# design 1

design_1/layer_met2.png
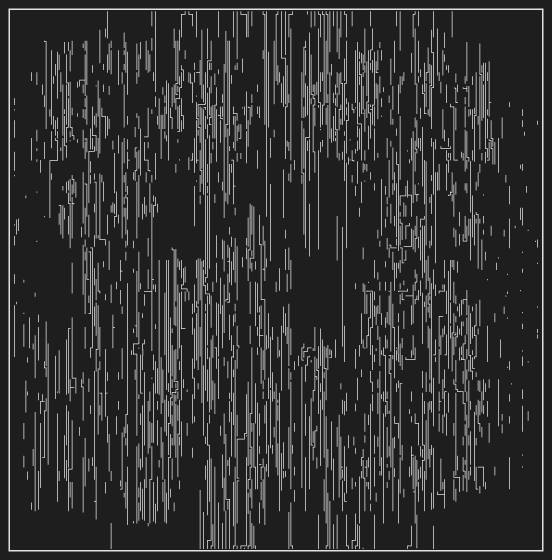

File: src/rtl/bp_update_scheduler.sv
// Port arbiter and read-modify-write sequencer for a single-ported PHT of 2-bit counters.
// Lookups own the port; queued feedback updates fill the idle cycles. Also sweeps the table after reset.
module bp_update_scheduler #(
  parameter int unsigned IDX_W = 8,
  parameter int unsigned DEPTH = 4,
  parameter int unsigned CNT_W = 32
) (
  input  logic                     clk,
  input  logic                     rst_n,
  input  logic                     i_req_valid,
  input  logic [IDX_W-1:0]         i_req_index,
  output logic                     o_pred_valid,
  output logic                     o_pred_taken,
  input  logic                     i_fb_valid,
  input  logic [IDX_W-1:0]         i_fb_index,
  input  logic                     i_fb_taken,
  input  logic                     i_fb_mispredict,
  output logic                     o_tbl_en,
  output logic                     o_tbl_we,
  output logic [IDX_W-1:0]         o_tbl_addr,
  output logic [1:0]               o_tbl_wdata,
  input  logic [1:0]               i_tbl_rdata,
  output logic                     o_busy,
  output logic [$clog2(DEPTH):0]   o_fb_count,
  output logic [CNT_W-1:0]         o_lookup_cnt,
  output logic [CNT_W-1:0]         o_miss_cnt,
  output logic [CNT_W-1:0]         o_drop_cnt
);

  localparam int unsigned PW = $clog2(DEPTH);
  localparam logic [PW:0] FullCnt = (PW+1)'(DEPTH);

  typedef enum logic [1:0] {StInit, StIdle, StRd, StWr} state_e;

  state_e           state_q;
  logic [IDX_W-1:0] sweep_q;
  logic [IDX_W-1:0] fifo_idx_q [DEPTH];
  logic             fifo_tk_q  [DEPTH];
  logic [PW-1:0]    wr_ptr_q, rd_ptr_q;
  logic [PW:0]      count_q;
  logic [IDX_W-1:0] wk_idx_q;
  logic             wk_taken_q;
  logic [1:0]       wk_cnt_q;
  logic             pred_valid_q, pred_tbl_q;
  logic [CNT_W-1:0] lookup_cnt_q, miss_cnt_q, drop_cnt_q;

  logic       pop, push, drop, full;
  logic [1:0] next_cnt;

  always_comb begin
    full = (count_q == FullCnt);
    pop  = rst_n && (state_q == StIdle) && (count_q != '0) && !i_req_valid;
    // A pop in the same cycle frees a slot, so a full FIFO still accepts.
    push = rst_n && i_fb_valid && (!full || pop);
    drop = rst_n && i_fb_valid && full && !pop;

    if (wk_taken_q) next_cnt = (i_tbl_rdata == 2'd3) ? 2'd3 : i_tbl_rdata + 2'd1;
    else            next_cnt = (i_tbl_rdata == 2'd0) ? 2'd0 : i_tbl_rdata - 2'd1;
  end

  always_comb begin
    o_tbl_en    = 1'b0;
    o_tbl_we    = 1'b0;
    o_tbl_addr  = '0;
    o_tbl_wdata = 2'b00;
    if (rst_n) begin
      if (state_q == StInit) begin
        o_tbl_en    = 1'b1;
        o_tbl_we    = 1'b1;
        o_tbl_addr  = sweep_q;
        o_tbl_wdata = 2'b01;
      end else if (i_req_valid) begin
        o_tbl_en   = 1'b1;
        o_tbl_addr = i_req_index;
      end else if (pop) begin
        o_tbl_en   = 1'b1;
        o_tbl_addr = fifo_idx_q[rd_ptr_q];
      end else if (state_q == StWr) begin
        o_tbl_en    = 1'b1;
        o_tbl_we    = 1'b1;
        o_tbl_addr  = wk_idx_q;
        o_tbl_wdata = wk_cnt_q;
      end
    end
  end

  always_ff @(posedge clk) begin
    if (!rst_n) begin
      state_q      <= StInit;
      sweep_q      <= '0;
      wr_ptr_q     <= '0;
      rd_ptr_q     <= '0;
      count_q      <= '0;
      wk_idx_q     <= '0;
      wk_taken_q   <= 1'b0;
      wk_cnt_q     <= 2'b00;
      pred_valid_q <= 1'b0;
      pred_tbl_q   <= 1'b0;
      lookup_cnt_q <= '0;
      miss_cnt_q   <= '0;
      drop_cnt_q   <= '0;
    end else begin
      unique case (state_q)
        StInit: begin
          sweep_q <= sweep_q + IDX_W'(1);
          if (sweep_q == '1) state_q <= StIdle;
        end
        StIdle: begin
          if (pop) begin
            wk_idx_q   <= fifo_idx_q[rd_ptr_q];
            wk_taken_q <= fifo_tk_q[rd_ptr_q];
            state_q    <= StRd;
          end
        end
        StRd: begin
          wk_cnt_q <= next_cnt;
          state_q  <= StWr;
        end
        StWr: begin
          if (!i_req_valid) state_q <= StIdle;
        end
        default: state_q <= StIdle;
      endcase

      if (push) begin
        fifo_idx_q[wr_ptr_q] <= i_fb_index;
        fifo_tk_q[wr_ptr_q]  <= i_fb_taken;
        wr_ptr_q             <= wr_ptr_q + PW'(1);
      end
      if (pop) rd_ptr_q <= rd_ptr_q + PW'(1);

      unique case ({push, pop})
        2'b10:   count_q <= count_q + (PW+1)'(1);
        2'b01:   count_q <= count_q - (PW+1)'(1);
        default: count_q <= count_q;
      endcase

      pred_valid_q <= i_req_valid;
      pred_tbl_q   <= (state_q != StInit);

      if (i_req_valid && lookup_cnt_q != '1) lookup_cnt_q <= lookup_cnt_q + CNT_W'(1);
      if (i_fb_valid && i_fb_mispredict && miss_cnt_q != '1)
        miss_cnt_q <= miss_cnt_q + CNT_W'(1);
      if (drop && drop_cnt_q != '1) drop_cnt_q <= drop_cnt_q + CNT_W'(1);
    end
  end

  assign o_pred_valid = pred_valid_q;
  assign o_pred_taken = pred_valid_q & pred_tbl_q & i_tbl_rdata[1];
  assign o_busy       = rst_n && ((state_q != StIdle) || (count_q != '0));
  assign o_fb_count   = count_q;
  assign o_lookup_cnt = lookup_cnt_q;
  assign o_miss_cnt   = miss_cnt_q;
  assign o_drop_cnt   = drop_cnt_q;

endmodule

File: config.mk
export PLATFORM = sky130hd
export DESIGN_NAME = bp_update_scheduler
export DESIGN_NICKNAME = d
export VERILOG_FILES = /design/src/rtl/bp_update_scheduler.sv
export SDC_FILE = /design/constraint.sdc
export NUM_CORES = 1
export LEC_CHECK = 0
export CORE_AREA = 3 3 129 131
export CTS_BUF_LIST = sky130_fd_sc_hd__clkbuf_4
export DETAILED_ROUTE_END_ITERATION = 8
export DIE_AREA = 0 0 132 134
export HOLD_SLACK_MARGIN = 0.05
export MAX_ROUTING_LAYER = met4
export PLACE_DENSITY_LB_ADDON = 0.25
export SLEW_MARGIN = 20
export SYNTH_ARGS = -nofsm -noshare
export SYNTH_HDL_FRONTEND = slang
export SYNTH_SLANG_ARGS = --single-unit
File: constraint.sdc
create_clock -name clk -period 2.55 [get_ports clk]
set_input_delay 0.51 -clock clk [delete_from_list [all_inputs] [get_ports clk]]
set_output_delay 0.51 -clock clk [all_outputs]
set_load 0.05 [all_outputs]
# design 2

===== config.mk =====
export PLATFORM = sky130hd
export DESIGN_NAME = ls_unit_flat
export DESIGN_NICKNAME = d
export VERILOG_FILES = /design/src/rtl/ls_unit.sv /design/src/rtl/ls_unit_if.sv /design/src/flat_wrapper.sv
export SDC_FILE = /design/constraint.sdc
export NUM_CORES = 1
export LEC_CHECK = 0
export ABC_CLOCK_PERIOD_IN_PS = 2800
export CELL_PAD_IN_SITES_DETAIL_PLACEMENT = 0
export CELL_PAD_IN_SITES_GLOBAL_PLACEMENT = 1
export CORE_MARGIN = 3
export CORE_UTILIZATION = 35
export CTS_CLUSTER_DIAMETER = 30
export DETAILED_ROUTE_END_ITERATION = 6
export HOLD_SLACK_MARGIN = 0.03
export PLACE_DENSITY_LB_ADDON = 0.1
export SETUP_SLACK_MARGIN = 0.02
export SLEW_MARGIN = 20
export SYNTH_ARGS = -nofsm -noshare
export SYNTH_HDL_FRONTEND = slang
export SYNTH_SLANG_ARGS = --single-unit

===== constraint.sdc =====
create_clock -name clk -period 2.8 [get_ports clk]
set_input_delay 0.28 -clock clk [delete_from_list [all_inputs] [get_ports clk]]
set_output_delay 0.28 -clock clk [all_outputs]
set_load 0.005 [all_outputs]

===== src/rtl/ls_unit.sv =====
// Single-entry load/store unit: address generation, one memory access, CDB writeback.
// Optional misalignment trap enabled by defining LS_UNIT_MISALIGN_CHECK_EN.
`ifndef XLEN
`define XLEN 32
`endif
`ifndef ROB_TAG_LEN
`define ROB_TAG_LEN 6
`endif

package ls_unit_pkg;
    typedef enum logic [1:0] {
        LS_LOAD  = 2'd0,
        LS_LOADU = 2'd1,
        LS_STORE = 2'd2
    } ls_func_e;

    typedef struct packed {
        logic [`XLEN-1:0]        value_src1;
        logic [`XLEN-1:0]        value_src2;
        logic [`XLEN-1:0]        imm;
        logic [`ROB_TAG_LEN-1:0] insn_tag;
        ls_func_e                func;
        logic [2:0]              funct3;
        logic                    read_write;
    } LS_UNIT_PACK;
endpackage

module ls_unit
    import ls_unit_pkg::*;
(
    input  logic          clk,
    input  logic          reset,
    input  logic          flush,
    input  logic          valid_in,
    input  LS_UNIT_PACK   insn_in,
    output logic          fu_reg_empty,
    output logic          done,
    output logic          ls_exception,
    ls_unit_if.master     bus
);

    typedef enum logic [2:0] {
        IDLE,
        ADDR,
        MEM,
        DRAIN,
        WB
    } state_e;

    state_e            state_q, state_d;
    LS_UNIT_PACK       insn_q, insn_d;
    logic [`XLEN-1:0]  addr_q, addr_d;
    logic [`XLEN-1:0]  result_q, result_d;

    logic [1:0]        lane;
    logic [1:0]        size;
    logic              is_load;
    logic              misaligned;
    logic              in_mem;
    logic [3:0]        be_base;
    logic [`XLEN-1:0]  load_word;
    logic [`XLEN-1:0]  load_val;
    logic              unused_funct3;

    assign lane          = addr_q[1:0];
    assign size          = insn_q.funct3[1:0];
    assign is_load       = insn_q.read_write;
    assign unused_funct3 = insn_q.funct3[2];

`ifdef LS_UNIT_MISALIGN_CHECK_EN
    assign misaligned   = ((size == 2'b01) && lane[0]) || (size[1] && (lane != 2'b00));
    assign ls_exception = (state_q == MEM) && misaligned && done;
`else
    assign misaligned   = 1'b0;
    assign ls_exception = 1'b0;
`endif

    // A trapped access never reaches the bus; DRAIN keeps the squashed load's request up.
    assign in_mem = ((state_q == MEM) && !misaligned) || (state_q == DRAIN);

    always_comb begin
        be_base = 4'b1111;
        case (size)
            2'b00:   be_base = 4'b0001;
            2'b01:   be_base = 4'b0011;
            default: be_base = 4'b1111;
        endcase
    end

    assign load_word = bus.mem_rdata >> {lane, 3'b000};

    always_comb begin
        load_val = load_word;
        case (size)
            2'b00: load_val = {{(`XLEN-8){(insn_q.func == LS_LOAD) && load_word[7]}}, load_word[7:0]};
            2'b01: load_val = {{(`XLEN-16){(insn_q.func == LS_LOAD) && load_word[15]}}, load_word[15:0]};
            default: load_val = load_word;
        endcase
    end

    assign fu_reg_empty    = (state_q == IDLE);
    assign bus.mem_req     = in_mem;
    assign bus.mem_we      = in_mem && !is_load;
    assign bus.mem_addr    = in_mem ? {addr_q[`XLEN-1:2], 2'b00} : '0;
    assign bus.mem_be      = in_mem ? 4'(be_base << lane) : 4'b0000;
    assign bus.mem_wdata   = (in_mem && !is_load) ? (insn_q.value_src2 << {lane, 3'b000}) : '0;
    assign bus.cdb_valid   = (state_q == WB);
    assign bus.cdb_rob_tag = (state_q == WB) ? insn_q.insn_tag : '0;
    assign bus.cdb_data    = (state_q == WB) ? result_q : '0;

    // Stores are already committed when they reach MEM, so flush only squashes loads there.
    always_comb begin
        state_d  = state_q;
        insn_d   = insn_q;
        addr_d   = addr_q;
        result_d = result_q;
        done     = 1'b0;
        case (state_q)
            IDLE: begin
                if (valid_in && !flush) begin
                    insn_d  = insn_in;
                    state_d = ADDR;
                end
            end
            ADDR: begin
                if (flush) begin
                    state_d = IDLE;
                end else begin
                    addr_d  = insn_q.value_src1 + insn_q.imm;
                    state_d = MEM;
                end
            end
            MEM: begin
                if (misaligned) begin
                    done    = !(flush && is_load);
                    state_d = IDLE;
                end else if (bus.mem_ack) begin
                    if (!is_load) begin
                        done    = 1'b1;
                        state_d = IDLE;
                    end else if (flush) begin
                        state_d = IDLE;
                    end else begin
                        result_d = load_val;
                        state_d  = WB;
                    end
                end else if (flush && is_load) begin
                    state_d = DRAIN;
                end
            end
            DRAIN: begin
                if (bus.mem_ack) begin
                    state_d = IDLE;
                end
            end
            WB: begin
                if (flush) begin
                    state_d = IDLE;
                end else if (bus.cdb_grant) begin
                    done    = 1'b1;
                    state_d = IDLE;
                end
            end
            default: state_d = IDLE;
        endcase
    end

    always_ff @(posedge clk) begin
        if (reset) begin
            state_q  <= IDLE;
            insn_q   <= '0;
            addr_q   <= '0;
            result_q <= '0;
        end else begin
            state_q  <= state_d;
            insn_q   <= insn_d;
            addr_q   <= addr_d;
            result_q <= result_d;
        end
    end

endmodule


===== src/rtl/ls_unit_if.sv =====
// Memory and CDB handshake bundle for ls_unit; the unit drives it through the master modport.
`ifndef XLEN
`define XLEN 32
`endif
`ifndef ROB_TAG_LEN
`define ROB_TAG_LEN 6
`endif

interface ls_unit_if;
    logic                    mem_req;
    logic                    mem_we;
    logic [`XLEN-1:0]        mem_addr;
    logic [`XLEN-1:0]        mem_wdata;
    logic [3:0]              mem_be;
    logic                    mem_ack;
    logic [`XLEN-1:0]        mem_rdata;
    logic                    cdb_valid;
    logic [`ROB_TAG_LEN-1:0] cdb_rob_tag;
    logic [`XLEN-1:0]        cdb_data;
    logic                    cdb_grant;

    modport master (
        output mem_req, mem_we, mem_addr, mem_wdata, mem_be,
        input  mem_ack, mem_rdata,
        output cdb_valid, cdb_rob_tag, cdb_data,
        input  cdb_grant
    );

    modport slave (
        input  mem_req, mem_we, mem_addr, mem_wdata, mem_be,
        output mem_ack, mem_rdata,
        input  cdb_valid, cdb_rob_tag, cdb_data,
        output cdb_grant
    );
endinterface


===== src/flat_wrapper.sv =====
// flat-port wrapper written by rule: the top's interface ports become plain ports
module ls_unit_flat import ls_unit_pkg::*;
  (clk, reset, flush, valid_in, insn_in, fu_reg_empty, done, ls_exception, bus_mem_req, bus_mem_we, bus_mem_addr, bus_mem_wdata, bus_mem_be, bus_mem_ack, bus_mem_rdata, bus_cdb_valid, bus_cdb_rob_tag, bus_cdb_data, bus_cdb_grant);
  ls_unit_if bus_i ();
  input  logic clk;
  input  logic reset;
  input  logic flush;
  input  logic valid_in;
  input  LS_UNIT_PACK insn_in;
  output logic fu_reg_empty;
  output logic done;
  output logic ls_exception;
  output wire logic [$bits(bus_i.mem_req)-1:0] bus_mem_req;
  output wire logic [$bits(bus_i.mem_we)-1:0] bus_mem_we;
  output wire logic [$bits(bus_i.mem_addr)-1:0] bus_mem_addr;
  output wire logic [$bits(bus_i.mem_wdata)-1:0] bus_mem_wdata;
  output wire logic [$bits(bus_i.mem_be)-1:0] bus_mem_be;
  input wire logic [$bits(bus_i.mem_ack)-1:0] bus_mem_ack;
  input wire logic [$bits(bus_i.mem_rdata)-1:0] bus_mem_rdata;
  output wire logic [$bits(bus_i.cdb_valid)-1:0] bus_cdb_valid;
  output wire logic [$bits(bus_i.cdb_rob_tag)-1:0] bus_cdb_rob_tag;
  output wire logic [$bits(bus_i.cdb_data)-1:0] bus_cdb_data;
  input wire logic [$bits(bus_i.cdb_grant)-1:0] bus_cdb_grant;
  assign bus_mem_req = bus_i.mem_req;
  assign bus_mem_we = bus_i.mem_we;
  assign bus_mem_addr = bus_i.mem_addr;
  assign bus_mem_wdata = bus_i.mem_wdata;
  assign bus_mem_be = bus_i.mem_be;
  assign bus_i.mem_ack = bus_mem_ack;
  assign bus_i.mem_rdata = bus_mem_rdata;
  assign bus_cdb_valid = bus_i.cdb_valid;
  assign bus_cdb_rob_tag = bus_i.cdb_rob_tag;
  assign bus_cdb_data = bus_i.cdb_data;
  assign bus_i.cdb_grant = bus_cdb_grant;
  ls_unit u_core (.clk(clk), .reset(reset), .flush(flush), .valid_in(valid_in), .insn_in(insn_in), .fu_reg_empty(fu_reg_empty), .done(done), .ls_exception(ls_exception), .bus(bus_i));
endmodule

# design 3

[src/rtl/operand_fetch_pkg.sv]
// Shared widths, stage state encoding and the producer-bypass record for operand fetch.
package operand_fetch_pkg;

  localparam int XLEN = 32;
  localparam int RA_W = 5;

  typedef enum logic [1:0] {
    ST_EMPTY = 2'd0,
    ST_FULL  = 2'd1,
    ST_STALL = 2'd2
  } state_t;

  typedef struct packed {
    logic            valid;
    logic [RA_W-1:0] rd;
    logic [XLEN-1:0] data;
    logic            is_load;
  } byp_t;

  // x0 is hard-wired, so a producer naming it never matches.
  function automatic logic byp_hit(input byp_t p, input logic [RA_W-1:0] idx);
    return p.valid && (p.rd == idx) && (idx != '0);
  endfunction

endpackage

[src/rtl/operand_bypass.sv]
// Combinational operand resolve: x0, then youngest in-flight producer (EX non-load, MEM, WB), then rf.
// Zero latency; no flow control.
module operand_bypass
  import operand_fetch_pkg::*;
(
  input  logic [RA_W-1:0] i_idx,
  input  logic [XLEN-1:0] i_rf_dat,
  input  byp_t            i_ex,
  input  byp_t            i_mem,
  input  byp_t            i_wb,
  output logic [XLEN-1:0] o_op
);

  logic w_unused;
  assign w_unused = i_mem.is_load ^ i_wb.is_load;

  always_comb begin
    o_op = i_rf_dat;
    if (i_idx == '0) begin
      o_op = '0;
    end else if (byp_hit(i_ex, i_idx) && !i_ex.is_load) begin
      o_op = i_ex.data;
    end else if (byp_hit(i_mem, i_idx)) begin
      o_op = i_mem.data;
    end else if (byp_hit(i_wb, i_idx)) begin
      o_op = i_wb.data;
    end
  end

endmodule

[src/rtl/operand_fetch.sv]
// Decode->execute stage: holds one instruction across the rf read cycle, bypasses EX/MEM/WB, stalls on load-use.
// Accept at edge N gives out_valid in cycle N+1; in_ready drops while held unless the output handshake completes.
module operand_fetch #(
  parameter int XLEN = operand_fetch_pkg::XLEN,
  parameter int RA_W = operand_fetch_pkg::RA_W,
  parameter int PC_W = 32
) (
  input  logic            clk,
  input  logic            rst_n,
  input  logic            flush,
  input  logic            in_valid,
  output logic            in_ready,
  input  logic [PC_W-1:0] in_pc,
  input  logic [RA_W-1:0] in_rs1,
  input  logic [RA_W-1:0] in_rs2,
  input  logic [RA_W-1:0] in_rd,
  input  logic            in_use1,
  input  logic            in_use2,
  output logic [RA_W-1:0] rf_rs1,
  output logic [RA_W-1:0] rf_rs2,
  input  logic [XLEN-1:0] rf_r1,
  input  logic [XLEN-1:0] rf_r2,
  input  logic            ex_valid,
  input  logic            ex_is_load,
  input  logic [RA_W-1:0] ex_rd,
  input  logic [XLEN-1:0] ex_data,
  input  logic            mem_valid,
  input  logic [RA_W-1:0] mem_rd,
  input  logic [XLEN-1:0] mem_data,
  input  logic            wb_valid,
  input  logic [RA_W-1:0] wb_rd,
  input  logic [XLEN-1:0] wb_data,
  output logic            out_valid,
  input  logic            out_ready,
  output logic [PC_W-1:0] out_pc,
  output logic [RA_W-1:0] out_rd,
  output logic [XLEN-1:0] out_op1,
  output logic [XLEN-1:0] out_op2,
  output logic [31:0]     stall_cnt
);

  import operand_fetch_pkg::*;

  // r_state only ever holds EMPTY or FULL; STALL is the live view of a held instruction blocked this cycle.
  state_t          r_state, w_state, w_state_nxt;
  logic [PC_W-1:0] r_pc;
  logic [RA_W-1:0] r_rs1, r_rs2, r_rd;
  logic            r_use1, r_use2;
  logic [31:0]     r_stall_cnt;
  logic            w_held, w_haz1, w_haz2, w_hazard, w_accept;
  byp_t            w_ex, w_mem, w_wb;

  assign w_held   = (r_state != ST_EMPTY);
  assign w_haz1   = r_use1 && (r_rs1 != '0) && ex_valid && ex_is_load && (ex_rd == r_rs1);
  assign w_haz2   = r_use2 && (r_rs2 != '0) && ex_valid && ex_is_load && (ex_rd == r_rs2);
  assign w_hazard = w_haz1 || w_haz2;

  always_comb begin
    w_state     = ST_EMPTY;
    out_valid   = 1'b0;
    in_ready    = 1'b0;
    w_accept    = 1'b0;
    w_state_nxt = r_state;
    if (w_held) begin
      w_state = w_hazard ? ST_STALL : ST_FULL;
    end
    out_valid = (w_state == ST_FULL);
    in_ready  = !flush && ((w_state == ST_EMPTY) || (out_valid && out_ready));
    w_accept  = in_valid && in_ready;
    if (flush) begin
      w_state_nxt = ST_EMPTY;
    end else if (w_accept) begin
      w_state_nxt = ST_FULL;
    end else if (out_valid && out_ready) begin
      w_state_nxt = ST_EMPTY;
    end
  end

  always_ff @(posedge clk or negedge rst_n) begin
    if (!rst_n) begin
      r_state <= ST_EMPTY;
    end else begin
      r_state <= w_state_nxt;
    end
  end

  always_ff @(posedge clk or negedge rst_n) begin
    if (!rst_n) begin
      r_pc   <= '0;
      r_rs1  <= '0;
      r_rs2  <= '0;
      r_rd   <= '0;
      r_use1 <= 1'b0;
      r_use2 <= 1'b0;
    end else if (w_accept) begin
      r_pc   <= in_pc;
      r_rs1  <= in_rs1;
      r_rs2  <= in_rs2;
      r_rd   <= in_rd;
      r_use1 <= in_use1;
      r_use2 <= in_use2;
    end
  end

  always_ff @(posedge clk or negedge rst_n) begin
    if (!rst_n) begin
      r_stall_cnt <= '0;
    end else if ((w_state == ST_STALL) && (r_stall_cnt != '1)) begin
      r_stall_cnt <= r_stall_cnt + 32'd1;
    end
  end

  // Re-presenting the held index keeps the rf read data current with WB writes while we wait.
  assign rf_rs1    = in_ready ? in_rs1 : r_rs1;
  assign rf_rs2    = in_ready ? in_rs2 : r_rs2;
  assign out_pc    = r_pc;
  assign out_rd    = r_rd;
  assign stall_cnt = r_stall_cnt;

  assign w_ex  = '{valid: ex_valid,  rd: ex_rd,  data: ex_data,  is_load: ex_is_load};
  assign w_mem = '{valid: mem_valid, rd: mem_rd, data: mem_data, is_load: 1'b0};
  assign w_wb  = '{valid: wb_valid,  rd: wb_rd,  data: wb_data,  is_load: 1'b0};

  operand_bypass u_byp1 (
    .i_idx    (r_rs1),
    .i_rf_dat (rf_r1),
    .i_ex     (w_ex),
    .i_mem    (w_mem),
    .i_wb     (w_wb),
    .o_op     (out_op1)
  );

  operand_bypass u_byp2 (
    .i_idx    (r_rs2),
    .i_rf_dat (rf_r2),
    .i_ex     (w_ex),
    .i_mem    (w_mem),
    .i_wb     (w_wb),
    .o_op     (out_op2)
  );

endmodule
[config.mk]
export PLATFORM = sky130hd
export DESIGN_NAME = operand_fetch
export DESIGN_NICKNAME = d
export VERILOG_FILES = /design/src/rtl/operand_fetch_pkg.sv /design/src/rtl/operand_bypass.sv /design/src/rtl/operand_fetch.sv
export SDC_FILE = /design/constraint.sdc
export NUM_CORES = 1
export LEC_CHECK = 0
export CAP_MARGIN = 20
export CORE_AREA = 2 2 145 147
export DETAILED_ROUTE_END_ITERATION = 10
export DIE_AREA = 0 0 147 149
export GPL_TIMING_DRIVEN = 0
export PLACE_DENSITY = 0.71
export SKIP_CTS_REPAIR_TIMING = 1
export SYNTH_ARGS = -nofsm -noshare
export SYNTH_HDL_FRONTEND = slang
export SYNTH_SLANG_ARGS = --single-unit
export TNS_END_PERCENT = 1
[constraint.sdc]
create_clock -name clk -period 3.45 [get_ports clk]
set_input_delay 0.8625 -clock clk [delete_from_list [all_inputs] [get_ports clk]]
set_output_delay 0.8625 -clock clk [all_outputs]
set_load 0.02 [all_outputs]
design_1/clocks.png
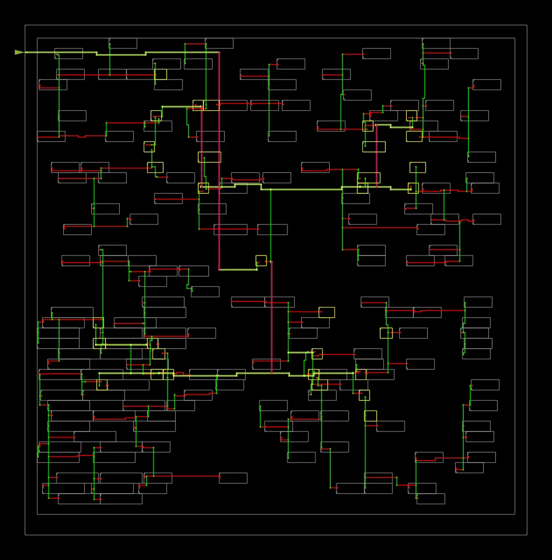
clk latency of the worst-skew pair: 560 ps
CTS buffer count: 17
P_clk: 1.54 mW

Notes on design_1/layer_met2.png above:
nets with wire on the layer = 899
longest straight run = 50.8 um
share of all routed wire = 48%
wire length on this layer = 9170 um
vias post-DR: 7103
met2 usage: 34.8%
Routed Wire Length: 19.0 mm

==> changes_impl.md, design 1 <==
### Physical design

* Run status: finished, violations left
* Violated checks: negative setup slack
* Final setup vio count at 10
* Gr usage total at 22.2%
* Synth Seq Share at 46.7%
* Crit-path max FO at 11
* Inverters excl. clock at 22
* Worst vdd ir at 0.441 mV
* Worst-margin pin slew at 696 ps
* GR Layer Usage met1 at 29.9%
* Adders+Majority by Area at 2.18%
* Min Hold Slack at roughly 310 ps
* Reg area at about 3700 um^2
* Vias per inst at 5.70
* Met3 WL at 858 um
* Post-synth ARST share at 0%
* Clock-cell share at between 2 and 3%
* Clock transition at path regs at 160 ps
* Hold WC Path Type: input port to flip-flop
* Fraction of area in multi-input gates at 40.3%
* Die width at 132 um
* Vias in the first global route at around 6400
* Final Hold Viols at 0
* Unrepaired setup endpoints after global routing: true
* Main flop type: dfxtp_1
* Init Core Util at between 40% and 50%
* Final worst slack at -66.4 ps
* First-pass detailed-route iteration total at 8
* Number of fill cells at 1259
* Bufs w/o clock at 186
* Slowest CP cell: clkdlybuf4s50_1
* Fin. max-slew vios at 0
* Post-CTS sizing at 48
* Worst Setup EP: o_tbl_addr[7]
design 1: sequential cells by signal, indices dropped and copies added (netlist names), named ones only:
signal,cells
rd_ptr_q,2
pred_tbl_q,1
sweep_q,8
o_pred_valid,1
wk_cnt_q,2
o_miss_cnt,32
o_drop_cnt,32
state_q,2
wr_ptr_q,2
o_lookup_cnt,32
wk_taken_q,1
fifo_idx_q,32
o_fb_count,3
fifo_tk_q,4
wk_idx_q,8
design 1: worst min-delay path by stage:
| stage | startpoint | to | slack [ps] | cells after the start |
|---|---|---|---|---|
| 2_1_floorplan | wk_idx_q[0]$_SDFFE_PN0P_ | wk_idx_q[0]$_SDFFE_PN0P_ | 440 | 2 |
| 3_3_place_gp | wk_idx_q[3]$_SDFFE_PN0P_ | wk_idx_q[3]$_SDFFE_PN0P_ | 450 | 2 |
| 3_5_place_dp | wk_idx_q[4]$_SDFFE_PN0P_ | wk_idx_q[4]$_SDFFE_PN0P_ | 450 | 2 |
| 4_1_cts | rst_n | o_fb_count[2]$_SDFFE_PN0P_ | 250 | 3 |
| 5_1_grt | rst_n | flip-flop | 260 | 2 |
| 6_report | rst_n | o_fb_count[2]$_SDFFE_PN0P_ | 310 | 3 |
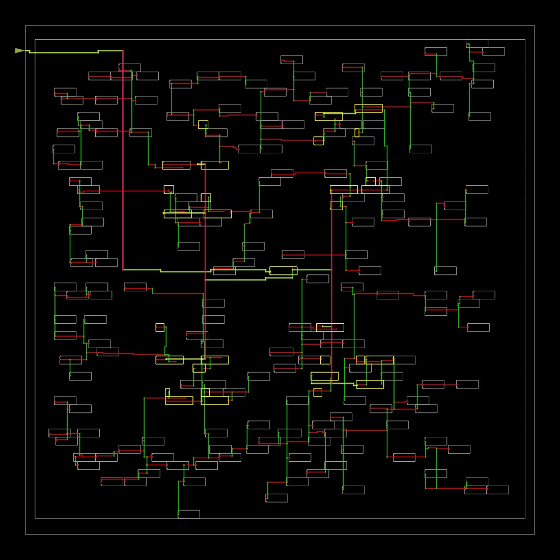
design_2/clocks.png
P_clk: 2.24 mW
clock buffer count: 19

==> changes_impl.md, design 2 <==
### Physical design

* Run status: complete, no violations
* Main logic family: simple AND/OR/NAND/NOR gates
* Cell mode on critical path: nor2_1
* Yosys reg bits at 174
* Multi-input gate count at about 1000
* Site row count at 59
* Gate Area at approximately 5600 um^2
* Worst vdd ir at 0.285 mV
* Busiest grt layer: met2
* Final worst slack at 160 ps
* Yosys Warn Count at 0
* Share of layout cells above drive strength 1 at roughly 6.3%
* Vias post-DR at 9471
* GR Layer Usage met1 at 29.2%
* WL met2 at 14.7 mm
* Init Core Util at 36.0%
* Most frequent cells in the layout: 294 x nand2_1, 252 x clkdlybuf4s50_1, 193 x a21oi_1, 172 x dfxtp_1, 58 x o21ai_0
* Max Freq at 379 MHz
* Setup Fix Bufs, Post-CTS at 0
-- design 2: how the worst min path moves through the flow --
stage                                           end  cells past startpoint  slack [ps]                            from
detailed placement   u_core.insn_q[75]$_SDFFE_PP0P_                      2         440  u_core.insn_q[75]$_SDFFE_PP0P_
floorplan            u_core.insn_q[10]$_SDFFE_PP0P_                      2         420                     insn_in[10]
global route         u_core.insn_q[80]$_SDFFE_PP0P_                      2         280                           reset
finish              u_core.insn_q[106]$_SDFFE_PP0P_                      2         260                           reset
CTS                  u_core.insn_q[80]$_SDFFE_PP0P_                      2         240                           reset
global placement     u_core.addr_q[11]$_SDFFE_PP0P_                      2         440  u_core.addr_q[11]$_SDFFE_PP0P_
-- design 2: flip-flops by register name, summed over array words and instances (netlist names) --
signal / flops
u_core.insn_q: 106
u_core.addr_q: 32
u_core.result_q: 32
u_core.is_load: 1
u_core.state_q: 3
-- design 2: power breakdown --
part | internal, mW | leakage (nW) | switching [mW]
clock | 1.16 | 0.250 | 1.08
sequential | 2.71 | 1.41 | 0.178
combinational | 0.852 | 3.14 | 1.34
total | 4.72 | 4.80 | 2.60
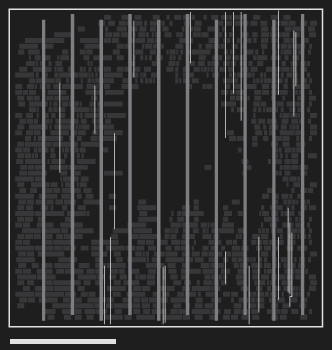
design_3/layer_met4.png
Scale bar: 50 um. Supply wires on this layer in gray. Cells faint in the background.
nets with wire on the layer = 21
longest straight run = 59.2 um

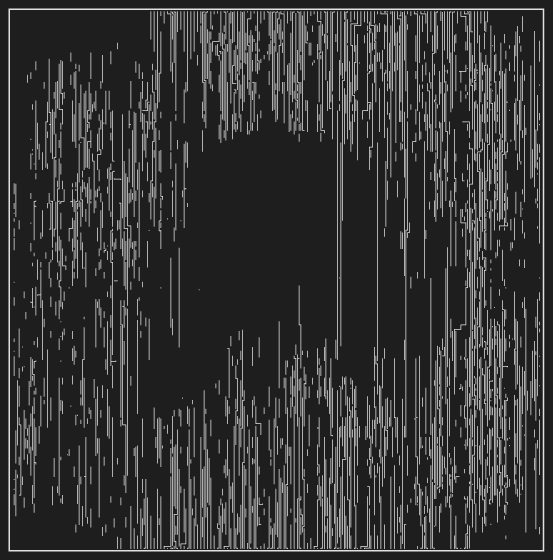
design_3/layer_met2.png
longest straight run = 68.7 um
wire length on this layer = 12500 um
nets with wire on the layer = 1159
met2 usage: 36.1%
Routed Wire Length: 25.4 mm
vias post-DR: 6796

==> changes_impl.md, design 3 <==
### Physical design

* Run status: finished, violations left
* Violated checks: negative setup slack
* Gr usage total at approximately a fifth
* Most frequent cells in the layout: 282 x clkdlybuf4s50_1, 80 x dfrtp_1, 79 x mux2_2, 63 x nor2_1, 54 x nand2_1
* Crit-path max FO at 5
* Num tapcells at 275
* Worst-margin pin slew at 504 ps
* Hold WC Path Type: input port to asynchronous set/reset pin
* Floorplan core area at about 20000 um^2
* Non-Filler Instances at 1363
* Final worst slack at -342 ps
* PortBufs at about 380
* Clock Skew at 8.85 ps
* Path depth of the worst reg2reg path at 11
* Top area cell types: dfrtp_1 34%, mux2_2 15%, nor2_1 5.5%
* Met1 WL at 10.1 mm
* Final ANT Viol Nets at 0
* Final setup vio count at 70
* Critical path launch point: ex_rd[1]
* Final Cycle Share at 110%
* GR Layer Usage met1 at 26.0%
* Die width at about 150 um
* Worst path required time at 2590 ps
* Design Area, Final at 10900 um^2
* Fraction of area in multi-input gates at a little over a third
* Number of fill cells at 1940
* Cell mode on critical path: buf_6
* Layout Nets at 1312
* Final Hold Viols at 0
* Die Y-Extent at 149 um
* Post-Place Cell Area at 10200 um^2
* FF-to-FF End: out_pc[30]$_DFFE_PN0P_
* Number of H-tree levels at 3
* Largest net degree at the start of global routing at 69
* Inverters excl. clock at 7
* Pwr Total at 3.71 mW
* Tmin final at 3790 ps
* Clock buffer count at 10
[design 3: cells by family after synthesis]
| group | Yosys count | synth area share (%) |
|---|---|---|
| adders and majority gates | 1 | 0.207 |
| muxes | 124 | 23.0 |
| AOI/OAI and AO/OA | 133 | 13.6 |
| and+or+nand+nor | 209 | 16.6 |
| DFF | 82 | 33.9 |
| buffers and inverters | 53 | 4.16 |
| xor gates and xnor gates | 58 | 8.52 |
[design 3: cell usage after synthesis, types with 2 or more instances]
cell type and number:
xnor2_1 24, inv_1 7, nand3_1 11, nand2b_1 2, buf_2 12, nand4_1 15
mux2i_1 32, nor3_1 8, xor2_1 33, and3_1 4, clkbuf_1 29, o21ai_0 64
a21oi_1 32, or4_1 2, buf_6 5, or3_1 3, nand2_1 55, mux2_4 10
nor4_2 4, a22o_1 32, mux2_2 82, nor2_1 88, nor4_1 6, dfrtp_1 82
[design 3: where the power goes]
part / internal, mW / switching, mW / total, mW
logic: 0.818 / 0.757 / 1.58
registers: 1.07 / 0.0611 / 1.13
clock network: 0.590 / 0.416 / 1.01
total: 2.47 / 1.23 / 3.71

# design 4

===== config.mk =====
export PLATFORM = sky130hd
export DESIGN_NAME = conv_window_input_fifo
export DESIGN_NICKNAME = d
export VERILOG_FILES = /design/src/rtl/conv_pkg.sv /design/src/rtl/conv_window_fifo_ctrl.sv /design/src/rtl/conv_window_input_fifo.sv
export SDC_FILE = /design/constraint.sdc
export NUM_CORES = 1
export LEC_CHECK = 0
export CORE_UTILIZATION = 25
export DETAILED_ROUTE_END_ITERATION = 6
export GPL_ROUTABILITY_DRIVEN = 1
export GPL_TIMING_DRIVEN = 0
export PLACE_DENSITY = 0.56
export SKIP_CTS_REPAIR_TIMING = 1
export SLEW_MARGIN = 10
export SYNTH_ARGS = -nofsm -noshare
export SYNTH_HDL_FRONTEND = slang
export SYNTH_SLANG_ARGS = --single-unit

===== constraint.sdc =====
create_clock -name clk -period 2.4 [get_ports clk]
set_input_delay 0.48 -clock clk [delete_from_list [all_inputs] [get_ports clk]]
set_output_delay 0.48 -clock clk [all_outputs]
set_load 0.02 [all_outputs]

===== src/rtl/conv_pkg.sv =====
// Shared defaults and packing helpers for the KxK multi-channel window datapath.
package conv_pkg;

    localparam int DATA_WIDTH_DEF = 8;
    localparam int K_DEF          = 3;
    localparam int CH_DEF         = 1;

    function automatic int win_bits(input int k, input int ch, input int dw);
        return k * k * ch * dw;
    endfunction

    // Element (r,c,ch) lives at ((r*K+c)*CH+ch)*DW; geometry defaults to the 3x3x1x8 case.
    function automatic int elem_off(input int r, input int c, input int ch,
                                    input int k  = K_DEF,
                                    input int nch = CH_DEF,
                                    input int dw = DATA_WIDTH_DEF);
        return ((r * k + c) * nch + ch) * dw;
    endfunction

endpackage


===== src/rtl/conv_window_fifo_ctrl.sv =====
// Pointer/occupancy control for the window FIFO: handshake decode, flush and consumed-window count.
module conv_window_fifo_ctrl
    import conv_pkg::*;
#(
    parameter int DEPTH     = 2,
    parameter int CNT_WIDTH = 16,
    localparam int PW = $clog2(DEPTH),
    localparam int CW = $clog2(DEPTH + 1)
) (
    input  logic                 clk,
    input  logic                 rst,
    input  logic                 input_valid,
    input  logic                 out_ready,
    input  logic                 flush,
    output logic                 input_ready,
    output logic                 out_valid,
    output logic                 push,
    output logic [PW-1:0]        wr_ptr,
    output logic [PW-1:0]        rd_ptr,
    output logic [CNT_WIDTH-1:0] win_count
);

    localparam logic [CW-1:0] FULL = CW'(DEPTH);

    logic [CW-1:0] count;
    logic          pop;

    // rst gates ready so upstream sees no space while the buffer is held in reset.
    assign input_ready = rst & (count != FULL);
    assign out_valid   = (count != '0);
    assign push        = input_valid & input_ready & ~flush;
    assign pop         = out_valid & out_ready & ~flush;

    always_ff @(posedge clk or negedge rst) begin
        if (!rst) begin
            wr_ptr    <= '0;
            rd_ptr    <= '0;
            count     <= '0;
            win_count <= '0;
        end else if (flush) begin
            wr_ptr    <= '0;
            rd_ptr    <= '0;
            count     <= '0;
            win_count <= '0;
        end else begin
            if (push)
                wr_ptr <= wr_ptr + PW'(1);
            if (pop) begin
                rd_ptr    <= rd_ptr + PW'(1);
                win_count <= win_count + CNT_WIDTH'(1);
            end
            case ({push, pop})
                2'b10:   count <= count + CW'(1);
                2'b01:   count <= count - CW'(1);
                default: count <= count;
            endcase
        end
    end

endmodule


===== src/rtl/conv_window_input_fifo.sv =====
// Window input stage: zero-pads masked positions, buffers DEPTH windows, presents the head to compute.
module conv_window_input_fifo
    import conv_pkg::*;
#(
    parameter int DATA_WIDTH = DATA_WIDTH_DEF,
    parameter int K          = K_DEF,
    parameter int CH         = CH_DEF,
    parameter int DEPTH      = 2,
    parameter int CNT_WIDTH  = 16,
    localparam int WB = win_bits(K, CH, DATA_WIDTH),
    localparam int PW = $clog2(DEPTH)
) (
    input  logic                 clk,
    input  logic                 rst,
    input  logic                 input_valid,
    output logic                 input_ready,
    input  logic [WB-1:0]        in_data,
    input  logic [K*K-1:0]       pad_mask,
    input  logic                 flush,
    output logic                 out_valid,
    input  logic                 out_ready,
    output logic [WB-1:0]        out_data,
    output logic [CNT_WIDTH-1:0] win_count
);

    logic [WB-1:0]            masked;
    logic [DEPTH-1:0][WB-1:0] mem;
    logic [PW-1:0]            wr_ptr;
    logic [PW-1:0]            rd_ptr;
    logic                     push;

    conv_window_fifo_ctrl #(
        .DEPTH     (DEPTH),
        .CNT_WIDTH (CNT_WIDTH)
    ) u_ctrl (
        .clk         (clk),
        .rst         (rst),
        .input_valid (input_valid),
        .out_ready   (out_ready),
        .flush       (flush),
        .input_ready (input_ready),
        .out_valid   (out_valid),
        .push        (push),
        .wr_ptr      (wr_ptr),
        .rd_ptr      (rd_ptr),
        .win_count   (win_count)
    );

    // One mask bit covers every channel of its position.
    for (genvar r = 0; r < K; r++) begin : g_row
        for (genvar c = 0; c < K; c++) begin : g_col
            for (genvar ch = 0; ch < CH; ch++) begin : g_ch
                localparam int OFF = elem_off(r, c, ch, K, CH, DATA_WIDTH);
                assign masked[OFF +: DATA_WIDTH] =
                    pad_mask[r*K + c] ? '0 : in_data[OFF +: DATA_WIDTH];
            end
        end
    end

    // Storage is cleared on reset so out_data reads zero while rst is low.
    always_ff @(posedge clk or negedge rst) begin
        if (!rst)
            mem <= '0;
        else if (push)
            mem[wr_ptr] <= masked;
    end

    assign out_data = mem[rd_ptr];

endmodule

# design 5

`src/rtl/seg_text_scroller.sv`:
```
// Scrolls "ALMATY" or "ASTANA" across six 7-segment digits (hex5 leftmost).
// Two raw active-low buttons are synchronised and debounced here: one toggles
// the message, the other toggles run/pause. All outputs are registered.
module seg_text_scroller #(
    parameter int STEP_CYCLES     = 12500000,
    parameter int DEBOUNCE_CYCLES = 1000000,
    parameter int SEG_ACTIVE_LOW  = 1
) (
    input  logic       CLOCK_50,
    input  logic       RESET_N,
    input  logic       key_sel_n,
    input  logic       key_run_n,
    output logic [6:0] hex5,
    output logic [6:0] hex4,
    output logic [6:0] hex3,
    output logic [6:0] hex2,
    output logic [6:0] hex1,
    output logic [6:0] hex0,
    output logic       msg_sel,
    output logic       running,
    output logic [3:0] pos
);

    localparam int PS_W = $clog2(STEP_CYCLES);
    localparam int DB_W = $clog2(DEBOUNCE_CYCLES + 1);
    localparam logic [PS_W-1:0] PS_LAST = PS_W'(STEP_CYCLES - 1);
    localparam logic [DB_W-1:0] DB_LAST = DB_W'(DEBOUNCE_CYCLES - 1);

    typedef enum logic {RUN = 1'b0, PAUSE = 1'b1} state_t;

    // Button index 0 = select, 1 = run/pause.
    logic [1:0]      key_raw;
    logic [1:0]      key_sync_p0;
    logic [1:0]      key_sync_p1;
    logic [1:0]      db_level;
    logic [1:0]      db_prev;
    logic [1:0]      armed;
    logic [1:0]      settle;
    logic [DB_W-1:0] db_cnt [2];
    logic [1:0]      press;
    logic            sel_press;
    logic            run_press;

    state_t          state;
    logic [PS_W-1:0] presc;

    assign key_raw = {key_run_n, key_sel_n};

    // Active-high glyph for a character slot of a message, polarity applied.
    function automatic logic [6:0] glyph(input logic msg, input logic [3:0] idx);
        logic [6:0] g;
        g = 7'b0000000;
        if (!msg) begin
            case (idx)
                4'd0:    g = 7'b1110111; // A
                4'd1:    g = 7'b0111000; // L
                4'd2:    g = 7'b0110111; // M
                4'd3:    g = 7'b1110111; // A
                4'd4:    g = 7'b1111000; // T
                4'd5:    g = 7'b1101110; // Y
                default: g = 7'b0000000;
            endcase
        end else begin
            case (idx)
                4'd0:    g = 7'b1110111; // A
                4'd1:    g = 7'b1101101; // S
                4'd2:    g = 7'b1111000; // T
                4'd3:    g = 7'b1110111; // A
                4'd4:    g = 7'b1010100; // N
                4'd5:    g = 7'b1110111; // A
                default: g = 7'b0000000;
            endcase
        end
        return (SEG_ACTIVE_LOW != 0) ? ~g : g;
    endfunction

    // Glyph for digit k of the window starting at base, wrapping modulo 12.
    function automatic logic [6:0] window(input logic msg, input logic [3:0] base,
                                          input logic [2:0] k);
        logic [4:0] sum;
        sum = {1'b0, base} + {2'b00, k};
        return glyph(msg, (sum > 5'd11) ? 4'(sum - 5'd12) : sum[3:0]);
    endfunction

    // A press is a debounced 1-to-0 edge, suppressed until the button has been
    // seen released since reset so a key held through reset stays silent.
    assign press     = db_prev & ~db_level & armed;
    assign sel_press = press[0];
    assign run_press = press[1];

    // Synchronise, debounce and arm both buttons.
    always_ff @(posedge CLOCK_50) begin
        if (!RESET_N) begin
            key_sync_p0 <= 2'b11;
            key_sync_p1 <= 2'b11;
            db_level    <= 2'b11;
            db_prev     <= 2'b11;
            armed       <= 2'b00;
            settle      <= 2'd0;
            for (int i = 0; i < 2; i++) begin
                db_cnt[i] <= '0;
            end
        end else begin
            key_sync_p0 <= key_raw;
            key_sync_p1 <= key_sync_p0;
            db_prev     <= db_level;
            // settle reaches 2 once key_sync_p1 holds a real sample, not a reset value
            if (settle != 2'd2) begin
                settle <= settle + 2'd1;
            end
            for (int i = 0; i < 2; i++) begin
                if (key_sync_p1[i] == db_level[i]) begin
                    db_cnt[i] <= '0;
                end else if (db_cnt[i] == DB_LAST) begin
                    db_level[i] <= key_sync_p1[i];
                    db_cnt[i]   <= '0;
                end else begin
                    db_cnt[i] <= db_cnt[i] + DB_W'(1);
                end
                if (settle == 2'd2 && key_sync_p1[i] && db_level[i]) begin
                    armed[i] <= 1'b1;
                end
            end
        end
    end

    // Run/pause state machine, prescaler, scroll position and message select.
    always_ff @(posedge CLOCK_50) begin
        if (!RESET_N) begin
            state   <= RUN;
            running <= 1'b1;
            msg_sel <= 1'b0;
            pos     <= 4'd0;
            presc   <= '0;
        end else begin
            // Select restarts the scroll and overrides a coincident step.
            if (sel_press) begin
                msg_sel <= ~msg_sel;
                pos     <= 4'd0;
                presc   <= '0;
            end else if (state == RUN) begin
                if (presc == PS_LAST) begin
                    presc <= '0;
                    pos   <= (pos == 4'd11) ? 4'd0 : pos + 4'd1;
                end else begin
                    presc <= presc + PS_W'(1);
                end
            end
            if (run_press) begin
                state   <= (state == RUN) ? PAUSE : RUN;
                running <= (state != RUN);
            end
        end
    end

    // Display stage: segment patterns registered from the current msg_sel/pos.
    always_ff @(posedge CLOCK_50) begin
        if (!RESET_N) begin
            hex5 <= window(1'b0, 4'd0, 3'd0);
            hex4 <= window(1'b0, 4'd0, 3'd1);
            hex3 <= window(1'b0, 4'd0, 3'd2);
            hex2 <= window(1'b0, 4'd0, 3'd3);
            hex1 <= window(1'b0, 4'd0, 3'd4);
            hex0 <= window(1'b0, 4'd0, 3'd5);
        end else begin
            hex5 <= window(msg_sel, pos, 3'd0);
            hex4 <= window(msg_sel, pos, 3'd1);
            hex3 <= window(msg_sel, pos, 3'd2);
            hex2 <= window(msg_sel, pos, 3'd3);
            hex1 <= window(msg_sel, pos, 3'd4);
            hex0 <= window(msg_sel, pos, 3'd5);
        end
    end

endmodule

```
`config.mk`:
```
export PLATFORM = sky130hd
export DESIGN_NAME = seg_text_scroller
export DESIGN_NICKNAME = d
export VERILOG_FILES = /design/src/rtl/seg_text_scroller.sv
export SDC_FILE = /design/constraint.sdc
export NUM_CORES = 1
export LEC_CHECK = 0
export ABC_CLOCK_PERIOD_IN_PS = 4200
export CAP_MARGIN = 20
export CORE_MARGIN = 3
export CORE_UTILIZATION = 40
export CTS_BUF_LIST = sky130_fd_sc_hd__clkbuf_2 sky130_fd_sc_hd__clkbuf_4 sky130_fd_sc_hd__clkbuf_8
export CTS_CLUSTER_DIAMETER = 80
export CTS_CLUSTER_SIZE = 25
export DETAILED_ROUTE_END_ITERATION = 16
export PLACE_DENSITY = 0.54
export SLEW_MARGIN = 30
export SYNTH_ARGS = -nofsm -noshare
export SYNTH_HDL_FRONTEND = slang
export SYNTH_SLANG_ARGS = --single-unit
```
`constraint.sdc`:
```
create_clock -name CLOCK_50 -period 4.2 [get_ports CLOCK_50]
set_clock_uncertainty 0.05 [all_clocks]
set_input_delay 1.26 -clock CLOCK_50 [delete_from_list [all_inputs] [get_ports CLOCK_50]]
set_output_delay 1.26 -clock CLOCK_50 [all_outputs]
set_load 0.1 [all_outputs]
```
# design 6

--- config.mk ---
export PLATFORM = sky130hd
export DESIGN_NAME = serial_logic_unit
export DESIGN_NICKNAME = d
export VERILOG_FILES = /design/src/rtl/serial_logic_unit.sv
export SDC_FILE = /design/constraint.sdc
export NUM_CORES = 1
export LEC_CHECK = 0
export CAP_MARGIN = 10
export CORE_MARGIN = 2
export CORE_UTILIZATION = 40
export DETAILED_ROUTE_END_ITERATION = 8
export PLACE_DENSITY_LB_ADDON = 0.3
export SLEW_MARGIN = 20
export SYNTH_ARGS = -nofsm -noshare
export SYNTH_HDL_FRONTEND = slang
export SYNTH_SLANG_ARGS = --single-unit
--- constraint.sdc ---
create_clock -name Clk -period 1.55 [get_ports Clk]
set_input_delay 0.31 -clock Clk [delete_from_list [all_inputs] [get_ports Clk]]
set_output_delay 0.31 -clock Clk [all_outputs]
set_load 0.005 [all_outputs]
--- src/rtl/serial_logic_unit.sv ---
// Bit-serial logic processor: two WIDTH-bit shift registers combined one bit
// per cycle through a selectable logic function and result router.
module serial_logic_unit #(
  parameter  int WIDTH = 8,
  localparam int CNT_W = $clog2(WIDTH+1)
) (
  input  logic             Clk,
  input  logic             Reset,
  input  logic             LoadA,
  input  logic             LoadB,
  input  logic             Execute,
  input  logic [WIDTH-1:0] Din,
  input  logic [2:0]       F,
  input  logic [1:0]       R,
  input  logic [CNT_W-1:0] Shifts,
  output logic [WIDTH-1:0] A,
  output logic [WIDTH-1:0] B,
  output logic             Busy,
  output logic             Done
);

  typedef enum logic [1:0] {IDLE, SHIFT, HOLD} state_t;

  state_t             state_q, state_d;
  logic [CNT_W-1:0]   cnt_q, cnt_d;
  logic [2:0]         f_q, f_d;
  logic [1:0]         r_q, r_d;
  logic [WIDTH-1:0]   a_q, a_d, b_q, b_d;
  logic               done_q, done_d;
  logic               a_bit, b_bit, f_bit, msb_a, msb_b;
  logic [CNT_W-1:0]   s_eff;

  assign a_bit = a_q[0];
  assign b_bit = b_q[0];

  // Zero or out-of-range shift counts mean a full-width pass.
  assign s_eff = (Shifts == '0 || Shifts > CNT_W'(WIDTH)) ? CNT_W'(WIDTH) : Shifts;

  always_comb begin
    f_bit = 1'b0;
    case (f_q)
      3'b000: f_bit = a_bit & b_bit;
      3'b001: f_bit = a_bit | b_bit;
      3'b010: f_bit = a_bit ^ b_bit;
      3'b011: f_bit = 1'b1;
      3'b100: f_bit = ~(a_bit & b_bit);
      3'b101: f_bit = ~(a_bit | b_bit);
      3'b110: f_bit = ~(a_bit ^ b_bit);
      default: f_bit = 1'b0;
    endcase
    msb_a = a_bit;
    msb_b = b_bit;
    case (r_q)
      2'b01: msb_b = f_bit;
      2'b10: msb_a = f_bit;
      2'b11: begin msb_a = b_bit; msb_b = a_bit; end
      default: ;
    endcase
  end

  always_comb begin
    state_d = state_q;
    cnt_d   = cnt_q;
    f_d     = f_q;
    r_d     = r_q;
    a_d     = a_q;
    b_d     = b_q;
    done_d  = 1'b0;
    case (state_q)
      IDLE: begin
        if (Execute) begin
          state_d = SHIFT;
          cnt_d   = s_eff;
          f_d     = F;
          r_d     = R;
        end else begin
          if (LoadA) a_d = Din;
          if (LoadB) b_d = Din;
        end
      end
      SHIFT: begin
        a_d   = {msb_a, a_q[WIDTH-1:1]};
        b_d   = {msb_b, b_q[WIDTH-1:1]};
        cnt_d = cnt_q - CNT_W'(1);
        if (cnt_q == CNT_W'(1)) begin
          state_d = HOLD;
          done_d  = 1'b1;
        end
      end
      HOLD: begin
        // One operation per Execute assertion: wait for release.
        if (!Execute) state_d = IDLE;
      end
      default: state_d = IDLE;
    endcase
  end

  always_ff @(posedge Clk) begin
    if (Reset) begin
      state_q <= IDLE;
      cnt_q   <= '0;
      f_q     <= '0;
      r_q     <= '0;
      a_q     <= '0;
      b_q     <= '0;
      done_q  <= 1'b0;
    end else begin
      state_q <= state_d;
      cnt_q   <= cnt_d;
      f_q     <= f_d;
      r_q     <= r_d;
      a_q     <= a_d;
      b_q     <= b_d;
      done_q  <= done_d;
    end
  end

  assign A    = a_q;
  assign B    = b_q;
  assign Busy = (state_q == SHIFT);
  assign Done = done_q;

endmodule

design_5/clocks.png
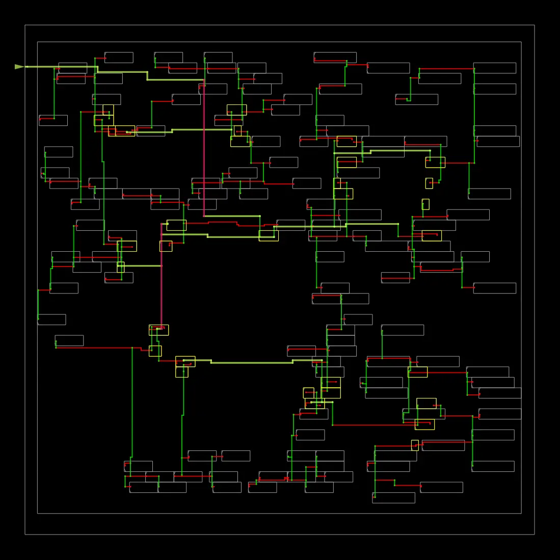
clk latency of the worst-skew pair: 440 ps
P_clk: 0.923 mW
Sink Count: 125

==> changes_impl.md, design 5 <==
### Physical design

* Met3 global-route usage at 4.12%
* CTS max path bufs at 2
* Final Hold Viols at 0
* Hold WC Path Type: flip-flop to flip-flop
* MaxCap Viol Count at 0
* Post-CTS sizing at 0
* Clock transition at path regs at 70 ps
* Post-Syn Area at approximately 6400 um^2
* Sequential share of cell area at 38.5%
* Yosys Warn Count at 0
* Layout Nets at ~830
* Clk pwr share at 39.6%
* Highest routed layer: met4
* Met1 WL at 6.79 mm
* Num tapcells at 211
* Busiest grt layer: met2
* Top-count cell post-synth: nor2_1
* Final Core Density at a little under 50%
* Worst Path Arrival at approximately 4000 ps
* Fraction of area in multi-input gates at 44.8%
* Run status: complete, no violations
* Crit path cell chain: inv_1 > ha_1 > xnor2_1 > inv_1 > ha_1 > inv_1 > a31o_2 > a211o_1 > o21ai_0 > and2_1 > o32ai_1
## design 5: worst max-delay path, delay by kind of cell, from the launching register on
family,cells,cell delay (ps)
AOI/OAI and AO/OA,4,1040
xor gates and xnor gates,1,510
DFF,1,620
buffers and inverters,3,440
adders and majority gates,2,720
and+or+nand+nor,1,230
## design 5: path summary, 6_finish.rpt
kind | from | slack (ps) | end
min | key_sync_p0[1]$_SDFF_PN1_ | 360 | key_sync_p1[1]$_SDFF_PN1_
max reg2reg | pos[0]$_SDFFE_PP0P_ | 450 | hex2[5]$_SDFF_PN0_
max | pos[0]$_SDFFE_PP0P_ | 450 | hex2[5]$_SDFF_PN0_
min reg2reg | key_sync_p0[1]$_SDFF_PN1_ | 360 | key_sync_p1[1]$_SDFF_PN1_
## design 5: stage by stage
| step | setup WS, ps | instances | instance area (um^2) |
|---|---|---|---|
| finish | 455 | 1023 | 7540 |
| global route | 175 | 1023 | 7540 |
| CTS | 514 | 1023 | 7540 |
| detailed placement | 549 | 991 | 7190 |
| global placement | 772 | 991 | 7190 |
| floorplan | 382 | 756 | 6520 |
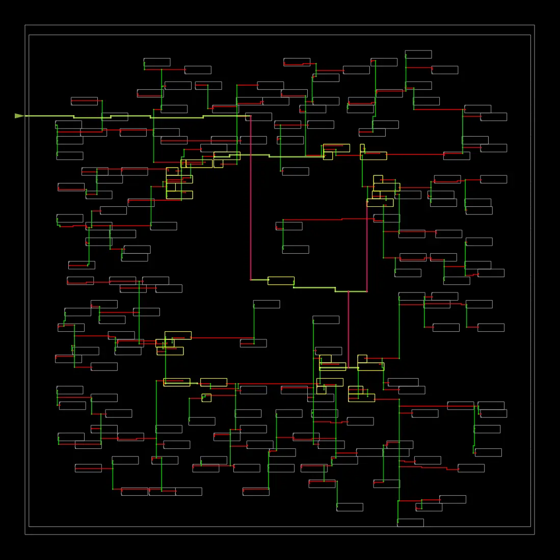
design_4/clocks.png
P_clk: 2.65 mW
clk latency of the worst-skew pair: 420 ps
Sink Count: 164
CTS buffer count: 17

==> changes_impl.md, design 4 <==
### Physical design

* Run status: finished, violations left
* Violated checks: negative setup slack
* IO Pins at 176
* Final ANT Viol Nets at 0
* Fraction of area in multi-input gates at a little under 30%
* Sequential share of cell area at about 38%
* Final setup vio count at 35
* Crit Reg-Reg Startpoint: u_ctrl.count[1]$_DFFE_PN0P_
* CTS max path bufs at 2
* Layout Nets at roughly 1000
* Slowest CP cell: clkdlybuf4s50_1
* Post-Syn Area at 7700 um^2
* Crit path launch type: flip-flop
* Adders+Majority by Area at 0.162%
* Vias in the first global route at between 5000 and 6000
* Synth Seq Share at 53.3%
* Worst vdd ir at 0.392 mV
* Post-synth top area cell: dfrtp_1
* Initial antenna violation count at 1
* Floorplan core area at 30000 um^2
* Gate Area at 3160 um^2
* Flop-to-flop setup slack at 210 ps
* Pwr dens at between 700 and 800 nW/um^2
* Final worst slack at -163 ps
==> design 4: per-layer routing <==
| layer | part of all wire [%] | up-vias | GRT usage, % |
|---|---|---|---|
| li1 | - | 2784 | - |
| met5 | 0 | - | 0 |
| met1 | 49 | 2803 | 18.5 |
| met3 | 3.5 | 6 | 2.85 |
| met4 | 0.55 | 0 | 2.92 |
| met2 | 47 | 104 | 21.2 |
==> design 4: flip-flops by register name, summed over array words and instances (netlist names) <==
register / count
mem: 144
u_ctrl.count: 2
u_ctrl.rd_ptr: 1
u_ctrl.win_count: 16
u_ctrl.wr_ptr: 1
==> design 4: worst register-to-register path: stages, from the launching register on <==
cell	delay, ps
dfrtp_1	360
buf_2	170
nor2b_1	180
or4_1	460
buf_2	240
buf_4	240
buf_2	220
nand2_1	90
o21ai_0	80
==> design 4: kinds of logic after synthesis <==
family                   count (synthesis)
AND-OR/OR-AND                           92
XOR/XNOR                                10
multiplexers                           146
buffers and inverters                  113
adder cells (fa/ha/maj)                  1
flip-flops                             164
AND/OR/NAND/NOR                        197
==> design 4: where the power goes <==
part / switching (mW) / internal [mW] / total, mW
clock network: 1.25 / 1.39 / 2.65
registers: 0.266 / 3.32 / 3.58
logic: 1.00 / 1.04 / 2.04
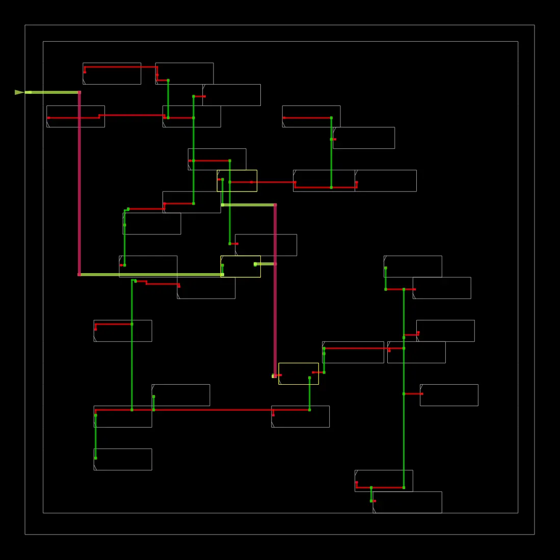
design_6/clocks.png
P_clk: 0.394 mW
Clock Skew: 3.08 ps
Sink Count: 28

==> changes_impl.md, design 6 <==
### Physical design

* Slowest CP cell: clkdlybuf4s50_1
* Clk pwr share at 21.2%
* CTS buffer count at 3
* Final Cycle Share at 97.6%
* Run status: complete, no violations
* Top-count cell post-synth: dfxtp_1
* Critical Path Sink Type: output pin
* Flop-to-flop setup slack at about 50 ps
* Layout Nets at 248
* Vias post-DR at 1375
* Crit-path max cell delay at around 480 ps
* Non-Filler Instances at roughly 270
* Post-CTS sizing at 10
* Net Switching at ~0.55 mW
* Worst path required time at 1240 ps
* Share of layout cells above drive strength 1 at about 18%
* Crit path launch type: flip-flop
* Yosys Instances at approximately 170
design 6: layout make-up:
| type | count | area [um^2] | area share [%] |
|---|---|---|---|
| inverters | 8 | 30.0 | 1.45 |
| repair buffers | 56 | 544 | 26.3 |
| well taps | 48 | 60.1 | 2.91 |
| clock buffers | 3 | 41.3 | 2.00 |
| flip-flops and latches | 28 | 571 | 27.6 |
| multi-input cells | 125 | 821 | 39.7 |
design 6: registers in the layout, summed over array words and instances, names as in the netlist:
name	count
f_q	3
B	8
r_q	2
Done	1
A	8
cnt_q	4
state_q	2
design 6: per-layer routing:
| metal | GRT usage (%) | routed length [um] |
|---|---|---|
| met1 | 23.2 | 1590 |
| met2 | 28.0 | 1660 |
| met3 | 2.43 | 138 |
| met4 | 6.38 | 44 |
| met5 | 0 | 0 |
design 6: kinds of logic after synthesis:
kind of cell	synth area share, %
compound gates	26.7
xor+xnor	1.19
simple gates	22.2
flops	38.1
buf+inv	7.65
mux	0.765
fa+ha+maj	3.40
design 6: worst max-delay path: cells and delay by family, from the launching register on:
kind | cells | cell delay (ps)
buffers and inverters | 2 | 590
DFF | 1 | 340

## Gallery

Metal 2.
panel A
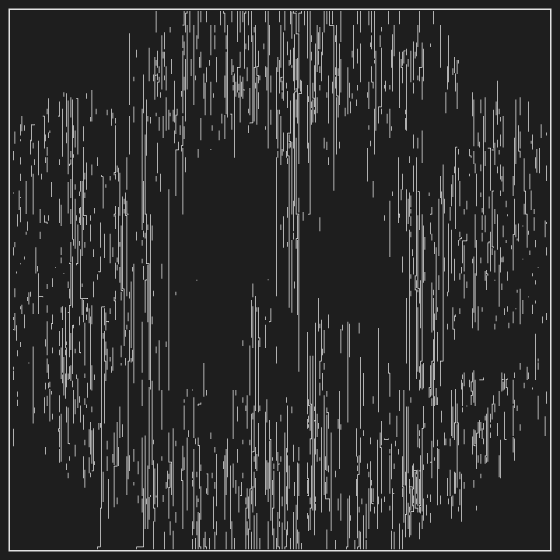
panel B
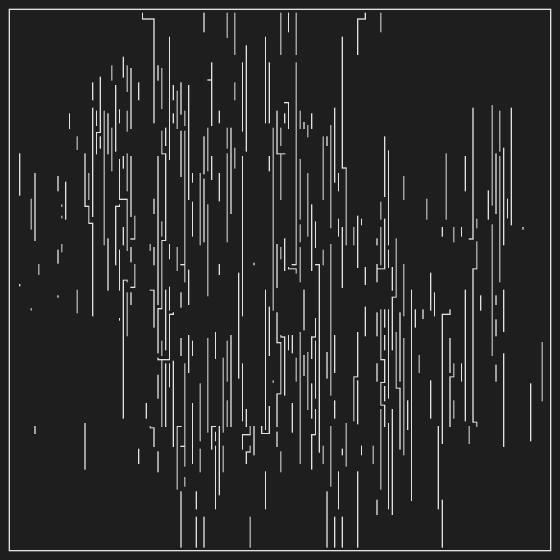
panel C
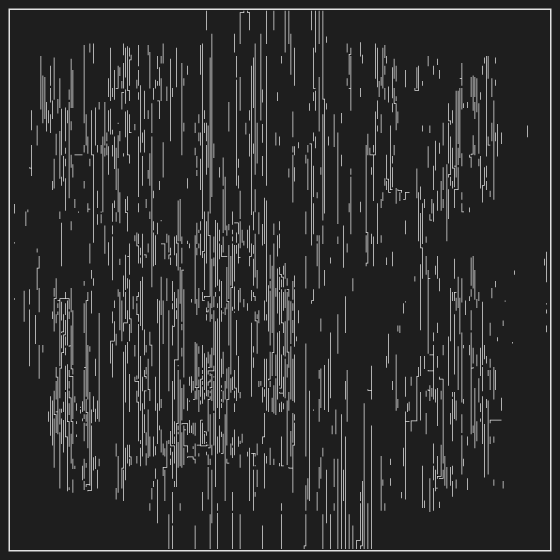
| from | picture |
|---|---|
| design 6 | panel B |
| design 4 | panel A |
| design 5 | panel C |

Key to panel C:
longest straight run = 42.8 um
main direction = vertical


# design 7

design_7/layer_met4.png
Scale bar: 20 um. Supply wires on this layer in gray. Cells faint in the background.
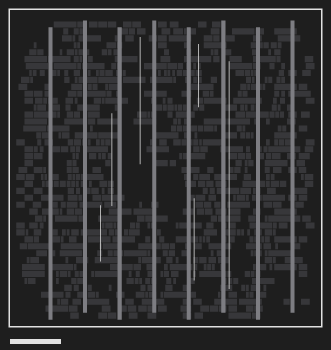

**src/rtl/hazard_ctrl_pkg.sv**
```systemverilog
// Shared definitions for the pipeline interlock controller:
// FSM state encoding, register-zero constant and default counter width.
package hazard_ctrl_pkg;

   typedef enum logic [1:0] {
      RUN    = 2'd0,
      HALT   = 2'd1,
      RESUME = 2'd2
   } hazState_t;

   localparam logic [4:0]  REG_ZERO  = 5'd0;
   localparam int unsigned CNT_W_DEF = 32;

endpackage

```
**src/rtl/hazard_ctrl_sat_counter.sv**
```systemverilog
// Saturating up-counter with synchronous clear (clear wins over increment).
module sat_counter #(
   parameter int unsigned CNT_W = 32
) (
   input  logic             clk,
   input  logic             rst_n,
   input  logic             clr,
   input  logic             inc,
   output logic [CNT_W-1:0] q
);

   always_ff @(posedge clk or negedge rst_n) begin
      if (!rst_n) begin
         q <= '0;
      end else if (clr) begin
         q <= '0;
      end else if (inc && (q != '1)) begin
         q <= q + CNT_W'(1);
      end
   end

endmodule

```
**src/rtl/hazard_ctrl.sv**
```systemverilog
// Pipeline interlock controller: load-use stalls, redirect flushes,
// halt/resume sequencing and performance counters.
module hazard_ctrl
   import hazard_ctrl_pkg::*;
#(
   parameter int unsigned CNT_W = CNT_W_DEF
) (
   input  logic             clk,
   input  logic             rst_n,
   input  logic [4:0]       rAID,
   input  logic [4:0]       rBID,
   input  logic             rAValidID,
   input  logic             rBValidID,
   input  logic [4:0]       rWEX,
   input  logic             rW_enEX,
   input  logic             memToRegEX,
   input  logic             branchTakenEX,
   input  logic             jumpEX,
   input  logic             haltWB,
   input  logic             go,
   input  logic             clrCnt,
   output logic             stallPC,
   output logic             stallIFID,
   output logic             flushIFID,
   output logic             flushIDEX,
   output logic             holdBack,
   output logic             halted,
   output logic [CNT_W-1:0] cycleCnt,
   output logic [CNT_W-1:0] loadUseCnt,
   output logic [CNT_W-1:0] branchCnt
);

   hazState_t state, stateNext;
   logic      goPrev;
   logic      goRise;
   logic      loadUse;
   logic      redir;
   logic      hold;
   logic      loadUseApplied;
   logic      redirApplied;

   assign loadUse = memToRegEX && rW_enEX && (rWEX != REG_ZERO) &&
                    ((rAValidID && (rAID == rWEX)) || (rBValidID && (rBID == rWEX)));
   assign redir   = branchTakenEX || jumpEX;
   assign goRise  = go && !goPrev;

   always_ff @(posedge clk or negedge rst_n) begin
      if (!rst_n) begin
         state  <= RUN;
         goPrev <= 1'b0;
      end else begin
         state  <= stateNext;
         goPrev <= go;
      end
   end

   // RESUME ignores haltWB so the halt instruction itself can retire.
   always_comb begin
      stateNext = state;
      hold      = 1'b0;
      case (state)
         RUN: begin
            if (haltWB) begin
               hold      = 1'b1;
               stateNext = HALT;
            end
         end
         HALT: begin
            hold = 1'b1;
            if (goRise) begin
               stateNext = RESUME;
            end
         end
         RESUME: begin
            stateNext = RUN;
         end
         default: begin
            stateNext = RUN;
         end
      endcase
   end

   // Redirect outranks load-use: the stalled ID instruction is wrong-path anyway.
   assign redirApplied   = !hold && redir;
   assign loadUseApplied = !hold && !redir && loadUse;

   assign stallPC   = hold || loadUseApplied;
   assign stallIFID = hold || loadUseApplied;
   assign flushIFID = redirApplied;
   assign flushIDEX = redirApplied || loadUseApplied;
   assign holdBack  = hold;
   assign halted    = (state == HALT);

   sat_counter #(.CNT_W(CNT_W)) uCycleCnt (
      .clk   (clk),
      .rst_n (rst_n),
      .clr   (clrCnt),
      .inc   (!hold),
      .q     (cycleCnt)
   );

   sat_counter #(.CNT_W(CNT_W)) uLoadUseCnt (
      .clk   (clk),
      .rst_n (rst_n),
      .clr   (clrCnt),
      .inc   (loadUseApplied),
      .q     (loadUseCnt)
   );

   sat_counter #(.CNT_W(CNT_W)) uBranchCnt (
      .clk   (clk),
      .rst_n (rst_n),
      .clr   (clrCnt),
      .inc   (redirApplied),
      .q     (branchCnt)
   );

endmodule

```
**config.mk**
```make
export PLATFORM = sky130hd
export DESIGN_NAME = hazard_ctrl
export DESIGN_NICKNAME = d
export VERILOG_FILES = /design/src/rtl/hazard_ctrl_pkg.sv /design/src/rtl/hazard_ctrl_sat_counter.sv /design/src/rtl/hazard_ctrl.sv
export SDC_FILE = /design/constraint.sdc
export NUM_CORES = 1
export LEC_CHECK = 0
export CORE_AREA = 2 2 120 122
export CTS_BUF_LIST = sky130_fd_sc_hd__clkbuf_4 sky130_fd_sc_hd__clkbuf_8
export CTS_CLUSTER_SIZE = 16
export DETAILED_ROUTE_END_ITERATION = 10
export DIE_AREA = 0 0 122 124
export PLACE_DENSITY_LB_ADDON = 0.08
export SLEW_MARGIN = 20
export SYNTH_ARGS = -nofsm -noshare
export SYNTH_HDL_FRONTEND = slang
export SYNTH_SLANG_ARGS = --single-unit
```
**constraint.sdc**
```tcl
create_clock -name clk -period 2.88 [get_ports clk]
set_clock_uncertainty 0.15 [all_clocks]
set_input_delay 0.432 -clock clk [delete_from_list [all_inputs] [get_ports clk]]
set_output_delay 0.432 -clock clk [all_outputs]
set_load 0.005 [all_outputs]
```
# design 8

$ cat src/rtl/bpu_fetch_pc.sv
// ============================================================================
// Module   : bpu_fetch_pc
// Brief    : Fetch-stage next-PC generator with BTB lookup, 2-bit PHT and
//            EX-driven redirect/training. Optional BPU_STATS_EN adds counters.
// Revision : 1.0
// ============================================================================
`default_nettype none

module bpu_fetch_pc #(
    parameter int          INDEX_WIDTH = 6,
    parameter logic [31:0] RESET_PC    = 32'h0,
    parameter logic [1:0]  CTR_INIT    = 2'b01
) (
    input  logic                     clk_i,
    input  logic                     rst_ni,
    input  logic                     stall_i,
    output logic [31:0]              pc_o,
    output logic [INDEX_WIDTH-1:0]   btb_rd_index_o,
    input  logic                     btb_valid_i,
    input  logic [29-INDEX_WIDTH:0]  btb_tag_i,
    input  logic [31:0]              btb_target_i,
    output logic                     pred_taken_o,
    output logic [31:0]              pred_target_o,
    input  logic                     ex_update_i,
    input  logic [31:0]              ex_pc_i,
    input  logic                     ex_taken_i,
    input  logic [31:0]              ex_target_i,
    input  logic                     ex_mispredict_i,
    output logic                     btb_wren_o,
    output logic [INDEX_WIDTH-1:0]   btb_wr_index_o,
    output logic [29-INDEX_WIDTH:0]  btb_wr_tag_o,
    output logic [31:0]              btb_wr_target_o
`ifdef BPU_STATS_EN
    ,
    output logic [31:0]              stat_lookup_o,
    output logic [31:0]              stat_hit_o,
    output logic [31:0]              stat_mispredict_o
`endif
);

    localparam int c_DEPTH = 2 ** INDEX_WIDTH;
    localparam int c_TW    = 30 - INDEX_WIDTH;

    // PC is held word-aligned; bits [1:0] are implicit zeros.
    logic [29:0]              r_pc;
    logic [29:0]              w_pc_next;
    logic [31:0]              w_pc_full;
    logic [1:0]               r_pht [c_DEPTH];

    logic [INDEX_WIDTH-1:0]   w_rd_idx;
    logic [c_TW-1:0]          w_rd_tag;
    logic                     w_hit;
    logic                     w_pred_taken;
    logic                     w_redirect;

    logic [INDEX_WIDTH-1:0]   w_upd_idx;
    logic [1:0]               w_upd_ctr;
    logic [1:0]               w_upd_ctr_next;

    logic                     r_btb_wren;
    logic [INDEX_WIDTH-1:0]   r_btb_wr_index;
    logic [c_TW-1:0]          r_btb_wr_tag;
    logic [31:0]              r_btb_wr_target;

    logic                     w_unused_bits;

    assign w_pc_full    = {r_pc, 2'b00};
    assign w_rd_idx     = w_pc_full[INDEX_WIDTH+1:2];
    assign w_rd_tag     = w_pc_full[31:INDEX_WIDTH+2];
    assign w_hit        = btb_valid_i && (btb_tag_i == w_rd_tag);
    assign w_pred_taken = w_hit && r_pht[w_rd_idx][1];
    assign w_redirect   = ex_update_i && ex_mispredict_i;

    assign pc_o           = w_pc_full;
    assign btb_rd_index_o = w_rd_idx;
    assign pred_taken_o   = w_pred_taken;
    assign pred_target_o  = {btb_target_i[31:2], 2'b00};

    assign w_unused_bits = ^{ex_pc_i[1:0], btb_target_i[1:0], ex_target_i[1:0]};

    always_comb begin
        w_pc_next = r_pc;
        if (w_redirect) begin
            w_pc_next = ex_taken_i ? ex_target_i[31:2] : (ex_pc_i[31:2] + 30'd1);
        end else if (stall_i) begin
            w_pc_next = r_pc;
        end else if (w_pred_taken) begin
            w_pc_next = btb_target_i[31:2];
        end else begin
            w_pc_next = r_pc + 30'd1;
        end
    end

    always_ff @(posedge clk_i) begin
        if (rst_ni) begin
            r_pc <= RESET_PC[31:2];
        end else begin
            r_pc <= w_pc_next;
        end
    end

    // Saturating 2-bit counter step for the resolved branch.
    assign w_upd_idx = ex_pc_i[INDEX_WIDTH+1:2];
    assign w_upd_ctr = r_pht[w_upd_idx];

    always_comb begin
        w_upd_ctr_next = w_upd_ctr;
        if (ex_taken_i) begin
            if (w_upd_ctr != 2'b11) begin
                w_upd_ctr_next = w_upd_ctr + 2'b01;
            end
        end else begin
            if (w_upd_ctr != 2'b00) begin
                w_upd_ctr_next = w_upd_ctr - 2'b01;
            end
        end
    end

    always_ff @(posedge clk_i) begin
        if (rst_ni) begin
            for (int i = 0; i < c_DEPTH; i++) begin
                r_pht[i] <= CTR_INIT;
            end
        end else if (ex_update_i) begin
            r_pht[w_upd_idx] <= w_upd_ctr_next;
        end
    end

    always_ff @(posedge clk_i) begin
        if (rst_ni) begin
            r_btb_wren      <= 1'b0;
            r_btb_wr_index  <= '0;
            r_btb_wr_tag    <= '0;
            r_btb_wr_target <= '0;
        end else begin
            r_btb_wren <= ex_update_i && ex_taken_i;
            if (ex_update_i && ex_taken_i) begin
                r_btb_wr_index  <= ex_pc_i[INDEX_WIDTH+1:2];
                r_btb_wr_tag    <= ex_pc_i[31:INDEX_WIDTH+2];
                r_btb_wr_target <= {ex_target_i[31:2], 2'b00};
            end
        end
    end

    assign btb_wren_o      = r_btb_wren;
    assign btb_wr_index_o  = r_btb_wr_index;
    assign btb_wr_tag_o    = r_btb_wr_tag;
    assign btb_wr_target_o = r_btb_wr_target;

`ifdef BPU_STATS_EN
    logic [31:0] r_stat_lookup;
    logic [31:0] r_stat_hit;
    logic [31:0] r_stat_mispredict;

    always_ff @(posedge clk_i) begin
        if (rst_ni) begin
            r_stat_lookup     <= '0;
            r_stat_hit        <= '0;
            r_stat_mispredict <= '0;
        end else begin
            if (!stall_i) begin
                r_stat_lookup <= r_stat_lookup + 32'd1;
                if (w_hit) begin
                    r_stat_hit <= r_stat_hit + 32'd1;
                end
            end
            if (w_redirect) begin
                r_stat_mispredict <= r_stat_mispredict + 32'd1;
            end
        end
    end

    assign stat_lookup_o     = r_stat_lookup;
    assign stat_hit_o        = r_stat_hit;
    assign stat_mispredict_o = r_stat_mispredict;
`endif

endmodule

`default_nettype wire
$ cat config.mk
export PLATFORM = sky130hd
export DESIGN_NAME = bpu_fetch_pc
export DESIGN_NICKNAME = d
export VERILOG_FILES = /design/src/rtl/bpu_fetch_pc.sv
export SDC_FILE = /design/constraint.sdc
export NUM_CORES = 1
export LEC_CHECK = 0
export CORE_MARGIN = 1.5
export CORE_UTILIZATION = 45
export DETAILED_ROUTE_END_ITERATION = 12
export HOLD_SLACK_MARGIN = 0.12
export PLACE_DENSITY = 0.7
export SYNTH_ARGS = -nofsm -noshare
export SYNTH_HDL_FRONTEND = slang
export SYNTH_SLANG_ARGS = --single-unit
$ cat constraint.sdc
create_clock -name clk_i -period 7.05 [get_ports clk_i]
set_clock_uncertainty 0.1 [all_clocks]
set_input_delay 2.115 -clock clk_i [delete_from_list [all_inputs] [get_ports clk_i]]
set_output_delay 2.115 -clock clk_i [all_outputs]
set_load 0.005 [all_outputs]
# design 9

===== config.mk =====
export PLATFORM = sky130hd
export DESIGN_NAME = multicycle_control_flat
export DESIGN_NICKNAME = d
export VERILOG_FILES = /design/src/rtl/mips_ctrl_pkg.sv /design/src/rtl/multicycle_control_if.sv /design/src/rtl/alu_decoder.sv /design/src/rtl/multicycle_control.sv /design/src/flat_wrapper.sv
export SDC_FILE = /design/constraint.sdc
export NUM_CORES = 1
export LEC_CHECK = 0
export ABC_AREA = 1
export CORE_UTILIZATION = 44
export DETAILED_ROUTE_END_ITERATION = 7
export PLACE_DENSITY_LB_ADDON = 0.15
export SLEW_MARGIN = 20
export SYNTH_ARGS = -nofsm -noshare
export SYNTH_HDL_FRONTEND = slang
export SYNTH_HIERARCHICAL = 1
export SYNTH_SLANG_ARGS = --single-unit

===== constraint.sdc =====
create_clock -name clock -period 2.4 [get_ports clock]
set_clock_uncertainty 0.1 [all_clocks]
set_input_delay 0.36 -clock clock [delete_from_list [all_inputs] [get_ports clock]]
set_output_delay 0.36 -clock clock [all_outputs]
set_load 0.01 [all_outputs]

===== src/rtl/mips_ctrl_pkg.sv =====
// Shared encodings for the multicycle MIPS controller: FSM states, instruction
// fields, ALU select codes and datapath mux codes.
package mips_ctrl_pkg;

    typedef enum logic [3:0] {
        S_FETCH    = 4'd0,
        S_DECODE   = 4'd1,
        S_MEMADR   = 4'd2,
        S_MEMREAD  = 4'd3,
        S_MEMWB    = 4'd4,
        S_MEMWRITE = 4'd5,
        S_EXECUTE  = 4'd6,
        S_ALUWB    = 4'd7,
        S_BRANCH   = 4'd8,
        S_ADDIEX   = 4'd9,
        S_ADDIWB   = 4'd10,
        S_JUMP     = 4'd11,
        S_FAULT    = 4'd12
    } state_t;

    localparam logic [5:0] OP_RTYPE = 6'b000000;
    localparam logic [5:0] OP_LW    = 6'b100011;
    localparam logic [5:0] OP_SW    = 6'b101011;
    localparam logic [5:0] OP_BEQ   = 6'b000100;
    localparam logic [5:0] OP_ADDI  = 6'b001000;
    localparam logic [5:0] OP_J     = 6'b000010;

    localparam logic [5:0] FN_ADD = 6'b100000;
    localparam logic [5:0] FN_SUB = 6'b100010;
    localparam logic [5:0] FN_AND = 6'b100100;
    localparam logic [5:0] FN_OR  = 6'b100101;
    localparam logic [5:0] FN_SLT = 6'b101010;

    typedef enum logic [4:0] {
        ALU_ADD = 5'd0,
        ALU_SUB = 5'd1,
        ALU_AND = 5'd2,
        ALU_OR  = 5'd3,
        ALU_SLT = 5'd4
    } alu_sel_t;

    // Which ALU operation a state needs: fixed add, fixed subtract, or funct-driven.
    typedef enum logic [1:0] {
        ACLS_ADD   = 2'd0,
        ACLS_SUB   = 2'd1,
        ACLS_FUNCT = 2'd2
    } alu_class_t;

    localparam logic [1:0] SRCB_RD2     = 2'b00;
    localparam logic [1:0] SRCB_FOUR    = 2'b01;
    localparam logic [1:0] SRCB_IMM     = 2'b10;
    localparam logic [1:0] SRCB_IMM_SH2 = 2'b11;

    localparam logic [1:0] PC_ALURES = 2'b00;
    localparam logic [1:0] PC_ALUOUT = 2'b01;
    localparam logic [1:0] PC_JUMP   = 2'b10;

    function automatic logic is_mem_state(state_t s);
        return (s == S_FETCH) || (s == S_MEMREAD) || (s == S_MEMWRITE);
    endfunction

endpackage


===== src/rtl/multicycle_control_if.sv =====
// Controller <-> datapath bundle: instruction fields and status in, enables and
// mux selects out. The datapath side is the master.
interface multicycle_control_if;
    logic [5:0] op;
    logic [5:0] funct;
    logic       zero;
    logic       memReady;
    logic       pcWrite;
    logic       irWrite;
    logic       regWrite;
    logic       memRead;
    logic       memWrite;
    logic       iOrD;
    logic       regDst;
    logic       memToReg;
    logic       aluSrcA;
    logic [1:0] aluSrcB;
    logic [1:0] pcSrc;
    logic [4:0] aluSelect;
    logic       fault;
    logic [3:0] state;

    modport master (
        output op, funct, zero, memReady,
        input  pcWrite, irWrite, regWrite, memRead, memWrite,
        input  iOrD, regDst, memToReg, aluSrcA, aluSrcB, pcSrc,
        input  aluSelect, fault, state
    );

    modport slave (
        input  op, funct, zero, memReady,
        output pcWrite, irWrite, regWrite, memRead, memWrite,
        output iOrD, regDst, memToReg, aluSrcA, aluSrcB, pcSrc,
        output aluSelect, fault, state
    );
endinterface


===== src/rtl/alu_decoder.sv =====
// Combinational ALU operation select from the controller's state class and the
// R-type funct field; flags funct codes the ALU does not implement.
module alu_decoder
    import mips_ctrl_pkg::*;
(
    input  alu_class_t alu_class_i,
    input  logic [5:0] funct_i,
    output alu_sel_t   alu_sel_o,
    output logic       funct_ok_o
);

    always_comb begin
        alu_sel_o  = ALU_ADD;
        funct_ok_o = 1'b1;
        case (alu_class_i)
            ACLS_SUB: alu_sel_o = ALU_SUB;
            ACLS_FUNCT: begin
                case (funct_i)
                    FN_ADD:  alu_sel_o = ALU_ADD;
                    FN_SUB:  alu_sel_o = ALU_SUB;
                    FN_AND:  alu_sel_o = ALU_AND;
                    FN_OR:   alu_sel_o = ALU_OR;
                    FN_SLT:  alu_sel_o = ALU_SLT;
                    default: funct_ok_o = 1'b0;
                endcase
            end
            default: alu_sel_o = ALU_ADD;
        endcase
    end

endmodule


===== src/rtl/multicycle_control.sv =====
// Multicycle MIPS control FSM with a bounded wait on the unified memory; a
// stalled access or an unknown instruction parks the controller in FAULT.
module multicycle_control
    import mips_ctrl_pkg::*;
#(
    parameter int WAIT_LIMIT = 15
) (
    input logic                 clock,
    input logic                 reset_n,
    multicycle_control_if.slave bus
);

    localparam int CW = (WAIT_LIMIT < 1) ? 1 : $clog2(WAIT_LIMIT + 1);

    state_t        state_q, state_d;
    logic [CW-1:0] cnt_q, cnt_d;
    logic          fault_q;

    alu_class_t alu_class;
    alu_sel_t   alu_sel;
    logic       funct_ok;
    logic       mem_stall;
    logic       wait_expired;

    always_comb begin
        case (state_q)
            S_EXECUTE: alu_class = ACLS_FUNCT;
            S_BRANCH:  alu_class = ACLS_SUB;
            default:   alu_class = ACLS_ADD;
        endcase
    end

    alu_decoder u_alu_dec (
        .alu_class_i (alu_class),
        .funct_i     (bus.funct),
        .alu_sel_o   (alu_sel),
        .funct_ok_o  (funct_ok)
    );

    assign mem_stall    = is_mem_state(state_q) && !bus.memReady;
    assign wait_expired = mem_stall && (cnt_q == CW'(WAIT_LIMIT));

    always_comb begin
        state_d = state_q;
        if (wait_expired) begin
            state_d = S_FAULT;
        end else begin
            case (state_q)
                S_FETCH:    if (bus.memReady) state_d = S_DECODE;
                S_DECODE: begin
                    case (bus.op)
                        OP_LW, OP_SW: state_d = S_MEMADR;
                        OP_RTYPE:     state_d = S_EXECUTE;
                        OP_BEQ:       state_d = S_BRANCH;
                        OP_ADDI:      state_d = S_ADDIEX;
                        OP_J:         state_d = S_JUMP;
                        default:      state_d = S_FAULT;
                    endcase
                end
                S_MEMADR: begin
                    if (bus.op == OP_LW)      state_d = S_MEMREAD;
                    else if (bus.op == OP_SW) state_d = S_MEMWRITE;
                    else                      state_d = S_FAULT;
                end
                S_MEMREAD:  if (bus.memReady) state_d = S_MEMWB;
                S_MEMWRITE: if (bus.memReady) state_d = S_FETCH;
                S_EXECUTE:  state_d = funct_ok ? S_ALUWB : S_FAULT;
                S_ADDIEX:   state_d = S_ADDIWB;
                S_MEMWB, S_ALUWB, S_BRANCH, S_ADDIWB, S_JUMP: state_d = S_FETCH;
                S_FAULT:    state_d = S_FAULT;
                default:    state_d = S_FAULT;
            endcase
        end
    end

    // Counting only continues while the same memory state keeps stalling; any
    // state change (including entry into a memory state) restarts it from zero.
    assign cnt_d = (mem_stall && (state_d == state_q)) ? cnt_q + 1'b1 : '0;

    always_ff @(posedge clock or negedge reset_n) begin
        if (!reset_n) begin
            state_q <= S_FETCH;
            cnt_q   <= '0;
            fault_q <= 1'b0;
        end else begin
            state_q <= state_d;
            cnt_q   <= cnt_d;
            fault_q <= fault_q | (state_d == S_FAULT);
        end
    end

    logic       pc_write, ir_write, reg_write, mem_read, mem_write;
    logic       i_or_d, reg_dst, mem_to_reg, alu_src_a;
    logic [1:0] alu_src_b, pc_src;

    // Moore decode of state_q, except the FETCH memReady and BRANCH zero terms.
    always_comb begin
        pc_write   = 1'b0;
        ir_write   = 1'b0;
        reg_write  = 1'b0;
        mem_read   = 1'b0;
        mem_write  = 1'b0;
        i_or_d     = 1'b0;
        reg_dst    = 1'b0;
        mem_to_reg = 1'b0;
        alu_src_a  = 1'b0;
        alu_src_b  = SRCB_RD2;
        pc_src     = PC_ALURES;
        case (state_q)
            S_FETCH: begin
                mem_read  = 1'b1;
                alu_src_b = SRCB_FOUR;
                ir_write  = bus.memReady;
                pc_write  = bus.memReady;
            end
            S_DECODE:   alu_src_b = SRCB_IMM_SH2;
            S_MEMADR: begin
                alu_src_a = 1'b1;
                alu_src_b = SRCB_IMM;
            end
            S_MEMREAD: begin
                i_or_d   = 1'b1;
                mem_read = 1'b1;
            end
            S_MEMWB: begin
                mem_to_reg = 1'b1;
                reg_write  = 1'b1;
            end
            S_MEMWRITE: begin
                i_or_d    = 1'b1;
                mem_write = 1'b1;
            end
            S_EXECUTE:  alu_src_a = 1'b1;
            S_ALUWB: begin
                reg_dst   = 1'b1;
                reg_write = 1'b1;
            end
            S_BRANCH: begin
                alu_src_a = 1'b1;
                pc_src    = PC_ALUOUT;
                pc_write  = bus.zero;
            end
            S_ADDIEX: begin
                alu_src_a = 1'b1;
                alu_src_b = SRCB_IMM;
            end
            S_ADDIWB:   reg_write = 1'b1;
            S_JUMP: begin
                pc_src   = PC_JUMP;
                pc_write = 1'b1;
            end
            default: ;
        endcase
    end

    assign bus.pcWrite   = pc_write;
    assign bus.irWrite   = ir_write;
    assign bus.regWrite  = reg_write;
    assign bus.memRead   = mem_read;
    assign bus.memWrite  = mem_write;
    assign bus.iOrD      = i_or_d;
    assign bus.regDst    = reg_dst;
    assign bus.memToReg  = mem_to_reg;
    assign bus.aluSrcA   = alu_src_a;
    assign bus.aluSrcB   = alu_src_b;
    assign bus.pcSrc     = pc_src;
    assign bus.aluSelect = alu_sel;
    assign bus.fault     = fault_q;
    assign bus.state     = state_q;

endmodule


===== src/flat_wrapper.sv =====
// flat-port wrapper written by rule: the top's interface ports become plain ports
module multicycle_control_flat import mips_ctrl_pkg::*;
#(
    parameter int WAIT_LIMIT = 15
)
  (clock, reset_n, bus_op, bus_funct, bus_zero, bus_memReady, bus_pcWrite, bus_irWrite, bus_regWrite, bus_memRead, bus_memWrite, bus_iOrD, bus_regDst, bus_memToReg, bus_aluSrcA, bus_aluSrcB, bus_pcSrc, bus_aluSelect, bus_fault, bus_state);
  multicycle_control_if bus_i ();
  input logic clock;
  input logic reset_n;
  input wire logic [$bits(bus_i.op)-1:0] bus_op;
  input wire logic [$bits(bus_i.funct)-1:0] bus_funct;
  input wire logic [$bits(bus_i.zero)-1:0] bus_zero;
  input wire logic [$bits(bus_i.memReady)-1:0] bus_memReady;
  output wire logic [$bits(bus_i.pcWrite)-1:0] bus_pcWrite;
  output wire logic [$bits(bus_i.irWrite)-1:0] bus_irWrite;
  output wire logic [$bits(bus_i.regWrite)-1:0] bus_regWrite;
  output wire logic [$bits(bus_i.memRead)-1:0] bus_memRead;
  output wire logic [$bits(bus_i.memWrite)-1:0] bus_memWrite;
  output wire logic [$bits(bus_i.iOrD)-1:0] bus_iOrD;
  output wire logic [$bits(bus_i.regDst)-1:0] bus_regDst;
  output wire logic [$bits(bus_i.memToReg)-1:0] bus_memToReg;
  output wire logic [$bits(bus_i.aluSrcA)-1:0] bus_aluSrcA;
  output wire logic [$bits(bus_i.aluSrcB)-1:0] bus_aluSrcB;
  output wire logic [$bits(bus_i.pcSrc)-1:0] bus_pcSrc;
  output wire logic [$bits(bus_i.aluSelect)-1:0] bus_aluSelect;
  output wire logic [$bits(bus_i.fault)-1:0] bus_fault;
  output wire logic [$bits(bus_i.state)-1:0] bus_state;
  assign bus_i.op = bus_op;
  assign bus_i.funct = bus_funct;
  assign bus_i.zero = bus_zero;
  assign bus_i.memReady = bus_memReady;
  assign bus_pcWrite = bus_i.pcWrite;
  assign bus_irWrite = bus_i.irWrite;
  assign bus_regWrite = bus_i.regWrite;
  assign bus_memRead = bus_i.memRead;
  assign bus_memWrite = bus_i.memWrite;
  assign bus_iOrD = bus_i.iOrD;
  assign bus_regDst = bus_i.regDst;
  assign bus_memToReg = bus_i.memToReg;
  assign bus_aluSrcA = bus_i.aluSrcA;
  assign bus_aluSrcB = bus_i.aluSrcB;
  assign bus_pcSrc = bus_i.pcSrc;
  assign bus_aluSelect = bus_i.aluSelect;
  assign bus_fault = bus_i.fault;
  assign bus_state = bus_i.state;
  multicycle_control #(.WAIT_LIMIT(WAIT_LIMIT)) u_core (.clock(clock), .reset_n(reset_n), .bus(bus_i));
endmodule

design_7/clocks.png
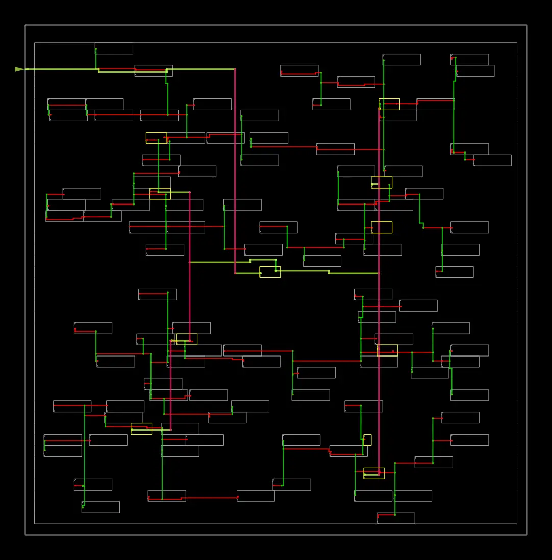
P_clk: 0.766 mW
clk latency of the worst-skew pair: 370 ps
Flops: 99
CTS buffer count: 9
clock buffer count: 10

About design_7/layer_met4.png:
longest straight run = 89.1 um
wire length on this layer = 253 um
nets with wire on the layer = 4
vias post-DR: 4913
Routed Wire Length: 14.4 mm

==> changes_impl.md, design 7 <==
### Physical design

* Unique cell types at 49
* IO Pins at 128
* Design Area, Final at 7240 um^2
* Sequential share of cell area at 34.2%
* Simple share at 30.6%
* Yosys reg bits at 99
* Gate Area at 2850 um^2
* Run status: complete, no violations
* Unrepaired setup endpoints after global routing: false
* Share of layout cells above drive strength 1 at 8.87%
* Worst-margin pin slew at approximately 730 ps
* Yosys Instances at 593
* Grt ovf at 0
* Number of H-tree levels at 3
* Reg area at 2480 um^2
* Num tapcells at 180
* Min Hold Slack at around 370 ps
* Adders+Majority by Area at less than 1%
* Final ANT Viol Nets at 0
* Xor/xnor share at 10.1%
* Met3 WL at 832 um
* First-pass detailed-route iteration total at 4
* Initial antenna violation count at 0
* Non-Filler Instances at around 910
* Worst vdd ir at between 0.15 and 0.2 mV
* Layout Nets at 762
* Worst Setup EP: stallPC
* Avg WL per Cell at 15.8 um
* CP Buf/Inv Count at 2
* Pwr dens at 335 nW/um^2
* Area Overhead vs Synth at 32.3%
* EDFF count, synth at 0
* Chip area at 15100 um^2
[design 7: flip-flops by register name (all words and copies together), names as in the netlist]
| name | flops |
|---|---|
| uBranchCnt.q | 32 |
| uCycleCnt.q | 32 |
| uLoadUseCnt.q | 32 |
| state | 2 |
| goPrev | 1 |
[design 7: cells in the final DEF, fill, tap and decap left out, types with 3 or more instances in the layout]
master,n
a21oi_1,24
a31oi_1,3
and2_1,5
and3_1,10
and4_1,8
buf_12,3
buf_4,22
clkbuf_8,10
clkdlybuf4s50_1,120
dfrtp_1,99
dlymetal6s2s_1,4
ha_1,3
inv_1,13
mux2_2,10
nand2_1,47
nand3_1,41
nand4_1,35
nor2_1,81
nor2b_1,18
nor3_1,10
nor3b_1,5
nor4_1,10
nor4_2,3
o21ai_0,21
o31ai_1,6
or3_1,17
or4_1,12
xnor2_1,25
xor2_1,37
[design 7: worst reg2reg max path, stage by stage, from the launching register on]
cell     delay (ps)
dfrtp_1         470
nand4_1         290
nor4_4          460
nand3_1         190
nand3_1         170
buf_12          180
buf_4           180
mux2i_1         180
nor2_1           50
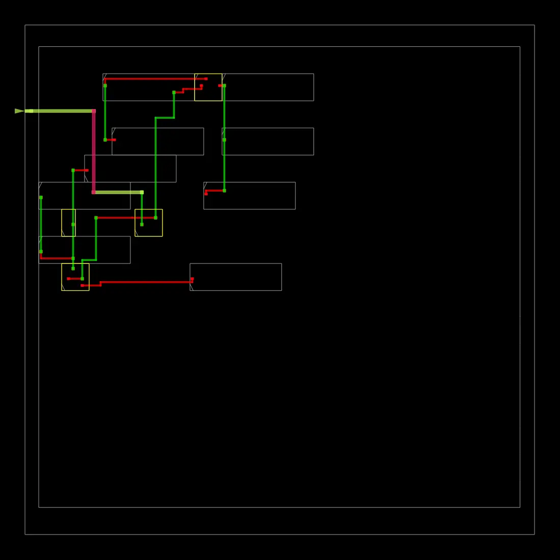
design_9/clocks.png
Flops: 9
P_clk: 0.114 mW
Sink Count: 9

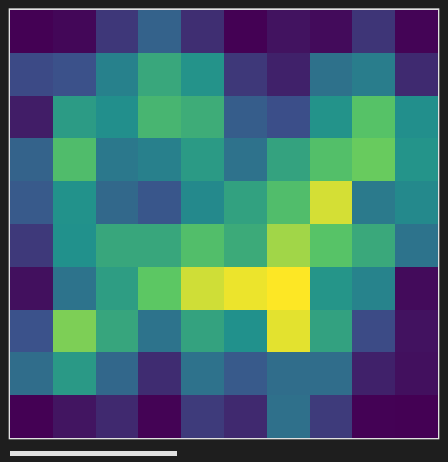
design_9/metal_density.png
Scale bar: 20 um. 10 x 10 tiles, from dark purple (low) to yellow (high), scaled to the fullest tile. Values are wire area over tile area, all layers added.
tiles over half the peak = 37%
emptiest ninth of the die = south-east
nearly empty tiles = 8.0%
Avg WL per Cell: 12.1 um
vias post-DR: 1241
gr usage total: 24.5%
Routed Wire Length: 2.96 mm

==> changes_impl.md, design 9 <==
### Physical design

* Worst path required time at 1940 ps
* Clk latency of the worst-skew pair at 250 ps
* Met3 global-route usage at 2.68%
* Mapped Cells at 163
* Hold Buf Count CTS at 0
* CTS tree: built
* Crit Reg-Reg Startpoint: u_core/bus.state[3]$_DFF_PN0_
* Largest net degree at the start of global routing at 10
* Site row count at 17
* Design Area, Final at 1600 um^2
* Top area cell types: dfrtp_1 21%, nand2_1 11%, inv_1 9.2%
* Init Core Util at a little under half
* Final setup vio count at 0
* Flop-to-flop setup slack at 300 ps
* Crit-path max cell delay at 530 ps
* Crit-path max FO at 5
* CTS buffer count at 3
* Final ANT Viol Nets at 0
* Worst vdd ir at 0.657 mV
* Worst setup slack after placement at -191 ps
* Run status: complete, no violations
* Setup Fix Bufs, Post-CTS at 2
* Share of layout cells above drive strength 1 at 28.7%
* Hold WC Path Type: input port to asynchronous set/reset pin
* Ant. Diodes at 0
* Met2 usage at 47.4%
* Crit path launch type: flip-flop
* Critical Path Sink Type: output pin
* Main flop type: dfrtp_1
* Post-synth ARST share at 100%
* Worst Setup EP: bus_iOrD
* GR Layer Usage met1 at 26.4%
* Sum Neg Setup Slack at 0 ps
* Main logic family: simple AND/OR/NAND/NOR gates
* Static Leakage at 0.829 nW
* Max Freq at 434 MHz
* Synth Seq Share at between 20% and 30%
* Top-count cell post-synth: nand2_1
* Initial antenna violation count at 0
* IO Pins at 39
* CP Buf/Inv Count at 3
* Vias per inst at slightly above 5
* Crit path depth at 6
* Number of fill cells at 187
* Post-Syn Area at 1060 um^2
* PortBufs at 36
* Post-CTS sizing at 10
* Synth cell count leaders: 30 x nand2_1, 26 x inv_1, 23 x nor2_1, 15 x nand3_1
* Final Core Density at 71.6%
[design 9: cell type report]
class | count | area [um^2] | area share (%)
multi-input combinational | 119 | 721 | 45.1
timing repair buffer | 51 | 468 | 29.3
sequential | 9 | 225 | 14.1
inverter | 33 | 124 | 7.75
tap | 28 | 35.0 | 2.19
clock buffer | 4 | 26.3 | 1.64
[design 9: metal layers]
metal	up-vias	share of wire, %
met5	-	0
met4	0	1.0
met3	4	4.9
met2	39	55
met1	584	39
li1	614	-
[design 9: power by group]
part | switching (mW) | internal, mW
combinational | 0.564 | 0.505
sequential | 0.0308 | 0.191
clock | 0.0497 | 0.0639
total | 0.644 | 0.761
[design 9: layout by cell type, fill, tap and decap left out, types with 3 or more instances in the layout]
master	n
nor2_4	5
nand3_1	15
inv_2	7
nand3_2	5
nor2_2	7
clkbuf_4	3
buf_4	15
nor2_1	20
clkdlybuf4s50_1	31
nand2_2	9
dfrtp_1	9
inv_1	25
nor3_2	5
nand2_1	30
[design 9: flip-flops by register name (all words and copies together) (netlist names)]
name	flops
u_core/bus.state	4
u_core/cnt_q	4
u_core/bus.fault	1
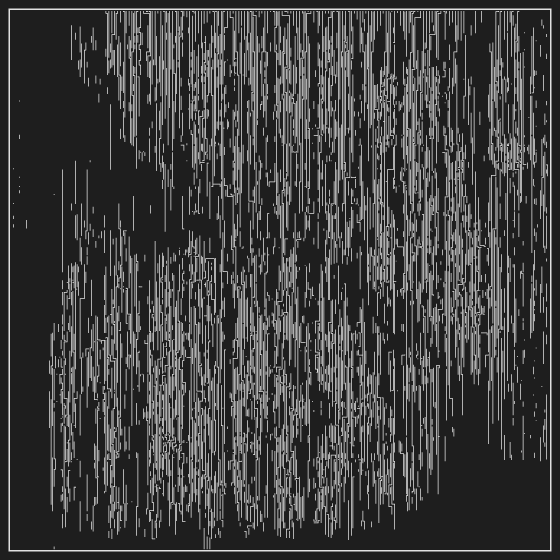
design_8/layer_met2.png
nets with wire on the layer = 1421
longest straight run = 74.5 um
main direction = vertical
wire length on this layer = 20.9 mm

==> changes_impl.md, design 8 <==
### Physical design

* Run status: complete, no violations
* Hold Buf Count CTS at 0
* Worst-margin pin slew at 1240 ps
* Crit-path max cell delay at 500 ps
* Cell mode on critical path: clkdlybuf4s50_1
* Setup Fix Bufs, Post-CTS at 0
* Min Hold Slack at roughly 350 ps
* CP top delay family: simple AND/OR/NAND/NOR gates
* Final worst slack at 168 ps
* Crit path launch type: input port
* Sink Count at around 230
* PortBufs at ~250
* Site row count at 61
* First-pass GRT wire length at about 67 mm
* Sequential share of cell area at 36.0%
* Met1 WL at 17.8 mm
* Vias per inst at 6.20
* Busiest grt layer: met2
* CTS tree: built
* Inst Count DP at between 1500 and 2000
* Fraction of area in multi-input gates at 38.6%
* Die Y-Extent at between 150 and 200 um
* Final Cycle Share at 97.6%
* Non-Filler Instances at 1937
* Yosys reg bits at 225
* Inverters excl. clock at 11
* Clock-cell share at 4.94%
* Clock buffer count at 35
* WHS Path Cells at 2
* Final Core Density at 57.6%
* Root buf cell: clkbuf_16
* Vias post-DR at between 10000 and 15000
* Slew headroom at 17.3%
* Die width at around 170 um
* Most frequent cells in the layout: 245 x clkdlybuf4s50_1, 234 x nand2_1, 128 x edfxtp_1, 97 x dfxtp_1, 79 x a21oi_1
* Max Freq at 145 MHz
* Placer Congestion at 0.927
* Init Core Util at ~46%
* Met3 WL at 4.58 mm
* Crit-path max FO at 3
* Bufs w/o clock at between 200 and 300
* Chip area at between 20000 and 30000 um^2
* IO Pins at 261
* CTS max path bufs at 3
* Floorplan core area at 27900 um^2
* Syn_area_per_cell at 9.29 um^2
design 8: power breakdown:
part,internal (mW),switching (mW),total (mW)
Combinational,0.248,0.305,0.552
Clock,0.753,0.530,1.28
Sequential,1.43,0.0542,1.49
design 8: registers in the layout (all words and copies together), names as in the netlist, named ones only:
signal	cells
btb_wren_o	1
r_pc	30
btb_wr_target_o	30
r_pht	128
btb_wr_index_o	6
btb_wr_tag_o	24
design 8: path summary, 6_finish.rpt:
path / from / endpoint
max: btb_tag_i[5] / pred_taken_o
min: btb_wr_tag_o[0]$_SDFFE_PP0P_ / btb_wr_tag_o[0]$_SDFFE_PP0P_
max reg2reg: flip-flop / r_pc[6]$_SDFFE_PP0N_
min reg2reg: btb_wr_tag_o[0]$_SDFFE_PP0P_ / btb_wr_tag_o[0]$_SDFFE_PP0P_
design 8: cells by family (layout without fill, tap and decap cells):
family / Yosys count / count (layout)
compound gates: 253 / 253
xor+xnor: 52 / 52
fa+ha+maj: 4 / 4
buf+inv: 174 / 340
flops: 225 / 225
mux: 75 / 75
other cells: 1 / 10
simple gates: 600 / 600
design 8: tightest hold or removal path, stage by stage, from the launching register on:
cell and delay [ps]:
dfxtp_1 300, nand2_1 50, a21oi_1 50

==> gallery <==
The metal 3 layer.
picture 1
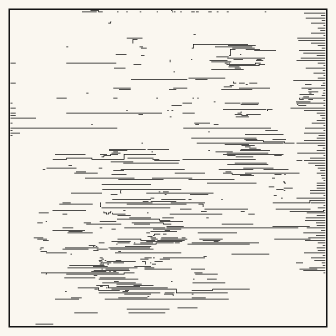
picture 2
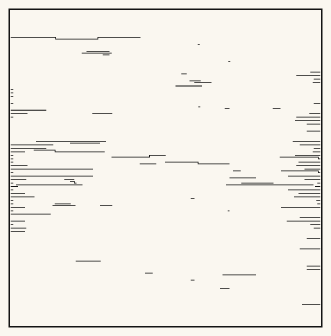
picture 3
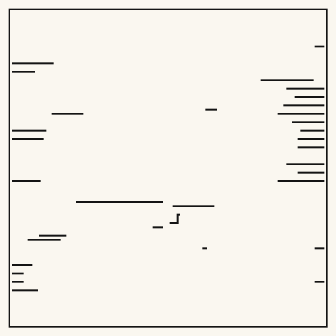
- picture 1 = design 8
- picture 2 = design 7
- picture 3 = design 9


# design 10

<file path="src/rtl/weight_pack_reg_pkg.sv">
// Shared definitions for the weight re-packer: bitwidth encodings, lane width,
// beat count and replica-compare helpers.
package weight_pack_reg_pkg;

  localparam int LANE_W = 8;
  localparam int DATA_W = 4 * LANE_W;

  localparam logic [1:0] BW_8B = 2'b00;
  localparam logic [1:0] BW_4B = 2'b01;
  localparam logic [1:0] BW_2B = 2'b10;

  // 2'b11 is treated as 2-bit, matching the unpacker.
  function automatic logic [2:0] beats_per_word(input logic [1:0] bw);
    logic [2:0] n;
    case (bw)
      BW_8B:   n = 3'd1;
      BW_4B:   n = 3'd2;
      default: n = 3'd4;
    endcase
    return n;
  endfunction

  function automatic logic replica_mismatch(input logic [1:0] bw, input logic [DATA_W-1:0] a);
    logic m;
    case (bw)
      BW_8B:   m = 1'b0;
      BW_4B:   m = (a[15:8] != a[7:0]) || (a[31:24] != a[23:16]);
      default: m = (a[15:8] != a[7:0]) || (a[23:16] != a[7:0]) || (a[31:24] != a[7:0]);
    endcase
    return m;
  endfunction

endpackage

</file>
<file path="src/rtl/weight_pack_lane_sel.sv">
// Combinational byte-slot extractor: picks the meaningful byte(s) of a
// replicated lane word and places them in the slot(s) owned by this beat.
module weight_pack_lane_sel #(
  parameter int LANE_W = 8
) (
  input  logic [1:0]          bw,
  input  logic [1:0]          beat_idx,
  input  logic [4*LANE_W-1:0] in_data,
  output logic [3:0]          byte_en,
  output logic [4*LANE_W-1:0] slot_data
);
  import weight_pack_reg_pkg::*;

  logic [LANE_W-1:0] lo_s;
  logic [LANE_W-1:0] hi_s;

  assign lo_s = in_data[LANE_W-1:0];
  assign hi_s = in_data[3*LANE_W-1:2*LANE_W];

  // slot selection by bitwidth and beat position
  always_comb begin
    byte_en   = 4'b0000;
    slot_data = {(4*LANE_W){1'b0}};
    case (bw)
      BW_8B: begin
        byte_en   = 4'b1111;
        slot_data = in_data;
      end
      BW_4B: begin
        if (beat_idx[0] == 1'b0) begin
          byte_en   = 4'b0011;
          slot_data = {{(2*LANE_W){1'b0}}, hi_s, lo_s};
        end else begin
          byte_en   = 4'b1100;
          slot_data = {hi_s, lo_s, {(2*LANE_W){1'b0}}};
        end
      end
      default: begin
        byte_en = 4'b0001 << beat_idx;
        for (int i = 0; i < 4; i++) begin
          slot_data[i*LANE_W +: LANE_W] = byte_en[i] ? lo_s : {LANE_W{1'b0}};
        end
      end
    endcase
  end

endmodule

</file>
<file path="src/rtl/weight_pack_reg.sv">
// Re-packs replicated lane words into dense 32-bit buffer words (1/2/4 beats).
// Optional replica-consistency checker: define WEIGHT_PACK_REPLICA_CHECK_EN.
module weight_pack_reg #(
  parameter int LANE_W = 8
) (
  input  logic                clk,
  input  logic                reset,
  input  logic [1:0]          input_bitwidth,
  input  logic                clear,
  input  logic                in_valid,
  output logic                in_ready,
  input  logic [4*LANE_W-1:0] in_data,
  output logic                out_valid,
  input  logic                out_ready,
  output logic [4*LANE_W-1:0] out_data,
  output logic [1:0]          beat_idx,
  output logic                replica_err
);
  import weight_pack_reg_pkg::*;

  localparam int DW = 4 * LANE_W;

  logic [1:0]    bw_q_r;
  logic [1:0]    beat_idx_r;
  logic [DW-1:0] asm_r;
  logic [DW-1:0] out_data_r;
  logic          out_valid_r;

  logic [1:0]    bw_eff_s;
  logic [3:0]    byte_en_s;
  logic [DW-1:0] slot_data_s;
  logic [DW-1:0] en_mask_s;
  logic [DW-1:0] merged_s;
  logic          last_s;
  logic          accept_s;
  logic          complete_s;

  // The first beat of a word uses the live bitwidth; later beats use the latched one.
  assign bw_eff_s   = (beat_idx_r == 2'd0) ? input_bitwidth : bw_q_r;
  assign last_s     = ({1'b0, beat_idx_r} == (beats_per_word(bw_eff_s) - 3'd1));
  assign in_ready   = !out_valid_r || out_ready;
  assign accept_s   = in_valid && in_ready && !clear;
  assign complete_s = accept_s && last_s;

  weight_pack_lane_sel #(.LANE_W(LANE_W)) u_lane_sel (
    .bw        (bw_eff_s),
    .beat_idx  (beat_idx_r),
    .in_data   (in_data),
    .byte_en   (byte_en_s),
    .slot_data (slot_data_s)
  );

  // expand byte enables into a bit mask for the merge
  always_comb begin
    en_mask_s = {DW{1'b0}};
    for (int i = 0; i < 4; i++) begin
      en_mask_s[i*LANE_W +: LANE_W] = {LANE_W{byte_en_s[i]}};
    end
  end

  assign merged_s = (asm_r & ~en_mask_s) | slot_data_s;

  // beat counter, assembly register and output word register
  always_ff @(posedge clk or posedge reset) begin
    if (reset) begin
      bw_q_r      <= BW_8B;
      beat_idx_r  <= 2'd0;
      asm_r       <= {DW{1'b0}};
      out_data_r  <= {DW{1'b0}};
      out_valid_r <= 1'b0;
    end else begin
      if (clear) begin
        beat_idx_r <= 2'd0;
        asm_r      <= {DW{1'b0}};
      end else if (accept_s) begin
        if (beat_idx_r == 2'd0) begin
          bw_q_r <= input_bitwidth;
        end else begin
          bw_q_r <= bw_q_r;
        end
        if (last_s) begin
          beat_idx_r <= 2'd0;
          asm_r      <= {DW{1'b0}};
        end else begin
          beat_idx_r <= beat_idx_r + 2'd1;
          asm_r      <= merged_s;
        end
      end else begin
        beat_idx_r <= beat_idx_r;
      end
      if (complete_s) begin
        out_valid_r <= 1'b1;
        out_data_r  <= merged_s;
      end else if (out_ready) begin
        out_valid_r <= 1'b0;
      end else begin
        out_valid_r <= out_valid_r;
      end
    end
  end

  assign out_valid = out_valid_r;
  assign out_data  = out_data_r;
  assign beat_idx  = beat_idx_r;

`ifdef WEIGHT_PACK_REPLICA_CHECK_EN
  logic replica_err_r;

  // sticky replica-mismatch flag; only reset clears it
  always_ff @(posedge clk or posedge reset) begin
    if (reset) begin
      replica_err_r <= 1'b0;
    end else if (accept_s && replica_mismatch(bw_eff_s, in_data)) begin
      replica_err_r <= 1'b1;
    end else begin
      replica_err_r <= replica_err_r;
    end
  end

  assign replica_err = replica_err_r;
`else
  assign replica_err = 1'b0;
`endif

endmodule

</file>
<file path="config.mk">
export PLATFORM = sky130hd
export DESIGN_NAME = weight_pack_reg
export DESIGN_NICKNAME = d
export VERILOG_FILES = /design/src/rtl/weight_pack_reg_pkg.sv /design/src/rtl/weight_pack_lane_sel.sv /design/src/rtl/weight_pack_reg.sv
export SDC_FILE = /design/constraint.sdc
export NUM_CORES = 1
export LEC_CHECK = 0
export CORE_MARGIN = 5
export CORE_UTILIZATION = 56
export CTS_CLUSTER_DIAMETER = 200
export DETAILED_ROUTE_END_ITERATION = 7
export PLACE_DENSITY_LB_ADDON = 0.1
export SKIP_CTS_REPAIR_TIMING = 1
export SLEW_MARGIN = 20
export SYNTH_ARGS = -nofsm -noshare
export SYNTH_HDL_FRONTEND = slang
export SYNTH_SLANG_ARGS = --single-unit
</file>
<file path="constraint.sdc">
create_clock -name clk -period 4.3 [get_ports clk]
set_input_delay 0.645 -clock clk [delete_from_list [all_inputs] [get_ports clk]]
set_output_delay 0.645 -clock clk [all_outputs]
set_load 0.01 [all_outputs]
</file>
# design 11

$ cat config.mk
export PLATFORM = sky130hd
export DESIGN_NAME = fft_norm_sched
export DESIGN_NICKNAME = d
export VERILOG_FILES = /design/src/rtl/fft_norm_sched.sv
export SDC_FILE = /design/constraint.sdc
export NUM_CORES = 1
export LEC_CHECK = 0
export ABC_AREA = 1
export CORE_AREA = 2 2 61 63
export DETAILED_ROUTE_END_ITERATION = 10
export DIE_AREA = 0 0 63 65
export GPL_TIMING_DRIVEN = 0
export MAX_ROUTING_LAYER = met4
export SKIP_LAST_GASP = 1
export SYNTH_ARGS = -nofsm -noshare
export SYNTH_HDL_FRONTEND = slang
export SYNTH_SLANG_ARGS = --single-unit
$ cat constraint.sdc
create_clock -name CLK -period 1.2 [get_ports CLK]
set_input_delay 0.12 -clock CLK [delete_from_list [all_inputs] [get_ports CLK]]
set_output_delay 0.12 -clock CLK [all_outputs]
set_load 0.005 [all_outputs]
$ cat src/rtl/fft_norm_sched.sv
// Block-floating-point scheduler for a 64-point FFT: tracks per-frame sample headroom and
// hands the normalization unit its next left-shift code. Optional FFT64_OVF_BACKOFF_EN backs off by one on overflow.
module fft_norm_sched #(
    parameter int nb = 16
) (
    input  logic          CLK,
    input  logic          RST,
    input  logic          ED,
    input  logic          START_IN,
    input  logic [nb+2:0] DR,
    input  logic [nb+2:0] DI,
    input  logic          OVF_IN,
    output logic [1:0]    SHIFT,
    output logic          NSTART,
    output logic [1:0]    EXP_OUT,
    output logic          EXP_VLD,
    output logic          OVF_FLAG,
    output logic          BUSY
);

    typedef enum logic [0:0] {StIdle, StRun} state_e;

    state_e     state_q, state_d;
    logic [5:0] cnt_q, cnt_d;
    logic [1:0] hmin_q, hmin_d;
    logic       fovf_q, fovf_d;
    logic [1:0] shift_q, shift_d;
    logic       nstart_q, nstart_d;
    logic [1:0] exp_out_q, exp_out_d;
    logic       exp_vld_q, exp_vld_d;
    logic       ovf_flag_q, ovf_flag_d;

    logic [1:0] h_re, h_im, hs, hmin_fold, code;
    logic       fovf_fold;

    // Count of redundant sign bits below the MSB, saturated at 3.
    function automatic logic [1:0] headroom(input logic [nb+2:0] x);
        if (x[nb+2] != x[nb+1]) return 2'd0;
        if (x[nb+2] != x[nb])   return 2'd1;
        if (x[nb+2] != x[nb-1]) return 2'd2;
        return 2'd3;
    endfunction

    always_comb begin
        h_re      = headroom(DR);
        h_im      = headroom(DI);
        hs        = (h_re < h_im) ? h_re : h_im;
        hmin_fold = (hs < hmin_q) ? hs : hmin_q;
        fovf_fold = fovf_q | OVF_IN;
        code      = hmin_fold;
`ifdef FFT64_OVF_BACKOFF_EN
        if (fovf_fold) code = (hmin_fold == 2'd0) ? 2'd0 : hmin_fold - 2'd1;
`endif
    end

    always_comb begin
        state_d    = state_q;
        cnt_d      = cnt_q;
        hmin_d     = hmin_q;
        fovf_d     = fovf_q;
        shift_d    = shift_q;
        nstart_d   = nstart_q;
        exp_out_d  = exp_out_q;
        exp_vld_d  = exp_vld_q;
        ovf_flag_d = ovf_flag_q;
        if (ED) begin
            nstart_d  = 1'b0;
            exp_vld_d = 1'b0;
            unique case (state_q)
                StIdle: begin
                    if (START_IN) begin
                        state_d  = StRun;
                        cnt_d    = 6'd1;
                        hmin_d   = hs;
                        nstart_d = 1'b1;
                    end
                end
                StRun: begin
                    ovf_flag_d = ovf_flag_q | OVF_IN;
                    // Frame end takes priority over a coincident START_IN.
                    if (cnt_q == 6'd63) begin
                        shift_d   = code;
                        exp_out_d = shift_q;
                        exp_vld_d = 1'b1;
                        nstart_d  = 1'b1;
                        hmin_d    = 2'd3;
                        fovf_d    = 1'b0;
                        cnt_d     = 6'd0;
                    end else if (START_IN && (cnt_q != 6'd0)) begin
                        cnt_d    = 6'd1;
                        hmin_d   = hs;
                        fovf_d   = 1'b0;
                        nstart_d = 1'b1;
                    end else begin
                        cnt_d  = cnt_q + 6'd1;
                        hmin_d = hmin_fold;
                        fovf_d = fovf_fold;
                    end
                end
                default: state_d = StIdle;
            endcase
        end
    end

    always_ff @(posedge CLK or posedge RST) begin
        if (RST) begin
            state_q    <= StIdle;
            cnt_q      <= 6'd0;
            hmin_q     <= 2'd3;
            fovf_q     <= 1'b0;
            shift_q    <= 2'd0;
            nstart_q   <= 1'b0;
            exp_out_q  <= 2'd0;
            exp_vld_q  <= 1'b0;
            ovf_flag_q <= 1'b0;
        end else begin
            state_q    <= state_d;
            cnt_q      <= cnt_d;
            hmin_q     <= hmin_d;
            fovf_q     <= fovf_d;
            shift_q    <= shift_d;
            nstart_q   <= nstart_d;
            exp_out_q  <= exp_out_d;
            exp_vld_q  <= exp_vld_d;
            ovf_flag_q <= ovf_flag_d;
        end
    end

    assign SHIFT    = shift_q;
    assign NSTART   = nstart_q;
    assign EXP_OUT  = exp_out_q;
    assign EXP_VLD  = exp_vld_q;
    assign OVF_FLAG = ovf_flag_q;
    assign BUSY     = (state_q == StRun);

endmodule

# design 12

--- src/rtl/bank_filter_pkg.sv ---
// bank_filter_pkg: shared types and constants for the bank filter controller and the tag-bank pair
package bank_filter_pkg;
  localparam int ADDR_WIDTH = 64;
  localparam logic SIDE_LEFT = 1'b0;
  localparam logic SIDE_RIGHT = 1'b1;
  typedef enum logic [1:0] {LOOKUP, INSERT, EMIT} state_e;
endpackage

--- src/rtl/bank_filter_ctrl_if.sv ---
// bank_filter_ctrl_if: request, bank lookup/insert, filtered output and statistics signals
//   slave  : controller side (drives *_o, samples *_i)
//   master : environment side (upstream, the two banks, downstream)
interface bank_filter_ctrl_if import bank_filter_pkg::*; #(
  parameter int WIDTH = ADDR_WIDTH,
  parameter int CNT_WIDTH = 32
);
  logic req_valid_i;
  logic req_ready_o;
  logic [WIDTH-1:0] req_addr_i;
  logic lk_read_o;
  logic [WIDTH-1:0] lk_addr_o;
  logic left_hit_i;
  logic right_hit_i;
  logic left_write_o;
  logic right_write_o;
  logic [WIDTH-1:0] ins_data_o;
  logic out_valid_o;
  logic out_ready_i;
  logic [WIDTH-1:0] out_addr_o;
  logic [CNT_WIDTH-1:0] hit_count_o;
  logic [CNT_WIDTH-1:0] miss_count_o;
  modport slave (
    input req_valid_i, req_addr_i, left_hit_i, right_hit_i, out_ready_i,
    output req_ready_o, lk_read_o, lk_addr_o, left_write_o, right_write_o, ins_data_o,
    output out_valid_o, out_addr_o, hit_count_o, miss_count_o
  );
  modport master (
    output req_valid_i, req_addr_i, left_hit_i, right_hit_i, out_ready_i,
    input req_ready_o, lk_read_o, lk_addr_o, left_write_o, right_write_o, ins_data_o,
    input out_valid_o, out_addr_o, hit_count_o, miss_count_o
  );
endinterface

--- src/rtl/bank_filter_ctrl_addr_fifo.sv ---
// addr_fifo: synchronous FIFO holding addresses waiting for a bank lookup
//   i_push/i_data enqueue, i_pop dequeues, o_head is the oldest entry, o_full/o_empty status
module addr_fifo #(
  parameter int WIDTH = 64,
  parameter int DEPTH = 8
) (
  input  logic clk,
  input  logic rst,
  input  logic i_push,
  input  logic i_pop,
  input  logic [WIDTH-1:0] i_data,
  output logic o_full,
  output logic o_empty,
  output logic [WIDTH-1:0] o_head
);
  localparam int AW = $clog2(DEPTH);
  logic [WIDTH-1:0] r_mem [DEPTH];
  logic [AW:0] r_wr, r_rd;
  always_ff @(posedge clk) begin
    if (rst) begin
      r_wr <= '0;
      r_rd <= '0;
    end else begin
      if (i_push) r_wr <= r_wr + 1'b1;
      if (i_pop) r_rd <= r_rd + 1'b1;
    end
  end
  always_ff @(posedge clk) if (i_push) r_mem[r_wr[AW-1:0]] <= i_data;
  // the extra pointer bit tells a full ring apart from an empty one
  assign o_empty = r_wr == r_rd;
  assign o_full = (r_wr[AW] != r_rd[AW]) && (r_wr[AW-1:0] == r_rd[AW-1:0]);
  assign o_head = r_mem[r_rd[AW-1:0]];
endmodule

--- src/rtl/bank_filter_ctrl.sv ---
// bank_filter_ctrl: probes both tag banks per queued address, inserts double misses alternately, forwards them
//   clk, rst : clock, synchronous active-high reset
//   bus      : slave side of bank_filter_ctrl_if (request in, lookup/insert to banks, filtered out, counters)
module bank_filter_ctrl import bank_filter_pkg::*; #(
  parameter int WIDTH = ADDR_WIDTH,
  parameter int DEPTH = 8,
  parameter int CNT_WIDTH = 32
) (
  input logic clk,
  input logic rst,
  bank_filter_ctrl_if.slave bus
);
  state_e r_state, w_next;
  logic r_side;
  logic [WIDTH-1:0] r_miss_addr, w_head;
  logic [CNT_WIDTH-1:0] r_hit_cnt, r_miss_cnt;
  logic w_full, w_empty, w_push, w_lookup, w_hit;
  assign w_push = bus.req_valid_i && !w_full;
  addr_fifo #(.WIDTH(WIDTH), .DEPTH(DEPTH)) u_fifo (
    .clk(clk), .rst(rst), .i_push(w_push), .i_pop(w_lookup), .i_data(bus.req_addr_i),
    .o_full(w_full), .o_empty(w_empty), .o_head(w_head)
  );
  always_comb begin
    w_hit = bus.left_hit_i || bus.right_hit_i;
    w_lookup = r_state == LOOKUP && !w_empty;
    w_next = r_state == INSERT ? EMIT :
             r_state == EMIT ? (bus.out_ready_i ? LOOKUP : EMIT) :
             (w_lookup && !w_hit ? INSERT : LOOKUP);
    bus.req_ready_o = !w_full;
    bus.lk_read_o = w_lookup;
    bus.lk_addr_o = w_lookup ? w_head : '0;
    // a write overlapping reset is suppressed so the bank never sees a half-abandoned insert
    bus.left_write_o = r_state == INSERT && r_side == SIDE_LEFT && !rst;
    bus.right_write_o = r_state == INSERT && r_side == SIDE_RIGHT && !rst;
    bus.ins_data_o = r_state == INSERT ? r_miss_addr : '0;
    bus.out_valid_o = r_state == EMIT;
    bus.out_addr_o = r_state == EMIT ? r_miss_addr : '0;
    bus.hit_count_o = r_hit_cnt;
    bus.miss_count_o = r_miss_cnt;
  end
  always_ff @(posedge clk) begin
    if (rst) begin
      r_state <= LOOKUP;
      r_side <= SIDE_LEFT;
      r_miss_addr <= '0;
      r_hit_cnt <= '0;
      r_miss_cnt <= '0;
    end else begin
      r_state <= w_next;
      if (w_lookup && w_hit && r_hit_cnt != '1) r_hit_cnt <= r_hit_cnt + 1'b1;
      if (w_lookup && !w_hit) begin
        r_miss_addr <= w_head;
        if (r_miss_cnt != '1) r_miss_cnt <= r_miss_cnt + 1'b1;
      end
      if (r_state == INSERT) r_side <= ~r_side;
    end
  end
endmodule

--- src/flat_wrapper.sv ---
// flat-port wrapper written by rule: the top's interface ports become plain ports
module bank_filter_ctrl_flat import bank_filter_pkg::*;
#(
  parameter int WIDTH = ADDR_WIDTH,
  parameter int DEPTH = 8,
  parameter int CNT_WIDTH = 32
)
  (clk, rst, bus_req_valid_i, bus_req_addr_i, bus_left_hit_i, bus_right_hit_i, bus_out_ready_i, bus_req_ready_o, bus_lk_read_o, bus_lk_addr_o, bus_left_write_o, bus_right_write_o, bus_ins_data_o, bus_out_valid_o, bus_out_addr_o, bus_hit_count_o, bus_miss_count_o);
  bank_filter_ctrl_if #(.WIDTH(WIDTH), .CNT_WIDTH(CNT_WIDTH)) bus_i ();
  input logic clk;
  input logic rst;
  input wire logic [$bits(bus_i.req_valid_i)-1:0] bus_req_valid_i;
  input wire logic [$bits(bus_i.req_addr_i)-1:0] bus_req_addr_i;
  input wire logic [$bits(bus_i.left_hit_i)-1:0] bus_left_hit_i;
  input wire logic [$bits(bus_i.right_hit_i)-1:0] bus_right_hit_i;
  input wire logic [$bits(bus_i.out_ready_i)-1:0] bus_out_ready_i;
  output wire logic [$bits(bus_i.req_ready_o)-1:0] bus_req_ready_o;
  output wire logic [$bits(bus_i.lk_read_o)-1:0] bus_lk_read_o;
  output wire logic [$bits(bus_i.lk_addr_o)-1:0] bus_lk_addr_o;
  output wire logic [$bits(bus_i.left_write_o)-1:0] bus_left_write_o;
  output wire logic [$bits(bus_i.right_write_o)-1:0] bus_right_write_o;
  output wire logic [$bits(bus_i.ins_data_o)-1:0] bus_ins_data_o;
  output wire logic [$bits(bus_i.out_valid_o)-1:0] bus_out_valid_o;
  output wire logic [$bits(bus_i.out_addr_o)-1:0] bus_out_addr_o;
  output wire logic [$bits(bus_i.hit_count_o)-1:0] bus_hit_count_o;
  output wire logic [$bits(bus_i.miss_count_o)-1:0] bus_miss_count_o;
  assign bus_i.req_valid_i = bus_req_valid_i;
  assign bus_i.req_addr_i = bus_req_addr_i;
  assign bus_i.left_hit_i = bus_left_hit_i;
  assign bus_i.right_hit_i = bus_right_hit_i;
  assign bus_i.out_ready_i = bus_out_ready_i;
  assign bus_req_ready_o = bus_i.req_ready_o;
  assign bus_lk_read_o = bus_i.lk_read_o;
  assign bus_lk_addr_o = bus_i.lk_addr_o;
  assign bus_left_write_o = bus_i.left_write_o;
  assign bus_right_write_o = bus_i.right_write_o;
  assign bus_ins_data_o = bus_i.ins_data_o;
  assign bus_out_valid_o = bus_i.out_valid_o;
  assign bus_out_addr_o = bus_i.out_addr_o;
  assign bus_hit_count_o = bus_i.hit_count_o;
  assign bus_miss_count_o = bus_i.miss_count_o;
  bank_filter_ctrl #(.WIDTH(WIDTH), .DEPTH(DEPTH), .CNT_WIDTH(CNT_WIDTH)) u_core (.clk(clk), .rst(rst), .bus(bus_i));
endmodule
--- config.mk ---
export PLATFORM = sky130hd
export DESIGN_NAME = bank_filter_ctrl_flat
export DESIGN_NICKNAME = d
export VERILOG_FILES = /design/src/rtl/bank_filter_pkg.sv /design/src/rtl/bank_filter_ctrl_if.sv /design/src/rtl/bank_filter_ctrl_addr_fifo.sv /design/src/rtl/bank_filter_ctrl.sv /design/src/flat_wrapper.sv
export SDC_FILE = /design/constraint.sdc
export NUM_CORES = 1
export LEC_CHECK = 0
export ABC_AREA = 1
export CAP_MARGIN = 40
export CORE_ASPECT_RATIO = 1.2
export CORE_MARGIN = 2
export CORE_UTILIZATION = 56
export CTS_BUF_LIST = sky130_fd_sc_hd__clkbuf_4 sky130_fd_sc_hd__clkbuf_8 sky130_fd_sc_hd__clkbuf_16
export CTS_CLUSTER_SIZE = 14
export DETAILED_ROUTE_END_ITERATION = 12
export PLACE_DENSITY = 0.8
export SLEW_MARGIN = 20
export SYNTH_ARGS = -nofsm -noshare
export SYNTH_HDL_FRONTEND = slang
export SYNTH_SLANG_ARGS = --single-unit
--- constraint.sdc ---
create_clock -name clk -period 6.9 [get_ports clk]
set_clock_uncertainty 0.2 [all_clocks]
set_input_delay 1.035 -clock clk [delete_from_list [all_inputs] [get_ports clk]]
set_output_delay 1.035 -clock clk [all_outputs]
set_load 0.05 [all_outputs]
# design 13

**src/rtl/mem_access_unit.sv**
```systemverilog
// mem_access_unit
//   Sequences byte/half/word loads and stores from the datapath onto a
//   single-ported 32-bit data memory with a combinational read path.
//   Sub-word stores use a read-modify-write so that only the addressed
//   lanes of the word change. Lane order is little-endian.
//
// Ports
//   clk, rst          rising-edge clock, synchronous active-high reset
//   req_valid/ready   request handshake (ready only while idle)
//   req_write         1 = store, 0 = load
//   req_size          00 byte, 01 half, 10 word, 11 illegal
//   req_signed        load extension: 1 = sign, 0 = zero
//   req_addr          byte address
//   req_wdata         right-justified store data
//   resp_valid        one-cycle completion pulse
//   resp_rdata        extended load data (0 for stores and errors)
//   resp_error        misaligned, illegal-size or out-of-range request
//   busy              unit is not idle
//   memoryRead        memory read enable
//   memoryWrite       memory write enable (memory writes on next clk edge)
//   memoryAddress     word-aligned byte address
//   memoryWriteData   full word to be written
//   memoryOutData     combinational memory read data
module mem_access_unit #(
  parameter int MEM_WORDS = 32
) (
  input  logic        clk,
  input  logic        rst,
  input  logic        req_valid,
  output logic        req_ready,
  input  logic        req_write,
  input  logic [1:0]  req_size,
  input  logic        req_signed,
  input  logic [31:0] req_addr,
  input  logic [31:0] req_wdata,
  output logic        resp_valid,
  output logic [31:0] resp_rdata,
  output logic        resp_error,
  output logic        busy,
  output logic        memoryRead,
  output logic        memoryWrite,
  output logic [31:0] memoryAddress,
  output logic [31:0] memoryWriteData,
  input  logic [31:0] memoryOutData
);

  typedef enum logic [2:0] {IDLE, RD, RMW_RD, WR, RESP} state_t;

  localparam logic [31:0] MEM_LIM = 32'(MEM_WORDS);

  state_t      state;
  logic [31:0] addr_q;
  logic [31:0] wdata_q;
  logic [31:0] wbuf_q;    // word to be written in WR
  logic [1:0]  size_q;
  logic        write_q;
  logic        signed_q;
  logic        err_q;

  // Misalignment, illegal size or word index beyond the memory.
  function automatic logic req_bad(input logic [1:0] sz, input logic [31:0] a);
    logic bad;
    bad = (sz == 2'b11) ||
          (sz == 2'b01 && a[0]) ||
          (sz == 2'b10 && a[1:0] != 2'b00);
    if ({2'b00, a[31:2]} >= MEM_LIM) bad = 1'b1;
    return bad;
  endfunction

  // Select the addressed lane and extend it to 32 bits.
  function automatic logic [31:0] load_ext(input logic [31:0] w, input logic [1:0] sz,
                                           input logic [1:0] off, input logic sg);
    logic        [31:0] sh;
    logic signed [7:0]  b;
    logic signed [15:0] h;
    logic        [31:0] r;
    r = w;
    case (sz)
      2'b00: begin
        sh = w >> {off, 3'b000};
        b  = $signed(sh[7:0]);
        r  = sg ? 32'($signed(b)) : {24'h0, sh[7:0]};
      end
      2'b01: begin
        sh = w >> {off[1], 4'b0000};
        h  = $signed(sh[15:0]);
        r  = sg ? 32'($signed(h)) : {16'h0, sh[15:0]};
      end
      default: r = w;
    endcase
    return r;
  endfunction

  // Replace only the addressed lane(s) of the old word with store data.
  function automatic logic [31:0] merge(input logic [31:0] w, input logic [31:0] wd,
                                        input logic [1:0] sz, input logic [1:0] off);
    logic [31:0] mask;
    logic [31:0] data;
    case (sz)
      2'b00: begin
        mask = 32'h0000_00FF << {off, 3'b000};
        data = {4{wd[7:0]}};
      end
      2'b01: begin
        mask = 32'h0000_FFFF << {off[1], 4'b0000};
        data = {2{wd[15:0]}};
      end
      default: begin
        mask = 32'hFFFF_FFFF;
        data = wd;
      end
    endcase
    return (w & ~mask) | (data & mask);
  endfunction

  always_ff @(posedge clk) begin
    if (rst) begin
      state      <= IDLE;
      addr_q     <= '0;
      wdata_q    <= '0;
      wbuf_q     <= '0;
      size_q     <= '0;
      write_q    <= 1'b0;
      signed_q   <= 1'b0;
      err_q      <= 1'b0;
      resp_rdata <= '0;
    end else begin
      case (state)
        IDLE: begin
          if (req_valid) begin
            addr_q     <= req_addr;
            wdata_q    <= req_wdata;
            wbuf_q     <= req_wdata;
            size_q     <= req_size;
            write_q    <= req_write;
            signed_q   <= req_signed;
            resp_rdata <= '0;
            err_q      <= req_bad(req_size, req_addr);
            if (req_bad(req_size, req_addr)) state <= RESP;
            else if (!req_write)             state <= RD;
            else if (req_size == 2'b10)      state <= WR;
            else                             state <= RMW_RD;
          end
        end
        RD: begin
          resp_rdata <= load_ext(memoryOutData, size_q, addr_q[1:0], signed_q);
          state      <= RESP;
        end
        RMW_RD: begin
          wbuf_q <= merge(memoryOutData, wdata_q, size_q, addr_q[1:0]);
          state  <= WR;
        end
        WR:      state <= RESP;
        RESP:    state <= IDLE;
        default: state <= IDLE;
      endcase
    end
  end

  logic mem_act;
  assign mem_act = (state == RD) || (state == RMW_RD) || (state == WR);

  assign req_ready       = (state == IDLE);
  assign busy            = (state != IDLE);
  assign resp_valid      = (state == RESP);
  assign resp_error      = (state == RESP) && err_q;
  assign memoryRead      = (state == RD) || (state == RMW_RD);
  // Gated by rst so a reset during WR can never commit the store.
  assign memoryWrite     = (state == WR) && !rst;
  assign memoryAddress   = mem_act ? {addr_q[31:2], 2'b00} : 32'h0;
  assign memoryWriteData = (state == WR) ? wbuf_q : 32'h0;

  // write_q is captured for completeness of the latched request; the
  // state already encodes load versus store.
  logic unused_ok;
  assign unused_ok = write_q;

endmodule

```
**config.mk**
```make
export PLATFORM = sky130hd
export DESIGN_NAME = mem_access_unit
export DESIGN_NICKNAME = d
export VERILOG_FILES = /design/src/rtl/mem_access_unit.sv
export SDC_FILE = /design/constraint.sdc
export NUM_CORES = 1
export LEC_CHECK = 0
export CAP_MARGIN = 10
export CORE_MARGIN = 2
export CORE_UTILIZATION = 51
export CTS_CLUSTER_SIZE = 28
export DETAILED_ROUTE_END_ITERATION = 10
export PLACE_DENSITY_LB_ADDON = 0.12
export REMOVE_ABC_BUFFERS = 1
export SLEW_MARGIN = 20
export SYNTH_ARGS = -nofsm -noshare
export SYNTH_HDL_FRONTEND = slang
export SYNTH_SLANG_ARGS = --single-unit
```
**constraint.sdc**
```tcl
create_clock -name clk -period 3.9 [get_ports clk]
set_clock_uncertainty 0.2 [all_clocks]
set_input_delay 0.78 -clock clk [delete_from_list [all_inputs] [get_ports clk]]
set_output_delay 0.78 -clock clk [all_outputs]
set_load 0.01 [all_outputs]
```
design_10/clocks.png
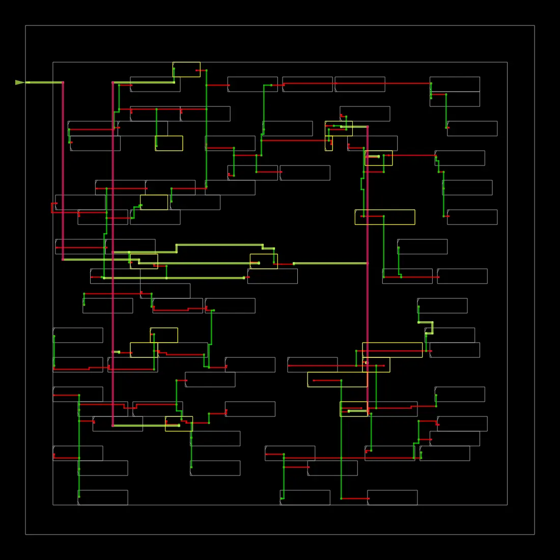
P_clk: 0.693 mW
CTS buffer count: 9

==> changes_impl.md, design 10 <==
### Physical design

* Run status: complete, no violations
* DRT iter0 DRCs at between 300 and 400
* Path depth of the worst reg2reg path at 6
* Flop-to-flop setup slack at 980 ps
* Top area cell types: dfrtp_1 44%, mux2i_1 4.1%, inv_1 3.5%
* Hold_sp: out_data[24]$_DFFE_PP0P_
* Initial antenna violation count at 0
* Inst Count DP at 526
* Yosys stat chip area at between 3000 and 4000 um^2
* Post-synth ARST share at 100%
* CP Buf/Inv Count at 1
* Min Hold Slack at 489 ps
* Fin. max-slew vios at 0
* Unrepaired setup endpoints after global routing: false
* MaxCap Viol Count at 0
* Area Overhead vs Synth at 25.7%
* Final Hold Viols at 0
* Worst Setup EP: asm_r[13]$_DFFE_PP0P_
* Crit path depth at 6
* Final Cycle Share at 77.3%
* Tmin final at 3320 ps
* Crit-path max cell delay at 620 ps
* Post-Synth AOI/OAI Area at between 20% and 30%
* WHS Path Cells at 1
* Init Core Util at 57.6%
* Vias post-DR at between 3000 and 4000
* First-pass GRT wire length at 18.5 mm
* Pwr dens at 535 nW/um^2
* Post-Syn Area at 3930 um^2
* CTS tree: built
* EDFF count, synth at 0
* Most frequent logic cell in the layout: clkdlybuf4s50_1
* Simple share at 14.0%
* Hold EP: out_data[24]$_DFFE_PP0P_
* Clk latency of the worst-skew pair at about 360 ps
* Final setup vio count at 0
* Worst Path Arrival at 3570 ps
* Worst vdd ir at between 0.3 and 0.4 mV
* Hold WC Path Type: flip-flop to flip-flop
* CTS max path bufs at 2
* Worst path required time at 4550 ps
* Share of layout cells above drive strength 1 at 9.64%
* Non-Filler Instances at 542
* Slew headroom at about two fifths
* Number of fill cells at 517
* PortBufs at around 74
* Static Leakage at between 2 and 2.5 nW
* Critical path launch point: beat_idx[1]$_DFFE_PP0P_
==> design 10: metal layers <==
metal | vias up | share of wire [%] | track usage, %
li1 | 1571 | - | -
met1 | 1716 | 43 | 37.7
met2 | 192 | 46 | 41.2
met3 | 36 | 8.0 | 4.97
met4 | 0 | 3.7 | 14.1
met5 | - | 0 | 0
==> design 10: registers in the layout, summed over array words and instances (netlist names) <==
name,count
asm_r,32
beat_idx,2
bw_q_r,2
out_data,32
out_valid,1
==> design 10: report_power, final <==
part	total (mW)	switching (mW)	leakage [nW]	internal, mW
clock network	0.693	0.259	0.130	0.433
registers	0.929	0.104	0.910	0.825
logic	1.02	0.516	1.05	0.504
==> design 10: synthesized netlist by cell type (all sizes together), types with 9 or more instances <==
library cell / number
a22o: 9
and3: 17
buf: 20
dfrtp: 69
inv: 37
mux2: 18
mux2i: 18
nand2: 12
nand3: 26
nand4: 10
nor3: 9
o21ai: 9
o22ai: 16
==> design 10: area by class of cell <==
cell class	instances	area (um^2)	share of cell area, %
clock buffer	13	169	3.42
tap	96	120	2.43
timing repair buffer	80	798	16.2
inverter	37	139	2.81
clock inverter	3	90.1	1.82
sequential	69	1730	34.9
multi-input combinational	244	1900	38.4
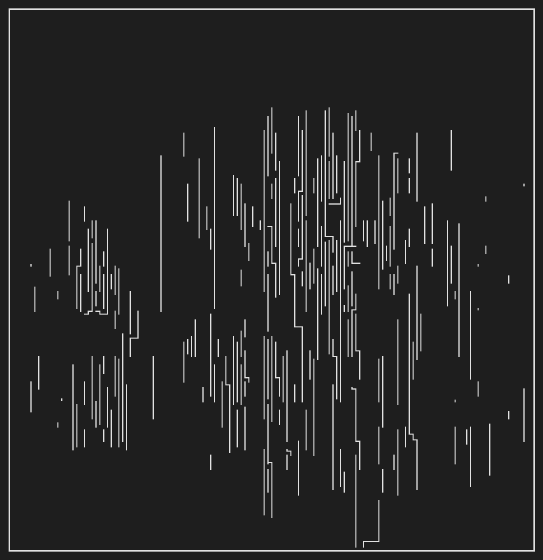
design_11/layer_met2.png
longest straight run = 21.8 um
wire length on this layer = 1200 um
nets with wire on the layer = 162
share of all routed wire = 52%

==> changes_impl.md, design 11 <==
### Physical design

* Sum Neg Setup Slack at -1820 ps
* DRT iter0 DRCs at 16
* Pwr dens at approximately 1100 nW/um^2
* CP top delay family: simple AND/OR/NAND/NOR gates
* Violated checks: negative setup slack
* Mapped Cells at between 100 and 150
* DRC at 0
* Inst Count DP at a little under 200
* Final worst slack at -182 ps
* Final setup vio count at 14
* Init Core Util at 28.6%
* Vias in the first global route at 914
* Layout Nets at approximately 220
* Placer Congestion at just over 0.8
* Top-count cell post-synth: nand2_1
* CTS max path bufs at 2
* Hold WC Path Type: input port to asynchronous set/reset pin
* Run status: finished, violations left
* Non-Filler Instances at about 210
* Worst path required time at 1360 ps
* Fin. max-slew vios at 0
[design 11: per-layer routing]
metal	vias up	part of all wire (%)
met2	21	52
met4	0	0.61
li1	481	-
met1	455	42
met5	-	0
met3	2	4.7
[design 11: power by group through the flow]
stage / combinational [mW] / clock [mW] / sequential (mW)
floorplan: 0.303 / 0 / 0.686
global placement: 0.425 / 0 / 0.694
detailed placement: 0.444 / 0 / 0.699
CTS: 0.574 / 0.284 / 0.709
global route: 0.740 / 0.317 / 0.727
finish: 0.674 / 0.272 / 0.718
[design 11: state kept, by name, summed over array words and instances, names as in the netlist]
register,flops
OVF_FLAG,1
hmin_q,2
EXP_OUT,2
BUSY,1
NSTART,1
cnt_q,6
SHIFT,2
EXP_VLD,1
[design 11: cell families after synthesis]
group / synth area share (%)
compound gates: 12.5
xor+xnor: 3.51
fa+ha+maj: 7.52
buf+inv: 10.5
flops: 40.4
simple gates: 25.6
[design 11: final cells by class]
type / instances / area, um^2
clock buffer: 3 / 22.5
inverter: 28 / 108
fill: 362 / 1990
sequential: 16 / 403
multi-input combinational: 85 / 628
tap: 48 / 60.1
timing repair buffer: 34 / 282
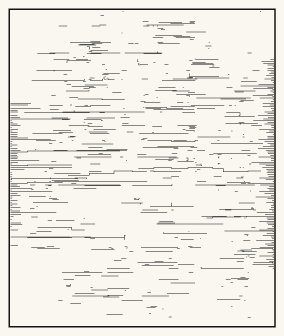
design_12/layer_met3.png
wire length on this layer = 5860 um
main direction = horizontal
longest straight run = 72.7 um

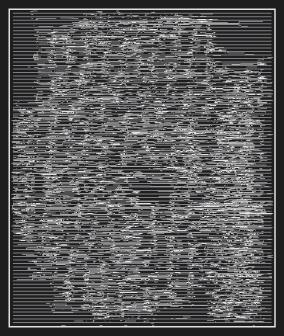
design_12/layer_met1.png
Supply wires on this layer in gray.
share of all routed wire = 38%
longest straight run = 55.7 um
nets with wire on the layer = 2794
main direction = horizontal

==> changes_impl.md, design 12 <==
### Physical design

* Highest routed layer: met5
* Hold WC Path Type: flip-flop to flip-flop
* Comb power at 5.42 mW
* Avg WL per Cell at 20.0 um
* Worst Setup EP: bus_lk_addr_o[54]
* Unrepaired setup endpoints after global routing: false
* DRC at 0
* Run status: complete, no violations
* Pwr dens at 405 nW/um^2
* GR Layer Usage met1 at 34.2%
* Tmin final at 5290 ps
* Slowest CP cell: clkdlybuf4s50_1
* CTS tree: built
* Max Freq at ~190 MHz
* Met3 WL at around 5.9 mm
* Area Overhead vs Synth at 21.9%
* Post-Synth AOI/OAI Area at 11.0%
* EDFF count, synth at 512
* Fin. max-slew vios at 0
## design 12: final cells by class
cell class / instances / share of cell area (%)
flip-flops and latches: 654 / 54.1
multi-input cells: 1760 / 24.2
repair buffers: 368 / 11.6
clock buffers: 84 / 5.12
well taps: 637 / 2.36
inverters: 140 / 1.59
clock inverters: 28 / 1.06
diodes: 6 / 0.0445
## design 12: critical path, delay by kind of cell (launching register included)
family / cells / cell delay (ps)
AOI/OAI and AO/OA: 3 / 410
and+or+nand+nor: 1 / 310
buffers and inverters: 4 / 2150
DFF: 1 / 500
## design 12: cell usage in the layout (no fill, tap or decap), drive strengths merged, types with 8 or more instances in the layout
cell and instances:
o211ai 57, nor2 717, inv 139, a21oi 34, o21ai 390, nand3 81
dfxtp 142, xnor2 9, clkinv 18, buf 38, nand2 346, bufinv 8
nand3b 9, o22ai 72, clkdlybuf4s50 330, xor2 31, edfxtp 512, clkbuf 84
## design 12: state kept, by name, summed over array words and instances, names as in the netlist, named ones only
name,cells
u_core.u_fifo.r_mem,512
u_core.r_miss_addr,64
u_core.bus.hit_count_o,32
u_core.bus.miss_count_o,32
u_core.u_fifo.r_rd,4
u_core.u_fifo.r_wr,4
u_core.r_state,2
u_core.r_side,1
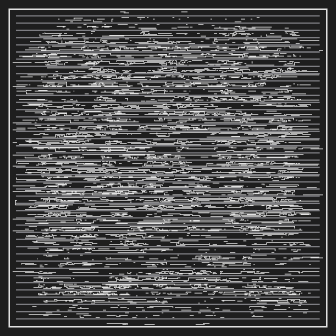
design_13/layer_met1.png
Supply wires on this layer in gray.
wire length on this layer = 9060 um
main direction = horizontal
share of all routed wire = 42%
longest straight run = 37.3 um
nets with wire on the layer = 960
vias post-DR: 6826
GR Layer Usage met1: 38.7%

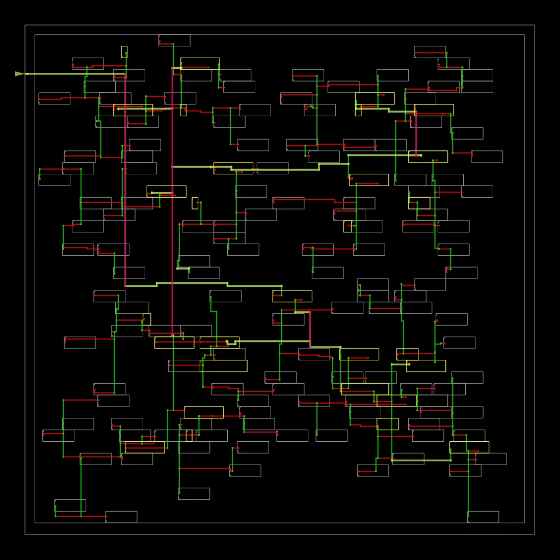
design_13/clocks.png
P_clk: 1.54 mW
clock buffer count: 25
clk latency of the worst-skew pair: 420 ps

==> changes_impl.md, design 13 <==
### Physical design

* PortBufs at 202
* Final setup vio count at 0
* Hold Buf Count CTS at 0
* Post-Syn Area at between 6000 and 7000 um^2
* First-pass detailed-route iteration total at 7
* Hold WC Path Type: flip-flop to flip-flop
* Placer Congestion at 0.898
* Max Freq at 291 MHz
* Mapped Cells at approximately 800
* Setup Fix Bufs, Post-CTS at 0
* Hold_sp: err_q$_SDFFE_PP0P_
* Chip area at roughly 14000 um^2
* Init Core Util at 51.7%
* Initial antenna violation count at 0
* First-pass GRT wire length at around 34 mm
* Area share, top type at around 40%
* Design Area, Final at 9360 um^2
* Crit path cell chain: nand2b_1 > nor2_1 > buf_12 > and2_1 > clkdlybuf4s50_1
* Floorplan core area at around 13000 um^2
* Layout Nets at 1073
* Crit-path max FO at 27
* Crit Reg-Reg Startpoint: state[2]$_SDFFE_PP0P_
* EDFF count, synth at 0
* Tmin final at 3440 ps
* Gr usage total at between 30% and 40%
* Syn_area_per_cell at between 8 and 9 um^2
* CTS buffer count at 17
* Routed Wire Length at around 22 mm
* Worst path required time at between 2000 and 3000 ps
* DP HPWL at between 10 and 15 mm
* Min Hold Slack at between 200 and 250 ps
* Path depth of the worst reg2reg path at 7
* Run status: complete, no violations
* Synth cell count leaders: 156 x nand2_1, 135 x dfxtp_1, 117 x a21oi_1, 64 x and2_1, 37 x clkbuf_1
* Final worst slack at 461 ps
* Post-synth ARST share at 0%
* Post-synth top area cell: dfxtp_1
* Worst Setup EP: memoryWriteData[22]
* Setup CP Type: flip-flop to output pin
* Hold EP: err_q$_SDFFE_PP0P_
* Avg WL per Cell at 18.8 um
==> design 13: critical path, delay by kind of cell (launching register included) <==
family	cells	cell delay (ps)
AND/OR/NAND/NOR	3	700
buffers and inverters	2	770
flip-flops	1	560
==> design 13: area by class of cell <==
type                       count  area [um^2]  share of cell area (%)
clock inverter                 4         70.1                   0.749
timing repair buffer         218         2150                    23.0
inverter                      28          105                    1.12
multi-input combinational    570         3620                    38.7
sequential                   135         2700                    28.9
clock buffer                  25          485                    5.19
tap                          176          220                    2.35
==> design 13: kinds of logic (layout without fill, tap and decap cells) <==
logic type | after synthesis | after routing | synth area share (%)
simple gates | 280 | 280 | 20.0
compound gates | 235 | 235 | 23.9
flops | 135 | 135 | 39.9
buf+inv | 99 | 275 | 6.75
mux | 53 | 53 | 9.39
other cells | 1 | 2 | 0.0554
==> design 13: routing by layer <==
layer | global-route usage [%] | share of wire [%]
met1 | 38.7 | 42
met2 | 50.6 | 48
met3 | 7.04 | 8.0
met4 | 11.2 | 2.2
met5 | 0 | 0
==> design 13: power by group <==
part	internal [mW]	switching, mW	total (mW)
Clock	0.979	0.564	1.54
Sequential	1.44	0.0483	1.49
Combinational	0.232	0.255	0.487
Total	2.65	0.867	3.52

==> gallery <==
Signal wires on met4.
shot_01.png
Scale bar: 20 um. Supply wires on this layer in gray. Cells faint in the background.
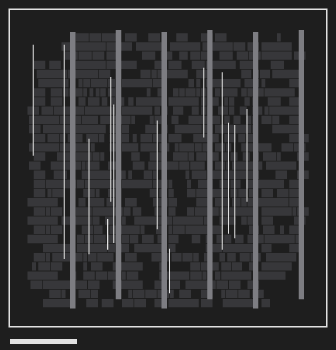
shot_02.png
Scale bar: 50 um. Supply wires on this layer in gray. Cells faint in the background.
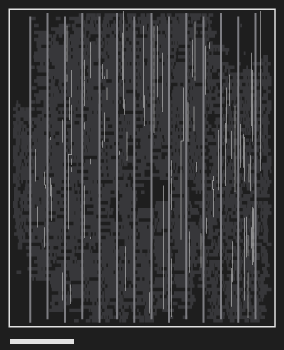
shot_03.png
Scale bar: 20 um. Supply wires on this layer in gray. Cells faint in the background.
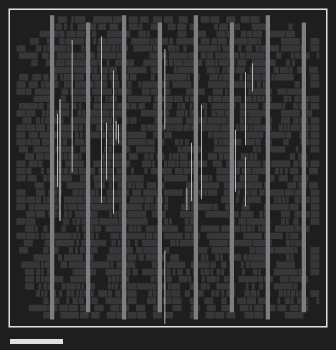
The one with the smallest die is shot_01.png.
The one with the largest die is shot_02.png.
For design 13, see shot_03.png.
For design 10, see shot_01.png.
For design 12, see shot_02.png.

Key to shot_01.png:
main direction = vertical
nets with wire on the layer = 11
share of all routed wire = 3.7%
wire length on this layer = 427 um
longest straight run = 63.2 um


# design 14

[src/rtl/ika3012_so_decoder_pkg.sv]
// Frame constants and word layout shared by the YM3012-style serial sound decoder.
package ika3012_so_decoder_pkg;

  localparam int unsigned FRAME_BITS           = 13;
  localparam int unsigned MANT_BITS            = 9;
  localparam int unsigned SIGN_POS             = 9;
  localparam int unsigned EXP_LSB              = 10;
  localparam int unsigned SLOTS_PER_HALF_FRAME = 16;

  typedef logic [FRAME_BITS-1:0] so_word_t;

  // Field order matches the shift register contents at frame end: {e[2:0], s, m[8:0]}
  typedef struct packed {
    logic [FRAME_BITS-EXP_LSB-1:0] expo;
    logic                          sign;
    logic [MANT_BITS-1:0]          mant;
  } so_fields_t;

  function automatic so_fields_t unpack_word(input so_word_t w);
    return so_fields_t'(w);
  endfunction

endpackage

[src/rtl/ika3012_fp_expand.sv]
// Combinational floating-point to 16-bit two's-complement expansion of one DAC word.
module ika3012_fp_expand
  import ika3012_so_decoder_pkg::*;
(
  input  logic [FRAME_BITS-1:0] word,
  output logic [15:0]           sample,
  output logic                  exp_zero
);

  so_fields_t  f;
  logic [20:0] placed;
  logic [14:0] body;

  // Mantissa sits with its LSB at bit e-1; placing it for e=7 and shifting right by
  // (7-e) pulls the ~s fill down above it, and the top fill bits fall off the cast.
  always_comb begin
    f        = unpack_word(word);
    placed   = {{6{~f.sign}}, f.mant, 6'b0};
    body     = 15'(placed >> (3'd7 - f.expo));
    exp_zero = (f.expo == 3'd0);
    sample   = exp_zero ? '0 : {~f.sign, body};
  end

endmodule

[src/rtl/ika3012_so_decoder.sv]
// Deserialises the SO/SH1/SH2 DAC stream into registered right/left 16-bit samples.
module ika3012_so_decoder
  import ika3012_so_decoder_pkg::*;
(
  input  logic        i_EMUCLK,
  input  logic        i_MRST_n,
  input  logic        i_phi1_NCEN_n,
  input  logic        i_SO,
  input  logic        i_SH1,
  input  logic        i_SH2,
  output logic [15:0] o_R,
  output logic [15:0] o_L,
  output logic        o_R_VALID,
  output logic        o_L_VALID,
  output logic        o_FRAME_ERR
);

  logic        en;
  so_word_t    sr, word_r, word_l;
  logic        sh1_z, sh2_z;
  logic        cap_r, cap_l;
  logic        pend_r, pend_l;
  logic [15:0] dec_r, dec_l;
  logic        zero_r, zero_l;

  always_comb begin
    en    = ~i_phi1_NCEN_n;
    cap_r = sh1_z & ~i_SH1;
    cap_l = sh2_z & ~i_SH2;
  end

  // Capture takes the pre-shift register, so the word framed by the strobe is kept intact.
  always_ff @(posedge i_EMUCLK or negedge i_MRST_n) begin
    if (!i_MRST_n) begin
      sr     <= '0;
      sh1_z  <= 1'b0;
      sh2_z  <= 1'b0;
      word_r <= '0;
      word_l <= '0;
      pend_r <= 1'b0;
      pend_l <= 1'b0;
    end else if (en) begin
      sr     <= {i_SO, sr[FRAME_BITS-1:1]};
      sh1_z  <= i_SH1;
      sh2_z  <= i_SH2;
      pend_r <= cap_r;
      pend_l <= cap_l;
      if (cap_r) word_r <= sr;
      if (cap_l) word_l <= sr;
    end
  end

  ika3012_fp_expand u_expand_r (
    .word     (word_r),
    .sample   (dec_r),
    .exp_zero (zero_r)
  );

  ika3012_fp_expand u_expand_l (
    .word     (word_l),
    .sample   (dec_l),
    .exp_zero (zero_l)
  );

  // Pulses clear on the very next EMUCLK even when that edge is not enabled.
  always_ff @(posedge i_EMUCLK or negedge i_MRST_n) begin
    if (!i_MRST_n) begin
      o_R         <= '0;
      o_L         <= '0;
      o_R_VALID   <= 1'b0;
      o_L_VALID   <= 1'b0;
      o_FRAME_ERR <= 1'b0;
    end else begin
      o_R_VALID   <= 1'b0;
      o_L_VALID   <= 1'b0;
      o_FRAME_ERR <= 1'b0;
      if (en) begin
        if (pend_r) begin
          o_R       <= dec_r;
          o_R_VALID <= 1'b1;
        end
        if (pend_l) begin
          o_L       <= dec_l;
          o_L_VALID <= 1'b1;
        end
        o_FRAME_ERR <= (pend_r & zero_r) | (pend_l & zero_l);
      end
    end
  end

endmodule
[config.mk]
export PLATFORM = sky130hd
export DESIGN_NAME = ika3012_so_decoder
export DESIGN_NICKNAME = d
export VERILOG_FILES = /design/src/rtl/ika3012_so_decoder_pkg.sv /design/src/rtl/ika3012_fp_expand.sv /design/src/rtl/ika3012_so_decoder.sv
export SDC_FILE = /design/constraint.sdc
export NUM_CORES = 1
export LEC_CHECK = 0
export ABC_AREA = 1
export CORE_MARGIN = 10
export CORE_UTILIZATION = 60
export CTS_CLUSTER_DIAMETER = 40
export CTS_CLUSTER_SIZE = 30
export DETAILED_ROUTE_END_ITERATION = 8
export HOLD_SLACK_MARGIN = 0.08
export PLACE_DENSITY = 0.84
export SLEW_MARGIN = 20
export SYNTH_ARGS = -nofsm -noshare
export SYNTH_HDL_FRONTEND = slang
export SYNTH_SLANG_ARGS = --single-unit
[constraint.sdc]
create_clock -name i_EMUCLK -period 1.8 [get_ports i_EMUCLK]
set_input_delay 0.45 -clock i_EMUCLK [delete_from_list [all_inputs] [get_ports i_EMUCLK]]
set_output_delay 0.45 -clock i_EMUCLK [all_outputs]
set_load 0.005 [all_outputs]
# design 15

==> src/rtl/hazard_control_unit.sv <==
// Load-use and memory-wait hazard controller for the 5-stage MIPS pipeline.
// Define HAZARD_PERF_CNT_EN to add the saturating StallCycles performance counter.
module hazard_control_unit #(
  parameter int ADDR_W   = 5,
  parameter int LOAD_LAT = 1,
  parameter int CNT_W    = 4
) (
  input  logic              clk,
  input  logic              reset,
  input  logic [ADDR_W-1:0] Rs_ID,
  input  logic [ADDR_W-1:0] Rt_ID,
  input  logic              UsesRs_ID,
  input  logic              UsesRt_ID,
  input  logic [ADDR_W-1:0] Rt_EX,
  input  logic [1:0]        MemToReg_EX,
  input  logic              BranchTaken_ID,
  input  logic              MemBusy_MEM,
  output logic              Stall_IF,
  output logic              Stall_ID,
  output logic              Stall_EX,
  output logic              Stall_MEM,
  output logic              Flush_IF,
  output logic              Flush_EX,
  output logic              Flush_WB
`ifdef HAZARD_PERF_CNT_EN
  ,
  output logic [31:0]       StallCycles
`endif
);

  typedef enum logic {
    RUN,
    LOAD_STALL
  } state_e;

  state_e           state_q, state_d;
  logic [CNT_W-1:0] cnt_q, cnt_d;
  logic             loadInEx;
  logic             rsMatch;
  logic             rtMatch;
  logic             loadUseHit;

  // Register 0 is hard-wired, so a load targeting it can never create a dependency.
  assign loadInEx   = (MemToReg_EX == 2'b01) && (Rt_EX != '0);
  assign rsMatch    = UsesRs_ID && (Rs_ID == Rt_EX);
  assign rtMatch    = UsesRt_ID && (Rt_ID == Rt_EX);
  assign loadUseHit = loadInEx && (rsMatch || rtMatch);

  always_ff @(posedge clk or negedge reset) begin
    if (!reset) begin
      state_q <= RUN;
      cnt_q   <= '0;
    end else begin
      state_q <= state_d;
      cnt_q   <= cnt_d;
    end
  end

  always_comb begin
    state_d   = state_q;
    cnt_d     = cnt_q;
    Stall_IF  = 1'b0;
    Stall_ID  = 1'b0;
    Stall_EX  = 1'b0;
    Stall_MEM = 1'b0;
    Flush_EX  = 1'b0;
    Flush_WB  = 1'b0;

    // A busy memory freezes the whole front of the pipe and the FSM with it.
    if (MemBusy_MEM) begin
      Stall_IF  = 1'b1;
      Stall_ID  = 1'b1;
      Stall_EX  = 1'b1;
      Stall_MEM = 1'b1;
      Flush_WB  = 1'b1;
    end else begin
      case (state_q)
        RUN: begin
          if (loadUseHit) begin
            Stall_IF = 1'b1;
            Stall_ID = 1'b1;
            Flush_EX = 1'b1;
            if (LOAD_LAT > 1) begin
              state_d = LOAD_STALL;
              cnt_d   = CNT_W'(LOAD_LAT - 1);
            end
          end
        end
        LOAD_STALL: begin
          Stall_IF = 1'b1;
          Stall_ID = 1'b1;
          Flush_EX = 1'b1;
          if (cnt_q == CNT_W'(1)) begin
            state_d = RUN;
            cnt_d   = '0;
          end else begin
            cnt_d = cnt_q - CNT_W'(1);
          end
        end
        default: begin
          state_d = RUN;
          cnt_d   = '0;
        end
      endcase
    end

    // A branch resolved while ID is held is simply seen again once ID moves.
    Flush_IF = BranchTaken_ID && !Stall_ID;
  end

`ifdef HAZARD_PERF_CNT_EN
  logic [31:0] stallCycles_q;

  always_ff @(posedge clk or negedge reset) begin
    if (!reset) begin
      stallCycles_q <= '0;
    end else if (Stall_ID && (stallCycles_q != 32'hFFFF_FFFF)) begin
      stallCycles_q <= stallCycles_q + 32'd1;
    end
  end

  assign StallCycles = stallCycles_q;
`endif

endmodule

==> config.mk <==
export PLATFORM = sky130hd
export DESIGN_NAME = hazard_control_unit
export DESIGN_NICKNAME = d
export VERILOG_FILES = /design/src/rtl/hazard_control_unit.sv
export SDC_FILE = /design/constraint.sdc
export NUM_CORES = 1
export LEC_CHECK = 0
export CAP_MARGIN = 0
export CORE_MARGIN = 2
export CORE_UTILIZATION = 34
export CTS_BUF_LIST = sky130_fd_sc_hd__clkbuf_16
export DETAILED_ROUTE_END_ITERATION = 10
export GPL_ROUTABILITY_DRIVEN = 1
export GPL_TIMING_DRIVEN = 0
export PLACE_DENSITY = 0.76
export SYNTH_ARGS = -nofsm -noshare
export SYNTH_HDL_FRONTEND = slang
export SYNTH_SLANG_ARGS = --single-unit
==> constraint.sdc <==
create_clock -name clk -period 2.3 [get_ports clk]
set_clock_uncertainty 0.2 [all_clocks]
set_input_delay 0.46 -clock clk [delete_from_list [all_inputs] [get_ports clk]]
set_output_delay 0.46 -clock clk [all_outputs]
set_load 0.1 [all_outputs]
# design 16

$ cat config.mk
export PLATFORM = sky130hd
export DESIGN_NAME = interrupt_controller_flat
export DESIGN_NICKNAME = d
export VERILOG_FILES = /design/src/rtl/interrupt_controller_if.sv /design/src/rtl/interrupt_controller.sv /design/src/flat_wrapper.sv
export SDC_FILE = /design/constraint.sdc
export NUM_CORES = 1
export LEC_CHECK = 0
export CORE_ASPECT_RATIO = 0.7
export CORE_MARGIN = 1.5
export CORE_UTILIZATION = 25
export CTS_BUF_LIST = sky130_fd_sc_hd__clkbuf_4 sky130_fd_sc_hd__clkbuf_8 sky130_fd_sc_hd__clkbuf_16
export DETAILED_ROUTE_END_ITERATION = 12
export MAX_ROUTING_LAYER = met4
export PLACE_DENSITY = 0.64
export SYNTH_ARGS = -nofsm -noshare
export SYNTH_HDL_FRONTEND = slang
export SYNTH_SLANG_ARGS = --single-unit
$ cat constraint.sdc
create_clock -name i_Clk -period 1.54 [get_ports i_Clk]
set_clock_uncertainty 0.15 [all_clocks]
set_input_delay 0.154 -clock i_Clk [delete_from_list [all_inputs] [get_ports i_Clk]]
set_output_delay 0.154 -clock i_Clk [all_outputs]
set_load 0.02 [all_outputs]
$ cat src/rtl/interrupt_controller_if.sv
// CPU-facing bus, request and dispatch signals of the interrupt controller.
// The master side is the CPU/peripheral side; the slave side is the controller.
interface interrupt_controller_if;
  logic [15:0] i_Address;
  logic [7:0]  i_Bus;
  logic        i_Bus_Out;
  logic        i_Bus_In;
  logic [7:0]  o_Bus;
  logic [4:0]  i_Requests;
  logic [4:0]  o_Interrupts;
  logic        o_Wake;
  logic        i_Handle_Interrupt;
  logic [15:0] o_Vector;
  logic        o_Ack;

  modport master (
    output i_Address, i_Bus, i_Bus_Out, i_Bus_In, i_Requests, i_Handle_Interrupt,
    input  o_Bus, o_Interrupts, o_Wake, o_Vector, o_Ack
  );

  modport slave (
    input  i_Address, i_Bus, i_Bus_Out, i_Bus_In, i_Requests, i_Handle_Interrupt,
    output o_Bus, o_Interrupts, o_Wake, o_Vector, o_Ack
  );
endinterface

$ cat src/rtl/interrupt_controller.sv
// IF/IE register pair, request edge capture and the vector dispatch handshake.
// Lower-numbered interrupts win; one IF bit is cleared per dispatch.
module interrupt_controller #(
  parameter logic [15:0] IF_ADDR  = 16'hFF0F,
  parameter logic [15:0] IE_ADDR  = 16'hFFFF,
  parameter logic [15:0] VEC_BASE = 16'h0040
) (
  input  logic                   i_Clk,
  input  logic                   i_Reset,
  input  logic                   i_Enable,
  interrupt_controller_if.slave  bus
);
  localparam logic [0:0] ST_IDLE = 1'b0;
  localparam logic [0:0] ST_ACK  = 1'b1;

  logic [4:0]  if_reg;
  logic [7:0]  ie_reg;
  logic [4:0]  req_hist_reg;
  logic [0:0]  state_reg;
  logic [15:0] vector_reg;
  logic        ack_reg;

  logic [4:0]  pending;
  logic [4:0]  lowest_onehot;
  logic [2:0]  lowest_idx;
  logic [4:0]  req_edge;
  logic [4:0]  ack_clr;
  logic [4:0]  if_next;
  logic        wr_if;
  logic        wr_ie;
  logic        dispatch_start;

  assign pending = if_reg & ie_reg[4:0];

  // Index of the lowest pending bit (highest priority); loop runs downward so bit 0 wins.
  always_comb begin
    lowest_idx = 3'd0;
    for (int i = 4; i >= 0; i--) begin
      if (pending[i]) lowest_idx = 3'(i);
    end
  end

  // Isolate the lowest set bit: x & -x.
  assign lowest_onehot = pending & (~pending + 5'd1);

  // Request edges only count on enabled cycles, so disabled cycles leave history intact.
  assign req_edge       = i_Enable ? (bus.i_Requests & ~req_hist_reg) : 5'd0;
  assign wr_if          = i_Enable & bus.i_Bus_Out & (bus.i_Address == IF_ADDR);
  assign wr_ie          = i_Enable & bus.i_Bus_Out & (bus.i_Address == IE_ADDR);
  assign dispatch_start = i_Enable & bus.i_Handle_Interrupt & (state_reg == ST_IDLE);
  assign ack_clr        = dispatch_start ? lowest_onehot : 5'd0;

  // A fresh request edge beats both the acknowledge clear and a CPU write.
  assign if_next = ((wr_if ? bus.i_Bus[4:0] : if_reg) & ~ack_clr) | req_edge;

  // Register file and request history.
  always_ff @(posedge i_Clk) begin
    if (i_Reset) begin
      if_reg       <= 5'd0;
      ie_reg       <= 8'd0;
      req_hist_reg <= 5'd0;
    end else if (i_Enable) begin
      if_reg       <= if_next;
      req_hist_reg <= bus.i_Requests;
      if (wr_ie) ie_reg <= bus.i_Bus;
    end
  end

  // Dispatch handshake: latch a vector on the strobe, release when the CPU drops it.
  always_ff @(posedge i_Clk) begin
    if (i_Reset) begin
      state_reg  <= ST_IDLE;
      vector_reg <= 16'd0;
      ack_reg    <= 1'b0;
    end else if (i_Enable) begin
      case (state_reg)
        ST_IDLE: begin
          if (bus.i_Handle_Interrupt) begin
            state_reg  <= ST_ACK;
            ack_reg    <= 1'b1;
            // An empty pending set means the dispatch was cancelled: vector 0.
            vector_reg <= (pending != 5'd0) ? (VEC_BASE + {10'd0, lowest_idx, 3'd0}) : 16'd0;
          end
        end
        default: begin
          if (!bus.i_Handle_Interrupt) begin
            state_reg <= ST_IDLE;
            ack_reg   <= 1'b0;
          end
        end
      endcase
    end
  end

  // Combinational read mux onto the OR-combined data bus.
  always_comb begin
    bus.o_Bus = 8'h00;
    if (bus.i_Bus_In) begin
      if (bus.i_Address == IF_ADDR)      bus.o_Bus = {3'b111, if_reg};
      else if (bus.i_Address == IE_ADDR) bus.o_Bus = ie_reg;
    end
  end

  assign bus.o_Interrupts = pending;
  assign bus.o_Wake       = |pending;
  assign bus.o_Vector     = vector_reg;
  assign bus.o_Ack        = ack_reg;
endmodule

$ cat src/flat_wrapper.sv
// flat-port wrapper written by rule: the top's interface ports become plain ports
module interrupt_controller_flat 
#(
  parameter logic [15:0] IF_ADDR  = 16'hFF0F,
  parameter logic [15:0] IE_ADDR  = 16'hFFFF,
  parameter logic [15:0] VEC_BASE = 16'h0040
)
  (i_Clk, i_Reset, i_Enable, bus_i_Address, bus_i_Bus, bus_i_Bus_Out, bus_i_Bus_In, bus_i_Requests, bus_i_Handle_Interrupt, bus_o_Bus, bus_o_Interrupts, bus_o_Wake, bus_o_Vector, bus_o_Ack);
  interrupt_controller_if bus_i ();
  input  logic i_Clk;
  input  logic i_Reset;
  input  logic i_Enable;
  input wire logic [$bits(bus_i.i_Address)-1:0] bus_i_Address;
  input wire logic [$bits(bus_i.i_Bus)-1:0] bus_i_Bus;
  input wire logic [$bits(bus_i.i_Bus_Out)-1:0] bus_i_Bus_Out;
  input wire logic [$bits(bus_i.i_Bus_In)-1:0] bus_i_Bus_In;
  input wire logic [$bits(bus_i.i_Requests)-1:0] bus_i_Requests;
  input wire logic [$bits(bus_i.i_Handle_Interrupt)-1:0] bus_i_Handle_Interrupt;
  output wire logic [$bits(bus_i.o_Bus)-1:0] bus_o_Bus;
  output wire logic [$bits(bus_i.o_Interrupts)-1:0] bus_o_Interrupts;
  output wire logic [$bits(bus_i.o_Wake)-1:0] bus_o_Wake;
  output wire logic [$bits(bus_i.o_Vector)-1:0] bus_o_Vector;
  output wire logic [$bits(bus_i.o_Ack)-1:0] bus_o_Ack;
  assign bus_i.i_Address = bus_i_Address;
  assign bus_i.i_Bus = bus_i_Bus;
  assign bus_i.i_Bus_Out = bus_i_Bus_Out;
  assign bus_i.i_Bus_In = bus_i_Bus_In;
  assign bus_i.i_Requests = bus_i_Requests;
  assign bus_i.i_Handle_Interrupt = bus_i_Handle_Interrupt;
  assign bus_o_Bus = bus_i.o_Bus;
  assign bus_o_Interrupts = bus_i.o_Interrupts;
  assign bus_o_Wake = bus_i.o_Wake;
  assign bus_o_Vector = bus_i.o_Vector;
  assign bus_o_Ack = bus_i.o_Ack;
  interrupt_controller #(.IF_ADDR(IF_ADDR), .IE_ADDR(IE_ADDR), .VEC_BASE(VEC_BASE)) u_core (.i_Clk(i_Clk), .i_Reset(i_Reset), .i_Enable(i_Enable), .bus(bus_i));
endmodule
# design 17

### config.mk
export PLATFORM = sky130hd
export DESIGN_NAME = fetch_unit
export DESIGN_NICKNAME = d
export VERILOG_FILES = /design/src/rtl/fetch_unit.sv
export SDC_FILE = /design/constraint.sdc
export NUM_CORES = 1
export LEC_CHECK = 0
export CAP_MARGIN = 20
export CORE_AREA = 2 2 108 215
export CTS_BUF_LIST = sky130_fd_sc_hd__clkbuf_8 sky130_fd_sc_hd__clkbuf_16
export DETAILED_ROUTE_END_ITERATION = 12
export DIE_AREA = 0 0 110 217
export PLACE_DENSITY = 0.61
export SYNTH_ARGS = -nofsm -noshare
export SYNTH_HDL_FRONTEND = slang
export SYNTH_SLANG_ARGS = --single-unit
### constraint.sdc
create_clock -name clk -period 1.9 [get_ports clk]
set_clock_uncertainty 0.2 [all_clocks]
set_input_delay 0.285 -clock clk [delete_from_list [all_inputs] [get_ports clk]]
set_output_delay 0.285 -clock clk [all_outputs]
set_load 0.01 [all_outputs]
### src/rtl/fetch_unit.sv
// Instruction fetch stage: owns the PC, reads the combinational instruction memory and
// queues {instr, PC+4} in a small FIFO. Optional FETCH_PERF_CNT_EN adds fetch/stall counters.
module fetch_unit #(
  parameter logic [31:0] RESET_PC       = 32'h0000_0000,
  parameter int          DEPTH          = 2,
  parameter int          IMEM_ADDR_BITS = 12
) (
  input  logic        clk,
  input  logic        rst,
  output logic [31:0] imem_addr,
  input  logic [31:0] imem_instr,
  input  logic        redirect_valid,
  input  logic [31:0] redirect_pc,
  output logic        out_valid,
  input  logic        out_ready,
  output logic [31:0] out_instr,
  output logic [31:0] out_pc4,
`ifdef FETCH_PERF_CNT_EN
  output logic [31:0] fetch_count,
  output logic [31:0] stall_count,
`endif
  output logic        misalign_err
);

  localparam int PW = $clog2(DEPTH);
  localparam int CW = PW + 1;

  if (DEPTH < 2 || (DEPTH & (DEPTH - 1)) != 0) begin : g_bad_depth
    $error("fetch_unit: DEPTH must be a power of two >= 2");
  end
  if (IMEM_ADDR_BITS < 3 || IMEM_ADDR_BITS > 32) begin : g_bad_abits
    $error("fetch_unit: IMEM_ADDR_BITS out of range");
  end

  logic [31:0]   pc_q, pc_d;
  logic [PW-1:0] wptr_q, wptr_d, rptr_q, rptr_d;
  logic [CW-1:0] count_q, count_d;
  logic [31:0]   instr_q [DEPTH];
  logic [31:0]   instr_d [DEPTH];
  logic [31:0]   pc4_q   [DEPTH];
  logic [31:0]   pc4_d   [DEPTH];
  logic          misalign_q, misalign_d;
  logic          push, pop;
  logic [31:0]   pc_plus4;

  // Handshake: a word moves downstream on a cycle where out_valid and out_ready are both 1;
  // out_valid never depends on out_ready, and the head is only ever a registered value.
  assign out_valid    = (count_q != '0);
  assign out_instr    = instr_q[rptr_q];
  assign out_pc4      = pc4_q[rptr_q];
  assign imem_addr    = pc_q;
  assign misalign_err = misalign_q;
  assign pc_plus4     = pc_q + 32'd4;

  always_comb begin
    pop        = out_valid & out_ready;
    push       = !redirect_valid && ((count_q < CW'(DEPTH)) || pop);
    pc_d       = pc_q;
    wptr_d     = wptr_q;
    rptr_d     = rptr_q;
    count_d    = count_q;
    instr_d    = instr_q;
    pc4_d      = pc4_q;
    misalign_d = misalign_q;
    if (redirect_valid) begin
      // Redirect flushes everything; a same-cycle pop has already been taken by the consumer.
      pc_d    = {redirect_pc[31:2], 2'b00};
      wptr_d  = '0;
      rptr_d  = '0;
      count_d = '0;
      if (redirect_pc[1:0] != 2'b00) misalign_d = 1'b1;
    end else begin
      if (push) begin
        instr_d[wptr_q] = imem_instr;
        pc4_d[wptr_q]   = pc_plus4;
        wptr_d          = wptr_q + 1'b1;
        pc_d            = pc_plus4;
      end
      if (pop) rptr_d = rptr_q + 1'b1;
      case ({push, pop})
        2'b10:   count_d = count_q + 1'b1;
        2'b01:   count_d = count_q - 1'b1;
        default: count_d = count_q;
      endcase
    end
  end

  always_ff @(posedge clk or negedge rst) begin
    if (!rst) begin
      pc_q       <= RESET_PC;
      wptr_q     <= '0;
      rptr_q     <= '0;
      count_q    <= '0;
      misalign_q <= 1'b0;
      for (int i = 0; i < DEPTH; i++) begin
        instr_q[i] <= '0;
        pc4_q[i]   <= '0;
      end
    end else begin
      pc_q       <= pc_d;
      wptr_q     <= wptr_d;
      rptr_q     <= rptr_d;
      count_q    <= count_d;
      misalign_q <= misalign_d;
      instr_q    <= instr_d;
      pc4_q      <= pc4_d;
    end
  end

`ifdef FETCH_PERF_CNT_EN
  logic [31:0] fetch_cnt_q, fetch_cnt_d, stall_cnt_q, stall_cnt_d;

  always_comb begin
    fetch_cnt_d = fetch_cnt_q;
    stall_cnt_d = stall_cnt_q;
    if (pop && fetch_cnt_q != 32'hFFFF_FFFF) fetch_cnt_d = fetch_cnt_q + 32'd1;
    if (out_valid && !out_ready && stall_cnt_q != 32'hFFFF_FFFF) stall_cnt_d = stall_cnt_q + 32'd1;
  end

  always_ff @(posedge clk or negedge rst) begin
    if (!rst) begin
      fetch_cnt_q <= '0;
      stall_cnt_q <= '0;
    end else begin
      fetch_cnt_q <= fetch_cnt_d;
      stall_cnt_q <= stall_cnt_d;
    end
  end

  assign fetch_count = fetch_cnt_q;
  assign stall_count = stall_cnt_q;
`endif

endmodule

# design 18

### config.mk
export PLATFORM = sky130hd
export DESIGN_NAME = s7_stopwatch
export DESIGN_NICKNAME = d
export VERILOG_FILES = /design/src/rtl/s7_pkg.sv /design/src/rtl/s7_scan_driver.sv /design/src/rtl/s7_stopwatch.sv
export SDC_FILE = /design/constraint.sdc
export NUM_CORES = 1
export LEC_CHECK = 0
export ABC_AREA = 0
export CAP_MARGIN = 20
export CORE_ASPECT_RATIO = 0.75
export CORE_UTILIZATION = 33
export CTS_BUF_LIST = sky130_fd_sc_hd__clkbuf_16
export CTS_CLUSTER_SIZE = 24
export DETAILED_ROUTE_END_ITERATION = 12
export GPL_TIMING_DRIVEN = 1
export RECOVER_POWER = 25
export SLEW_MARGIN = 20
export SYNTH_ARGS = -nofsm -noshare
export SYNTH_HDL_FRONTEND = slang
export SYNTH_SLANG_ARGS = --single-unit
export TNS_END_PERCENT = 30
### constraint.sdc
create_clock -name i_clk -period 5.4 [get_ports i_clk]
set_input_delay 0.54 -clock i_clk [delete_from_list [all_inputs] [get_ports i_clk]]
set_output_delay 0.54 -clock i_clk [all_outputs]
set_load 0.02 [all_outputs]
### src/rtl/s7_pkg.sv
// Shared types and the digit-to-segment decoder for the s7 stopwatch.
// Segment patterns are active-low, bit6 = a ... bit0 = g.
package s7_pkg;

   typedef logic [3:0] digit_t;

   localparam logic [6:0] SEG_BLANK = 7'b1111111;

   function automatic logic [6:0] seg_decode(input digit_t d);
      logic [6:0] seg;
      case (d)
         4'd0:    seg = 7'b0000001;
         4'd1:    seg = 7'b1001111;
         4'd2:    seg = 7'b0010010;
         4'd3:    seg = 7'b0000110;
         4'd4:    seg = 7'b1001100;
         4'd5:    seg = 7'b0100100;
         4'd6:    seg = 7'b0100000;
         4'd7:    seg = 7'b0001111;
         4'd8:    seg = 7'b0000000;
         4'd9:    seg = 7'b0000100;
         default: seg = SEG_BLANK;
      endcase
      return seg;
   endfunction

endpackage

### src/rtl/s7_scan_driver.sv
// Time-multiplexed 7-segment scanner with registered segment/select outputs.
// Optional S7_LEADING_ZERO_BLANK_EN blanks leading zero digits at index >= 3.
module s7_scan_driver
   import s7_pkg::*;
#(
   parameter int unsigned DISPLAYS_NUM = 4,
   parameter int unsigned MLT_CNT      = 10
) (
   input  logic                        clk,
   input  logic                        rst_n,
   input  logic [4*DISPLAYS_NUM-1:0]   digits,
   output logic [6:0]                  segments,
   output logic [DISPLAYS_NUM-1:0]     segments_sel
);

   localparam int unsigned CNT_W = (MLT_CNT > 1) ? $clog2(MLT_CNT) : 1;
   localparam int unsigned IDX_W = (DISPLAYS_NUM > 1) ? $clog2(DISPLAYS_NUM) : 1;

   logic [CNT_W-1:0]        scan_cnt;
   logic [IDX_W-1:0]        scan_idx;
   digit_t                  cur_digit;
   logic [DISPLAYS_NUM-1:0] cur_sel;
   logic                    lead_zero;

   always_comb begin
      cur_digit = '0;
      cur_sel   = '1;
      lead_zero = 1'b0;
      for (int unsigned k = 0; k < DISPLAYS_NUM; k++) begin
         if (scan_idx == IDX_W'(k)) begin
            cur_digit  = digits[4*k +: 4];
            cur_sel[k] = 1'b0;
`ifdef S7_LEADING_ZERO_BLANK_EN
            // shifting out the lower digits leaves this digit and all above it
            lead_zero  = (k >= 3) && ((digits >> (4*k)) == '0);
`endif
         end
      end
   end

   always_ff @(posedge clk or negedge rst_n) begin
      if (!rst_n) begin
         scan_cnt     <= '0;
         scan_idx     <= '0;
         segments     <= SEG_BLANK;
         segments_sel <= '1;
      end else begin
         segments     <= lead_zero ? SEG_BLANK : seg_decode(cur_digit);
         segments_sel <= cur_sel;
         if (scan_cnt == CNT_W'(MLT_CNT - 1)) begin
            scan_cnt <= '0;
            scan_idx <= (scan_idx == IDX_W'(DISPLAYS_NUM - 1)) ? '0 : scan_idx + 1'b1;
         end else begin
            scan_cnt <= scan_cnt + 1'b1;
         end
      end
   end

endmodule

### src/rtl/s7_stopwatch.sv
// Free-running BCD stopwatch driving multiplexed 7-segment digits.
// Optional macro S7_LEADING_ZERO_BLANK_EN (in s7_scan_driver) blanks leading zeros.
module s7_stopwatch
   import s7_pkg::*;
#(
   parameter int unsigned DISPLAYS_NUM = 4,
   parameter int unsigned CLK_F_HZ     = 1000,
   parameter int unsigned TICK_HZ      = 100,
   parameter int unsigned MLT_CNT      = 10
) (
   input  logic                    i_clk,
   input  logic                    i_rst,
   output logic [6:0]              o_segments,
   output logic [DISPLAYS_NUM-1:0] o_segments_sel
);

   localparam int unsigned PRESCALE = ((CLK_F_HZ / TICK_HZ) > 0) ? (CLK_F_HZ / TICK_HZ) : 1;
   localparam int unsigned PRE_W    = (PRESCALE > 1) ? $clog2(PRESCALE) : 1;

   logic [PRE_W-1:0]               prescale_cnt;
   logic                           tick;
   digit_t [DISPLAYS_NUM-1:0]      digits;
   digit_t [DISPLAYS_NUM-1:0]      digits_next;
   logic                           carry;

   assign tick = (prescale_cnt == PRE_W'(PRESCALE - 1));

   // carry ripples through any run of 9s within the same cycle
   always_comb begin
      digits_next = digits;
      carry       = tick;
      for (int unsigned k = 0; k < DISPLAYS_NUM; k++) begin
         if (carry) begin
            if (digits[k] == 4'd9) begin
               digits_next[k] = '0;
            end else begin
               digits_next[k] = digits[k] + 4'd1;
               carry          = 1'b0;
            end
         end
      end
   end

   always_ff @(posedge i_clk or negedge i_rst) begin
      if (!i_rst) begin
         prescale_cnt <= '0;
         digits       <= '0;
      end else begin
         prescale_cnt <= tick ? '0 : prescale_cnt + 1'b1;
         digits       <= digits_next;
      end
   end

   s7_scan_driver #(
      .DISPLAYS_NUM (DISPLAYS_NUM),
      .MLT_CNT      (MLT_CNT)
   ) u_scan (
      .clk          (i_clk),
      .rst_n        (i_rst),
      .digits       (digits),
      .segments     (o_segments),
      .segments_sel (o_segments_sel)
   );

endmodule

design_17/layer_met2.png
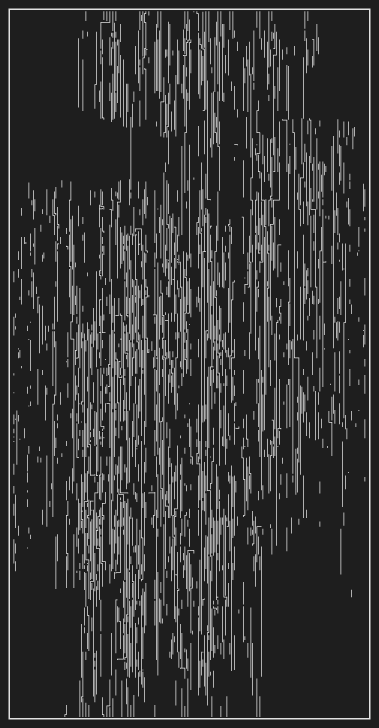
wire length on this layer = 11800 um
nets with wire on the layer = 915
share of all routed wire = 51%
Routed Wire Length: 23.2 mm
met2 usage: 29.3%
vias post-DR: 6202

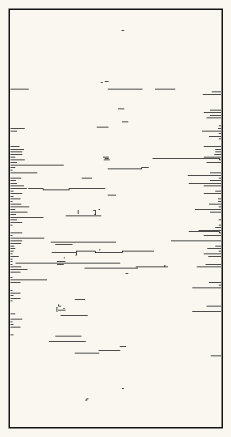
design_17/layer_met3.png
main direction = horizontal
share of all routed wire = 4.9%
nets with wire on the layer = 142
wire length on this layer = 1130 um
longest straight run = 54.3 um

==> changes_impl.md, design 17 <==
### Physical design

* Run status: finished, violations left
* Violated checks: negative setup slack
* Avg WL per Cell at 18.4 um
* Bufs w/o clock at approximately 320
* Final ANT Viol Nets at 0
* CTS max path bufs at 2
* Area Overhead vs Synth at 62.5%
* Adders+Majority by Area at less than 1%
* Top-count cell post-synth: dfrtp_1
* DRT iter0 DRCs at roughly 240
* Area share, top type at 51.7%
* Critical Path Sink Type: output pin
* Crit path launch type: flip-flop
* Post-Synth AOI/OAI Area at 5.77%
* Num tapcells at ~280
* Crit-path max FO at 8
* Final setup vio count at 83
* Design Area, Final at 12500 um^2
* Fraction of area in multi-input gates at approximately a third
* Flop-to-flop setup slack at -80 ps
* Slowest CP cell: dfrtp_2
* Pwr dens at 954 nW/um^2
* Sequential share of cell area at 31.9%
* Setup Fix Bufs, Post-CTS at 36
* Top area cell types: dfrtp_1 52%, mux2_2 18%, xnor2_1 4.4%
* Clock transition at path regs at 70 ps
* Main flop type: dfrtp_1
* Area fraction in mux cells at 19.5%
* Simple share at 12.6%
* First-pass GRT wire length at 33.6 mm
* Max Freq at approximately 460 MHz
* IO Pins at 166
* Final Hold Viols at 0
* Leading cell kind: multi-input combinational cells
* Syn_area_per_cell at 11.3 um^2
* Final worst slack at -294 ps
* Share of layout cells above drive strength 1 at about 50%
* Worst setup slack after placement at -353 ps
* First-pass detailed-route iteration total at 4
* Floorplan core area at 22300 um^2
* Ant. Diodes at 0
* Fin. max-slew vios at 0
* CP top delay family: buffers and inverters
* Post-Place Cell Area at 10200 um^2
* DP HPWL at 13.8 mm
* Yosys stat chip area at about 7700 um^2
* Gr usage total at 18.4%
* Synth Seq Share at 51.7%
* Layout Nets at 1041
## design 17: path summary, 6_finish.rpt
path,start,end
max reg2reg,imem_addr[2]$_DFFE_PN0P_,imem_addr[30]$_DFFE_PN0P_
min reg2reg,misalign_err$_DFFE_PN0P_,misalign_err$_DFFE_PN0P_
max in group asynchronous,rst,imem_addr[30]$_DFFE_PN0P_
min in group asynchronous,rst,pc4_q[10]$_DFFE_PN0P_
min,out_ready,count_q[1]$_DFFE_PN0P_
max,rptr_q$_DFFE_PN0P_,out_instr[14]
## design 17: flip-flops by register name (all words and copies together) (netlist names)
signal,count
wptr_q,1
rptr_q,1
imem_addr,30
pc4_q,60
misalign_err,1
count_q,2
instr_q,64
## design 17: layer usage
metal / wire length (um) / track usage (%) / up-vias
met5: 0 / 0 / -
met4: 486 / 6.03 / 0
met3: 1130 / 4.16 / 21
met2: 11800 / 29.3 / 188
met1: 9770 / 24.6 / 3058
li1: - / - / 2935
## design 17: report_power, final
group / internal [mW] / switching, mW
combinational: 2.46 / 1.68
sequential: 4.12 / 0.439
clock: 1.76 / 1.47
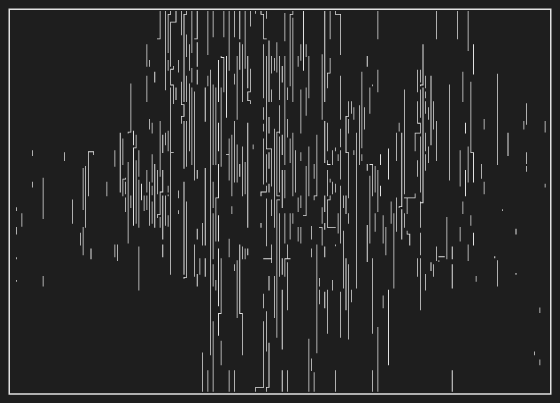
design_16/layer_met2.png
longest straight run = 49.3 um
wire length on this layer = 2170 um
nets with wire on the layer = 278
main direction = vertical

==> changes_impl.md, design 16 <==
### Physical design

* Run status: finished, violations left
* Violated checks: negative setup slack
* Routed Wire Length at 4.75 mm
* Die Y-Extent at 66.4 um
* Syn_area_per_cell at a little under 8 um^2
* Top area cell types: dfxtp_1 34%, buf_4 6.3%, a21oi_1 5.6%
* Crit-path max cell delay at ~550 ps
* Max FFs per register at 8
* DRC at 0
* Die width at 93.5 um
* CP Buf/Inv Count at 4
* Hold Buf Count CTS at 0
* Worst Setup EP: u_core.if_reg[3]$_SDFFE_PP0P_
* Worst vdd ir at 0.338 mV
* Yosys reg bits at 24
* Post-synth ARST share at 0%
* Crit-path max FO at 5
* Busiest grt layer: met2
* Post-synth top area cell: dfxtp_1
* Switching share of power at 24.8%
* Hold WC Path Type: input port to flip-flop
* Post-Syn Area at 1430 um^2
* Most frequent cells in the layout: 39 x buf_4, 23 x dfxtp_1, 18 x clkdlybuf4s50_1, 17 x buf_6
* Site row count at 22
* Main flop type: dfxtp_1
* Root buf cell: clkbuf_8
* Largest net degree at the start of global routing at 15
* Worst Path Arrival at between 1500 and 2000 ps
* Avg WL per Cell at 13.6 um
* Slowest CP cell: or4_4
* Final setup vio count at 14
* Path depth of the worst reg2reg path at 6
* Max Freq at 556 MHz
* GR Layer Usage met1 at 21.0%
* Vias post-DR at 1668
* Final worst slack at -259 ps
* P_clk at 0.568 mW
## design 16: metal layers
metal	wire, um	vias up	share of wire (%)
li1	-	824	-
met1	2260	786	48
met2	2170	54	46
met3	287	4	6.0
met4	29	0	0.61
met5	0	-	0
## design 16: area by class of cell
cell class,instances,area (um^2)
fill,533,2850
multi-input combinational,145,996
timing repair buffer,100,895
sequential,24,482
tap,72,90.1
clock buffer,3,41.3
clock inverter,1,30.0
inverter,4,15.0
## design 16: cells by family after synthesis
| kind of cell | after synthesis | share of synthesized area [%] |
|---|---|---|
| flip-flops | 24 | 33.5 |
| AND/OR/NAND/NOR | 82 | 33.1 |
| AND-OR/OR-AND | 44 | 18.8 |
| other | 1 | 0.262 |
| adder cells (fa/ha/maj) | 1 | 0.872 |
| multiplexers | 6 | 4.19 |
| buffers and inverters | 23 | 9.25 |
## design 16: stage by stage
stage | utilization [%] | setup slack, ps | cells | total power, mW
floorplan | - | -162 | 192 | 0.820
global placement | 43.3 | -1020 | 340 | 0.969
detailed placement | 43.3 | -1060 | 340 | 0.974
CTS | 46.7 | -313 | 349 | 1.54
global route | 47.2 | -315 | 349 | 1.60
finish | 47.2 | -259 | 349 | 1.53
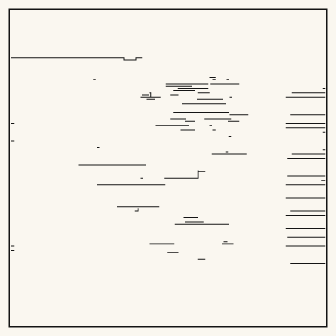
design_14/layer_met3.png
main direction = horizontal
longest straight run = 35.0 um
wire length on this layer = 497 um
nets with wire on the layer = 57

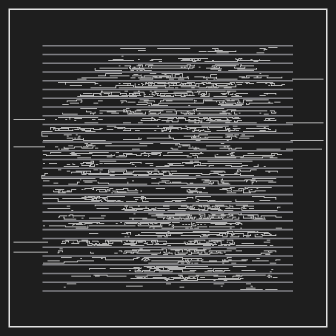
design_14/layer_met1.png
Supply wires on this layer in gray.
longest straight run = 28.5 um
main direction = horizontal

==> changes_impl.md, design 14 <==
### Physical design

* Run status: complete, no violations
* Bufs w/o clock at 49
* CTS buffer count at 9
* Layout Nets at 505
* Most frequent logic cell in the layout: nand2_1
* Init Core Util at 61.9%
* Xor/xnor share at 0%
* Floorplan core area at 5920 um^2
* Syn_area_per_cell at 8.03 um^2
* Flop-to-flop setup slack at 300 ps
* Top-count cell post-synth: nand2_1
* Post-synth ARST share at 100%
* Yosys stat chip area at 3660 um^2
* Worst Setup EP: o_L[0]
* First-pass GRT wire length at 13.4 mm
* Gr usage total at 16.7%
[design 14: layer usage]
layer  share of wire [%]  GRT usage [%]  wire length, um
met1                  47           22.0             3680
met4                 2.3           9.28              185
met5                   0              0                0
met3                 6.3           3.24              496
met2                  45           25.1             3520
[design 14: power by group]
| part | total [mW] | internal [mW] | switching (mW) |
|---|---|---|---|
| Sequential | 2.49 | 2.18 | 0.306 |
| Combinational | 1.83 | 0.868 | 0.964 |
| Clock | 1.24 | 0.647 | 0.593 |
| Total | 5.56 | 3.70 | 1.86 |
[design 14: sequential cells by signal, summed over array words and instances (netlist names)]
| signal | flops |
|---|---|
| pend_l | 1 |
| pend_r | 1 |
| o_L | 16 |
| sh2_z | 1 |
| word_l | 13 |
| o_FRAME_ERR | 1 |
| o_L_VALID | 1 |
| sh1_z | 1 |
| word_r | 13 |
| sr | 13 |
| o_R | 16 |
| o_R_VALID | 1 |
[design 14: kinds of logic (layout without fill, tap and decap cells)]
group	count (synthesis)	count (layout)
and+or+nand+nor	267	267
DFF	78	78
AOI/OAI and AO/OA	62	62
buffers and inverters	49	96
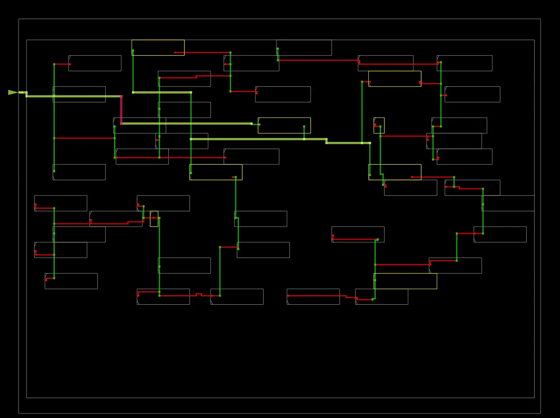
design_18/clocks.png
Sink Count: 37
Clock Skew: 6.21 ps
clk latency of the worst-skew pair: 280 ps

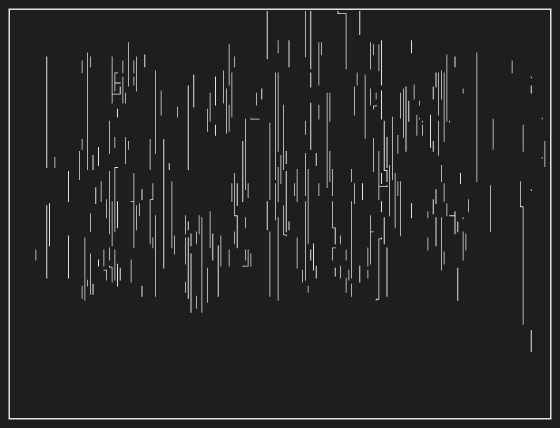
design_18/layer_met2.png
wire length on this layer = 1280 um
main direction = vertical
nets with wire on the layer = 154
share of all routed wire = 39%

==> changes_impl.md, design 18 <==
### Physical design

* Run status: finished, violations left
* Violated checks: max-capacitance violations, max-slew violations
* Sum Neg Setup Slack at 0 ps
* Grt ovf at 0
* Ant. Diodes at 0
* Yosys stat chip area at 1970 um^2
* Crit-path max cell delay at 520 ps
* MaxCap Viol Count at 1
* PortBufs at 12
* Xor/xnor share at around 4.9%
* Fin. max-slew vios at 38
* CTS tree: built
* Vias post-DR at 1264
* Min Hold Slack at slightly below 500 ps
* Switching share of power at 18.5%
* Pwr dens at 262 nW/um^2
* FF-to-FF End: u_scan.segments[1]$_DFF_PN1_
-- design 18: power groups by stage --
stage / clock network, mW / logic (mW) / registers [mW]
floorplan: 0 / 0.000000413 / 0.282
global placement: 0 / 0.00603 / 0.282
detailed placement: 0 / 0.00608 / 0.282
CTS: 0.334 / 0.00595 / 0.278
global route: 0.346 / 0.00665 / 0.278
finish: 0.322 / 0.00532 / 0.278
-- design 18: state kept, by name, summed over array words and instances (netlist names) --
name and cells:
u_scan.segments_sel 4, u_scan.scan_cnt 4, u_scan.segments 7, prescale_cnt 4
digits 16, u_scan.scan_idx 2
-- design 18: synthesized netlist by cell type, types with 3 or more instances --
library cell / number
a211oi_1: 3
nand3b_1: 4
inv_1: 18
nand3_1: 5
o21ai_0: 9
dfrtp_1: 26
nor2_1: 5
mux2i_1: 5
nand2b_1: 5
dfstp_2: 11
a21oi_1: 5
ha_1: 10
a22o_1: 4
nor3b_1: 3
xnor2_1: 10
nand2_1: 14
-- design 18: layout make-up --
cell class | instances | share of cell area [%]
clock inverters | 3 | 1.68
repair buffers | 12 | 4.93
inverters | 18 | 2.93
multi-input cells | 118 | 40.3
well taps | 75 | 4.06
flip-flops and latches | 37 | 40.7
clock buffers | 5 | 5.42
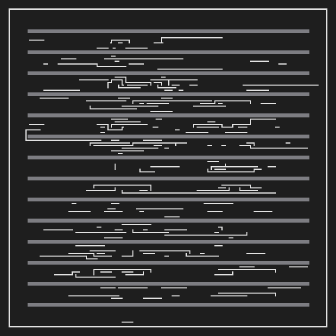
design_15/layer_met1.png
Supply wires on this layer in gray.
wire length on this layer = 504 um
nets with wire on the layer = 96
longest straight run = 19.8 um
GR Layer Usage met1: 21.8%
vias post-DR: 487
Routed Wire Length: 1.25 mm

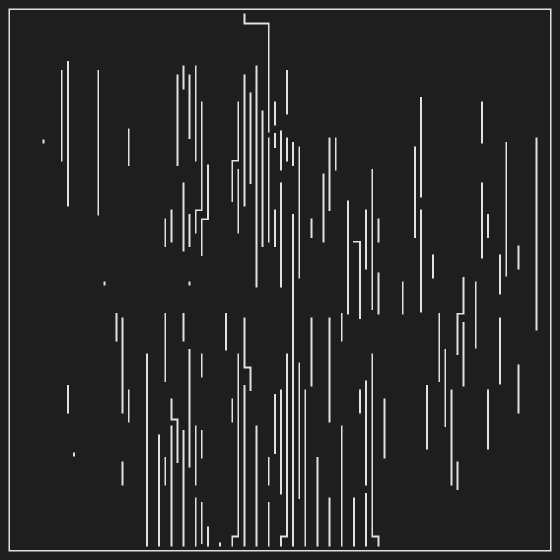
design_15/layer_met2.png
main direction = vertical
wire length on this layer = 649 um
nets with wire on the layer = 97
share of all routed wire = 52%
longest straight run = 25.0 um

==> changes_impl.md, design 15 <==
### Physical design

* Run status: finished, violations left
* Violated checks: negative setup slack
* Gate Area at 358 um^2
* Final Hold Viols at 0
* Simple share at 20.9%
* Syn nets at 77
* Layout Nets at 113
* Die Y-Extent at 40.8 um
* Seq pwr at 0.0886 mW
* Clk pwr share at 54.9%
* Worst path required time at roughly 1600 ps
* Number of fill cells at 104
* Main logic family: simple AND/OR/NAND/NOR gates
* Crit-path max cell delay at 340 ps
* Hold Buf Count CTS at 0
* Synth Seq Share at a little over a quarter
* Critical Path Sink Type: output pin
* Share of layout cells above drive strength 1 at 42.5%
* Worst Path Arrival at about 1900 ps
* Root buf cell: clkbuf_16
* Xor/xnor share at 19.0%
* Pwr Total at 0.512 mW
* Pwr top: clock
* Post-Syn Area at 460 um^2
* Static Leakage at approximately 0.42 nW
* Flops at 5
* Yosys Warn Count at 0
* Final setup vio count at 4
* Gr usage total at 19.2%
* Ant. Diodes at 0
* CP Buf/Inv Count at 4
* Top-count cell post-synth: xor2_1
* Sink Count at 5
* Final worst slack at -299 ps
* CTS buffer count at 3
* Init Core Util at 35.8%
* Busiest grt layer: met2
* Final Core Density at between 70 and 80%
## design 15: registers in the layout, summed over array words and instances, names as in the netlist
register,flops
cnt_q,4
state_q,1
## design 15: how the worst max path moves through the flow
stage          slack (ps)  endpoint  startpoint
2_1_floorplan        -650  Stall_IF    Rt_EX[3]
3_5_place_dp        -1600  Stall_IF    Rt_EX[3]
5_1_grt              -360  Stall_IF    Rs_ID[1]
4_1_cts              -390  Stall_IF    Rs_ID[1]
6_report             -300  Stall_IF    Rs_ID[1]
3_3_place_gp        -1600  Stall_IF    Rt_EX[3]
## design 15: per-stage QoR
step	setup WS, ps	cells	hold WS, ps
5_1_grt	-356	102	285
4_1_cts	-390	102	266
6_report	-299	102	260
3_5_place_dp	-1600	96	311
2_1_floorplan	-646	52	-35.6
3_3_place_gp	-1600	96	302
## design 15: metal layers
| metal | wire length [um] | part of all wire (%) | up-vias |
|---|---|---|---|
| li1 | - | - | 246 |
| met1 | 504 | 40 | 218 |
| met2 | 648 | 52 | 16 |
| met3 | 64 | 5.1 | 7 |
| met4 | 31 | 2.5 | 0 |
| met5 | 0 | 0 | - |

# design 19

design_19/layer_met1.png
Supply wires on this layer in gray.
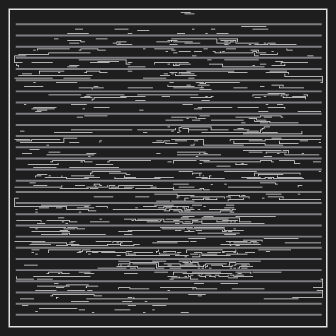

--- config.mk ---
export PLATFORM = sky130hd
export DESIGN_NAME = alu_issuer_flat
export DESIGN_NICKNAME = d
export VERILOG_FILES = /design/src/rtl/alu_issuer_if.sv /design/src/rtl/alu_issuer.sv /design/src/flat_wrapper.sv
export SDC_FILE = /design/constraint.sdc
export NUM_CORES = 1
export LEC_CHECK = 0
export CORE_UTILIZATION = 40
export CTS_CLUSTER_DIAMETER = 150
export CTS_CLUSTER_SIZE = 10
export DETAILED_ROUTE_END_ITERATION = 8
export PLACE_DENSITY_LB_ADDON = 0.12
export REMOVE_ABC_BUFFERS = 1
export SYNTH_ARGS = -nofsm -noshare
export SYNTH_HDL_FRONTEND = slang
export SYNTH_SLANG_ARGS = --single-unit
--- constraint.sdc ---
create_clock -name clk -period 2 [get_ports clk]
set_clock_uncertainty 0.05 [all_clocks]
set_input_delay 0.3 -clock clk [delete_from_list [all_inputs] [get_ports clk]]
set_output_delay 0.3 -clock clk [all_outputs]
set_load 0.01 [all_outputs]
--- src/rtl/alu_issuer_if.sv ---
// alu_issuer_if: host request/response and control-unit handshake bundle for alu_issuer
interface alu_issuer_if #(parameter int WIDTH = 8);
  logic             req_valid, req_ready;
  logic [1:0]       req_op;
  logic [WIDTH-1:0] req_a, req_b;
  logic             start;
  logic [1:0]       opcode;
  logic [WIDTH-1:0] op_a, op_b;
  logic             done;
  logic [WIDTH-1:0] res_lo, res_hi;
  logic             rsp_valid, rsp_ready;
  logic [1:0]       rsp_op;
  logic [WIDTH-1:0] rsp_lo, rsp_hi;
  logic             rsp_err;
  logic             busy;
  modport slave (
    input  req_valid, req_op, req_a, req_b, done, res_lo, res_hi, rsp_ready,
    output req_ready, start, opcode, op_a, op_b, rsp_valid, rsp_op, rsp_lo, rsp_hi, rsp_err, busy
  );
  modport master (
    output req_valid, req_op, req_a, req_b, done, res_lo, res_hi, rsp_ready,
    input  req_ready, start, opcode, op_a, op_b, rsp_valid, rsp_op, rsp_lo, rsp_hi, rsp_err, busy
  );
endinterface

--- src/rtl/alu_issuer.sv ---
// alu_issuer: single-outstanding ALU request issuer with done timeout and divide-by-zero short-cut
module alu_issuer #(
  parameter int WIDTH   = 8,
  parameter int TIMEOUT = 64
) (
  input logic         clk,
  input logic         reset,
  alu_issuer_if.slave bus
);
  localparam int CW = $clog2(TIMEOUT + 1);
  typedef enum logic [1:0] {IDLE, ISSUE, WAIT, RESP} state_t;
  state_t           state_q, state_d;
  logic [CW-1:0]    cnt_q, cnt_d;
  logic [1:0]       opcode_q, opcode_d, rsp_op_q, rsp_op_d;
  logic [WIDTH-1:0] op_a_q, op_a_d, op_b_q, op_b_d, rsp_lo_q, rsp_lo_d, rsp_hi_q, rsp_hi_d;
  logic             rsp_err_q, rsp_err_d;
  logic             req_ready_q, start_q, busy_q, rsp_valid_q;
  always_comb begin
    state_d  = state_q;
    cnt_d    = cnt_q;
    opcode_d = opcode_q;
    op_a_d   = op_a_q;
    op_b_d   = op_b_q;
    rsp_op_d = rsp_op_q;
    rsp_lo_d = rsp_lo_q;
    rsp_hi_d = rsp_hi_q;
    rsp_err_d = rsp_err_q;
    case (state_q)
      IDLE: if (bus.req_valid) begin
        rsp_op_d = bus.req_op;
        if (bus.req_op == 2'b11 && bus.req_b == '0) begin
          state_d   = RESP;
          rsp_err_d = 1'b1;
          rsp_lo_d  = '1;
          rsp_hi_d  = '1;
        end else begin
          state_d  = ISSUE;
          opcode_d = bus.req_op;
          op_a_d   = bus.req_a;
          op_b_d   = bus.req_b;
        end
      end
      ISSUE: begin
        state_d = WAIT;
        cnt_d   = '0;
      end
      WAIT: if (bus.done) begin
        state_d   = RESP;
        rsp_err_d = 1'b0;
        rsp_lo_d  = bus.res_lo;
        rsp_hi_d  = bus.res_hi;
      end else if (cnt_q == CW'(TIMEOUT - 1)) begin
        state_d   = RESP;
        rsp_err_d = 1'b1;
        rsp_lo_d  = '0;
        rsp_hi_d  = '0;
      end else begin
        cnt_d = cnt_q + 1'b1;
      end
      RESP: state_d = bus.rsp_ready ? IDLE : RESP;
      default: state_d = IDLE;
    endcase
  end
  always_ff @(posedge clk or negedge reset) begin
    if (!reset) begin
      state_q     <= IDLE;
      cnt_q       <= '0;
      opcode_q    <= '0;
      op_a_q      <= '0;
      op_b_q      <= '0;
      rsp_op_q    <= '0;
      rsp_lo_q    <= '0;
      rsp_hi_q    <= '0;
      rsp_err_q   <= 1'b0;
      req_ready_q <= 1'b1;
      start_q     <= 1'b0;
      busy_q      <= 1'b0;
      rsp_valid_q <= 1'b0;
    end else begin
      state_q     <= state_d;
      cnt_q       <= cnt_d;
      opcode_q    <= opcode_d;
      op_a_q      <= op_a_d;
      op_b_q      <= op_b_d;
      rsp_op_q    <= rsp_op_d;
      rsp_lo_q    <= rsp_lo_d;
      rsp_hi_q    <= rsp_hi_d;
      rsp_err_q   <= rsp_err_d;
      req_ready_q <= state_d == IDLE;
      start_q     <= state_d == ISSUE;
      busy_q      <= state_d != IDLE;
      rsp_valid_q <= state_d == RESP;
    end
  end
  assign bus.req_ready = req_ready_q;
  assign bus.start     = start_q;
  assign bus.busy      = busy_q;
  assign bus.rsp_valid = rsp_valid_q;
  assign bus.opcode    = opcode_q;
  assign bus.op_a      = op_a_q;
  assign bus.op_b      = op_b_q;
  assign bus.rsp_op    = rsp_op_q;
  assign bus.rsp_lo    = rsp_lo_q;
  assign bus.rsp_hi    = rsp_hi_q;
  assign bus.rsp_err   = rsp_err_q;
endmodule

--- src/flat_wrapper.sv ---
// flat-port wrapper written by rule: the top's interface ports become plain ports
module alu_issuer_flat 
#(
  parameter int WIDTH   = 8,
  parameter int TIMEOUT = 64
)
  (clk, reset, bus_req_valid, bus_req_op, bus_req_a, bus_req_b, bus_done, bus_res_lo, bus_res_hi, bus_rsp_ready, bus_req_ready, bus_start, bus_opcode, bus_op_a, bus_op_b, bus_rsp_valid, bus_rsp_op, bus_rsp_lo, bus_rsp_hi, bus_rsp_err, bus_busy);
  alu_issuer_if #(.WIDTH(WIDTH)) bus_i ();
  input logic clk;
  input logic reset;
  input wire logic [$bits(bus_i.req_valid)-1:0] bus_req_valid;
  input wire logic [$bits(bus_i.req_op)-1:0] bus_req_op;
  input wire logic [$bits(bus_i.req_a)-1:0] bus_req_a;
  input wire logic [$bits(bus_i.req_b)-1:0] bus_req_b;
  input wire logic [$bits(bus_i.done)-1:0] bus_done;
  input wire logic [$bits(bus_i.res_lo)-1:0] bus_res_lo;
  input wire logic [$bits(bus_i.res_hi)-1:0] bus_res_hi;
  input wire logic [$bits(bus_i.rsp_ready)-1:0] bus_rsp_ready;
  output wire logic [$bits(bus_i.req_ready)-1:0] bus_req_ready;
  output wire logic [$bits(bus_i.start)-1:0] bus_start;
  output wire logic [$bits(bus_i.opcode)-1:0] bus_opcode;
  output wire logic [$bits(bus_i.op_a)-1:0] bus_op_a;
  output wire logic [$bits(bus_i.op_b)-1:0] bus_op_b;
  output wire logic [$bits(bus_i.rsp_valid)-1:0] bus_rsp_valid;
  output wire logic [$bits(bus_i.rsp_op)-1:0] bus_rsp_op;
  output wire logic [$bits(bus_i.rsp_lo)-1:0] bus_rsp_lo;
  output wire logic [$bits(bus_i.rsp_hi)-1:0] bus_rsp_hi;
  output wire logic [$bits(bus_i.rsp_err)-1:0] bus_rsp_err;
  output wire logic [$bits(bus_i.busy)-1:0] bus_busy;
  assign bus_i.req_valid = bus_req_valid;
  assign bus_i.req_op = bus_req_op;
  assign bus_i.req_a = bus_req_a;
  assign bus_i.req_b = bus_req_b;
  assign bus_i.done = bus_done;
  assign bus_i.res_lo = bus_res_lo;
  assign bus_i.res_hi = bus_res_hi;
  assign bus_i.rsp_ready = bus_rsp_ready;
  assign bus_req_ready = bus_i.req_ready;
  assign bus_start = bus_i.start;
  assign bus_opcode = bus_i.opcode;
  assign bus_op_a = bus_i.op_a;
  assign bus_op_b = bus_i.op_b;
  assign bus_rsp_valid = bus_i.rsp_valid;
  assign bus_rsp_op = bus_i.rsp_op;
  assign bus_rsp_lo = bus_i.rsp_lo;
  assign bus_rsp_hi = bus_i.rsp_hi;
  assign bus_rsp_err = bus_i.rsp_err;
  assign bus_busy = bus_i.busy;
  alu_issuer #(.WIDTH(WIDTH), .TIMEOUT(TIMEOUT)) u_core (.clk(clk), .reset(reset), .bus(bus_i));
endmodule
# design 20

<file path="config.mk">
export PLATFORM = sky130hd
export DESIGN_NAME = data_mux_scheduler
export DESIGN_NICKNAME = d
export VERILOG_FILES = /design/src/rtl/data_mux_pkg.sv /design/src/rtl/rr_next_select.sv /design/src/rtl/data_mux_scheduler.sv
export SDC_FILE = /design/constraint.sdc
export NUM_CORES = 1
export LEC_CHECK = 0
export CAP_MARGIN = 20
export CORE_ASPECT_RATIO = 0.5
export CORE_UTILIZATION = 40
export DETAILED_ROUTE_END_ITERATION = 10
export PLACE_DENSITY = 0.63
export REMOVE_ABC_BUFFERS = 1
export SYNTH_ARGS = -nofsm -noshare
export SYNTH_HDL_FRONTEND = slang
export SYNTH_SLANG_ARGS = --single-unit
export TNS_END_PERCENT = 10
</file>
<file path="constraint.sdc">
create_clock -name clk -period 3.8 [get_ports clk]
set_input_delay 1.14 -clock clk [delete_from_list [all_inputs] [get_ports clk]]
set_output_delay 1.14 -clock clk [all_outputs]
set_load 0.005 [all_outputs]
</file>
<file path="src/rtl/data_mux_pkg.sv">
// Shared types and defaults for the data mux scheduler.
// The enum encodes the turn state; the localparams are the default widths.
package data_mux_pkg;
  localparam int N_INPUTS_DEF    = 2;
  localparam int SEL_WIDTH_DEF   = 4;
  localparam int DWELL_WIDTH_DEF = 16;
  localparam int GAP_WIDTH       = 8;

  typedef enum logic [1:0] {
    ST_IDLE  = 2'd0,
    ST_DWELL = 2'd1,
    ST_GAP   = 2'd2
  } sched_state_e;
endpackage

</file>
<file path="src/rtl/rr_next_select.sv">
// Round-robin search for the next set mask bit strictly above cur_sel, with wrap-around.
// wrap is set when the found index is at or below cur_sel.
module rr_next_select #(
  parameter int N_INPUTS  = 2,
  parameter int SEL_WIDTH = 4
) (
  input  logic [N_INPUTS-1:0]  mask,
  input  logic [SEL_WIDTH-1:0] cur_sel,
  output logic [SEL_WIDTH-1:0] next_sel,
  output logic                 wrap
);
  always_comb begin
    int                  idx;
    logic                found;
    logic [N_INPUTS-1:0] probe;
    next_sel = cur_sel;
    wrap     = 1'b0;
    found    = 1'b0;
    idx      = 0;
    probe    = '0;
    // k runs to N_INPUTS so a lone set bit finds itself and reports a wrap
    for (int k = 1; k <= N_INPUTS; k++) begin
      idx = int'(cur_sel) + k;
      if (idx >= N_INPUTS) idx = idx - N_INPUTS;
      probe = mask >> idx;
      if (!found && probe[0]) begin
        found    = 1'b1;
        next_sel = SEL_WIDTH'(idx);
        wrap     = (idx <= int'(cur_sel));
      end
    end
  end
endmodule

</file>
<file path="src/rtl/data_mux_scheduler.sv">
// Dwell/gap round-robin scheduler driving a data mux select and idle insertion.
// Fast commands: linkReset forces IDLE and clears rotations; orbitSync restarts on the lowest input.
module data_mux_scheduler
  import data_mux_pkg::*;
#(
  parameter int N_INPUTS    = N_INPUTS_DEF,
  parameter int SEL_WIDTH   = SEL_WIDTH_DEF,
  parameter int DWELL_WIDTH = DWELL_WIDTH_DEF
) (
  input  logic                   clk,
  input  logic                   aresetn,
  input  logic                   enable,
  input  logic [N_INPUTS-1:0]    input_mask,
  input  logic [DWELL_WIDTH-1:0] dwell_words,
  input  logic [GAP_WIDTH-1:0]   gap_words,
  input  logic                   tvalid_out,
  input  logic                   tready_out,
  input  logic                   fc_orbitSync,
  input  logic                   fc_linkReset,
  output logic [SEL_WIDTH-1:0]   output_select,
  output logic                   insert_idle,
  output logic                   busy,
  output logic [DWELL_WIDTH-1:0] rotation_count
);
  sched_state_e           state_q, state_d;
  logic [SEL_WIDTH-1:0]   sel_q, sel_d;
  logic                   idle_q, idle_d;
  logic                   busy_q, busy_d;
  logic [DWELL_WIDTH-1:0] rot_q, rot_d;
  logic [DWELL_WIDTH-1:0] beat_q, beat_d;
  logic [GAP_WIDTH-1:0]   gap_q, gap_d;

  logic [SEL_WIDTH-1:0]   nxt_sel, low_sel;
  logic                   nxt_wrap;
  logic [N_INPUTS-1:0]    cur_probe;
  logic                   cur_live, beat, run_ok, turn_done, gap_done;
  logic [DWELL_WIDTH-1:0] dwell_eff, beat_inc;

  rr_next_select #(.N_INPUTS(N_INPUTS), .SEL_WIDTH(SEL_WIDTH)) u_next (
    .mask     (input_mask),
    .cur_sel  (sel_q),
    .next_sel (nxt_sel),
    .wrap     (nxt_wrap)
  );

  always_comb begin
    low_sel = '0;
    for (int i = N_INPUTS - 1; i >= 0; i--)
      if (input_mask[i]) low_sel = SEL_WIDTH'(i);
  end

  assign cur_probe = input_mask >> sel_q;
  assign cur_live  = cur_probe[0];
  assign beat      = tvalid_out & tready_out;
  assign run_ok    = enable & (|input_mask);
  assign dwell_eff = (dwell_words == '0) ? DWELL_WIDTH'(1) : dwell_words;
  assign beat_inc  = beat_q + DWELL_WIDTH'(1);
  // A dropped mask bit ends the turn just like a completed dwell
  assign turn_done = ~cur_live | (beat & (beat_inc == dwell_eff));
  assign gap_done  = ({1'b0, gap_q} + 9'd1) >= {1'b0, gap_words};

  always_comb begin
    state_d = state_q;
    sel_d   = sel_q;
    idle_d  = idle_q;
    rot_d   = rot_q;
    beat_d  = beat_q;
    gap_d   = gap_q;
    if (fc_linkReset) begin
      state_d = ST_IDLE;
      sel_d   = '0;
      idle_d  = 1'b0;
      rot_d   = '0;
      beat_d  = '0;
      gap_d   = '0;
    end else if (fc_orbitSync && state_q != ST_IDLE) begin
      state_d = (|input_mask) ? ST_DWELL : ST_IDLE;
      if (|input_mask) sel_d = low_sel;
      idle_d  = 1'b0;
      beat_d  = '0;
      gap_d   = '0;
    end else begin
      case (state_q)
        ST_IDLE: begin
          if (run_ok) begin
            state_d = ST_DWELL;
            sel_d   = low_sel;
            beat_d  = '0;
          end
        end
        ST_DWELL: begin
          if (beat) beat_d = beat_inc;
          if (turn_done) begin
            beat_d = '0;
            if (!run_ok) begin
              state_d = ST_IDLE;
            end else if (gap_words != '0) begin
              state_d = ST_GAP;
              gap_d   = '0;
              idle_d  = 1'b1;
            end else begin
              sel_d = nxt_sel;
              rot_d = rot_q + DWELL_WIDTH'(nxt_wrap);
            end
          end
        end
        ST_GAP: begin
          gap_d = gap_q + GAP_WIDTH'(1);
          if (gap_done) begin
            gap_d  = '0;
            idle_d = 1'b0;
            beat_d = '0;
            if (!run_ok) begin
              state_d = ST_IDLE;
            end else begin
              state_d = ST_DWELL;
              sel_d   = nxt_sel;
              rot_d   = rot_q + DWELL_WIDTH'(nxt_wrap);
            end
          end
        end
        default: begin
          state_d = ST_IDLE;
          idle_d  = 1'b0;
        end
      endcase
    end
    busy_d = (state_d != ST_IDLE);
  end

  always_ff @(posedge clk or negedge aresetn) begin
    if (!aresetn) begin
      state_q <= ST_IDLE;
      sel_q   <= '0;
      idle_q  <= 1'b0;
      busy_q  <= 1'b0;
      rot_q   <= '0;
      beat_q  <= '0;
      gap_q   <= '0;
    end else begin
      state_q <= state_d;
      sel_q   <= sel_d;
      idle_q  <= idle_d;
      busy_q  <= busy_d;
      rot_q   <= rot_d;
      beat_q  <= beat_d;
      gap_q   <= gap_d;
    end
  end

  assign output_select  = sel_q;
  assign insert_idle    = idle_q;
  assign busy           = busy_q;
  assign rotation_count = rot_q;
endmodule

</file>
# design 21

<file path="src/rtl/mem_access_unit_pkg.sv">
// Shared encodings for the memory access stage: RAMCtrl access types, FSM states,
// byte-enable patterns and the access legality check.
package mem_access_unit_pkg;

  localparam logic [2:0] RC_FULL   = 3'd0;
  localparam logic [2:0] RC_FULLX  = 3'd1;
  localparam logic [2:0] RC_HALF   = 3'd2;
  localparam logic [2:0] RC_HALFX  = 3'd3;
  localparam logic [2:0] RC_HALFU  = 3'd4;
  localparam logic [2:0] RC_HALFUX = 3'd5;

  localparam logic [3:0] BE_WORD = 4'b1111;
  localparam logic [3:0] BE_LO   = 4'b0011;
  localparam logic [3:0] BE_HI   = 4'b1100;

  typedef enum logic [2:0] {
    ST_IDLE = 3'd0,
    ST_REQ  = 3'd1,
    ST_WAIT = 3'd2,
    ST_DONE = 3'd3,
    ST_HOLD = 3'd4
  } mau_state_e;

  // 1 when the access type is undefined or the address is not naturally aligned.
  function automatic logic access_fault(input logic [2:0] ctrl, input logic [1:0] alo);
    case (ctrl)
      RC_FULL, RC_FULLX:                      return (alo != 2'b00);
      RC_HALF, RC_HALFX, RC_HALFU, RC_HALFUX: return alo[0];
      default:                                return 1'b1;
    endcase
  endfunction

  function automatic logic is_swapped(input logic [2:0] ctrl);
    return (ctrl == RC_FULLX) || (ctrl == RC_HALFX) || (ctrl == RC_HALFUX);
  endfunction

endpackage

</file>
<file path="src/rtl/mem_access_unit_if.sv">
// RAM-side bus of the memory access stage.
// Handshake: master raises ram_req for one cycle with ram_we/ram_be/ram_addr/ram_wdata
// stable and holds them until the slave returns a one-cycle ram_ack (ram_rdata valid with it).
interface mem_access_unit_if #(
  parameter int ADDR_W = 32
);
  logic              ram_req;
  logic              ram_we;
  logic [3:0]        ram_be;
  logic [ADDR_W-1:0] ram_addr;
  logic [31:0]       ram_wdata;
  logic              ram_ack;
  logic [31:0]       ram_rdata;

  modport master (
    output ram_req, ram_we, ram_be, ram_addr, ram_wdata,
    input  ram_ack, ram_rdata
  );

  modport slave (
    input  ram_req, ram_we, ram_be, ram_addr, ram_wdata,
    output ram_ack, ram_rdata
  );
endinterface

</file>
<file path="src/rtl/mem_access_unit_lane_align.sv">
// mem_lane_align: combinational store lane placement / byte enables and
// load halfword selection, byte swap and sign/zero extension.
module mem_lane_align
  import mem_access_unit_pkg::*;
(
  input  logic [2:0]  st_ctrl,
  input  logic        st_hi,
  input  logic [31:0] st_data,
  output logic [3:0]  st_be,
  output logic [31:0] st_word,
  input  logic [2:0]  ld_ctrl,
  input  logic        ld_hi,
  input  logic [31:0] ld_word,
  output logic [31:0] ld_data
);

  logic [15:0] st_half;
  logic [15:0] ld_half_raw;
  logic [15:0] ld_half;
  logic [31:0] st_rev;
  logic [31:0] ld_rev;

  always_comb begin
    st_rev  = {st_data[7:0], st_data[15:8], st_data[23:16], st_data[31:24]};
    st_half = is_swapped(st_ctrl) ? {st_data[7:0], st_data[15:8]} : st_data[15:0];
    st_be   = 4'b0000;
    st_word = 32'h0;
    case (st_ctrl)
      RC_FULL: begin
        st_be   = BE_WORD;
        st_word = st_data;
      end
      RC_FULLX: begin
        st_be   = BE_WORD;
        st_word = st_rev;
      end
      RC_HALF, RC_HALFX, RC_HALFU, RC_HALFUX: begin
        st_be   = st_hi ? BE_HI : BE_LO;
        st_word = st_hi ? {st_half, 16'h0} : {16'h0, st_half};
      end
      default: ;
    endcase
  end

  always_comb begin
    ld_rev      = {ld_word[7:0], ld_word[15:8], ld_word[23:16], ld_word[31:24]};
    ld_half_raw = ld_hi ? ld_word[31:16] : ld_word[15:0];
    ld_half     = is_swapped(ld_ctrl) ? {ld_half_raw[7:0], ld_half_raw[15:8]} : ld_half_raw;
    ld_data     = 32'h0;
    case (ld_ctrl)
      RC_FULL:              ld_data = ld_word;
      RC_FULLX:             ld_data = ld_rev;
      RC_HALF, RC_HALFX:    ld_data = {{16{ld_half[15]}}, ld_half};
      RC_HALFU, RC_HALFUX:  ld_data = {16'h0, ld_half};
      default: ;
    endcase
  end

endmodule

</file>
<file path="src/rtl/mem_access_unit.sv">
// Memory access stage: turns controller MemRead/MemWrite into one RAM bus transaction
// and stalls the CPU via MIO_ready. Optional WAIT timeout: define MEMACC_TIMEOUT_EN.
module mem_access_unit
  import mem_access_unit_pkg::*;
#(
  parameter int ADDR_W      = 32,
  parameter int TIMEOUT_CYC = 255
) (
  input  logic              clk,
  input  logic              rst,
  input  logic              MemRead,
  input  logic              MemWrite,
  input  logic [2:0]        RAMCtrl,
  input  logic [ADDR_W-1:0] addr,
  input  logic [31:0]       wdata,
  output logic              MIO_ready,
  output logic [31:0]       rdata,
  output logic              mem_err,
  mem_access_unit_if.master ram,
  output mau_state_e        state_dbg
);

  mau_state_e  state;
  logic        go;
  logic [2:0]  ctrl_q;
  logic        hi_q;
  logic [3:0]  st_be;
  logic [31:0] st_word;
  logic [31:0] ld_data;

  if (TIMEOUT_CYC < 1) begin : g_bad_timeout
    $error("TIMEOUT_CYC must be at least 1");
  end

`ifdef MEMACC_TIMEOUT_EN
  localparam int CNT_W = ($clog2(TIMEOUT_CYC + 1) > 8) ? $clog2(TIMEOUT_CYC + 1) : 8;
  localparam logic [CNT_W-1:0] TMO_LAST = CNT_W'(TIMEOUT_CYC - 1);
  logic [CNT_W-1:0] tmo_cnt;
`endif

  assign go        = MemRead | MemWrite;
  assign state_dbg = state;

  mem_lane_align u_lane (
    .st_ctrl (RAMCtrl),
    .st_hi   (addr[1]),
    .st_data (wdata),
    .st_be   (st_be),
    .st_word (st_word),
    .ld_ctrl (ctrl_q),
    .ld_hi   (hi_q),
    .ld_word (ram.ram_rdata),
    .ld_data (ld_data)
  );

  // IDLE answers combinationally so the controller stalls in the request cycle itself.
  always_comb begin
    MIO_ready = 1'b0;
    case (state)
      ST_IDLE:          MIO_ready = !go;
      ST_DONE, ST_HOLD: MIO_ready = 1'b1;
      default: ;
    endcase
  end

  always_ff @(posedge clk or negedge rst) begin
    if (!rst) begin
      state         <= ST_IDLE;
      rdata         <= 32'h0;
      mem_err       <= 1'b0;
      ram.ram_req   <= 1'b0;
      ram.ram_we    <= 1'b0;
      ram.ram_be    <= 4'b0000;
      ram.ram_addr  <= '0;
      ram.ram_wdata <= 32'h0;
      ctrl_q        <= RC_FULL;
      hi_q          <= 1'b0;
`ifdef MEMACC_TIMEOUT_EN
      tmo_cnt       <= '0;
`endif
    end else begin
      case (state)
        ST_IDLE: begin
          if (go) begin
            if (access_fault(RAMCtrl, addr[1:0])) begin
              mem_err <= 1'b1;
              state   <= ST_DONE;
            end else begin
              ram.ram_req   <= 1'b1;
              ram.ram_we    <= MemWrite;
              ram.ram_be    <= st_be;
              ram.ram_addr  <= {addr[ADDR_W-1:2], 2'b00};
              ram.ram_wdata <= st_word;
              ctrl_q        <= RAMCtrl;
              hi_q          <= addr[1];
`ifdef MEMACC_TIMEOUT_EN
              tmo_cnt       <= '0;
`endif
              state         <= ST_REQ;
            end
          end
        end
        ST_REQ: begin
          ram.ram_req <= 1'b0;
          state       <= ST_WAIT;
        end
        ST_WAIT: begin
          if (ram.ram_ack) begin
            if (!ram.ram_we) rdata <= ld_data;
            state <= ST_DONE;
          end
`ifdef MEMACC_TIMEOUT_EN
          else if (tmo_cnt == TMO_LAST) begin
            mem_err <= 1'b1;
            state   <= ST_DONE;
          end else begin
            tmo_cnt <= tmo_cnt + 1'b1;
          end
`endif
        end
        ST_DONE: state <= ST_HOLD;
        ST_HOLD: if (!go) state <= ST_IDLE;
        default: state <= ST_IDLE;
      endcase
    end
  end

endmodule

</file>
<file path="src/flat_wrapper.sv">
// flat-port wrapper written by rule: the top's interface ports become plain ports
module mem_access_unit_flat import mem_access_unit_pkg::*;
#(
  parameter int ADDR_W      = 32,
  parameter int TIMEOUT_CYC = 255
)
  (clk, rst, MemRead, MemWrite, RAMCtrl, addr, wdata, MIO_ready, rdata, mem_err, state_dbg, ram_ram_req, ram_ram_we, ram_ram_be, ram_ram_addr, ram_ram_wdata, ram_ram_ack, ram_ram_rdata);
  mem_access_unit_if #(.ADDR_W(ADDR_W)) ram_i ();
  input  logic clk;
  input  logic rst;
  input  logic MemRead;
  input  logic MemWrite;
  input  logic [2:0] RAMCtrl;
  input  logic [ADDR_W-1:0] addr;
  input  logic [31:0] wdata;
  output logic MIO_ready;
  output logic [31:0] rdata;
  output logic mem_err;
  output mau_state_e state_dbg;
  output wire logic [$bits(ram_i.ram_req)-1:0] ram_ram_req;
  output wire logic [$bits(ram_i.ram_we)-1:0] ram_ram_we;
  output wire logic [$bits(ram_i.ram_be)-1:0] ram_ram_be;
  output wire logic [$bits(ram_i.ram_addr)-1:0] ram_ram_addr;
  output wire logic [$bits(ram_i.ram_wdata)-1:0] ram_ram_wdata;
  input wire logic [$bits(ram_i.ram_ack)-1:0] ram_ram_ack;
  input wire logic [$bits(ram_i.ram_rdata)-1:0] ram_ram_rdata;
  assign ram_ram_req = ram_i.ram_req;
  assign ram_ram_we = ram_i.ram_we;
  assign ram_ram_be = ram_i.ram_be;
  assign ram_ram_addr = ram_i.ram_addr;
  assign ram_ram_wdata = ram_i.ram_wdata;
  assign ram_i.ram_ack = ram_ram_ack;
  assign ram_i.ram_rdata = ram_ram_rdata;
  mem_access_unit #(.ADDR_W(ADDR_W), .TIMEOUT_CYC(TIMEOUT_CYC)) u_core (.clk(clk), .rst(rst), .MemRead(MemRead), .MemWrite(MemWrite), .RAMCtrl(RAMCtrl), .addr(addr), .wdata(wdata), .MIO_ready(MIO_ready), .rdata(rdata), .mem_err(mem_err), .ram(ram_i), .state_dbg(state_dbg));
endmodule
</file>
<file path="config.mk">
export PLATFORM = sky130hd
export DESIGN_NAME = mem_access_unit_flat
export DESIGN_NICKNAME = d
export VERILOG_FILES = /design/src/rtl/mem_access_unit_pkg.sv /design/src/rtl/mem_access_unit_if.sv /design/src/rtl/mem_access_unit_lane_align.sv /design/src/rtl/mem_access_unit.sv /design/src/flat_wrapper.sv
export SDC_FILE = /design/constraint.sdc
export NUM_CORES = 1
export LEC_CHECK = 0
export ABC_AREA = 1
export CAP_MARGIN = 10
export CORE_MARGIN = 2
export CORE_UTILIZATION = 40
export DETAILED_ROUTE_END_ITERATION = 6
export PLACE_DENSITY = 0.83
export SLEW_MARGIN = 30
export SYNTH_ARGS = -nofsm -noshare
export SYNTH_HDL_FRONTEND = slang
export SYNTH_SLANG_ARGS = --single-unit
</file>
<file path="constraint.sdc">
create_clock -name clk -period 1.42 [get_ports clk]
set_input_delay 0.284 -clock clk [delete_from_list [all_inputs] [get_ports clk]]
set_output_delay 0.284 -clock clk [all_outputs]
set_load 0.005 [all_outputs]
</file>
# design 22

===== config.mk =====
export PLATFORM = sky130hd
export DESIGN_NAME = onehot_bus_arbiter
export DESIGN_NICKNAME = d
export VERILOG_FILES = /design/src/rtl/onehot_bus_arbiter.sv
export SDC_FILE = /design/constraint.sdc
export NUM_CORES = 1
export LEC_CHECK = 0
export ABC_AREA = 1
export CORE_ASPECT_RATIO = 2
export CORE_MARGIN = 5
export CORE_UTILIZATION = 40
export CTS_BUF_LIST = sky130_fd_sc_hd__clkbuf_16
export DETAILED_ROUTE_END_ITERATION = 12
export PLACE_DENSITY = 0.73
export REMOVE_ABC_BUFFERS = 1
export SYNTH_ARGS = -nofsm -noshare
export SYNTH_HDL_FRONTEND = slang
export SYNTH_SLANG_ARGS = --single-unit

===== constraint.sdc =====
create_clock -name clock -period 6.45 [get_ports clock]
set_input_delay 0.645 -clock clock [delete_from_list [all_inputs] [get_ports clock]]
set_output_delay 0.645 -clock clock [all_outputs]
set_load 0.01 [all_outputs]

===== src/rtl/onehot_bus_arbiter.sv =====
// onehot_bus_arbiter
//   Five-requester round-robin bus arbiter with a registered one-hot grant
//   and bursts of up to MAX_BURST beats.
//
// Optional feature:
//   ARB_HOLD_TIMEOUT_EN -- when defined, a grant whose beat has been stalled
//   by backpressure for 15 consecutive cycles is force-released and
//   io_timeout pulses. When undefined, grants are held indefinitely and
//   io_timeout is tied low.
//
// Parameters:
//   WIDTH      data width of each requester and of io_out
//   MAX_BURST  maximum beats per grant (1..15)
//
// Ports:
//   clock         rising-edge clock
//   reset         synchronous active-low reset
//   io_req[4:0]   request per requester (bit i = requester i+1)
//   io_in1..5     requester data
//   io_out_ready  downstream accepts a beat
//   io_out_valid  io_out carries a beat
//   io_out        data of the granted requester (0 when idle)
//   io_path[4:0]  registered one-hot grant, 0 when idle
//   io_ack[4:0]   one-cycle pulse for the requester whose beat was accepted
//   io_timeout    one-cycle pulse on forced grant release
module onehot_bus_arbiter #(
  parameter int WIDTH     = 8,
  parameter int MAX_BURST = 4
) (
  input  logic             clock,
  input  logic             reset,
  input  logic [4:0]       io_req,
  input  logic [WIDTH-1:0] io_in1,
  input  logic [WIDTH-1:0] io_in2,
  input  logic [WIDTH-1:0] io_in3,
  input  logic [WIDTH-1:0] io_in4,
  input  logic [WIDTH-1:0] io_in5,
  input  logic             io_out_ready,
  output logic             io_out_valid,
  output logic [WIDTH-1:0] io_out,
  output logic [4:0]       io_path,
  output logic [4:0]       io_ack,
  output logic             io_timeout
);

  typedef enum logic {IDLE, BUSY} state_t;

  state_t     state, state_nxt;
  logic [4:0] path_nxt;
  logic [3:0] beat_cnt, beat_nxt;
  logic [2:0] last, last_nxt;     // index (0..4) of the last released grant
  logic [4:0] pick_onehot;
  logic [2:0] grant_idx;
  logic       granted_req;
  logic       beat;
  logic       burst_done;

`ifdef ARB_HOLD_TIMEOUT_EN
  logic [3:0] stall_cnt;
`endif

  // Round-robin pick: first requesting index after 'last', wrapping 4 -> 0.
  always_comb begin
    logic [2:0] idx;
    idx         = '0;
    pick_onehot = '0;
    for (int unsigned k = 1; k <= 5; k++) begin
      idx = 3'((32'(last) + k) % 5);
      if (pick_onehot == '0 && io_req[idx]) pick_onehot[idx] = 1'b1;
    end
  end

  always_comb begin
    grant_idx = '0;
    for (int unsigned i = 0; i < 5; i++) begin
      if (io_path[i]) grant_idx = 3'(i);
    end
  end

  assign granted_req = |(io_req & io_path);
  assign beat        = io_out_valid && io_out_ready;
  assign burst_done  = beat && (beat_cnt == 4'(MAX_BURST - 1));

  // State register
  always_ff @(posedge clock) begin
    if (!reset) begin
      state    <= IDLE;
      io_path  <= '0;
      beat_cnt <= '0;
      last     <= 3'd4;
    end else begin
      state    <= state_nxt;
      io_path  <= path_nxt;
      beat_cnt <= beat_nxt;
      last     <= last_nxt;
    end
  end

`ifdef ARB_HOLD_TIMEOUT_EN
  // Consecutive stalled-beat cycles; any non-stall cycle (beat, idle,
  // dropped request) or the forced release itself clears it.
  always_ff @(posedge clock) begin
    if (!reset) begin
      stall_cnt <= '0;
    end else if (io_out_valid && !io_out_ready && !io_timeout) begin
      stall_cnt <= stall_cnt + 4'd1;
    end else begin
      stall_cnt <= '0;
    end
  end
`endif

  // Next-state logic
  always_comb begin
    state_nxt = state;
    path_nxt  = io_path;
    beat_nxt  = beat_cnt;
    last_nxt  = last;
    case (state)
      IDLE: begin
        path_nxt = '0;
        if (|io_req) begin
          state_nxt = BUSY;
          path_nxt  = pick_onehot;
          beat_nxt  = '0;
        end
      end
      BUSY: begin
        if (beat) beat_nxt = beat_cnt + 4'd1;
        if (burst_done || !granted_req || io_timeout) begin
          state_nxt = IDLE;
          path_nxt  = '0;
          last_nxt  = grant_idx;
        end
      end
      default: begin
        state_nxt = IDLE;
        path_nxt  = '0;
      end
    endcase
  end

  // Outputs
  always_comb begin
    io_out_valid = (state == BUSY) && granted_req;
    io_ack       = (io_out_valid && io_out_ready) ? io_path : '0;
    io_out       = ({WIDTH{io_path[0]}} & io_in1) |
                   ({WIDTH{io_path[1]}} & io_in2) |
                   ({WIDTH{io_path[2]}} & io_in3) |
                   ({WIDTH{io_path[3]}} & io_in4) |
                   ({WIDTH{io_path[4]}} & io_in5);
`ifdef ARB_HOLD_TIMEOUT_EN
    // Fires on the 15th consecutive stalled cycle; release happens at that edge.
    io_timeout   = io_out_valid && !io_out_ready && (stall_cnt == 4'd14);
`else
    io_timeout   = 1'b0;
`endif
  end

endmodule


design_21/layer_met4.png
Scale bar: 50 um. Supply wires on this layer in gray. Cells faint in the background.
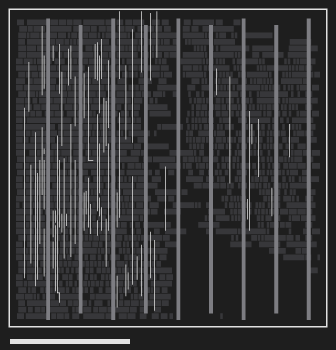
wire length on this layer = 1770 um
share of all routed wire = 6.2%
nets with wire on the layer = 65
Routed Wire Length: 28.5 mm
vias post-DR: 8418

==> changes_impl.md, design 21 <==
### Physical design

* Seq pwr share at 26.6%
* DP HPWL at 15.3 mm
* Comb power at 12.0 mW
* Vias in the first global route at 7800
* Slowest CP cell: dfrtp_1
* FF-to-FF End: u_core.ram.ram_wdata[5]$_DFFE_PN0P_
* Final worst slack at -193 ps
* Gate power share at 60.4%
* Simple share at between 40% and 50%
* Crit path cell chain: inv_2 > nand2_4 > nor2_4 > buf_6 > nand3_4 > nor2_4 > buf_6 > buf_12 > nand2_1 > nand2_2
* Final Core Density at a little over two thirds
* Tool Warnings at 29
* CTS buffer count at 9
* P_clk at between 2 and 3 mW
* Vias per inst at around 5.5
* Path depth of the worst reg2reg path at 10
* DRC at 0
* Tmin final at 1610 ps
* Post-CTS sizing at 228
* Die Y-Extent at 132 um
* Unique cell types at 25
* Yosys Warn Count at 0
* Crit Reg-Reg Startpoint: u_core.state_dbg[0]$_DFFE_PN0P_
* Fin. max-slew vios at 0
* Worst setup slack after placement at -649 ps
* Max Freq at 620 MHz
* Violated checks: negative setup slack
* Final setup vio count at 103
* Run status: finished, violations left
* Syn_area_per_cell at 6.55 um^2
* Pwr top: combinational cells
* Setup Fix Bufs, Post-CTS at 57
* CP top delay family: simple AND/OR/NAND/NOR gates
* Largest net degree at the start of global routing at 44
* Net Switching at 8.64 mW
* Hold WC Path Type: input port to asynchronous set/reset pin
* First-pass detailed-route iteration total at 6
* Clk latency of the worst-skew pair at 370 ps
* Root buf cell: clkbuf_16
==> design 21: cell usage after synthesis <==
cell      instances  area share [%]
a21oi_1           1           0.077
buf_1             3            0.17
buf_2            27             2.1
buf_4            11             1.3
buf_6             4            0.69
clkbuf_1         20             1.2
clkinv_1          1           0.058
conb_1            1           0.058
dfrtp_1         106              41
ha_1              2            0.38
inv_1            89             5.1
inv_2             7            0.40
nand2_1         461              27
nand2_2           3            0.29
nand3_1         200              15
nand3_4           1            0.27
nand4_1          32             3.1
nand4_2           1            0.19
nor2_1            9            0.52
nor2_2            4            0.38
nor3_1            1           0.077
o21ai_0           6            0.46
o21ai_1           3            0.23
o21bai_1          1            0.12
xor2_2            1            0.25
==> design 21: layout make-up <==
type	instances	area share (%)
Inverter	97	3.36
Timing Repair Buffer	362	33.0
Clock inverter	7	0.653
Tap cell	216	2.43
Sequential cell	106	23.9
Multi-Input combinational cell	728	34.6
Clock buffer	9	2.03
==> design 21: per-layer routing <==
metal,vias to the layer above,global-route usage [%],wire [um]
met2,566,51.9,14200
met5,-,0,0
li1,3763,-,-
met3,156,7.60,2850
met1,3933,32.1,9700
met4,0,14.4,1770
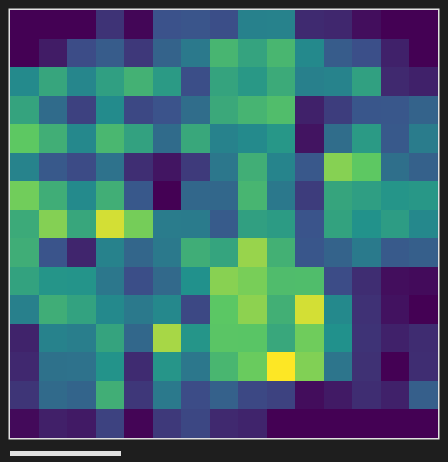
design_19/metal_density.png
Scale bar: 20 um. 15 x 15 tiles, from dark purple (low) to yellow (high), scaled to the fullest tile. Values are wire area over tile area, all layers added.
mean over tiles = 0.13
tiles over half the peak = 33%
fullest tile = 0.36
nearly empty tiles = 8.0%
gr usage total: 18.6%
vias post-DR: 1729
Avg WL per Cell: 14.7 um
Routed Wire Length: 4.97 mm

About design_19/layer_met1.png:
longest straight run = 19.8 um
nets with wire on the layer = 248
share of all routed wire = 47%

==> changes_impl.md, design 19 <==
### Physical design

* Main logic family: AND-OR/OR-AND gates
* Max Freq at between 500 and 600 MHz
* Die Y-Extent at ~77 um
* Mapped Cells at approximately 180
* Area Overhead vs Synth at 48.4%
* Flops at approximately 50
* Clock transition at path regs at 90 ps
* Gate Area at 928 um^2
* CTS max path bufs at 2
* Final setup vio count at 0
* PortBufs at about 79
* Chip area at 5920 um^2
* Top-count cell post-synth: dfrtp_1
* Hold WC Path Type: flip-flop to flip-flop
* Root buf cell: clkbuf_8
* Final Hold Viols at 0
* Crit path launch type: flip-flop
* Die width at 76.9 um
* Site row count at 26
* Synth Seq Share at a little under three fifths
* Inst Count DP at 328
* Placer Congestion at 0.764
* Number of fill cells at 425
* Run status: complete, no violations
* Final ANT Viol Nets at 0
* Tool Warnings at 25
* Yosys reg bits at around 50
* CTS tree: built
* Clk pwr share at between 10% and 20%
* Switching share of power at about a third
* Area share, top type at 54.6%
* Num tapcells at 70
* Seq pwr share at 37.4%
* Crit Reg-Reg Startpoint: u_core.cnt_q[1]$_DFFE_PN0P_
* Top area cell types: dfrtp_1 55%, mux2_2 9.5%, a2bb2oi_2 6.7%
* Met1 WL at 2.36 mm
* MaxCap Viol Count at 0
* FF-to-FF End: u_core.cnt_q[3]$_DFFE_PN0P_
* Unique cell types at ~42
* Yosys Instances at 175
* Worst-margin pin slew at approximately 450 ps
* GR Layer Usage met1 at 25.1%
* Layout Nets at between 300 and 400
* Clock buffer count at 7
* EDFF count, synth at 0
* Crit-path max cell delay at 420 ps
* Path depth of the worst reg2reg path at 5
* Syn_area_per_cell at 12.8 um^2
* Fraction of area in multi-input gates at 27.9%
* Ant. Diodes at 0
## design 19: stage by stage
| stage | utilization, % | hold WS (ps) | power, mW |
|---|---|---|---|
| 2_1_floorplan | - | -45.6 | 2.84 |
| 3_3_place_gp | 61.2 | 263 | 4.06 |
| 3_5_place_dp | 61.2 | 264 | 4.10 |
| 4_1_cts | 63.1 | 457 | 4.72 |
| 5_1_grt | 63.2 | 473 | 4.98 |
| 6_report | 63.2 | 454 | 4.69 |
## design 19: how the worst max path moves through the flow
stage                                      from                                to  slack, ps  depth (start not counted)
global placement                   bus_req_b[3]  u_core.bus.rsp_hi[3]$_DFFE_PN0P_        -80                          6
global route        u_core.cnt_q[1]$_DFFE_PN0P_  u_core.bus.rsp_hi[3]$_DFFE_PN0P_         20                          6
detailed placement                 bus_req_b[3]  u_core.bus.rsp_hi[4]$_DFFE_PN0P_       -140                          6
finish              u_core.cnt_q[1]$_DFFE_PN0P_       u_core.cnt_q[3]$_DFFE_PN0P_        130                          5
CTS                 u_core.cnt_q[1]$_DFFE_PN0P_       u_core.cnt_q[3]$_DFFE_PN0P_        110                          5
floorplan           u_core.state_q[1]$_DFF_PN0_    u_core.bus.op_a[0]$_DFFE_PN0P_       -230                          4
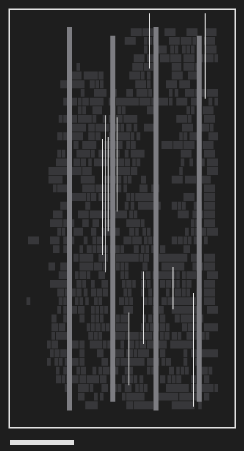
design_22/layer_met4.png
Scale bar: 20 um. Supply wires on this layer in gray. Cells faint in the background.
longest straight run = 49.0 um
main direction = vertical
wire length on this layer = 280 um
nets with wire on the layer = 10
share of all routed wire = 3.3%

==> changes_impl.md, design 22 <==
### Physical design

* Unique cell types at 48
* Final Cycle Share at 76.6%
* Cell mode on critical path: nand2_1
* Gate Area at 2290 um^2
* Hold EP: beat_cnt[1]$_SDFFE_PN0P_
* Design Area, Final at 3720 um^2
* Slew headroom at 57.4%
* Min Hold Slack at 483 ps
* Post-CTS sizing at 0
* Run status: complete, no violations
* Die width at 70.4 um
* Routed Wire Length at 8.48 mm
* Area share, top type at 16.0%
* Comb power at 2.05 mW
* Yosys reg bits at 13
* CTS max path bufs at 2
* FF-to-FF End: io_path[4]$_SDFFE_PN0P_
* Worst Path Arrival at 5060 ps
* WHS Path Cells at 2
* Final setup vio count at 0
* CP top delay family: simple AND/OR/NAND/NOR gates
* Path depth of the worst reg2reg path at 30
* Yosys Instances at roughly 470
* Tool Warnings at 41
* Worst vdd ir at ~0.33 mV
* CTS tree: built
* MaxCap Viol Count at 0
* Main flop type: dfxtp_1
* Sink Count at 13
* Main logic family: simple AND/OR/NAND/NOR gates
* First-pass detailed-route iteration total at 4
* Non-Filler Instances at between 600 and 700
* Number of fill cells at 747
* Most frequent cells in the layout: 124 x nand2_1, 69 x inv_1, 66 x clkdlybuf4s50_1, 37 x nor2_1, 28 x ha_1
* Seq pwr at between 0.1 and 0.15 mW
==> design 22: worst max-delay path by stage <==
| stage | endpoint | depth (start not counted) |
|---|---|---|
| after global placement | io_path[4]$_SDFFE_PN0P_ | 30 |
| after CTS | io_path[4]$_SDFFE_PN0P_ | 30 |
| after floorplan | io_path[0]$_SDFFE_PN0P_ | 30 |
| final | io_path[4]$_SDFFE_PN0P_ | 30 |
| after detailed placement | io_path[4]$_SDFFE_PN0P_ | 30 |
| after global routing | io_path[1]$_SDFFE_PN0P_ | 30 |
==> design 22: per-layer routing <==
metal	track usage [%]	wire length, um	vias to the layer above	share of wire [%]
li1	-	-	1646	-
met1	15.7	2880	1475	34
met2	39.4	5000	79	59
met3	2.45	319	22	3.8
met4	6.66	280	0	3.3
met5	0	0	-	0
==> design 22: synthesized netlist by cell type (all sizes together), types with 2 or more instances <==
cell type and count:
buf 3, dfxtp 13, nand4 17, a21oi 18, o21a 2, a211oi 2, o21ai 22, o22ai 2
nand2 155, nor2 50, ha 28, inv 74, xor2 7, a221oi 9, nand3 37, clkinv 3
clkbuf 7, nor3 10
==> design 22: state kept, by name, indices dropped and copies added (netlist names) <==
register  cells
io_path       5
last          3
state         1
beat_cnt      4
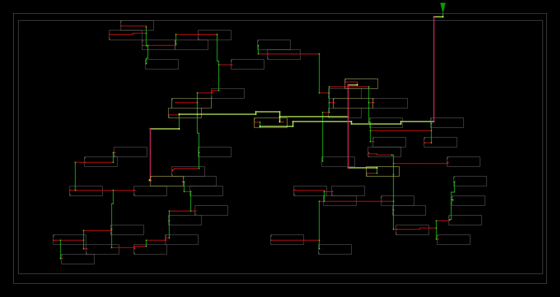
design_20/clocks.png
Flops: 48
P_clk: 0.564 mW
Clock Skew: 5.24 ps
clock buffer count: 5
Sink Count: 48

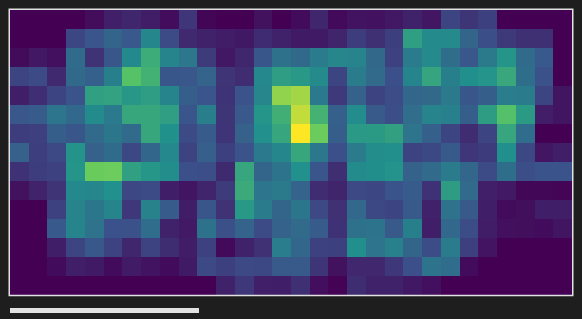
design_20/metal_density.png
Scale bar: 50 um. 30 x 15 tiles, from dark purple (low) to yellow (high), scaled to the fullest tile. Values are wire area over tile area, all layers added.
densest ninth of the die = center
nearly empty tiles = 13%
tiles over half the peak = 10%
fullest tile = 0.66
mean over tiles = 0.17

==> changes_impl.md, design 20 <==
### Physical design

* Run status: finished, violations left
* Violated checks: negative setup slack
* Seq pwr share at 29.6%
* Worst Path Arrival at around 4000 ps
* Syn_area_per_cell at 8.11 um^2
* Path depth of the worst reg2reg path at 20
* Met1 WL at 5.54 mm
* Main logic family: AND-OR/OR-AND gates
* Final setup vio count at 4
* Inst Count DP at a little under 800
* Crit-path max cell delay at 500 ps
* Final ANT Viol Nets at 0
* Grt ovf at 0
* Setup Fix Bufs, Post-CTS at 4
* Fraction of area in multi-input gates at around 52%
* Net Switching at roughly 0.57 mW
* Routed Wire Length at 11.9 mm
* Area Overhead vs Synth at 41.1%
* Die Y-Extent at 75.4 um
* Number of fill cells at 949
* Final worst slack at -49.2 ps
-- design 20: worst max-delay path, delay by kind of cell (launching register included) --
kind	cells	cell delay, ps
AND-OR/OR-AND	6	760
XOR/XNOR	1	140
adder cells (fa/ha/maj)	4	940
buffers and inverters	3	380
flip-flops	1	450
AND/OR/NAND/NOR	6	1100
-- design 20: registers in the layout, indices dropped and copies added (netlist names) --
name / cells
insert_idle: 1
busy: 1
rotation_count: 16
state_q: 2
output_select: 4
gap_q: 8
beat_q: 16
-- design 20: cells in the final DEF, fill, tap and decap left out, types with 5 or more instances in the layout --
master / count
inv_1: 29
nor2_1: 25
a31oi_1: 7
o31ai_1: 15
nor3_1: 8
ha_1: 22
nand4_1: 5
or3_1: 6
o21ai_1: 16
o21ai_0: 18
o21ai_2: 6
nand2_1: 50
a21oi_1: 37
o211ai_1: 6
and3_1: 11
a21o_1: 6
nor4_1: 6
o41ai_1: 9
xnor2_1: 12
mux2i_1: 5
dfrtp_1: 47
nand3_1: 25
clkdlybuf4s50_1: 53
or4_1: 8
or4b_1: 5
xor2_1: 11
clkbuf_16: 5
nand2b_1: 9
and2_1: 6
buf_4: 89
nor2b_1: 7

# design 23

design_23/layer_met2.png
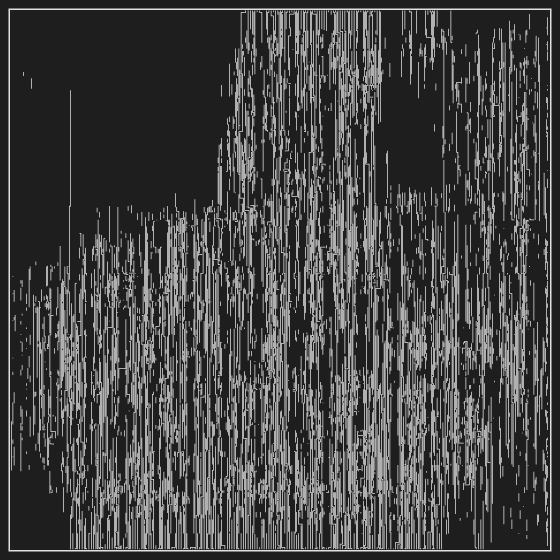

===== src/rtl/hash_core_arbiter.sv =====
// Round-robin arbiter that time-shares one byte-serial hash core among N_REQ requesters.
// Streams the granted requester's message into the core and returns the digest with a done pulse.
module hash_core_arbiter #(
  parameter int unsigned N_REQ = 4,
  parameter int unsigned LEN_W = 64,
  localparam int unsigned ID_W = $clog2(N_REQ)
) (
  input  logic                   clk,
  input  logic                   rst_n,
  input  logic [N_REQ-1:0]       req,
  input  logic [N_REQ*LEN_W-1:0] req_len,
  input  logic [N_REQ*8-1:0]     byte_data,
  input  logic [N_REQ-1:0]       byte_valid,
  output logic [N_REQ-1:0]       byte_ready,
  output logic [N_REQ-1:0]       done,
  output logic [31:0]            digest_out,
  output logic [ID_W-1:0]        grant_id,
  output logic                   busy,
  output logic [7:0]             core_M,
  output logic                   core_M_valid,
  output logic [LEN_W-1:0]       core_len,
  input  logic                   core_hash_ready,
  input  logic [31:0]            core_digest
);

  localparam logic [2:0] IDLE   = 3'd0;
  localparam logic [2:0] GRANT  = 3'd1;
  localparam logic [2:0] ZERO   = 3'd2;
  localparam logic [2:0] STREAM = 3'd3;
  localparam logic [2:0] WAIT   = 3'd4;
  localparam logic [2:0] DONE   = 3'd5;

  logic [2:0]       state_q, state_d;
  logic [ID_W-1:0]  ptr_q, ptr_d;
  logic [ID_W-1:0]  grant_q, grant_d;
  logic [LEN_W-1:0] rem_q, rem_d;
  logic [LEN_W-1:0] len_q, len_d;
  logic             seen_low_q, seen_low_d;
  logic             aborted_q, aborted_d;
  logic [N_REQ-1:0] done_q, done_d;
  logic             busy_q, busy_d;
  logic [31:0]      digest_q, digest_d;
  logic [7:0]       m_q, m_d;
  logic             mv_q, mv_d;
  logic [N_REQ-1:0] ready;

  logic [LEN_W-1:0] len_arr  [N_REQ];
  logic [7:0]       data_arr [N_REQ];

  for (genvar g = 0; g < N_REQ; g++) begin : g_unpack
    assign len_arr[g]  = req_len[g*LEN_W +: LEN_W];
    assign data_arr[g] = byte_data[g*8 +: 8];
  end

  // First requester after the last owner, wrapping around.
  logic [ID_W-1:0] pick;
  logic [ID_W-1:0] idx;
  logic            found;

  always_comb begin
    pick  = '0;
    idx   = '0;
    found = 1'b0;
    for (int unsigned k = 1; k <= N_REQ; k++) begin
      idx = ID_W'((32'(ptr_q) + k) % N_REQ);
      if (!found && req[idx]) begin
        found = 1'b1;
        pick  = idx;
      end
    end
  end

  always_comb begin
    state_d    = state_q;
    ptr_d      = ptr_q;
    grant_d    = grant_q;
    rem_d      = rem_q;
    len_d      = len_q;
    seen_low_d = seen_low_q;
    aborted_d  = aborted_q;
    done_d     = '0;
    busy_d     = busy_q;
    digest_d   = digest_q;
    m_d        = m_q;
    mv_d       = 1'b0;
    ready      = '0;
    case (state_q)
      IDLE: begin
        if (found) begin
          grant_d    = pick;
          ptr_d      = pick;
          rem_d      = len_arr[pick];
          len_d      = len_arr[pick];
          busy_d     = 1'b1;
          seen_low_d = 1'b0;
          aborted_d  = 1'b0;
          state_d    = GRANT;
        end
      end
      GRANT: begin
        if (rem_q == '0) begin
          // Empty message: one dummy byte starts the core without hashing anything.
          m_d     = 8'h00;
          mv_d    = 1'b1;
          state_d = ZERO;
        end else begin
          state_d = STREAM;
        end
      end
      ZERO: state_d = WAIT;
      STREAM: begin
        if (aborted_q || !req[grant_q]) begin
          // Owner walked away: pad out the promised length so the core still finishes.
          aborted_d = 1'b1;
          m_d       = 8'h00;
          mv_d      = 1'b1;
          rem_d     = rem_q - LEN_W'(1);
          if (rem_q == LEN_W'(1)) state_d = WAIT;
        end else begin
          ready[grant_q] = 1'b1;
          if (byte_valid[grant_q]) begin
            m_d   = data_arr[grant_q];
            mv_d  = 1'b1;
            rem_d = rem_q - LEN_W'(1);
            if (rem_q == LEN_W'(1)) state_d = WAIT;
          end
        end
      end
      WAIT: begin
        // A high level is only trusted after it was seen low, so the previous digest is skipped.
        if (!core_hash_ready) begin
          seen_low_d = 1'b1;
        end else if (seen_low_q) begin
          state_d = DONE;
          if (!aborted_q) begin
            digest_d        = core_digest;
            done_d[grant_q] = 1'b1;
          end
        end
      end
      DONE: begin
        busy_d  = 1'b0;
        state_d = IDLE;
      end
      default: state_d = IDLE;
    endcase
  end

  always_ff @(posedge clk or negedge rst_n) begin
    if (!rst_n) begin
      state_q    <= IDLE;
      ptr_q      <= ID_W'(N_REQ - 1);
      grant_q    <= '0;
      rem_q      <= '0;
      len_q      <= '0;
      seen_low_q <= 1'b0;
      aborted_q  <= 1'b0;
      done_q     <= '0;
      busy_q     <= 1'b0;
      digest_q   <= '0;
      m_q        <= '0;
      mv_q       <= 1'b0;
    end else begin
      state_q    <= state_d;
      ptr_q      <= ptr_d;
      grant_q    <= grant_d;
      rem_q      <= rem_d;
      len_q      <= len_d;
      seen_low_q <= seen_low_d;
      aborted_q  <= aborted_d;
      done_q     <= done_d;
      busy_q     <= busy_d;
      digest_q   <= digest_d;
      m_q        <= m_d;
      mv_q       <= mv_d;
    end
  end

  assign byte_ready   = ready;
  assign done         = done_q;
  assign digest_out   = digest_q;
  assign grant_id     = grant_q;
  assign busy         = busy_q;
  assign core_M       = m_q;
  assign core_M_valid = mv_q;
  assign core_len     = len_q;

endmodule


===== config.mk =====
export PLATFORM = sky130hd
export DESIGN_NAME = hash_core_arbiter
export DESIGN_NICKNAME = d
export VERILOG_FILES = /design/src/rtl/hash_core_arbiter.sv
export SDC_FILE = /design/constraint.sdc
export NUM_CORES = 1
export LEC_CHECK = 0
export ABC_AREA = 1
export CAP_MARGIN = 20
export CORE_MARGIN = 4
export CORE_UTILIZATION = 30
export DETAILED_ROUTE_END_ITERATION = 6
export SETUP_SLACK_MARGIN = 0.5
export SLEW_MARGIN = 20
export SYNTH_ARGS = -nofsm -noshare
export SYNTH_HDL_FRONTEND = slang
export SYNTH_SLANG_ARGS = --single-unit
export TNS_END_PERCENT = 30

===== constraint.sdc =====
create_clock -name clk -period 2.6 [get_ports clk]
set_input_delay 0.39 -clock clk [delete_from_list [all_inputs] [get_ports clk]]
set_output_delay 0.39 -clock clk [all_outputs]
set_load 0.02 [all_outputs]

# design 24

### config.mk
export PLATFORM = sky130hd
export DESIGN_NAME = ram_arbiter
export DESIGN_NICKNAME = d
export VERILOG_FILES = /design/src/rtl/ram_arbiter.sv
export SDC_FILE = /design/constraint.sdc
export NUM_CORES = 1
export LEC_CHECK = 0
export CAP_MARGIN = 20
export CORE_AREA = 2 2 130 132
export CTS_CLUSTER_DIAMETER = 50
export DETAILED_ROUTE_END_ITERATION = 8
export DIE_AREA = 0 0 132 134
export SLEW_MARGIN = 40
export SYNTH_ARGS = -nofsm -noshare
export SYNTH_HDL_FRONTEND = slang
export SYNTH_SLANG_ARGS = --single-unit
### constraint.sdc
create_clock -name CLK -period 2.89 [get_ports CLK]
set_input_delay 0.578 -clock CLK [delete_from_list [all_inputs] [get_ports CLK]]
set_output_delay 0.578 -clock CLK [all_outputs]
set_load 0.1 [all_outputs]
### src/rtl/ram_arbiter.sv
// ram_arbiter: shares one RAM port between two fetch cores and the bus data port.
// Data has priority, a starvation counter forces fetch through, and fetches alternate between cores.
module ram_arbiter #(
    parameter int IWAIT_MAX = 4
) (
    input  logic             CLK,
    input  logic             nRST,
    input  logic [1:0]       iREN,
    input  logic [1:0][31:0] iaddr,
    output logic [1:0]       iwait,
    output logic [1:0][31:0] iload,
    input  logic             dREN,
    input  logic             dWEN,
    input  logic [31:0]      daddr,
    input  logic [31:0]      dstore,
    output logic             dwait,
    output logic [31:0]      dload,
    output logic             ramREN,
    output logic             ramWEN,
    output logic [31:0]      ramaddr,
    output logic [31:0]      ramstore,
    input  logic [31:0]      ramload,
    input  logic [1:0]       ramstate
);
    localparam int SW = $clog2(IWAIT_MAX + 1);
    localparam logic [SW-1:0] SMAX = SW'(IWAIT_MAX);
    localparam logic [1:0] ACCESS = 2'd2;

    typedef enum logic [1:0] {IDLE, OWN_D, OWN_I0, OWN_I1} state_t;

    state_t state_q, state_d, winner, pick_i, gnt;
    logic rr_q, rr_d;
    logic [SW-1:0] starve_q, starve_d;
    logic d_req, owner_req, done;

    assign d_req = dREN | dWEN;

    always_ff @(posedge CLK or negedge nRST) begin
        if (!nRST) begin
            state_q  <= IDLE;
            rr_q     <= 1'b0;
            starve_q <= '0;
        end else begin
            state_q  <= state_d;
            rr_q     <= rr_d;
            starve_q <= starve_d;
        end
    end

    // Grant is IDLE while in reset so RAM enables drop the moment nRST falls.
    always_comb begin
        pick_i    = (iREN == 2'b11) ? (rr_q ? OWN_I1 : OWN_I0) : (iREN[1] ? OWN_I1 : OWN_I0);
        winner    = (|iREN && starve_q == SMAX) ? pick_i : d_req ? OWN_D : |iREN ? pick_i : IDLE;
        owner_req = state_q == OWN_D ? d_req : state_q == OWN_I0 ? iREN[0] :
                    state_q == OWN_I1 ? iREN[1] : 1'b0;
        gnt       = !nRST ? IDLE : state_q == IDLE ? winner : owner_req ? state_q : IDLE;
        done      = gnt != IDLE && ramstate == ACCESS;
        state_d   = done ? IDLE : gnt;
        rr_d      = (done && gnt != OWN_D) ? (gnt == OWN_I0) : rr_q;
        starve_d  = (done && gnt != OWN_D) ? '0 :
                    (done && |iREN && starve_q != SMAX) ? starve_q + SW'(1) : starve_q;
    end

    always_comb begin
        ramWEN   = gnt == OWN_D && dWEN;
        ramREN   = gnt == OWN_I0 || gnt == OWN_I1 || (gnt == OWN_D && !dWEN);
        ramaddr  = gnt == OWN_D ? daddr : gnt == OWN_I0 ? iaddr[0] : gnt == OWN_I1 ? iaddr[1] : '0;
        ramstore = ramWEN ? dstore : '0;
        dwait    = !(gnt == OWN_D && ramstate == ACCESS);
        dload    = gnt == OWN_D ? ramload : '0;
        iwait[0] = !(gnt == OWN_I0 && ramstate == ACCESS);
        iwait[1] = !(gnt == OWN_I1 && ramstate == ACCESS);
        iload[0] = gnt == OWN_I0 ? ramload : '0;
        iload[1] = gnt == OWN_I1 ? ramload : '0;
    end
endmodule

design_23/layer_met1.png
Supply wires on this layer in gray.
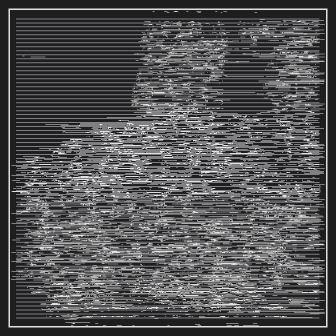
longest straight run = 82.8 um
share of all routed wire = 41%
wire length on this layer = 25.7 mm

## Picture notes: design_23/layer_met2.png
wire length on this layer = 31.0 mm
longest straight run = 84.0 um
share of all routed wire = 49%
met2 usage: 45.4%
vias post-DR: 16200
Routed Wire Length: 62.6 mm

==> changes_impl.md, design 23 <==
### Physical design

* Run status: complete, no violations
* Pwr dens at 1650 nW/um^2
* CTS tree: built
* DP HPWL at 46.1 mm
* Static Leakage at 10.3 nW
* Layout Nets at 2954
* Gate Area at 7670 um^2
* Crit Reg-Reg Startpoint: ptr_q[0]$_DFFE_PN1P_
* CP Buf/Inv Count at 5
* Final Cycle Share at between 90% and 100%
* Grt ovf at 0
* Tmin final at approximately 2500 ps
* Post-Place Cell Area at 18900 um^2
* Final Core Density at 50.2%
* Area Overhead vs Synth at 64.1%
* Worst path required time at ~2900 ps
* Design Area, Final at 21200 um^2
* CTS buffer count at 17
* Yosys stat chip area at ~13000 um^2
* Final Hold Viols at 0
* Placer Congestion at around 0.93
* CTS max path bufs at 2
* Initial antenna violation count at 4
* Crit path depth at 14
* Syn_area_per_cell at between 6 and 7 um^2
* FF-to-FF End: core_len[62]$_DFFE_PN0P_
* Root buf cell: clkbuf_16
* GR Layer Usage met1 at 32.0%
* Final worst slack at 87.7 ps
* EDFF count, synth at 0
* Largest net degree at the start of global routing at 83
* Crit-path max FO at 8
design 23: where the power goes:
group          internal, mW  leakage (nW)  switching, mW
Clock                  1.27         0.268           1.38
Sequential             4.19          2.23           1.23
Combinational          11.7          7.80           15.3
Total                  17.1          10.3           17.9
design 23: cell families after synthesis:
kind of cell	share of synthesized area, %
AND-OR/OR-AND	6.77
XOR/XNOR	1.76
buffers and inverters	11.1
adder cells (fa/ha/maj)	0.194
flip-flops	35.5
AND/OR/NAND/NOR	44.7
design 23: registers in the layout, summed over array words and instances, names as in the netlist:
name	count
core_len	64
rem_q	64
digest_out	32
core_M	8
done	4
state_q	3
grant_id	2
ptr_q	2
aborted_q	1
busy	1
core_M_valid	1
seen_low_q	1
design 23: layout make-up:
type                       count  share of cell area, %
sequential                   183                   21.6
multi-input combinational   1533                   36.2
timing repair buffer         650                   32.1
tap                          539                   3.18
clock inverter                15                  0.620
clock buffer                  17                   2.01
inverter                     236                   4.27
antenna                        3                 0.0354
design 23: through the flow:
step                power (mW)  hold WS (ps)
finish                    35.0           443
detailed placement        26.6           398
CTS                       32.8           447
global placement          26.4           401
global route              37.3           458
floorplan                 17.2          94.4
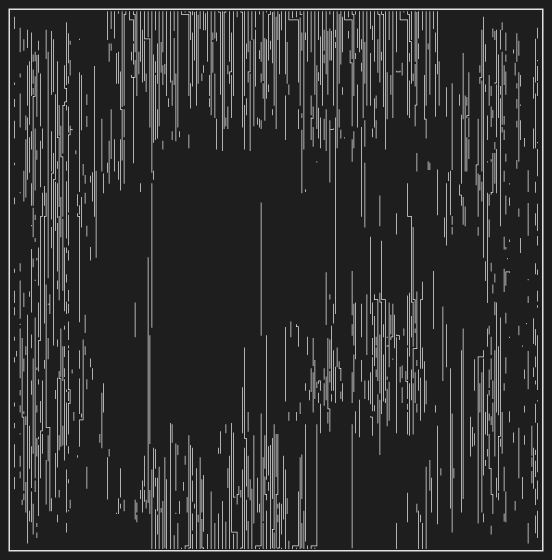
design_24/layer_met2.png
main direction = vertical
longest straight run = 60.9 um
share of all routed wire = 53%

==> changes_impl.md, design 24 <==
### Physical design

* CTS max path bufs at 2
* Fraction of area in multi-input gates at 25.0%
* Area fraction in mux cells at 16.2%
* Run status: complete, no violations
* Synth Seq Share at 7.36%
* Top area cell types: and2_1 27%, mux2i_1 16%, o2bb2ai_1 14%
* Worst Path Arrival at 2250 ps
* Final Hold Viols at 0
* Yosys reg bits at 6
* Area Overhead vs Synth at 300%
* Hold WC Path Type: input port to asynchronous set/reset pin
* Post-Syn Area at ~2000 um^2
* Tmin final at approximately 2800 ps
* Pwr top: combinational cells
* Fin. max-slew vios at 0
* Switching share of power at between 50% and 60%
* Syn nets at 442
* Pwr Total at 3.61 mW
* Placer Congestion at 0.865
==> design 24: layout by cell type, fill, tap and decap left out, drive strengths merged, types with 2 or more instances in the layout <==
cell type        n
and3            33
bufbuf           2
o21a             2
nand2            9
a22o             2
and2            97
clkbuf           5
ha               2
nand3            3
mux2i           33
clkdlybuf4s15    2
dfrtp            6
clkdlybuf4s50  162
inv              3
nor2             5
o21ai            3
o2bb2ai         32
o311ai           2
buf            209
nand2b           3
nand4            3
==> design 24: timing repair <==
item                       in CTS  in global routing
resized                        48                  9
setup endpoints to repair     165                 81
setup buffers                  11                  1
cloned                          5                  1
pin swaps                       7                  3
==> design 24: metal layers <==
| metal | GRT usage (%) | wire, um | part of all wire, % | up-vias |
|---|---|---|---|---|
| met4 | 3.62 | 204 | 1.3 | 0 |
| met5 | 0 | 0 | 0 | - |
| met3 | 5.90 | 1510 | 10 | 13 |
| met1 | 17.4 | 5430 | 36 | 1593 |
| li1 | - | - | - | 1666 |
| met2 | 30.5 | 7970 | 53 | 223 |
==> design 24: state kept, by name, summed over array words and instances, names as in the netlist <==
| name | flops |
|---|---|
| starve_q | 3 |
| rr_q | 1 |
| state_q | 2 |


==> gallery <==
M1 wires.
Supply wires on this layer in gray.
(a)
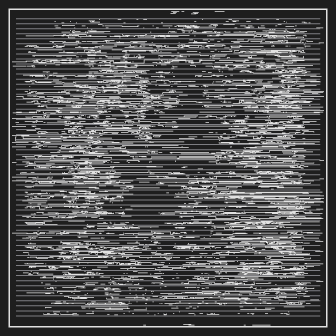
(b)
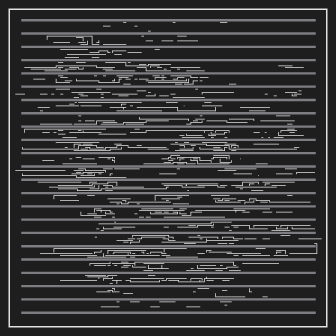
(c)
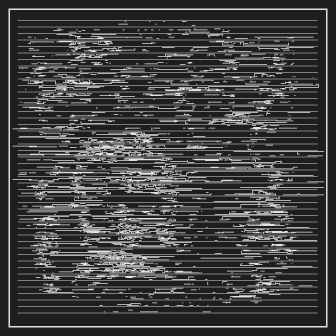
(d)
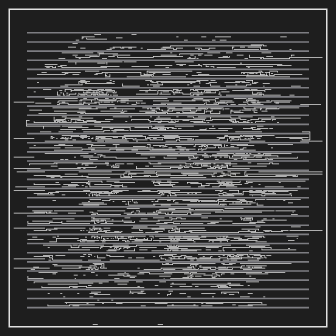
(e)
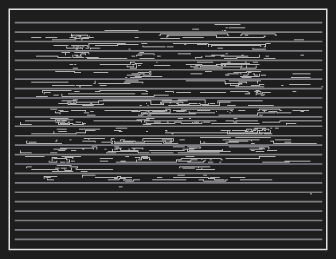
(f)
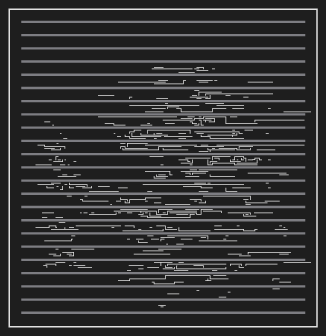
- design 2 = (a)
- design 10 = (d)
- design 18 = (e)
- design 11 = (f)
- design 5 = (c)
- design 6 = (b)

Key to (d):
wire length on this layer = 4860 um
longest straight run = 58.4 um
nets with wire on the layer = 449


## Gallery

The metal 3 layer.
Plate I
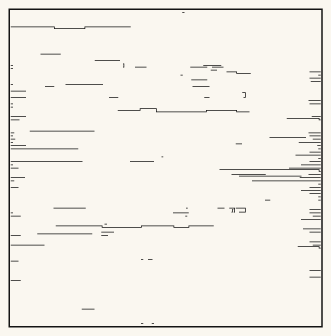
Plate II
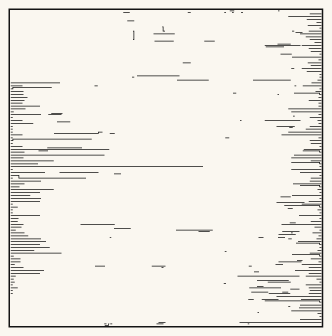
Plate III
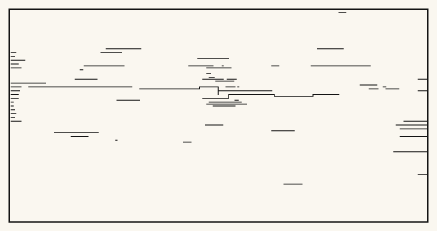
Plate IV
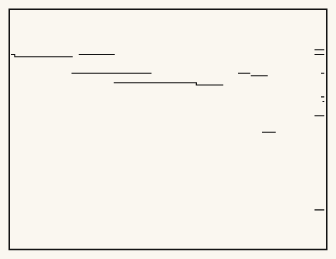
Plate V
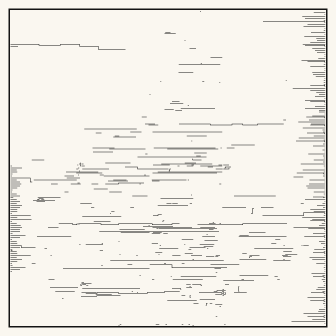
Plate VI
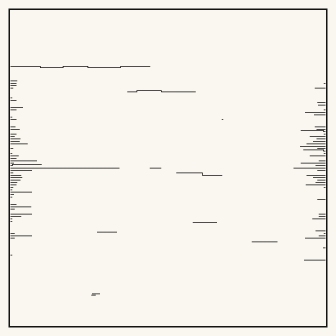
Plate III comes from design 20.
Plate II comes from design 3.
Plate IV comes from design 18.
Plate V comes from design 23.
Plate I comes from design 1.
Plate VI comes from design 4.

Power and IR drop assume default switching activity.
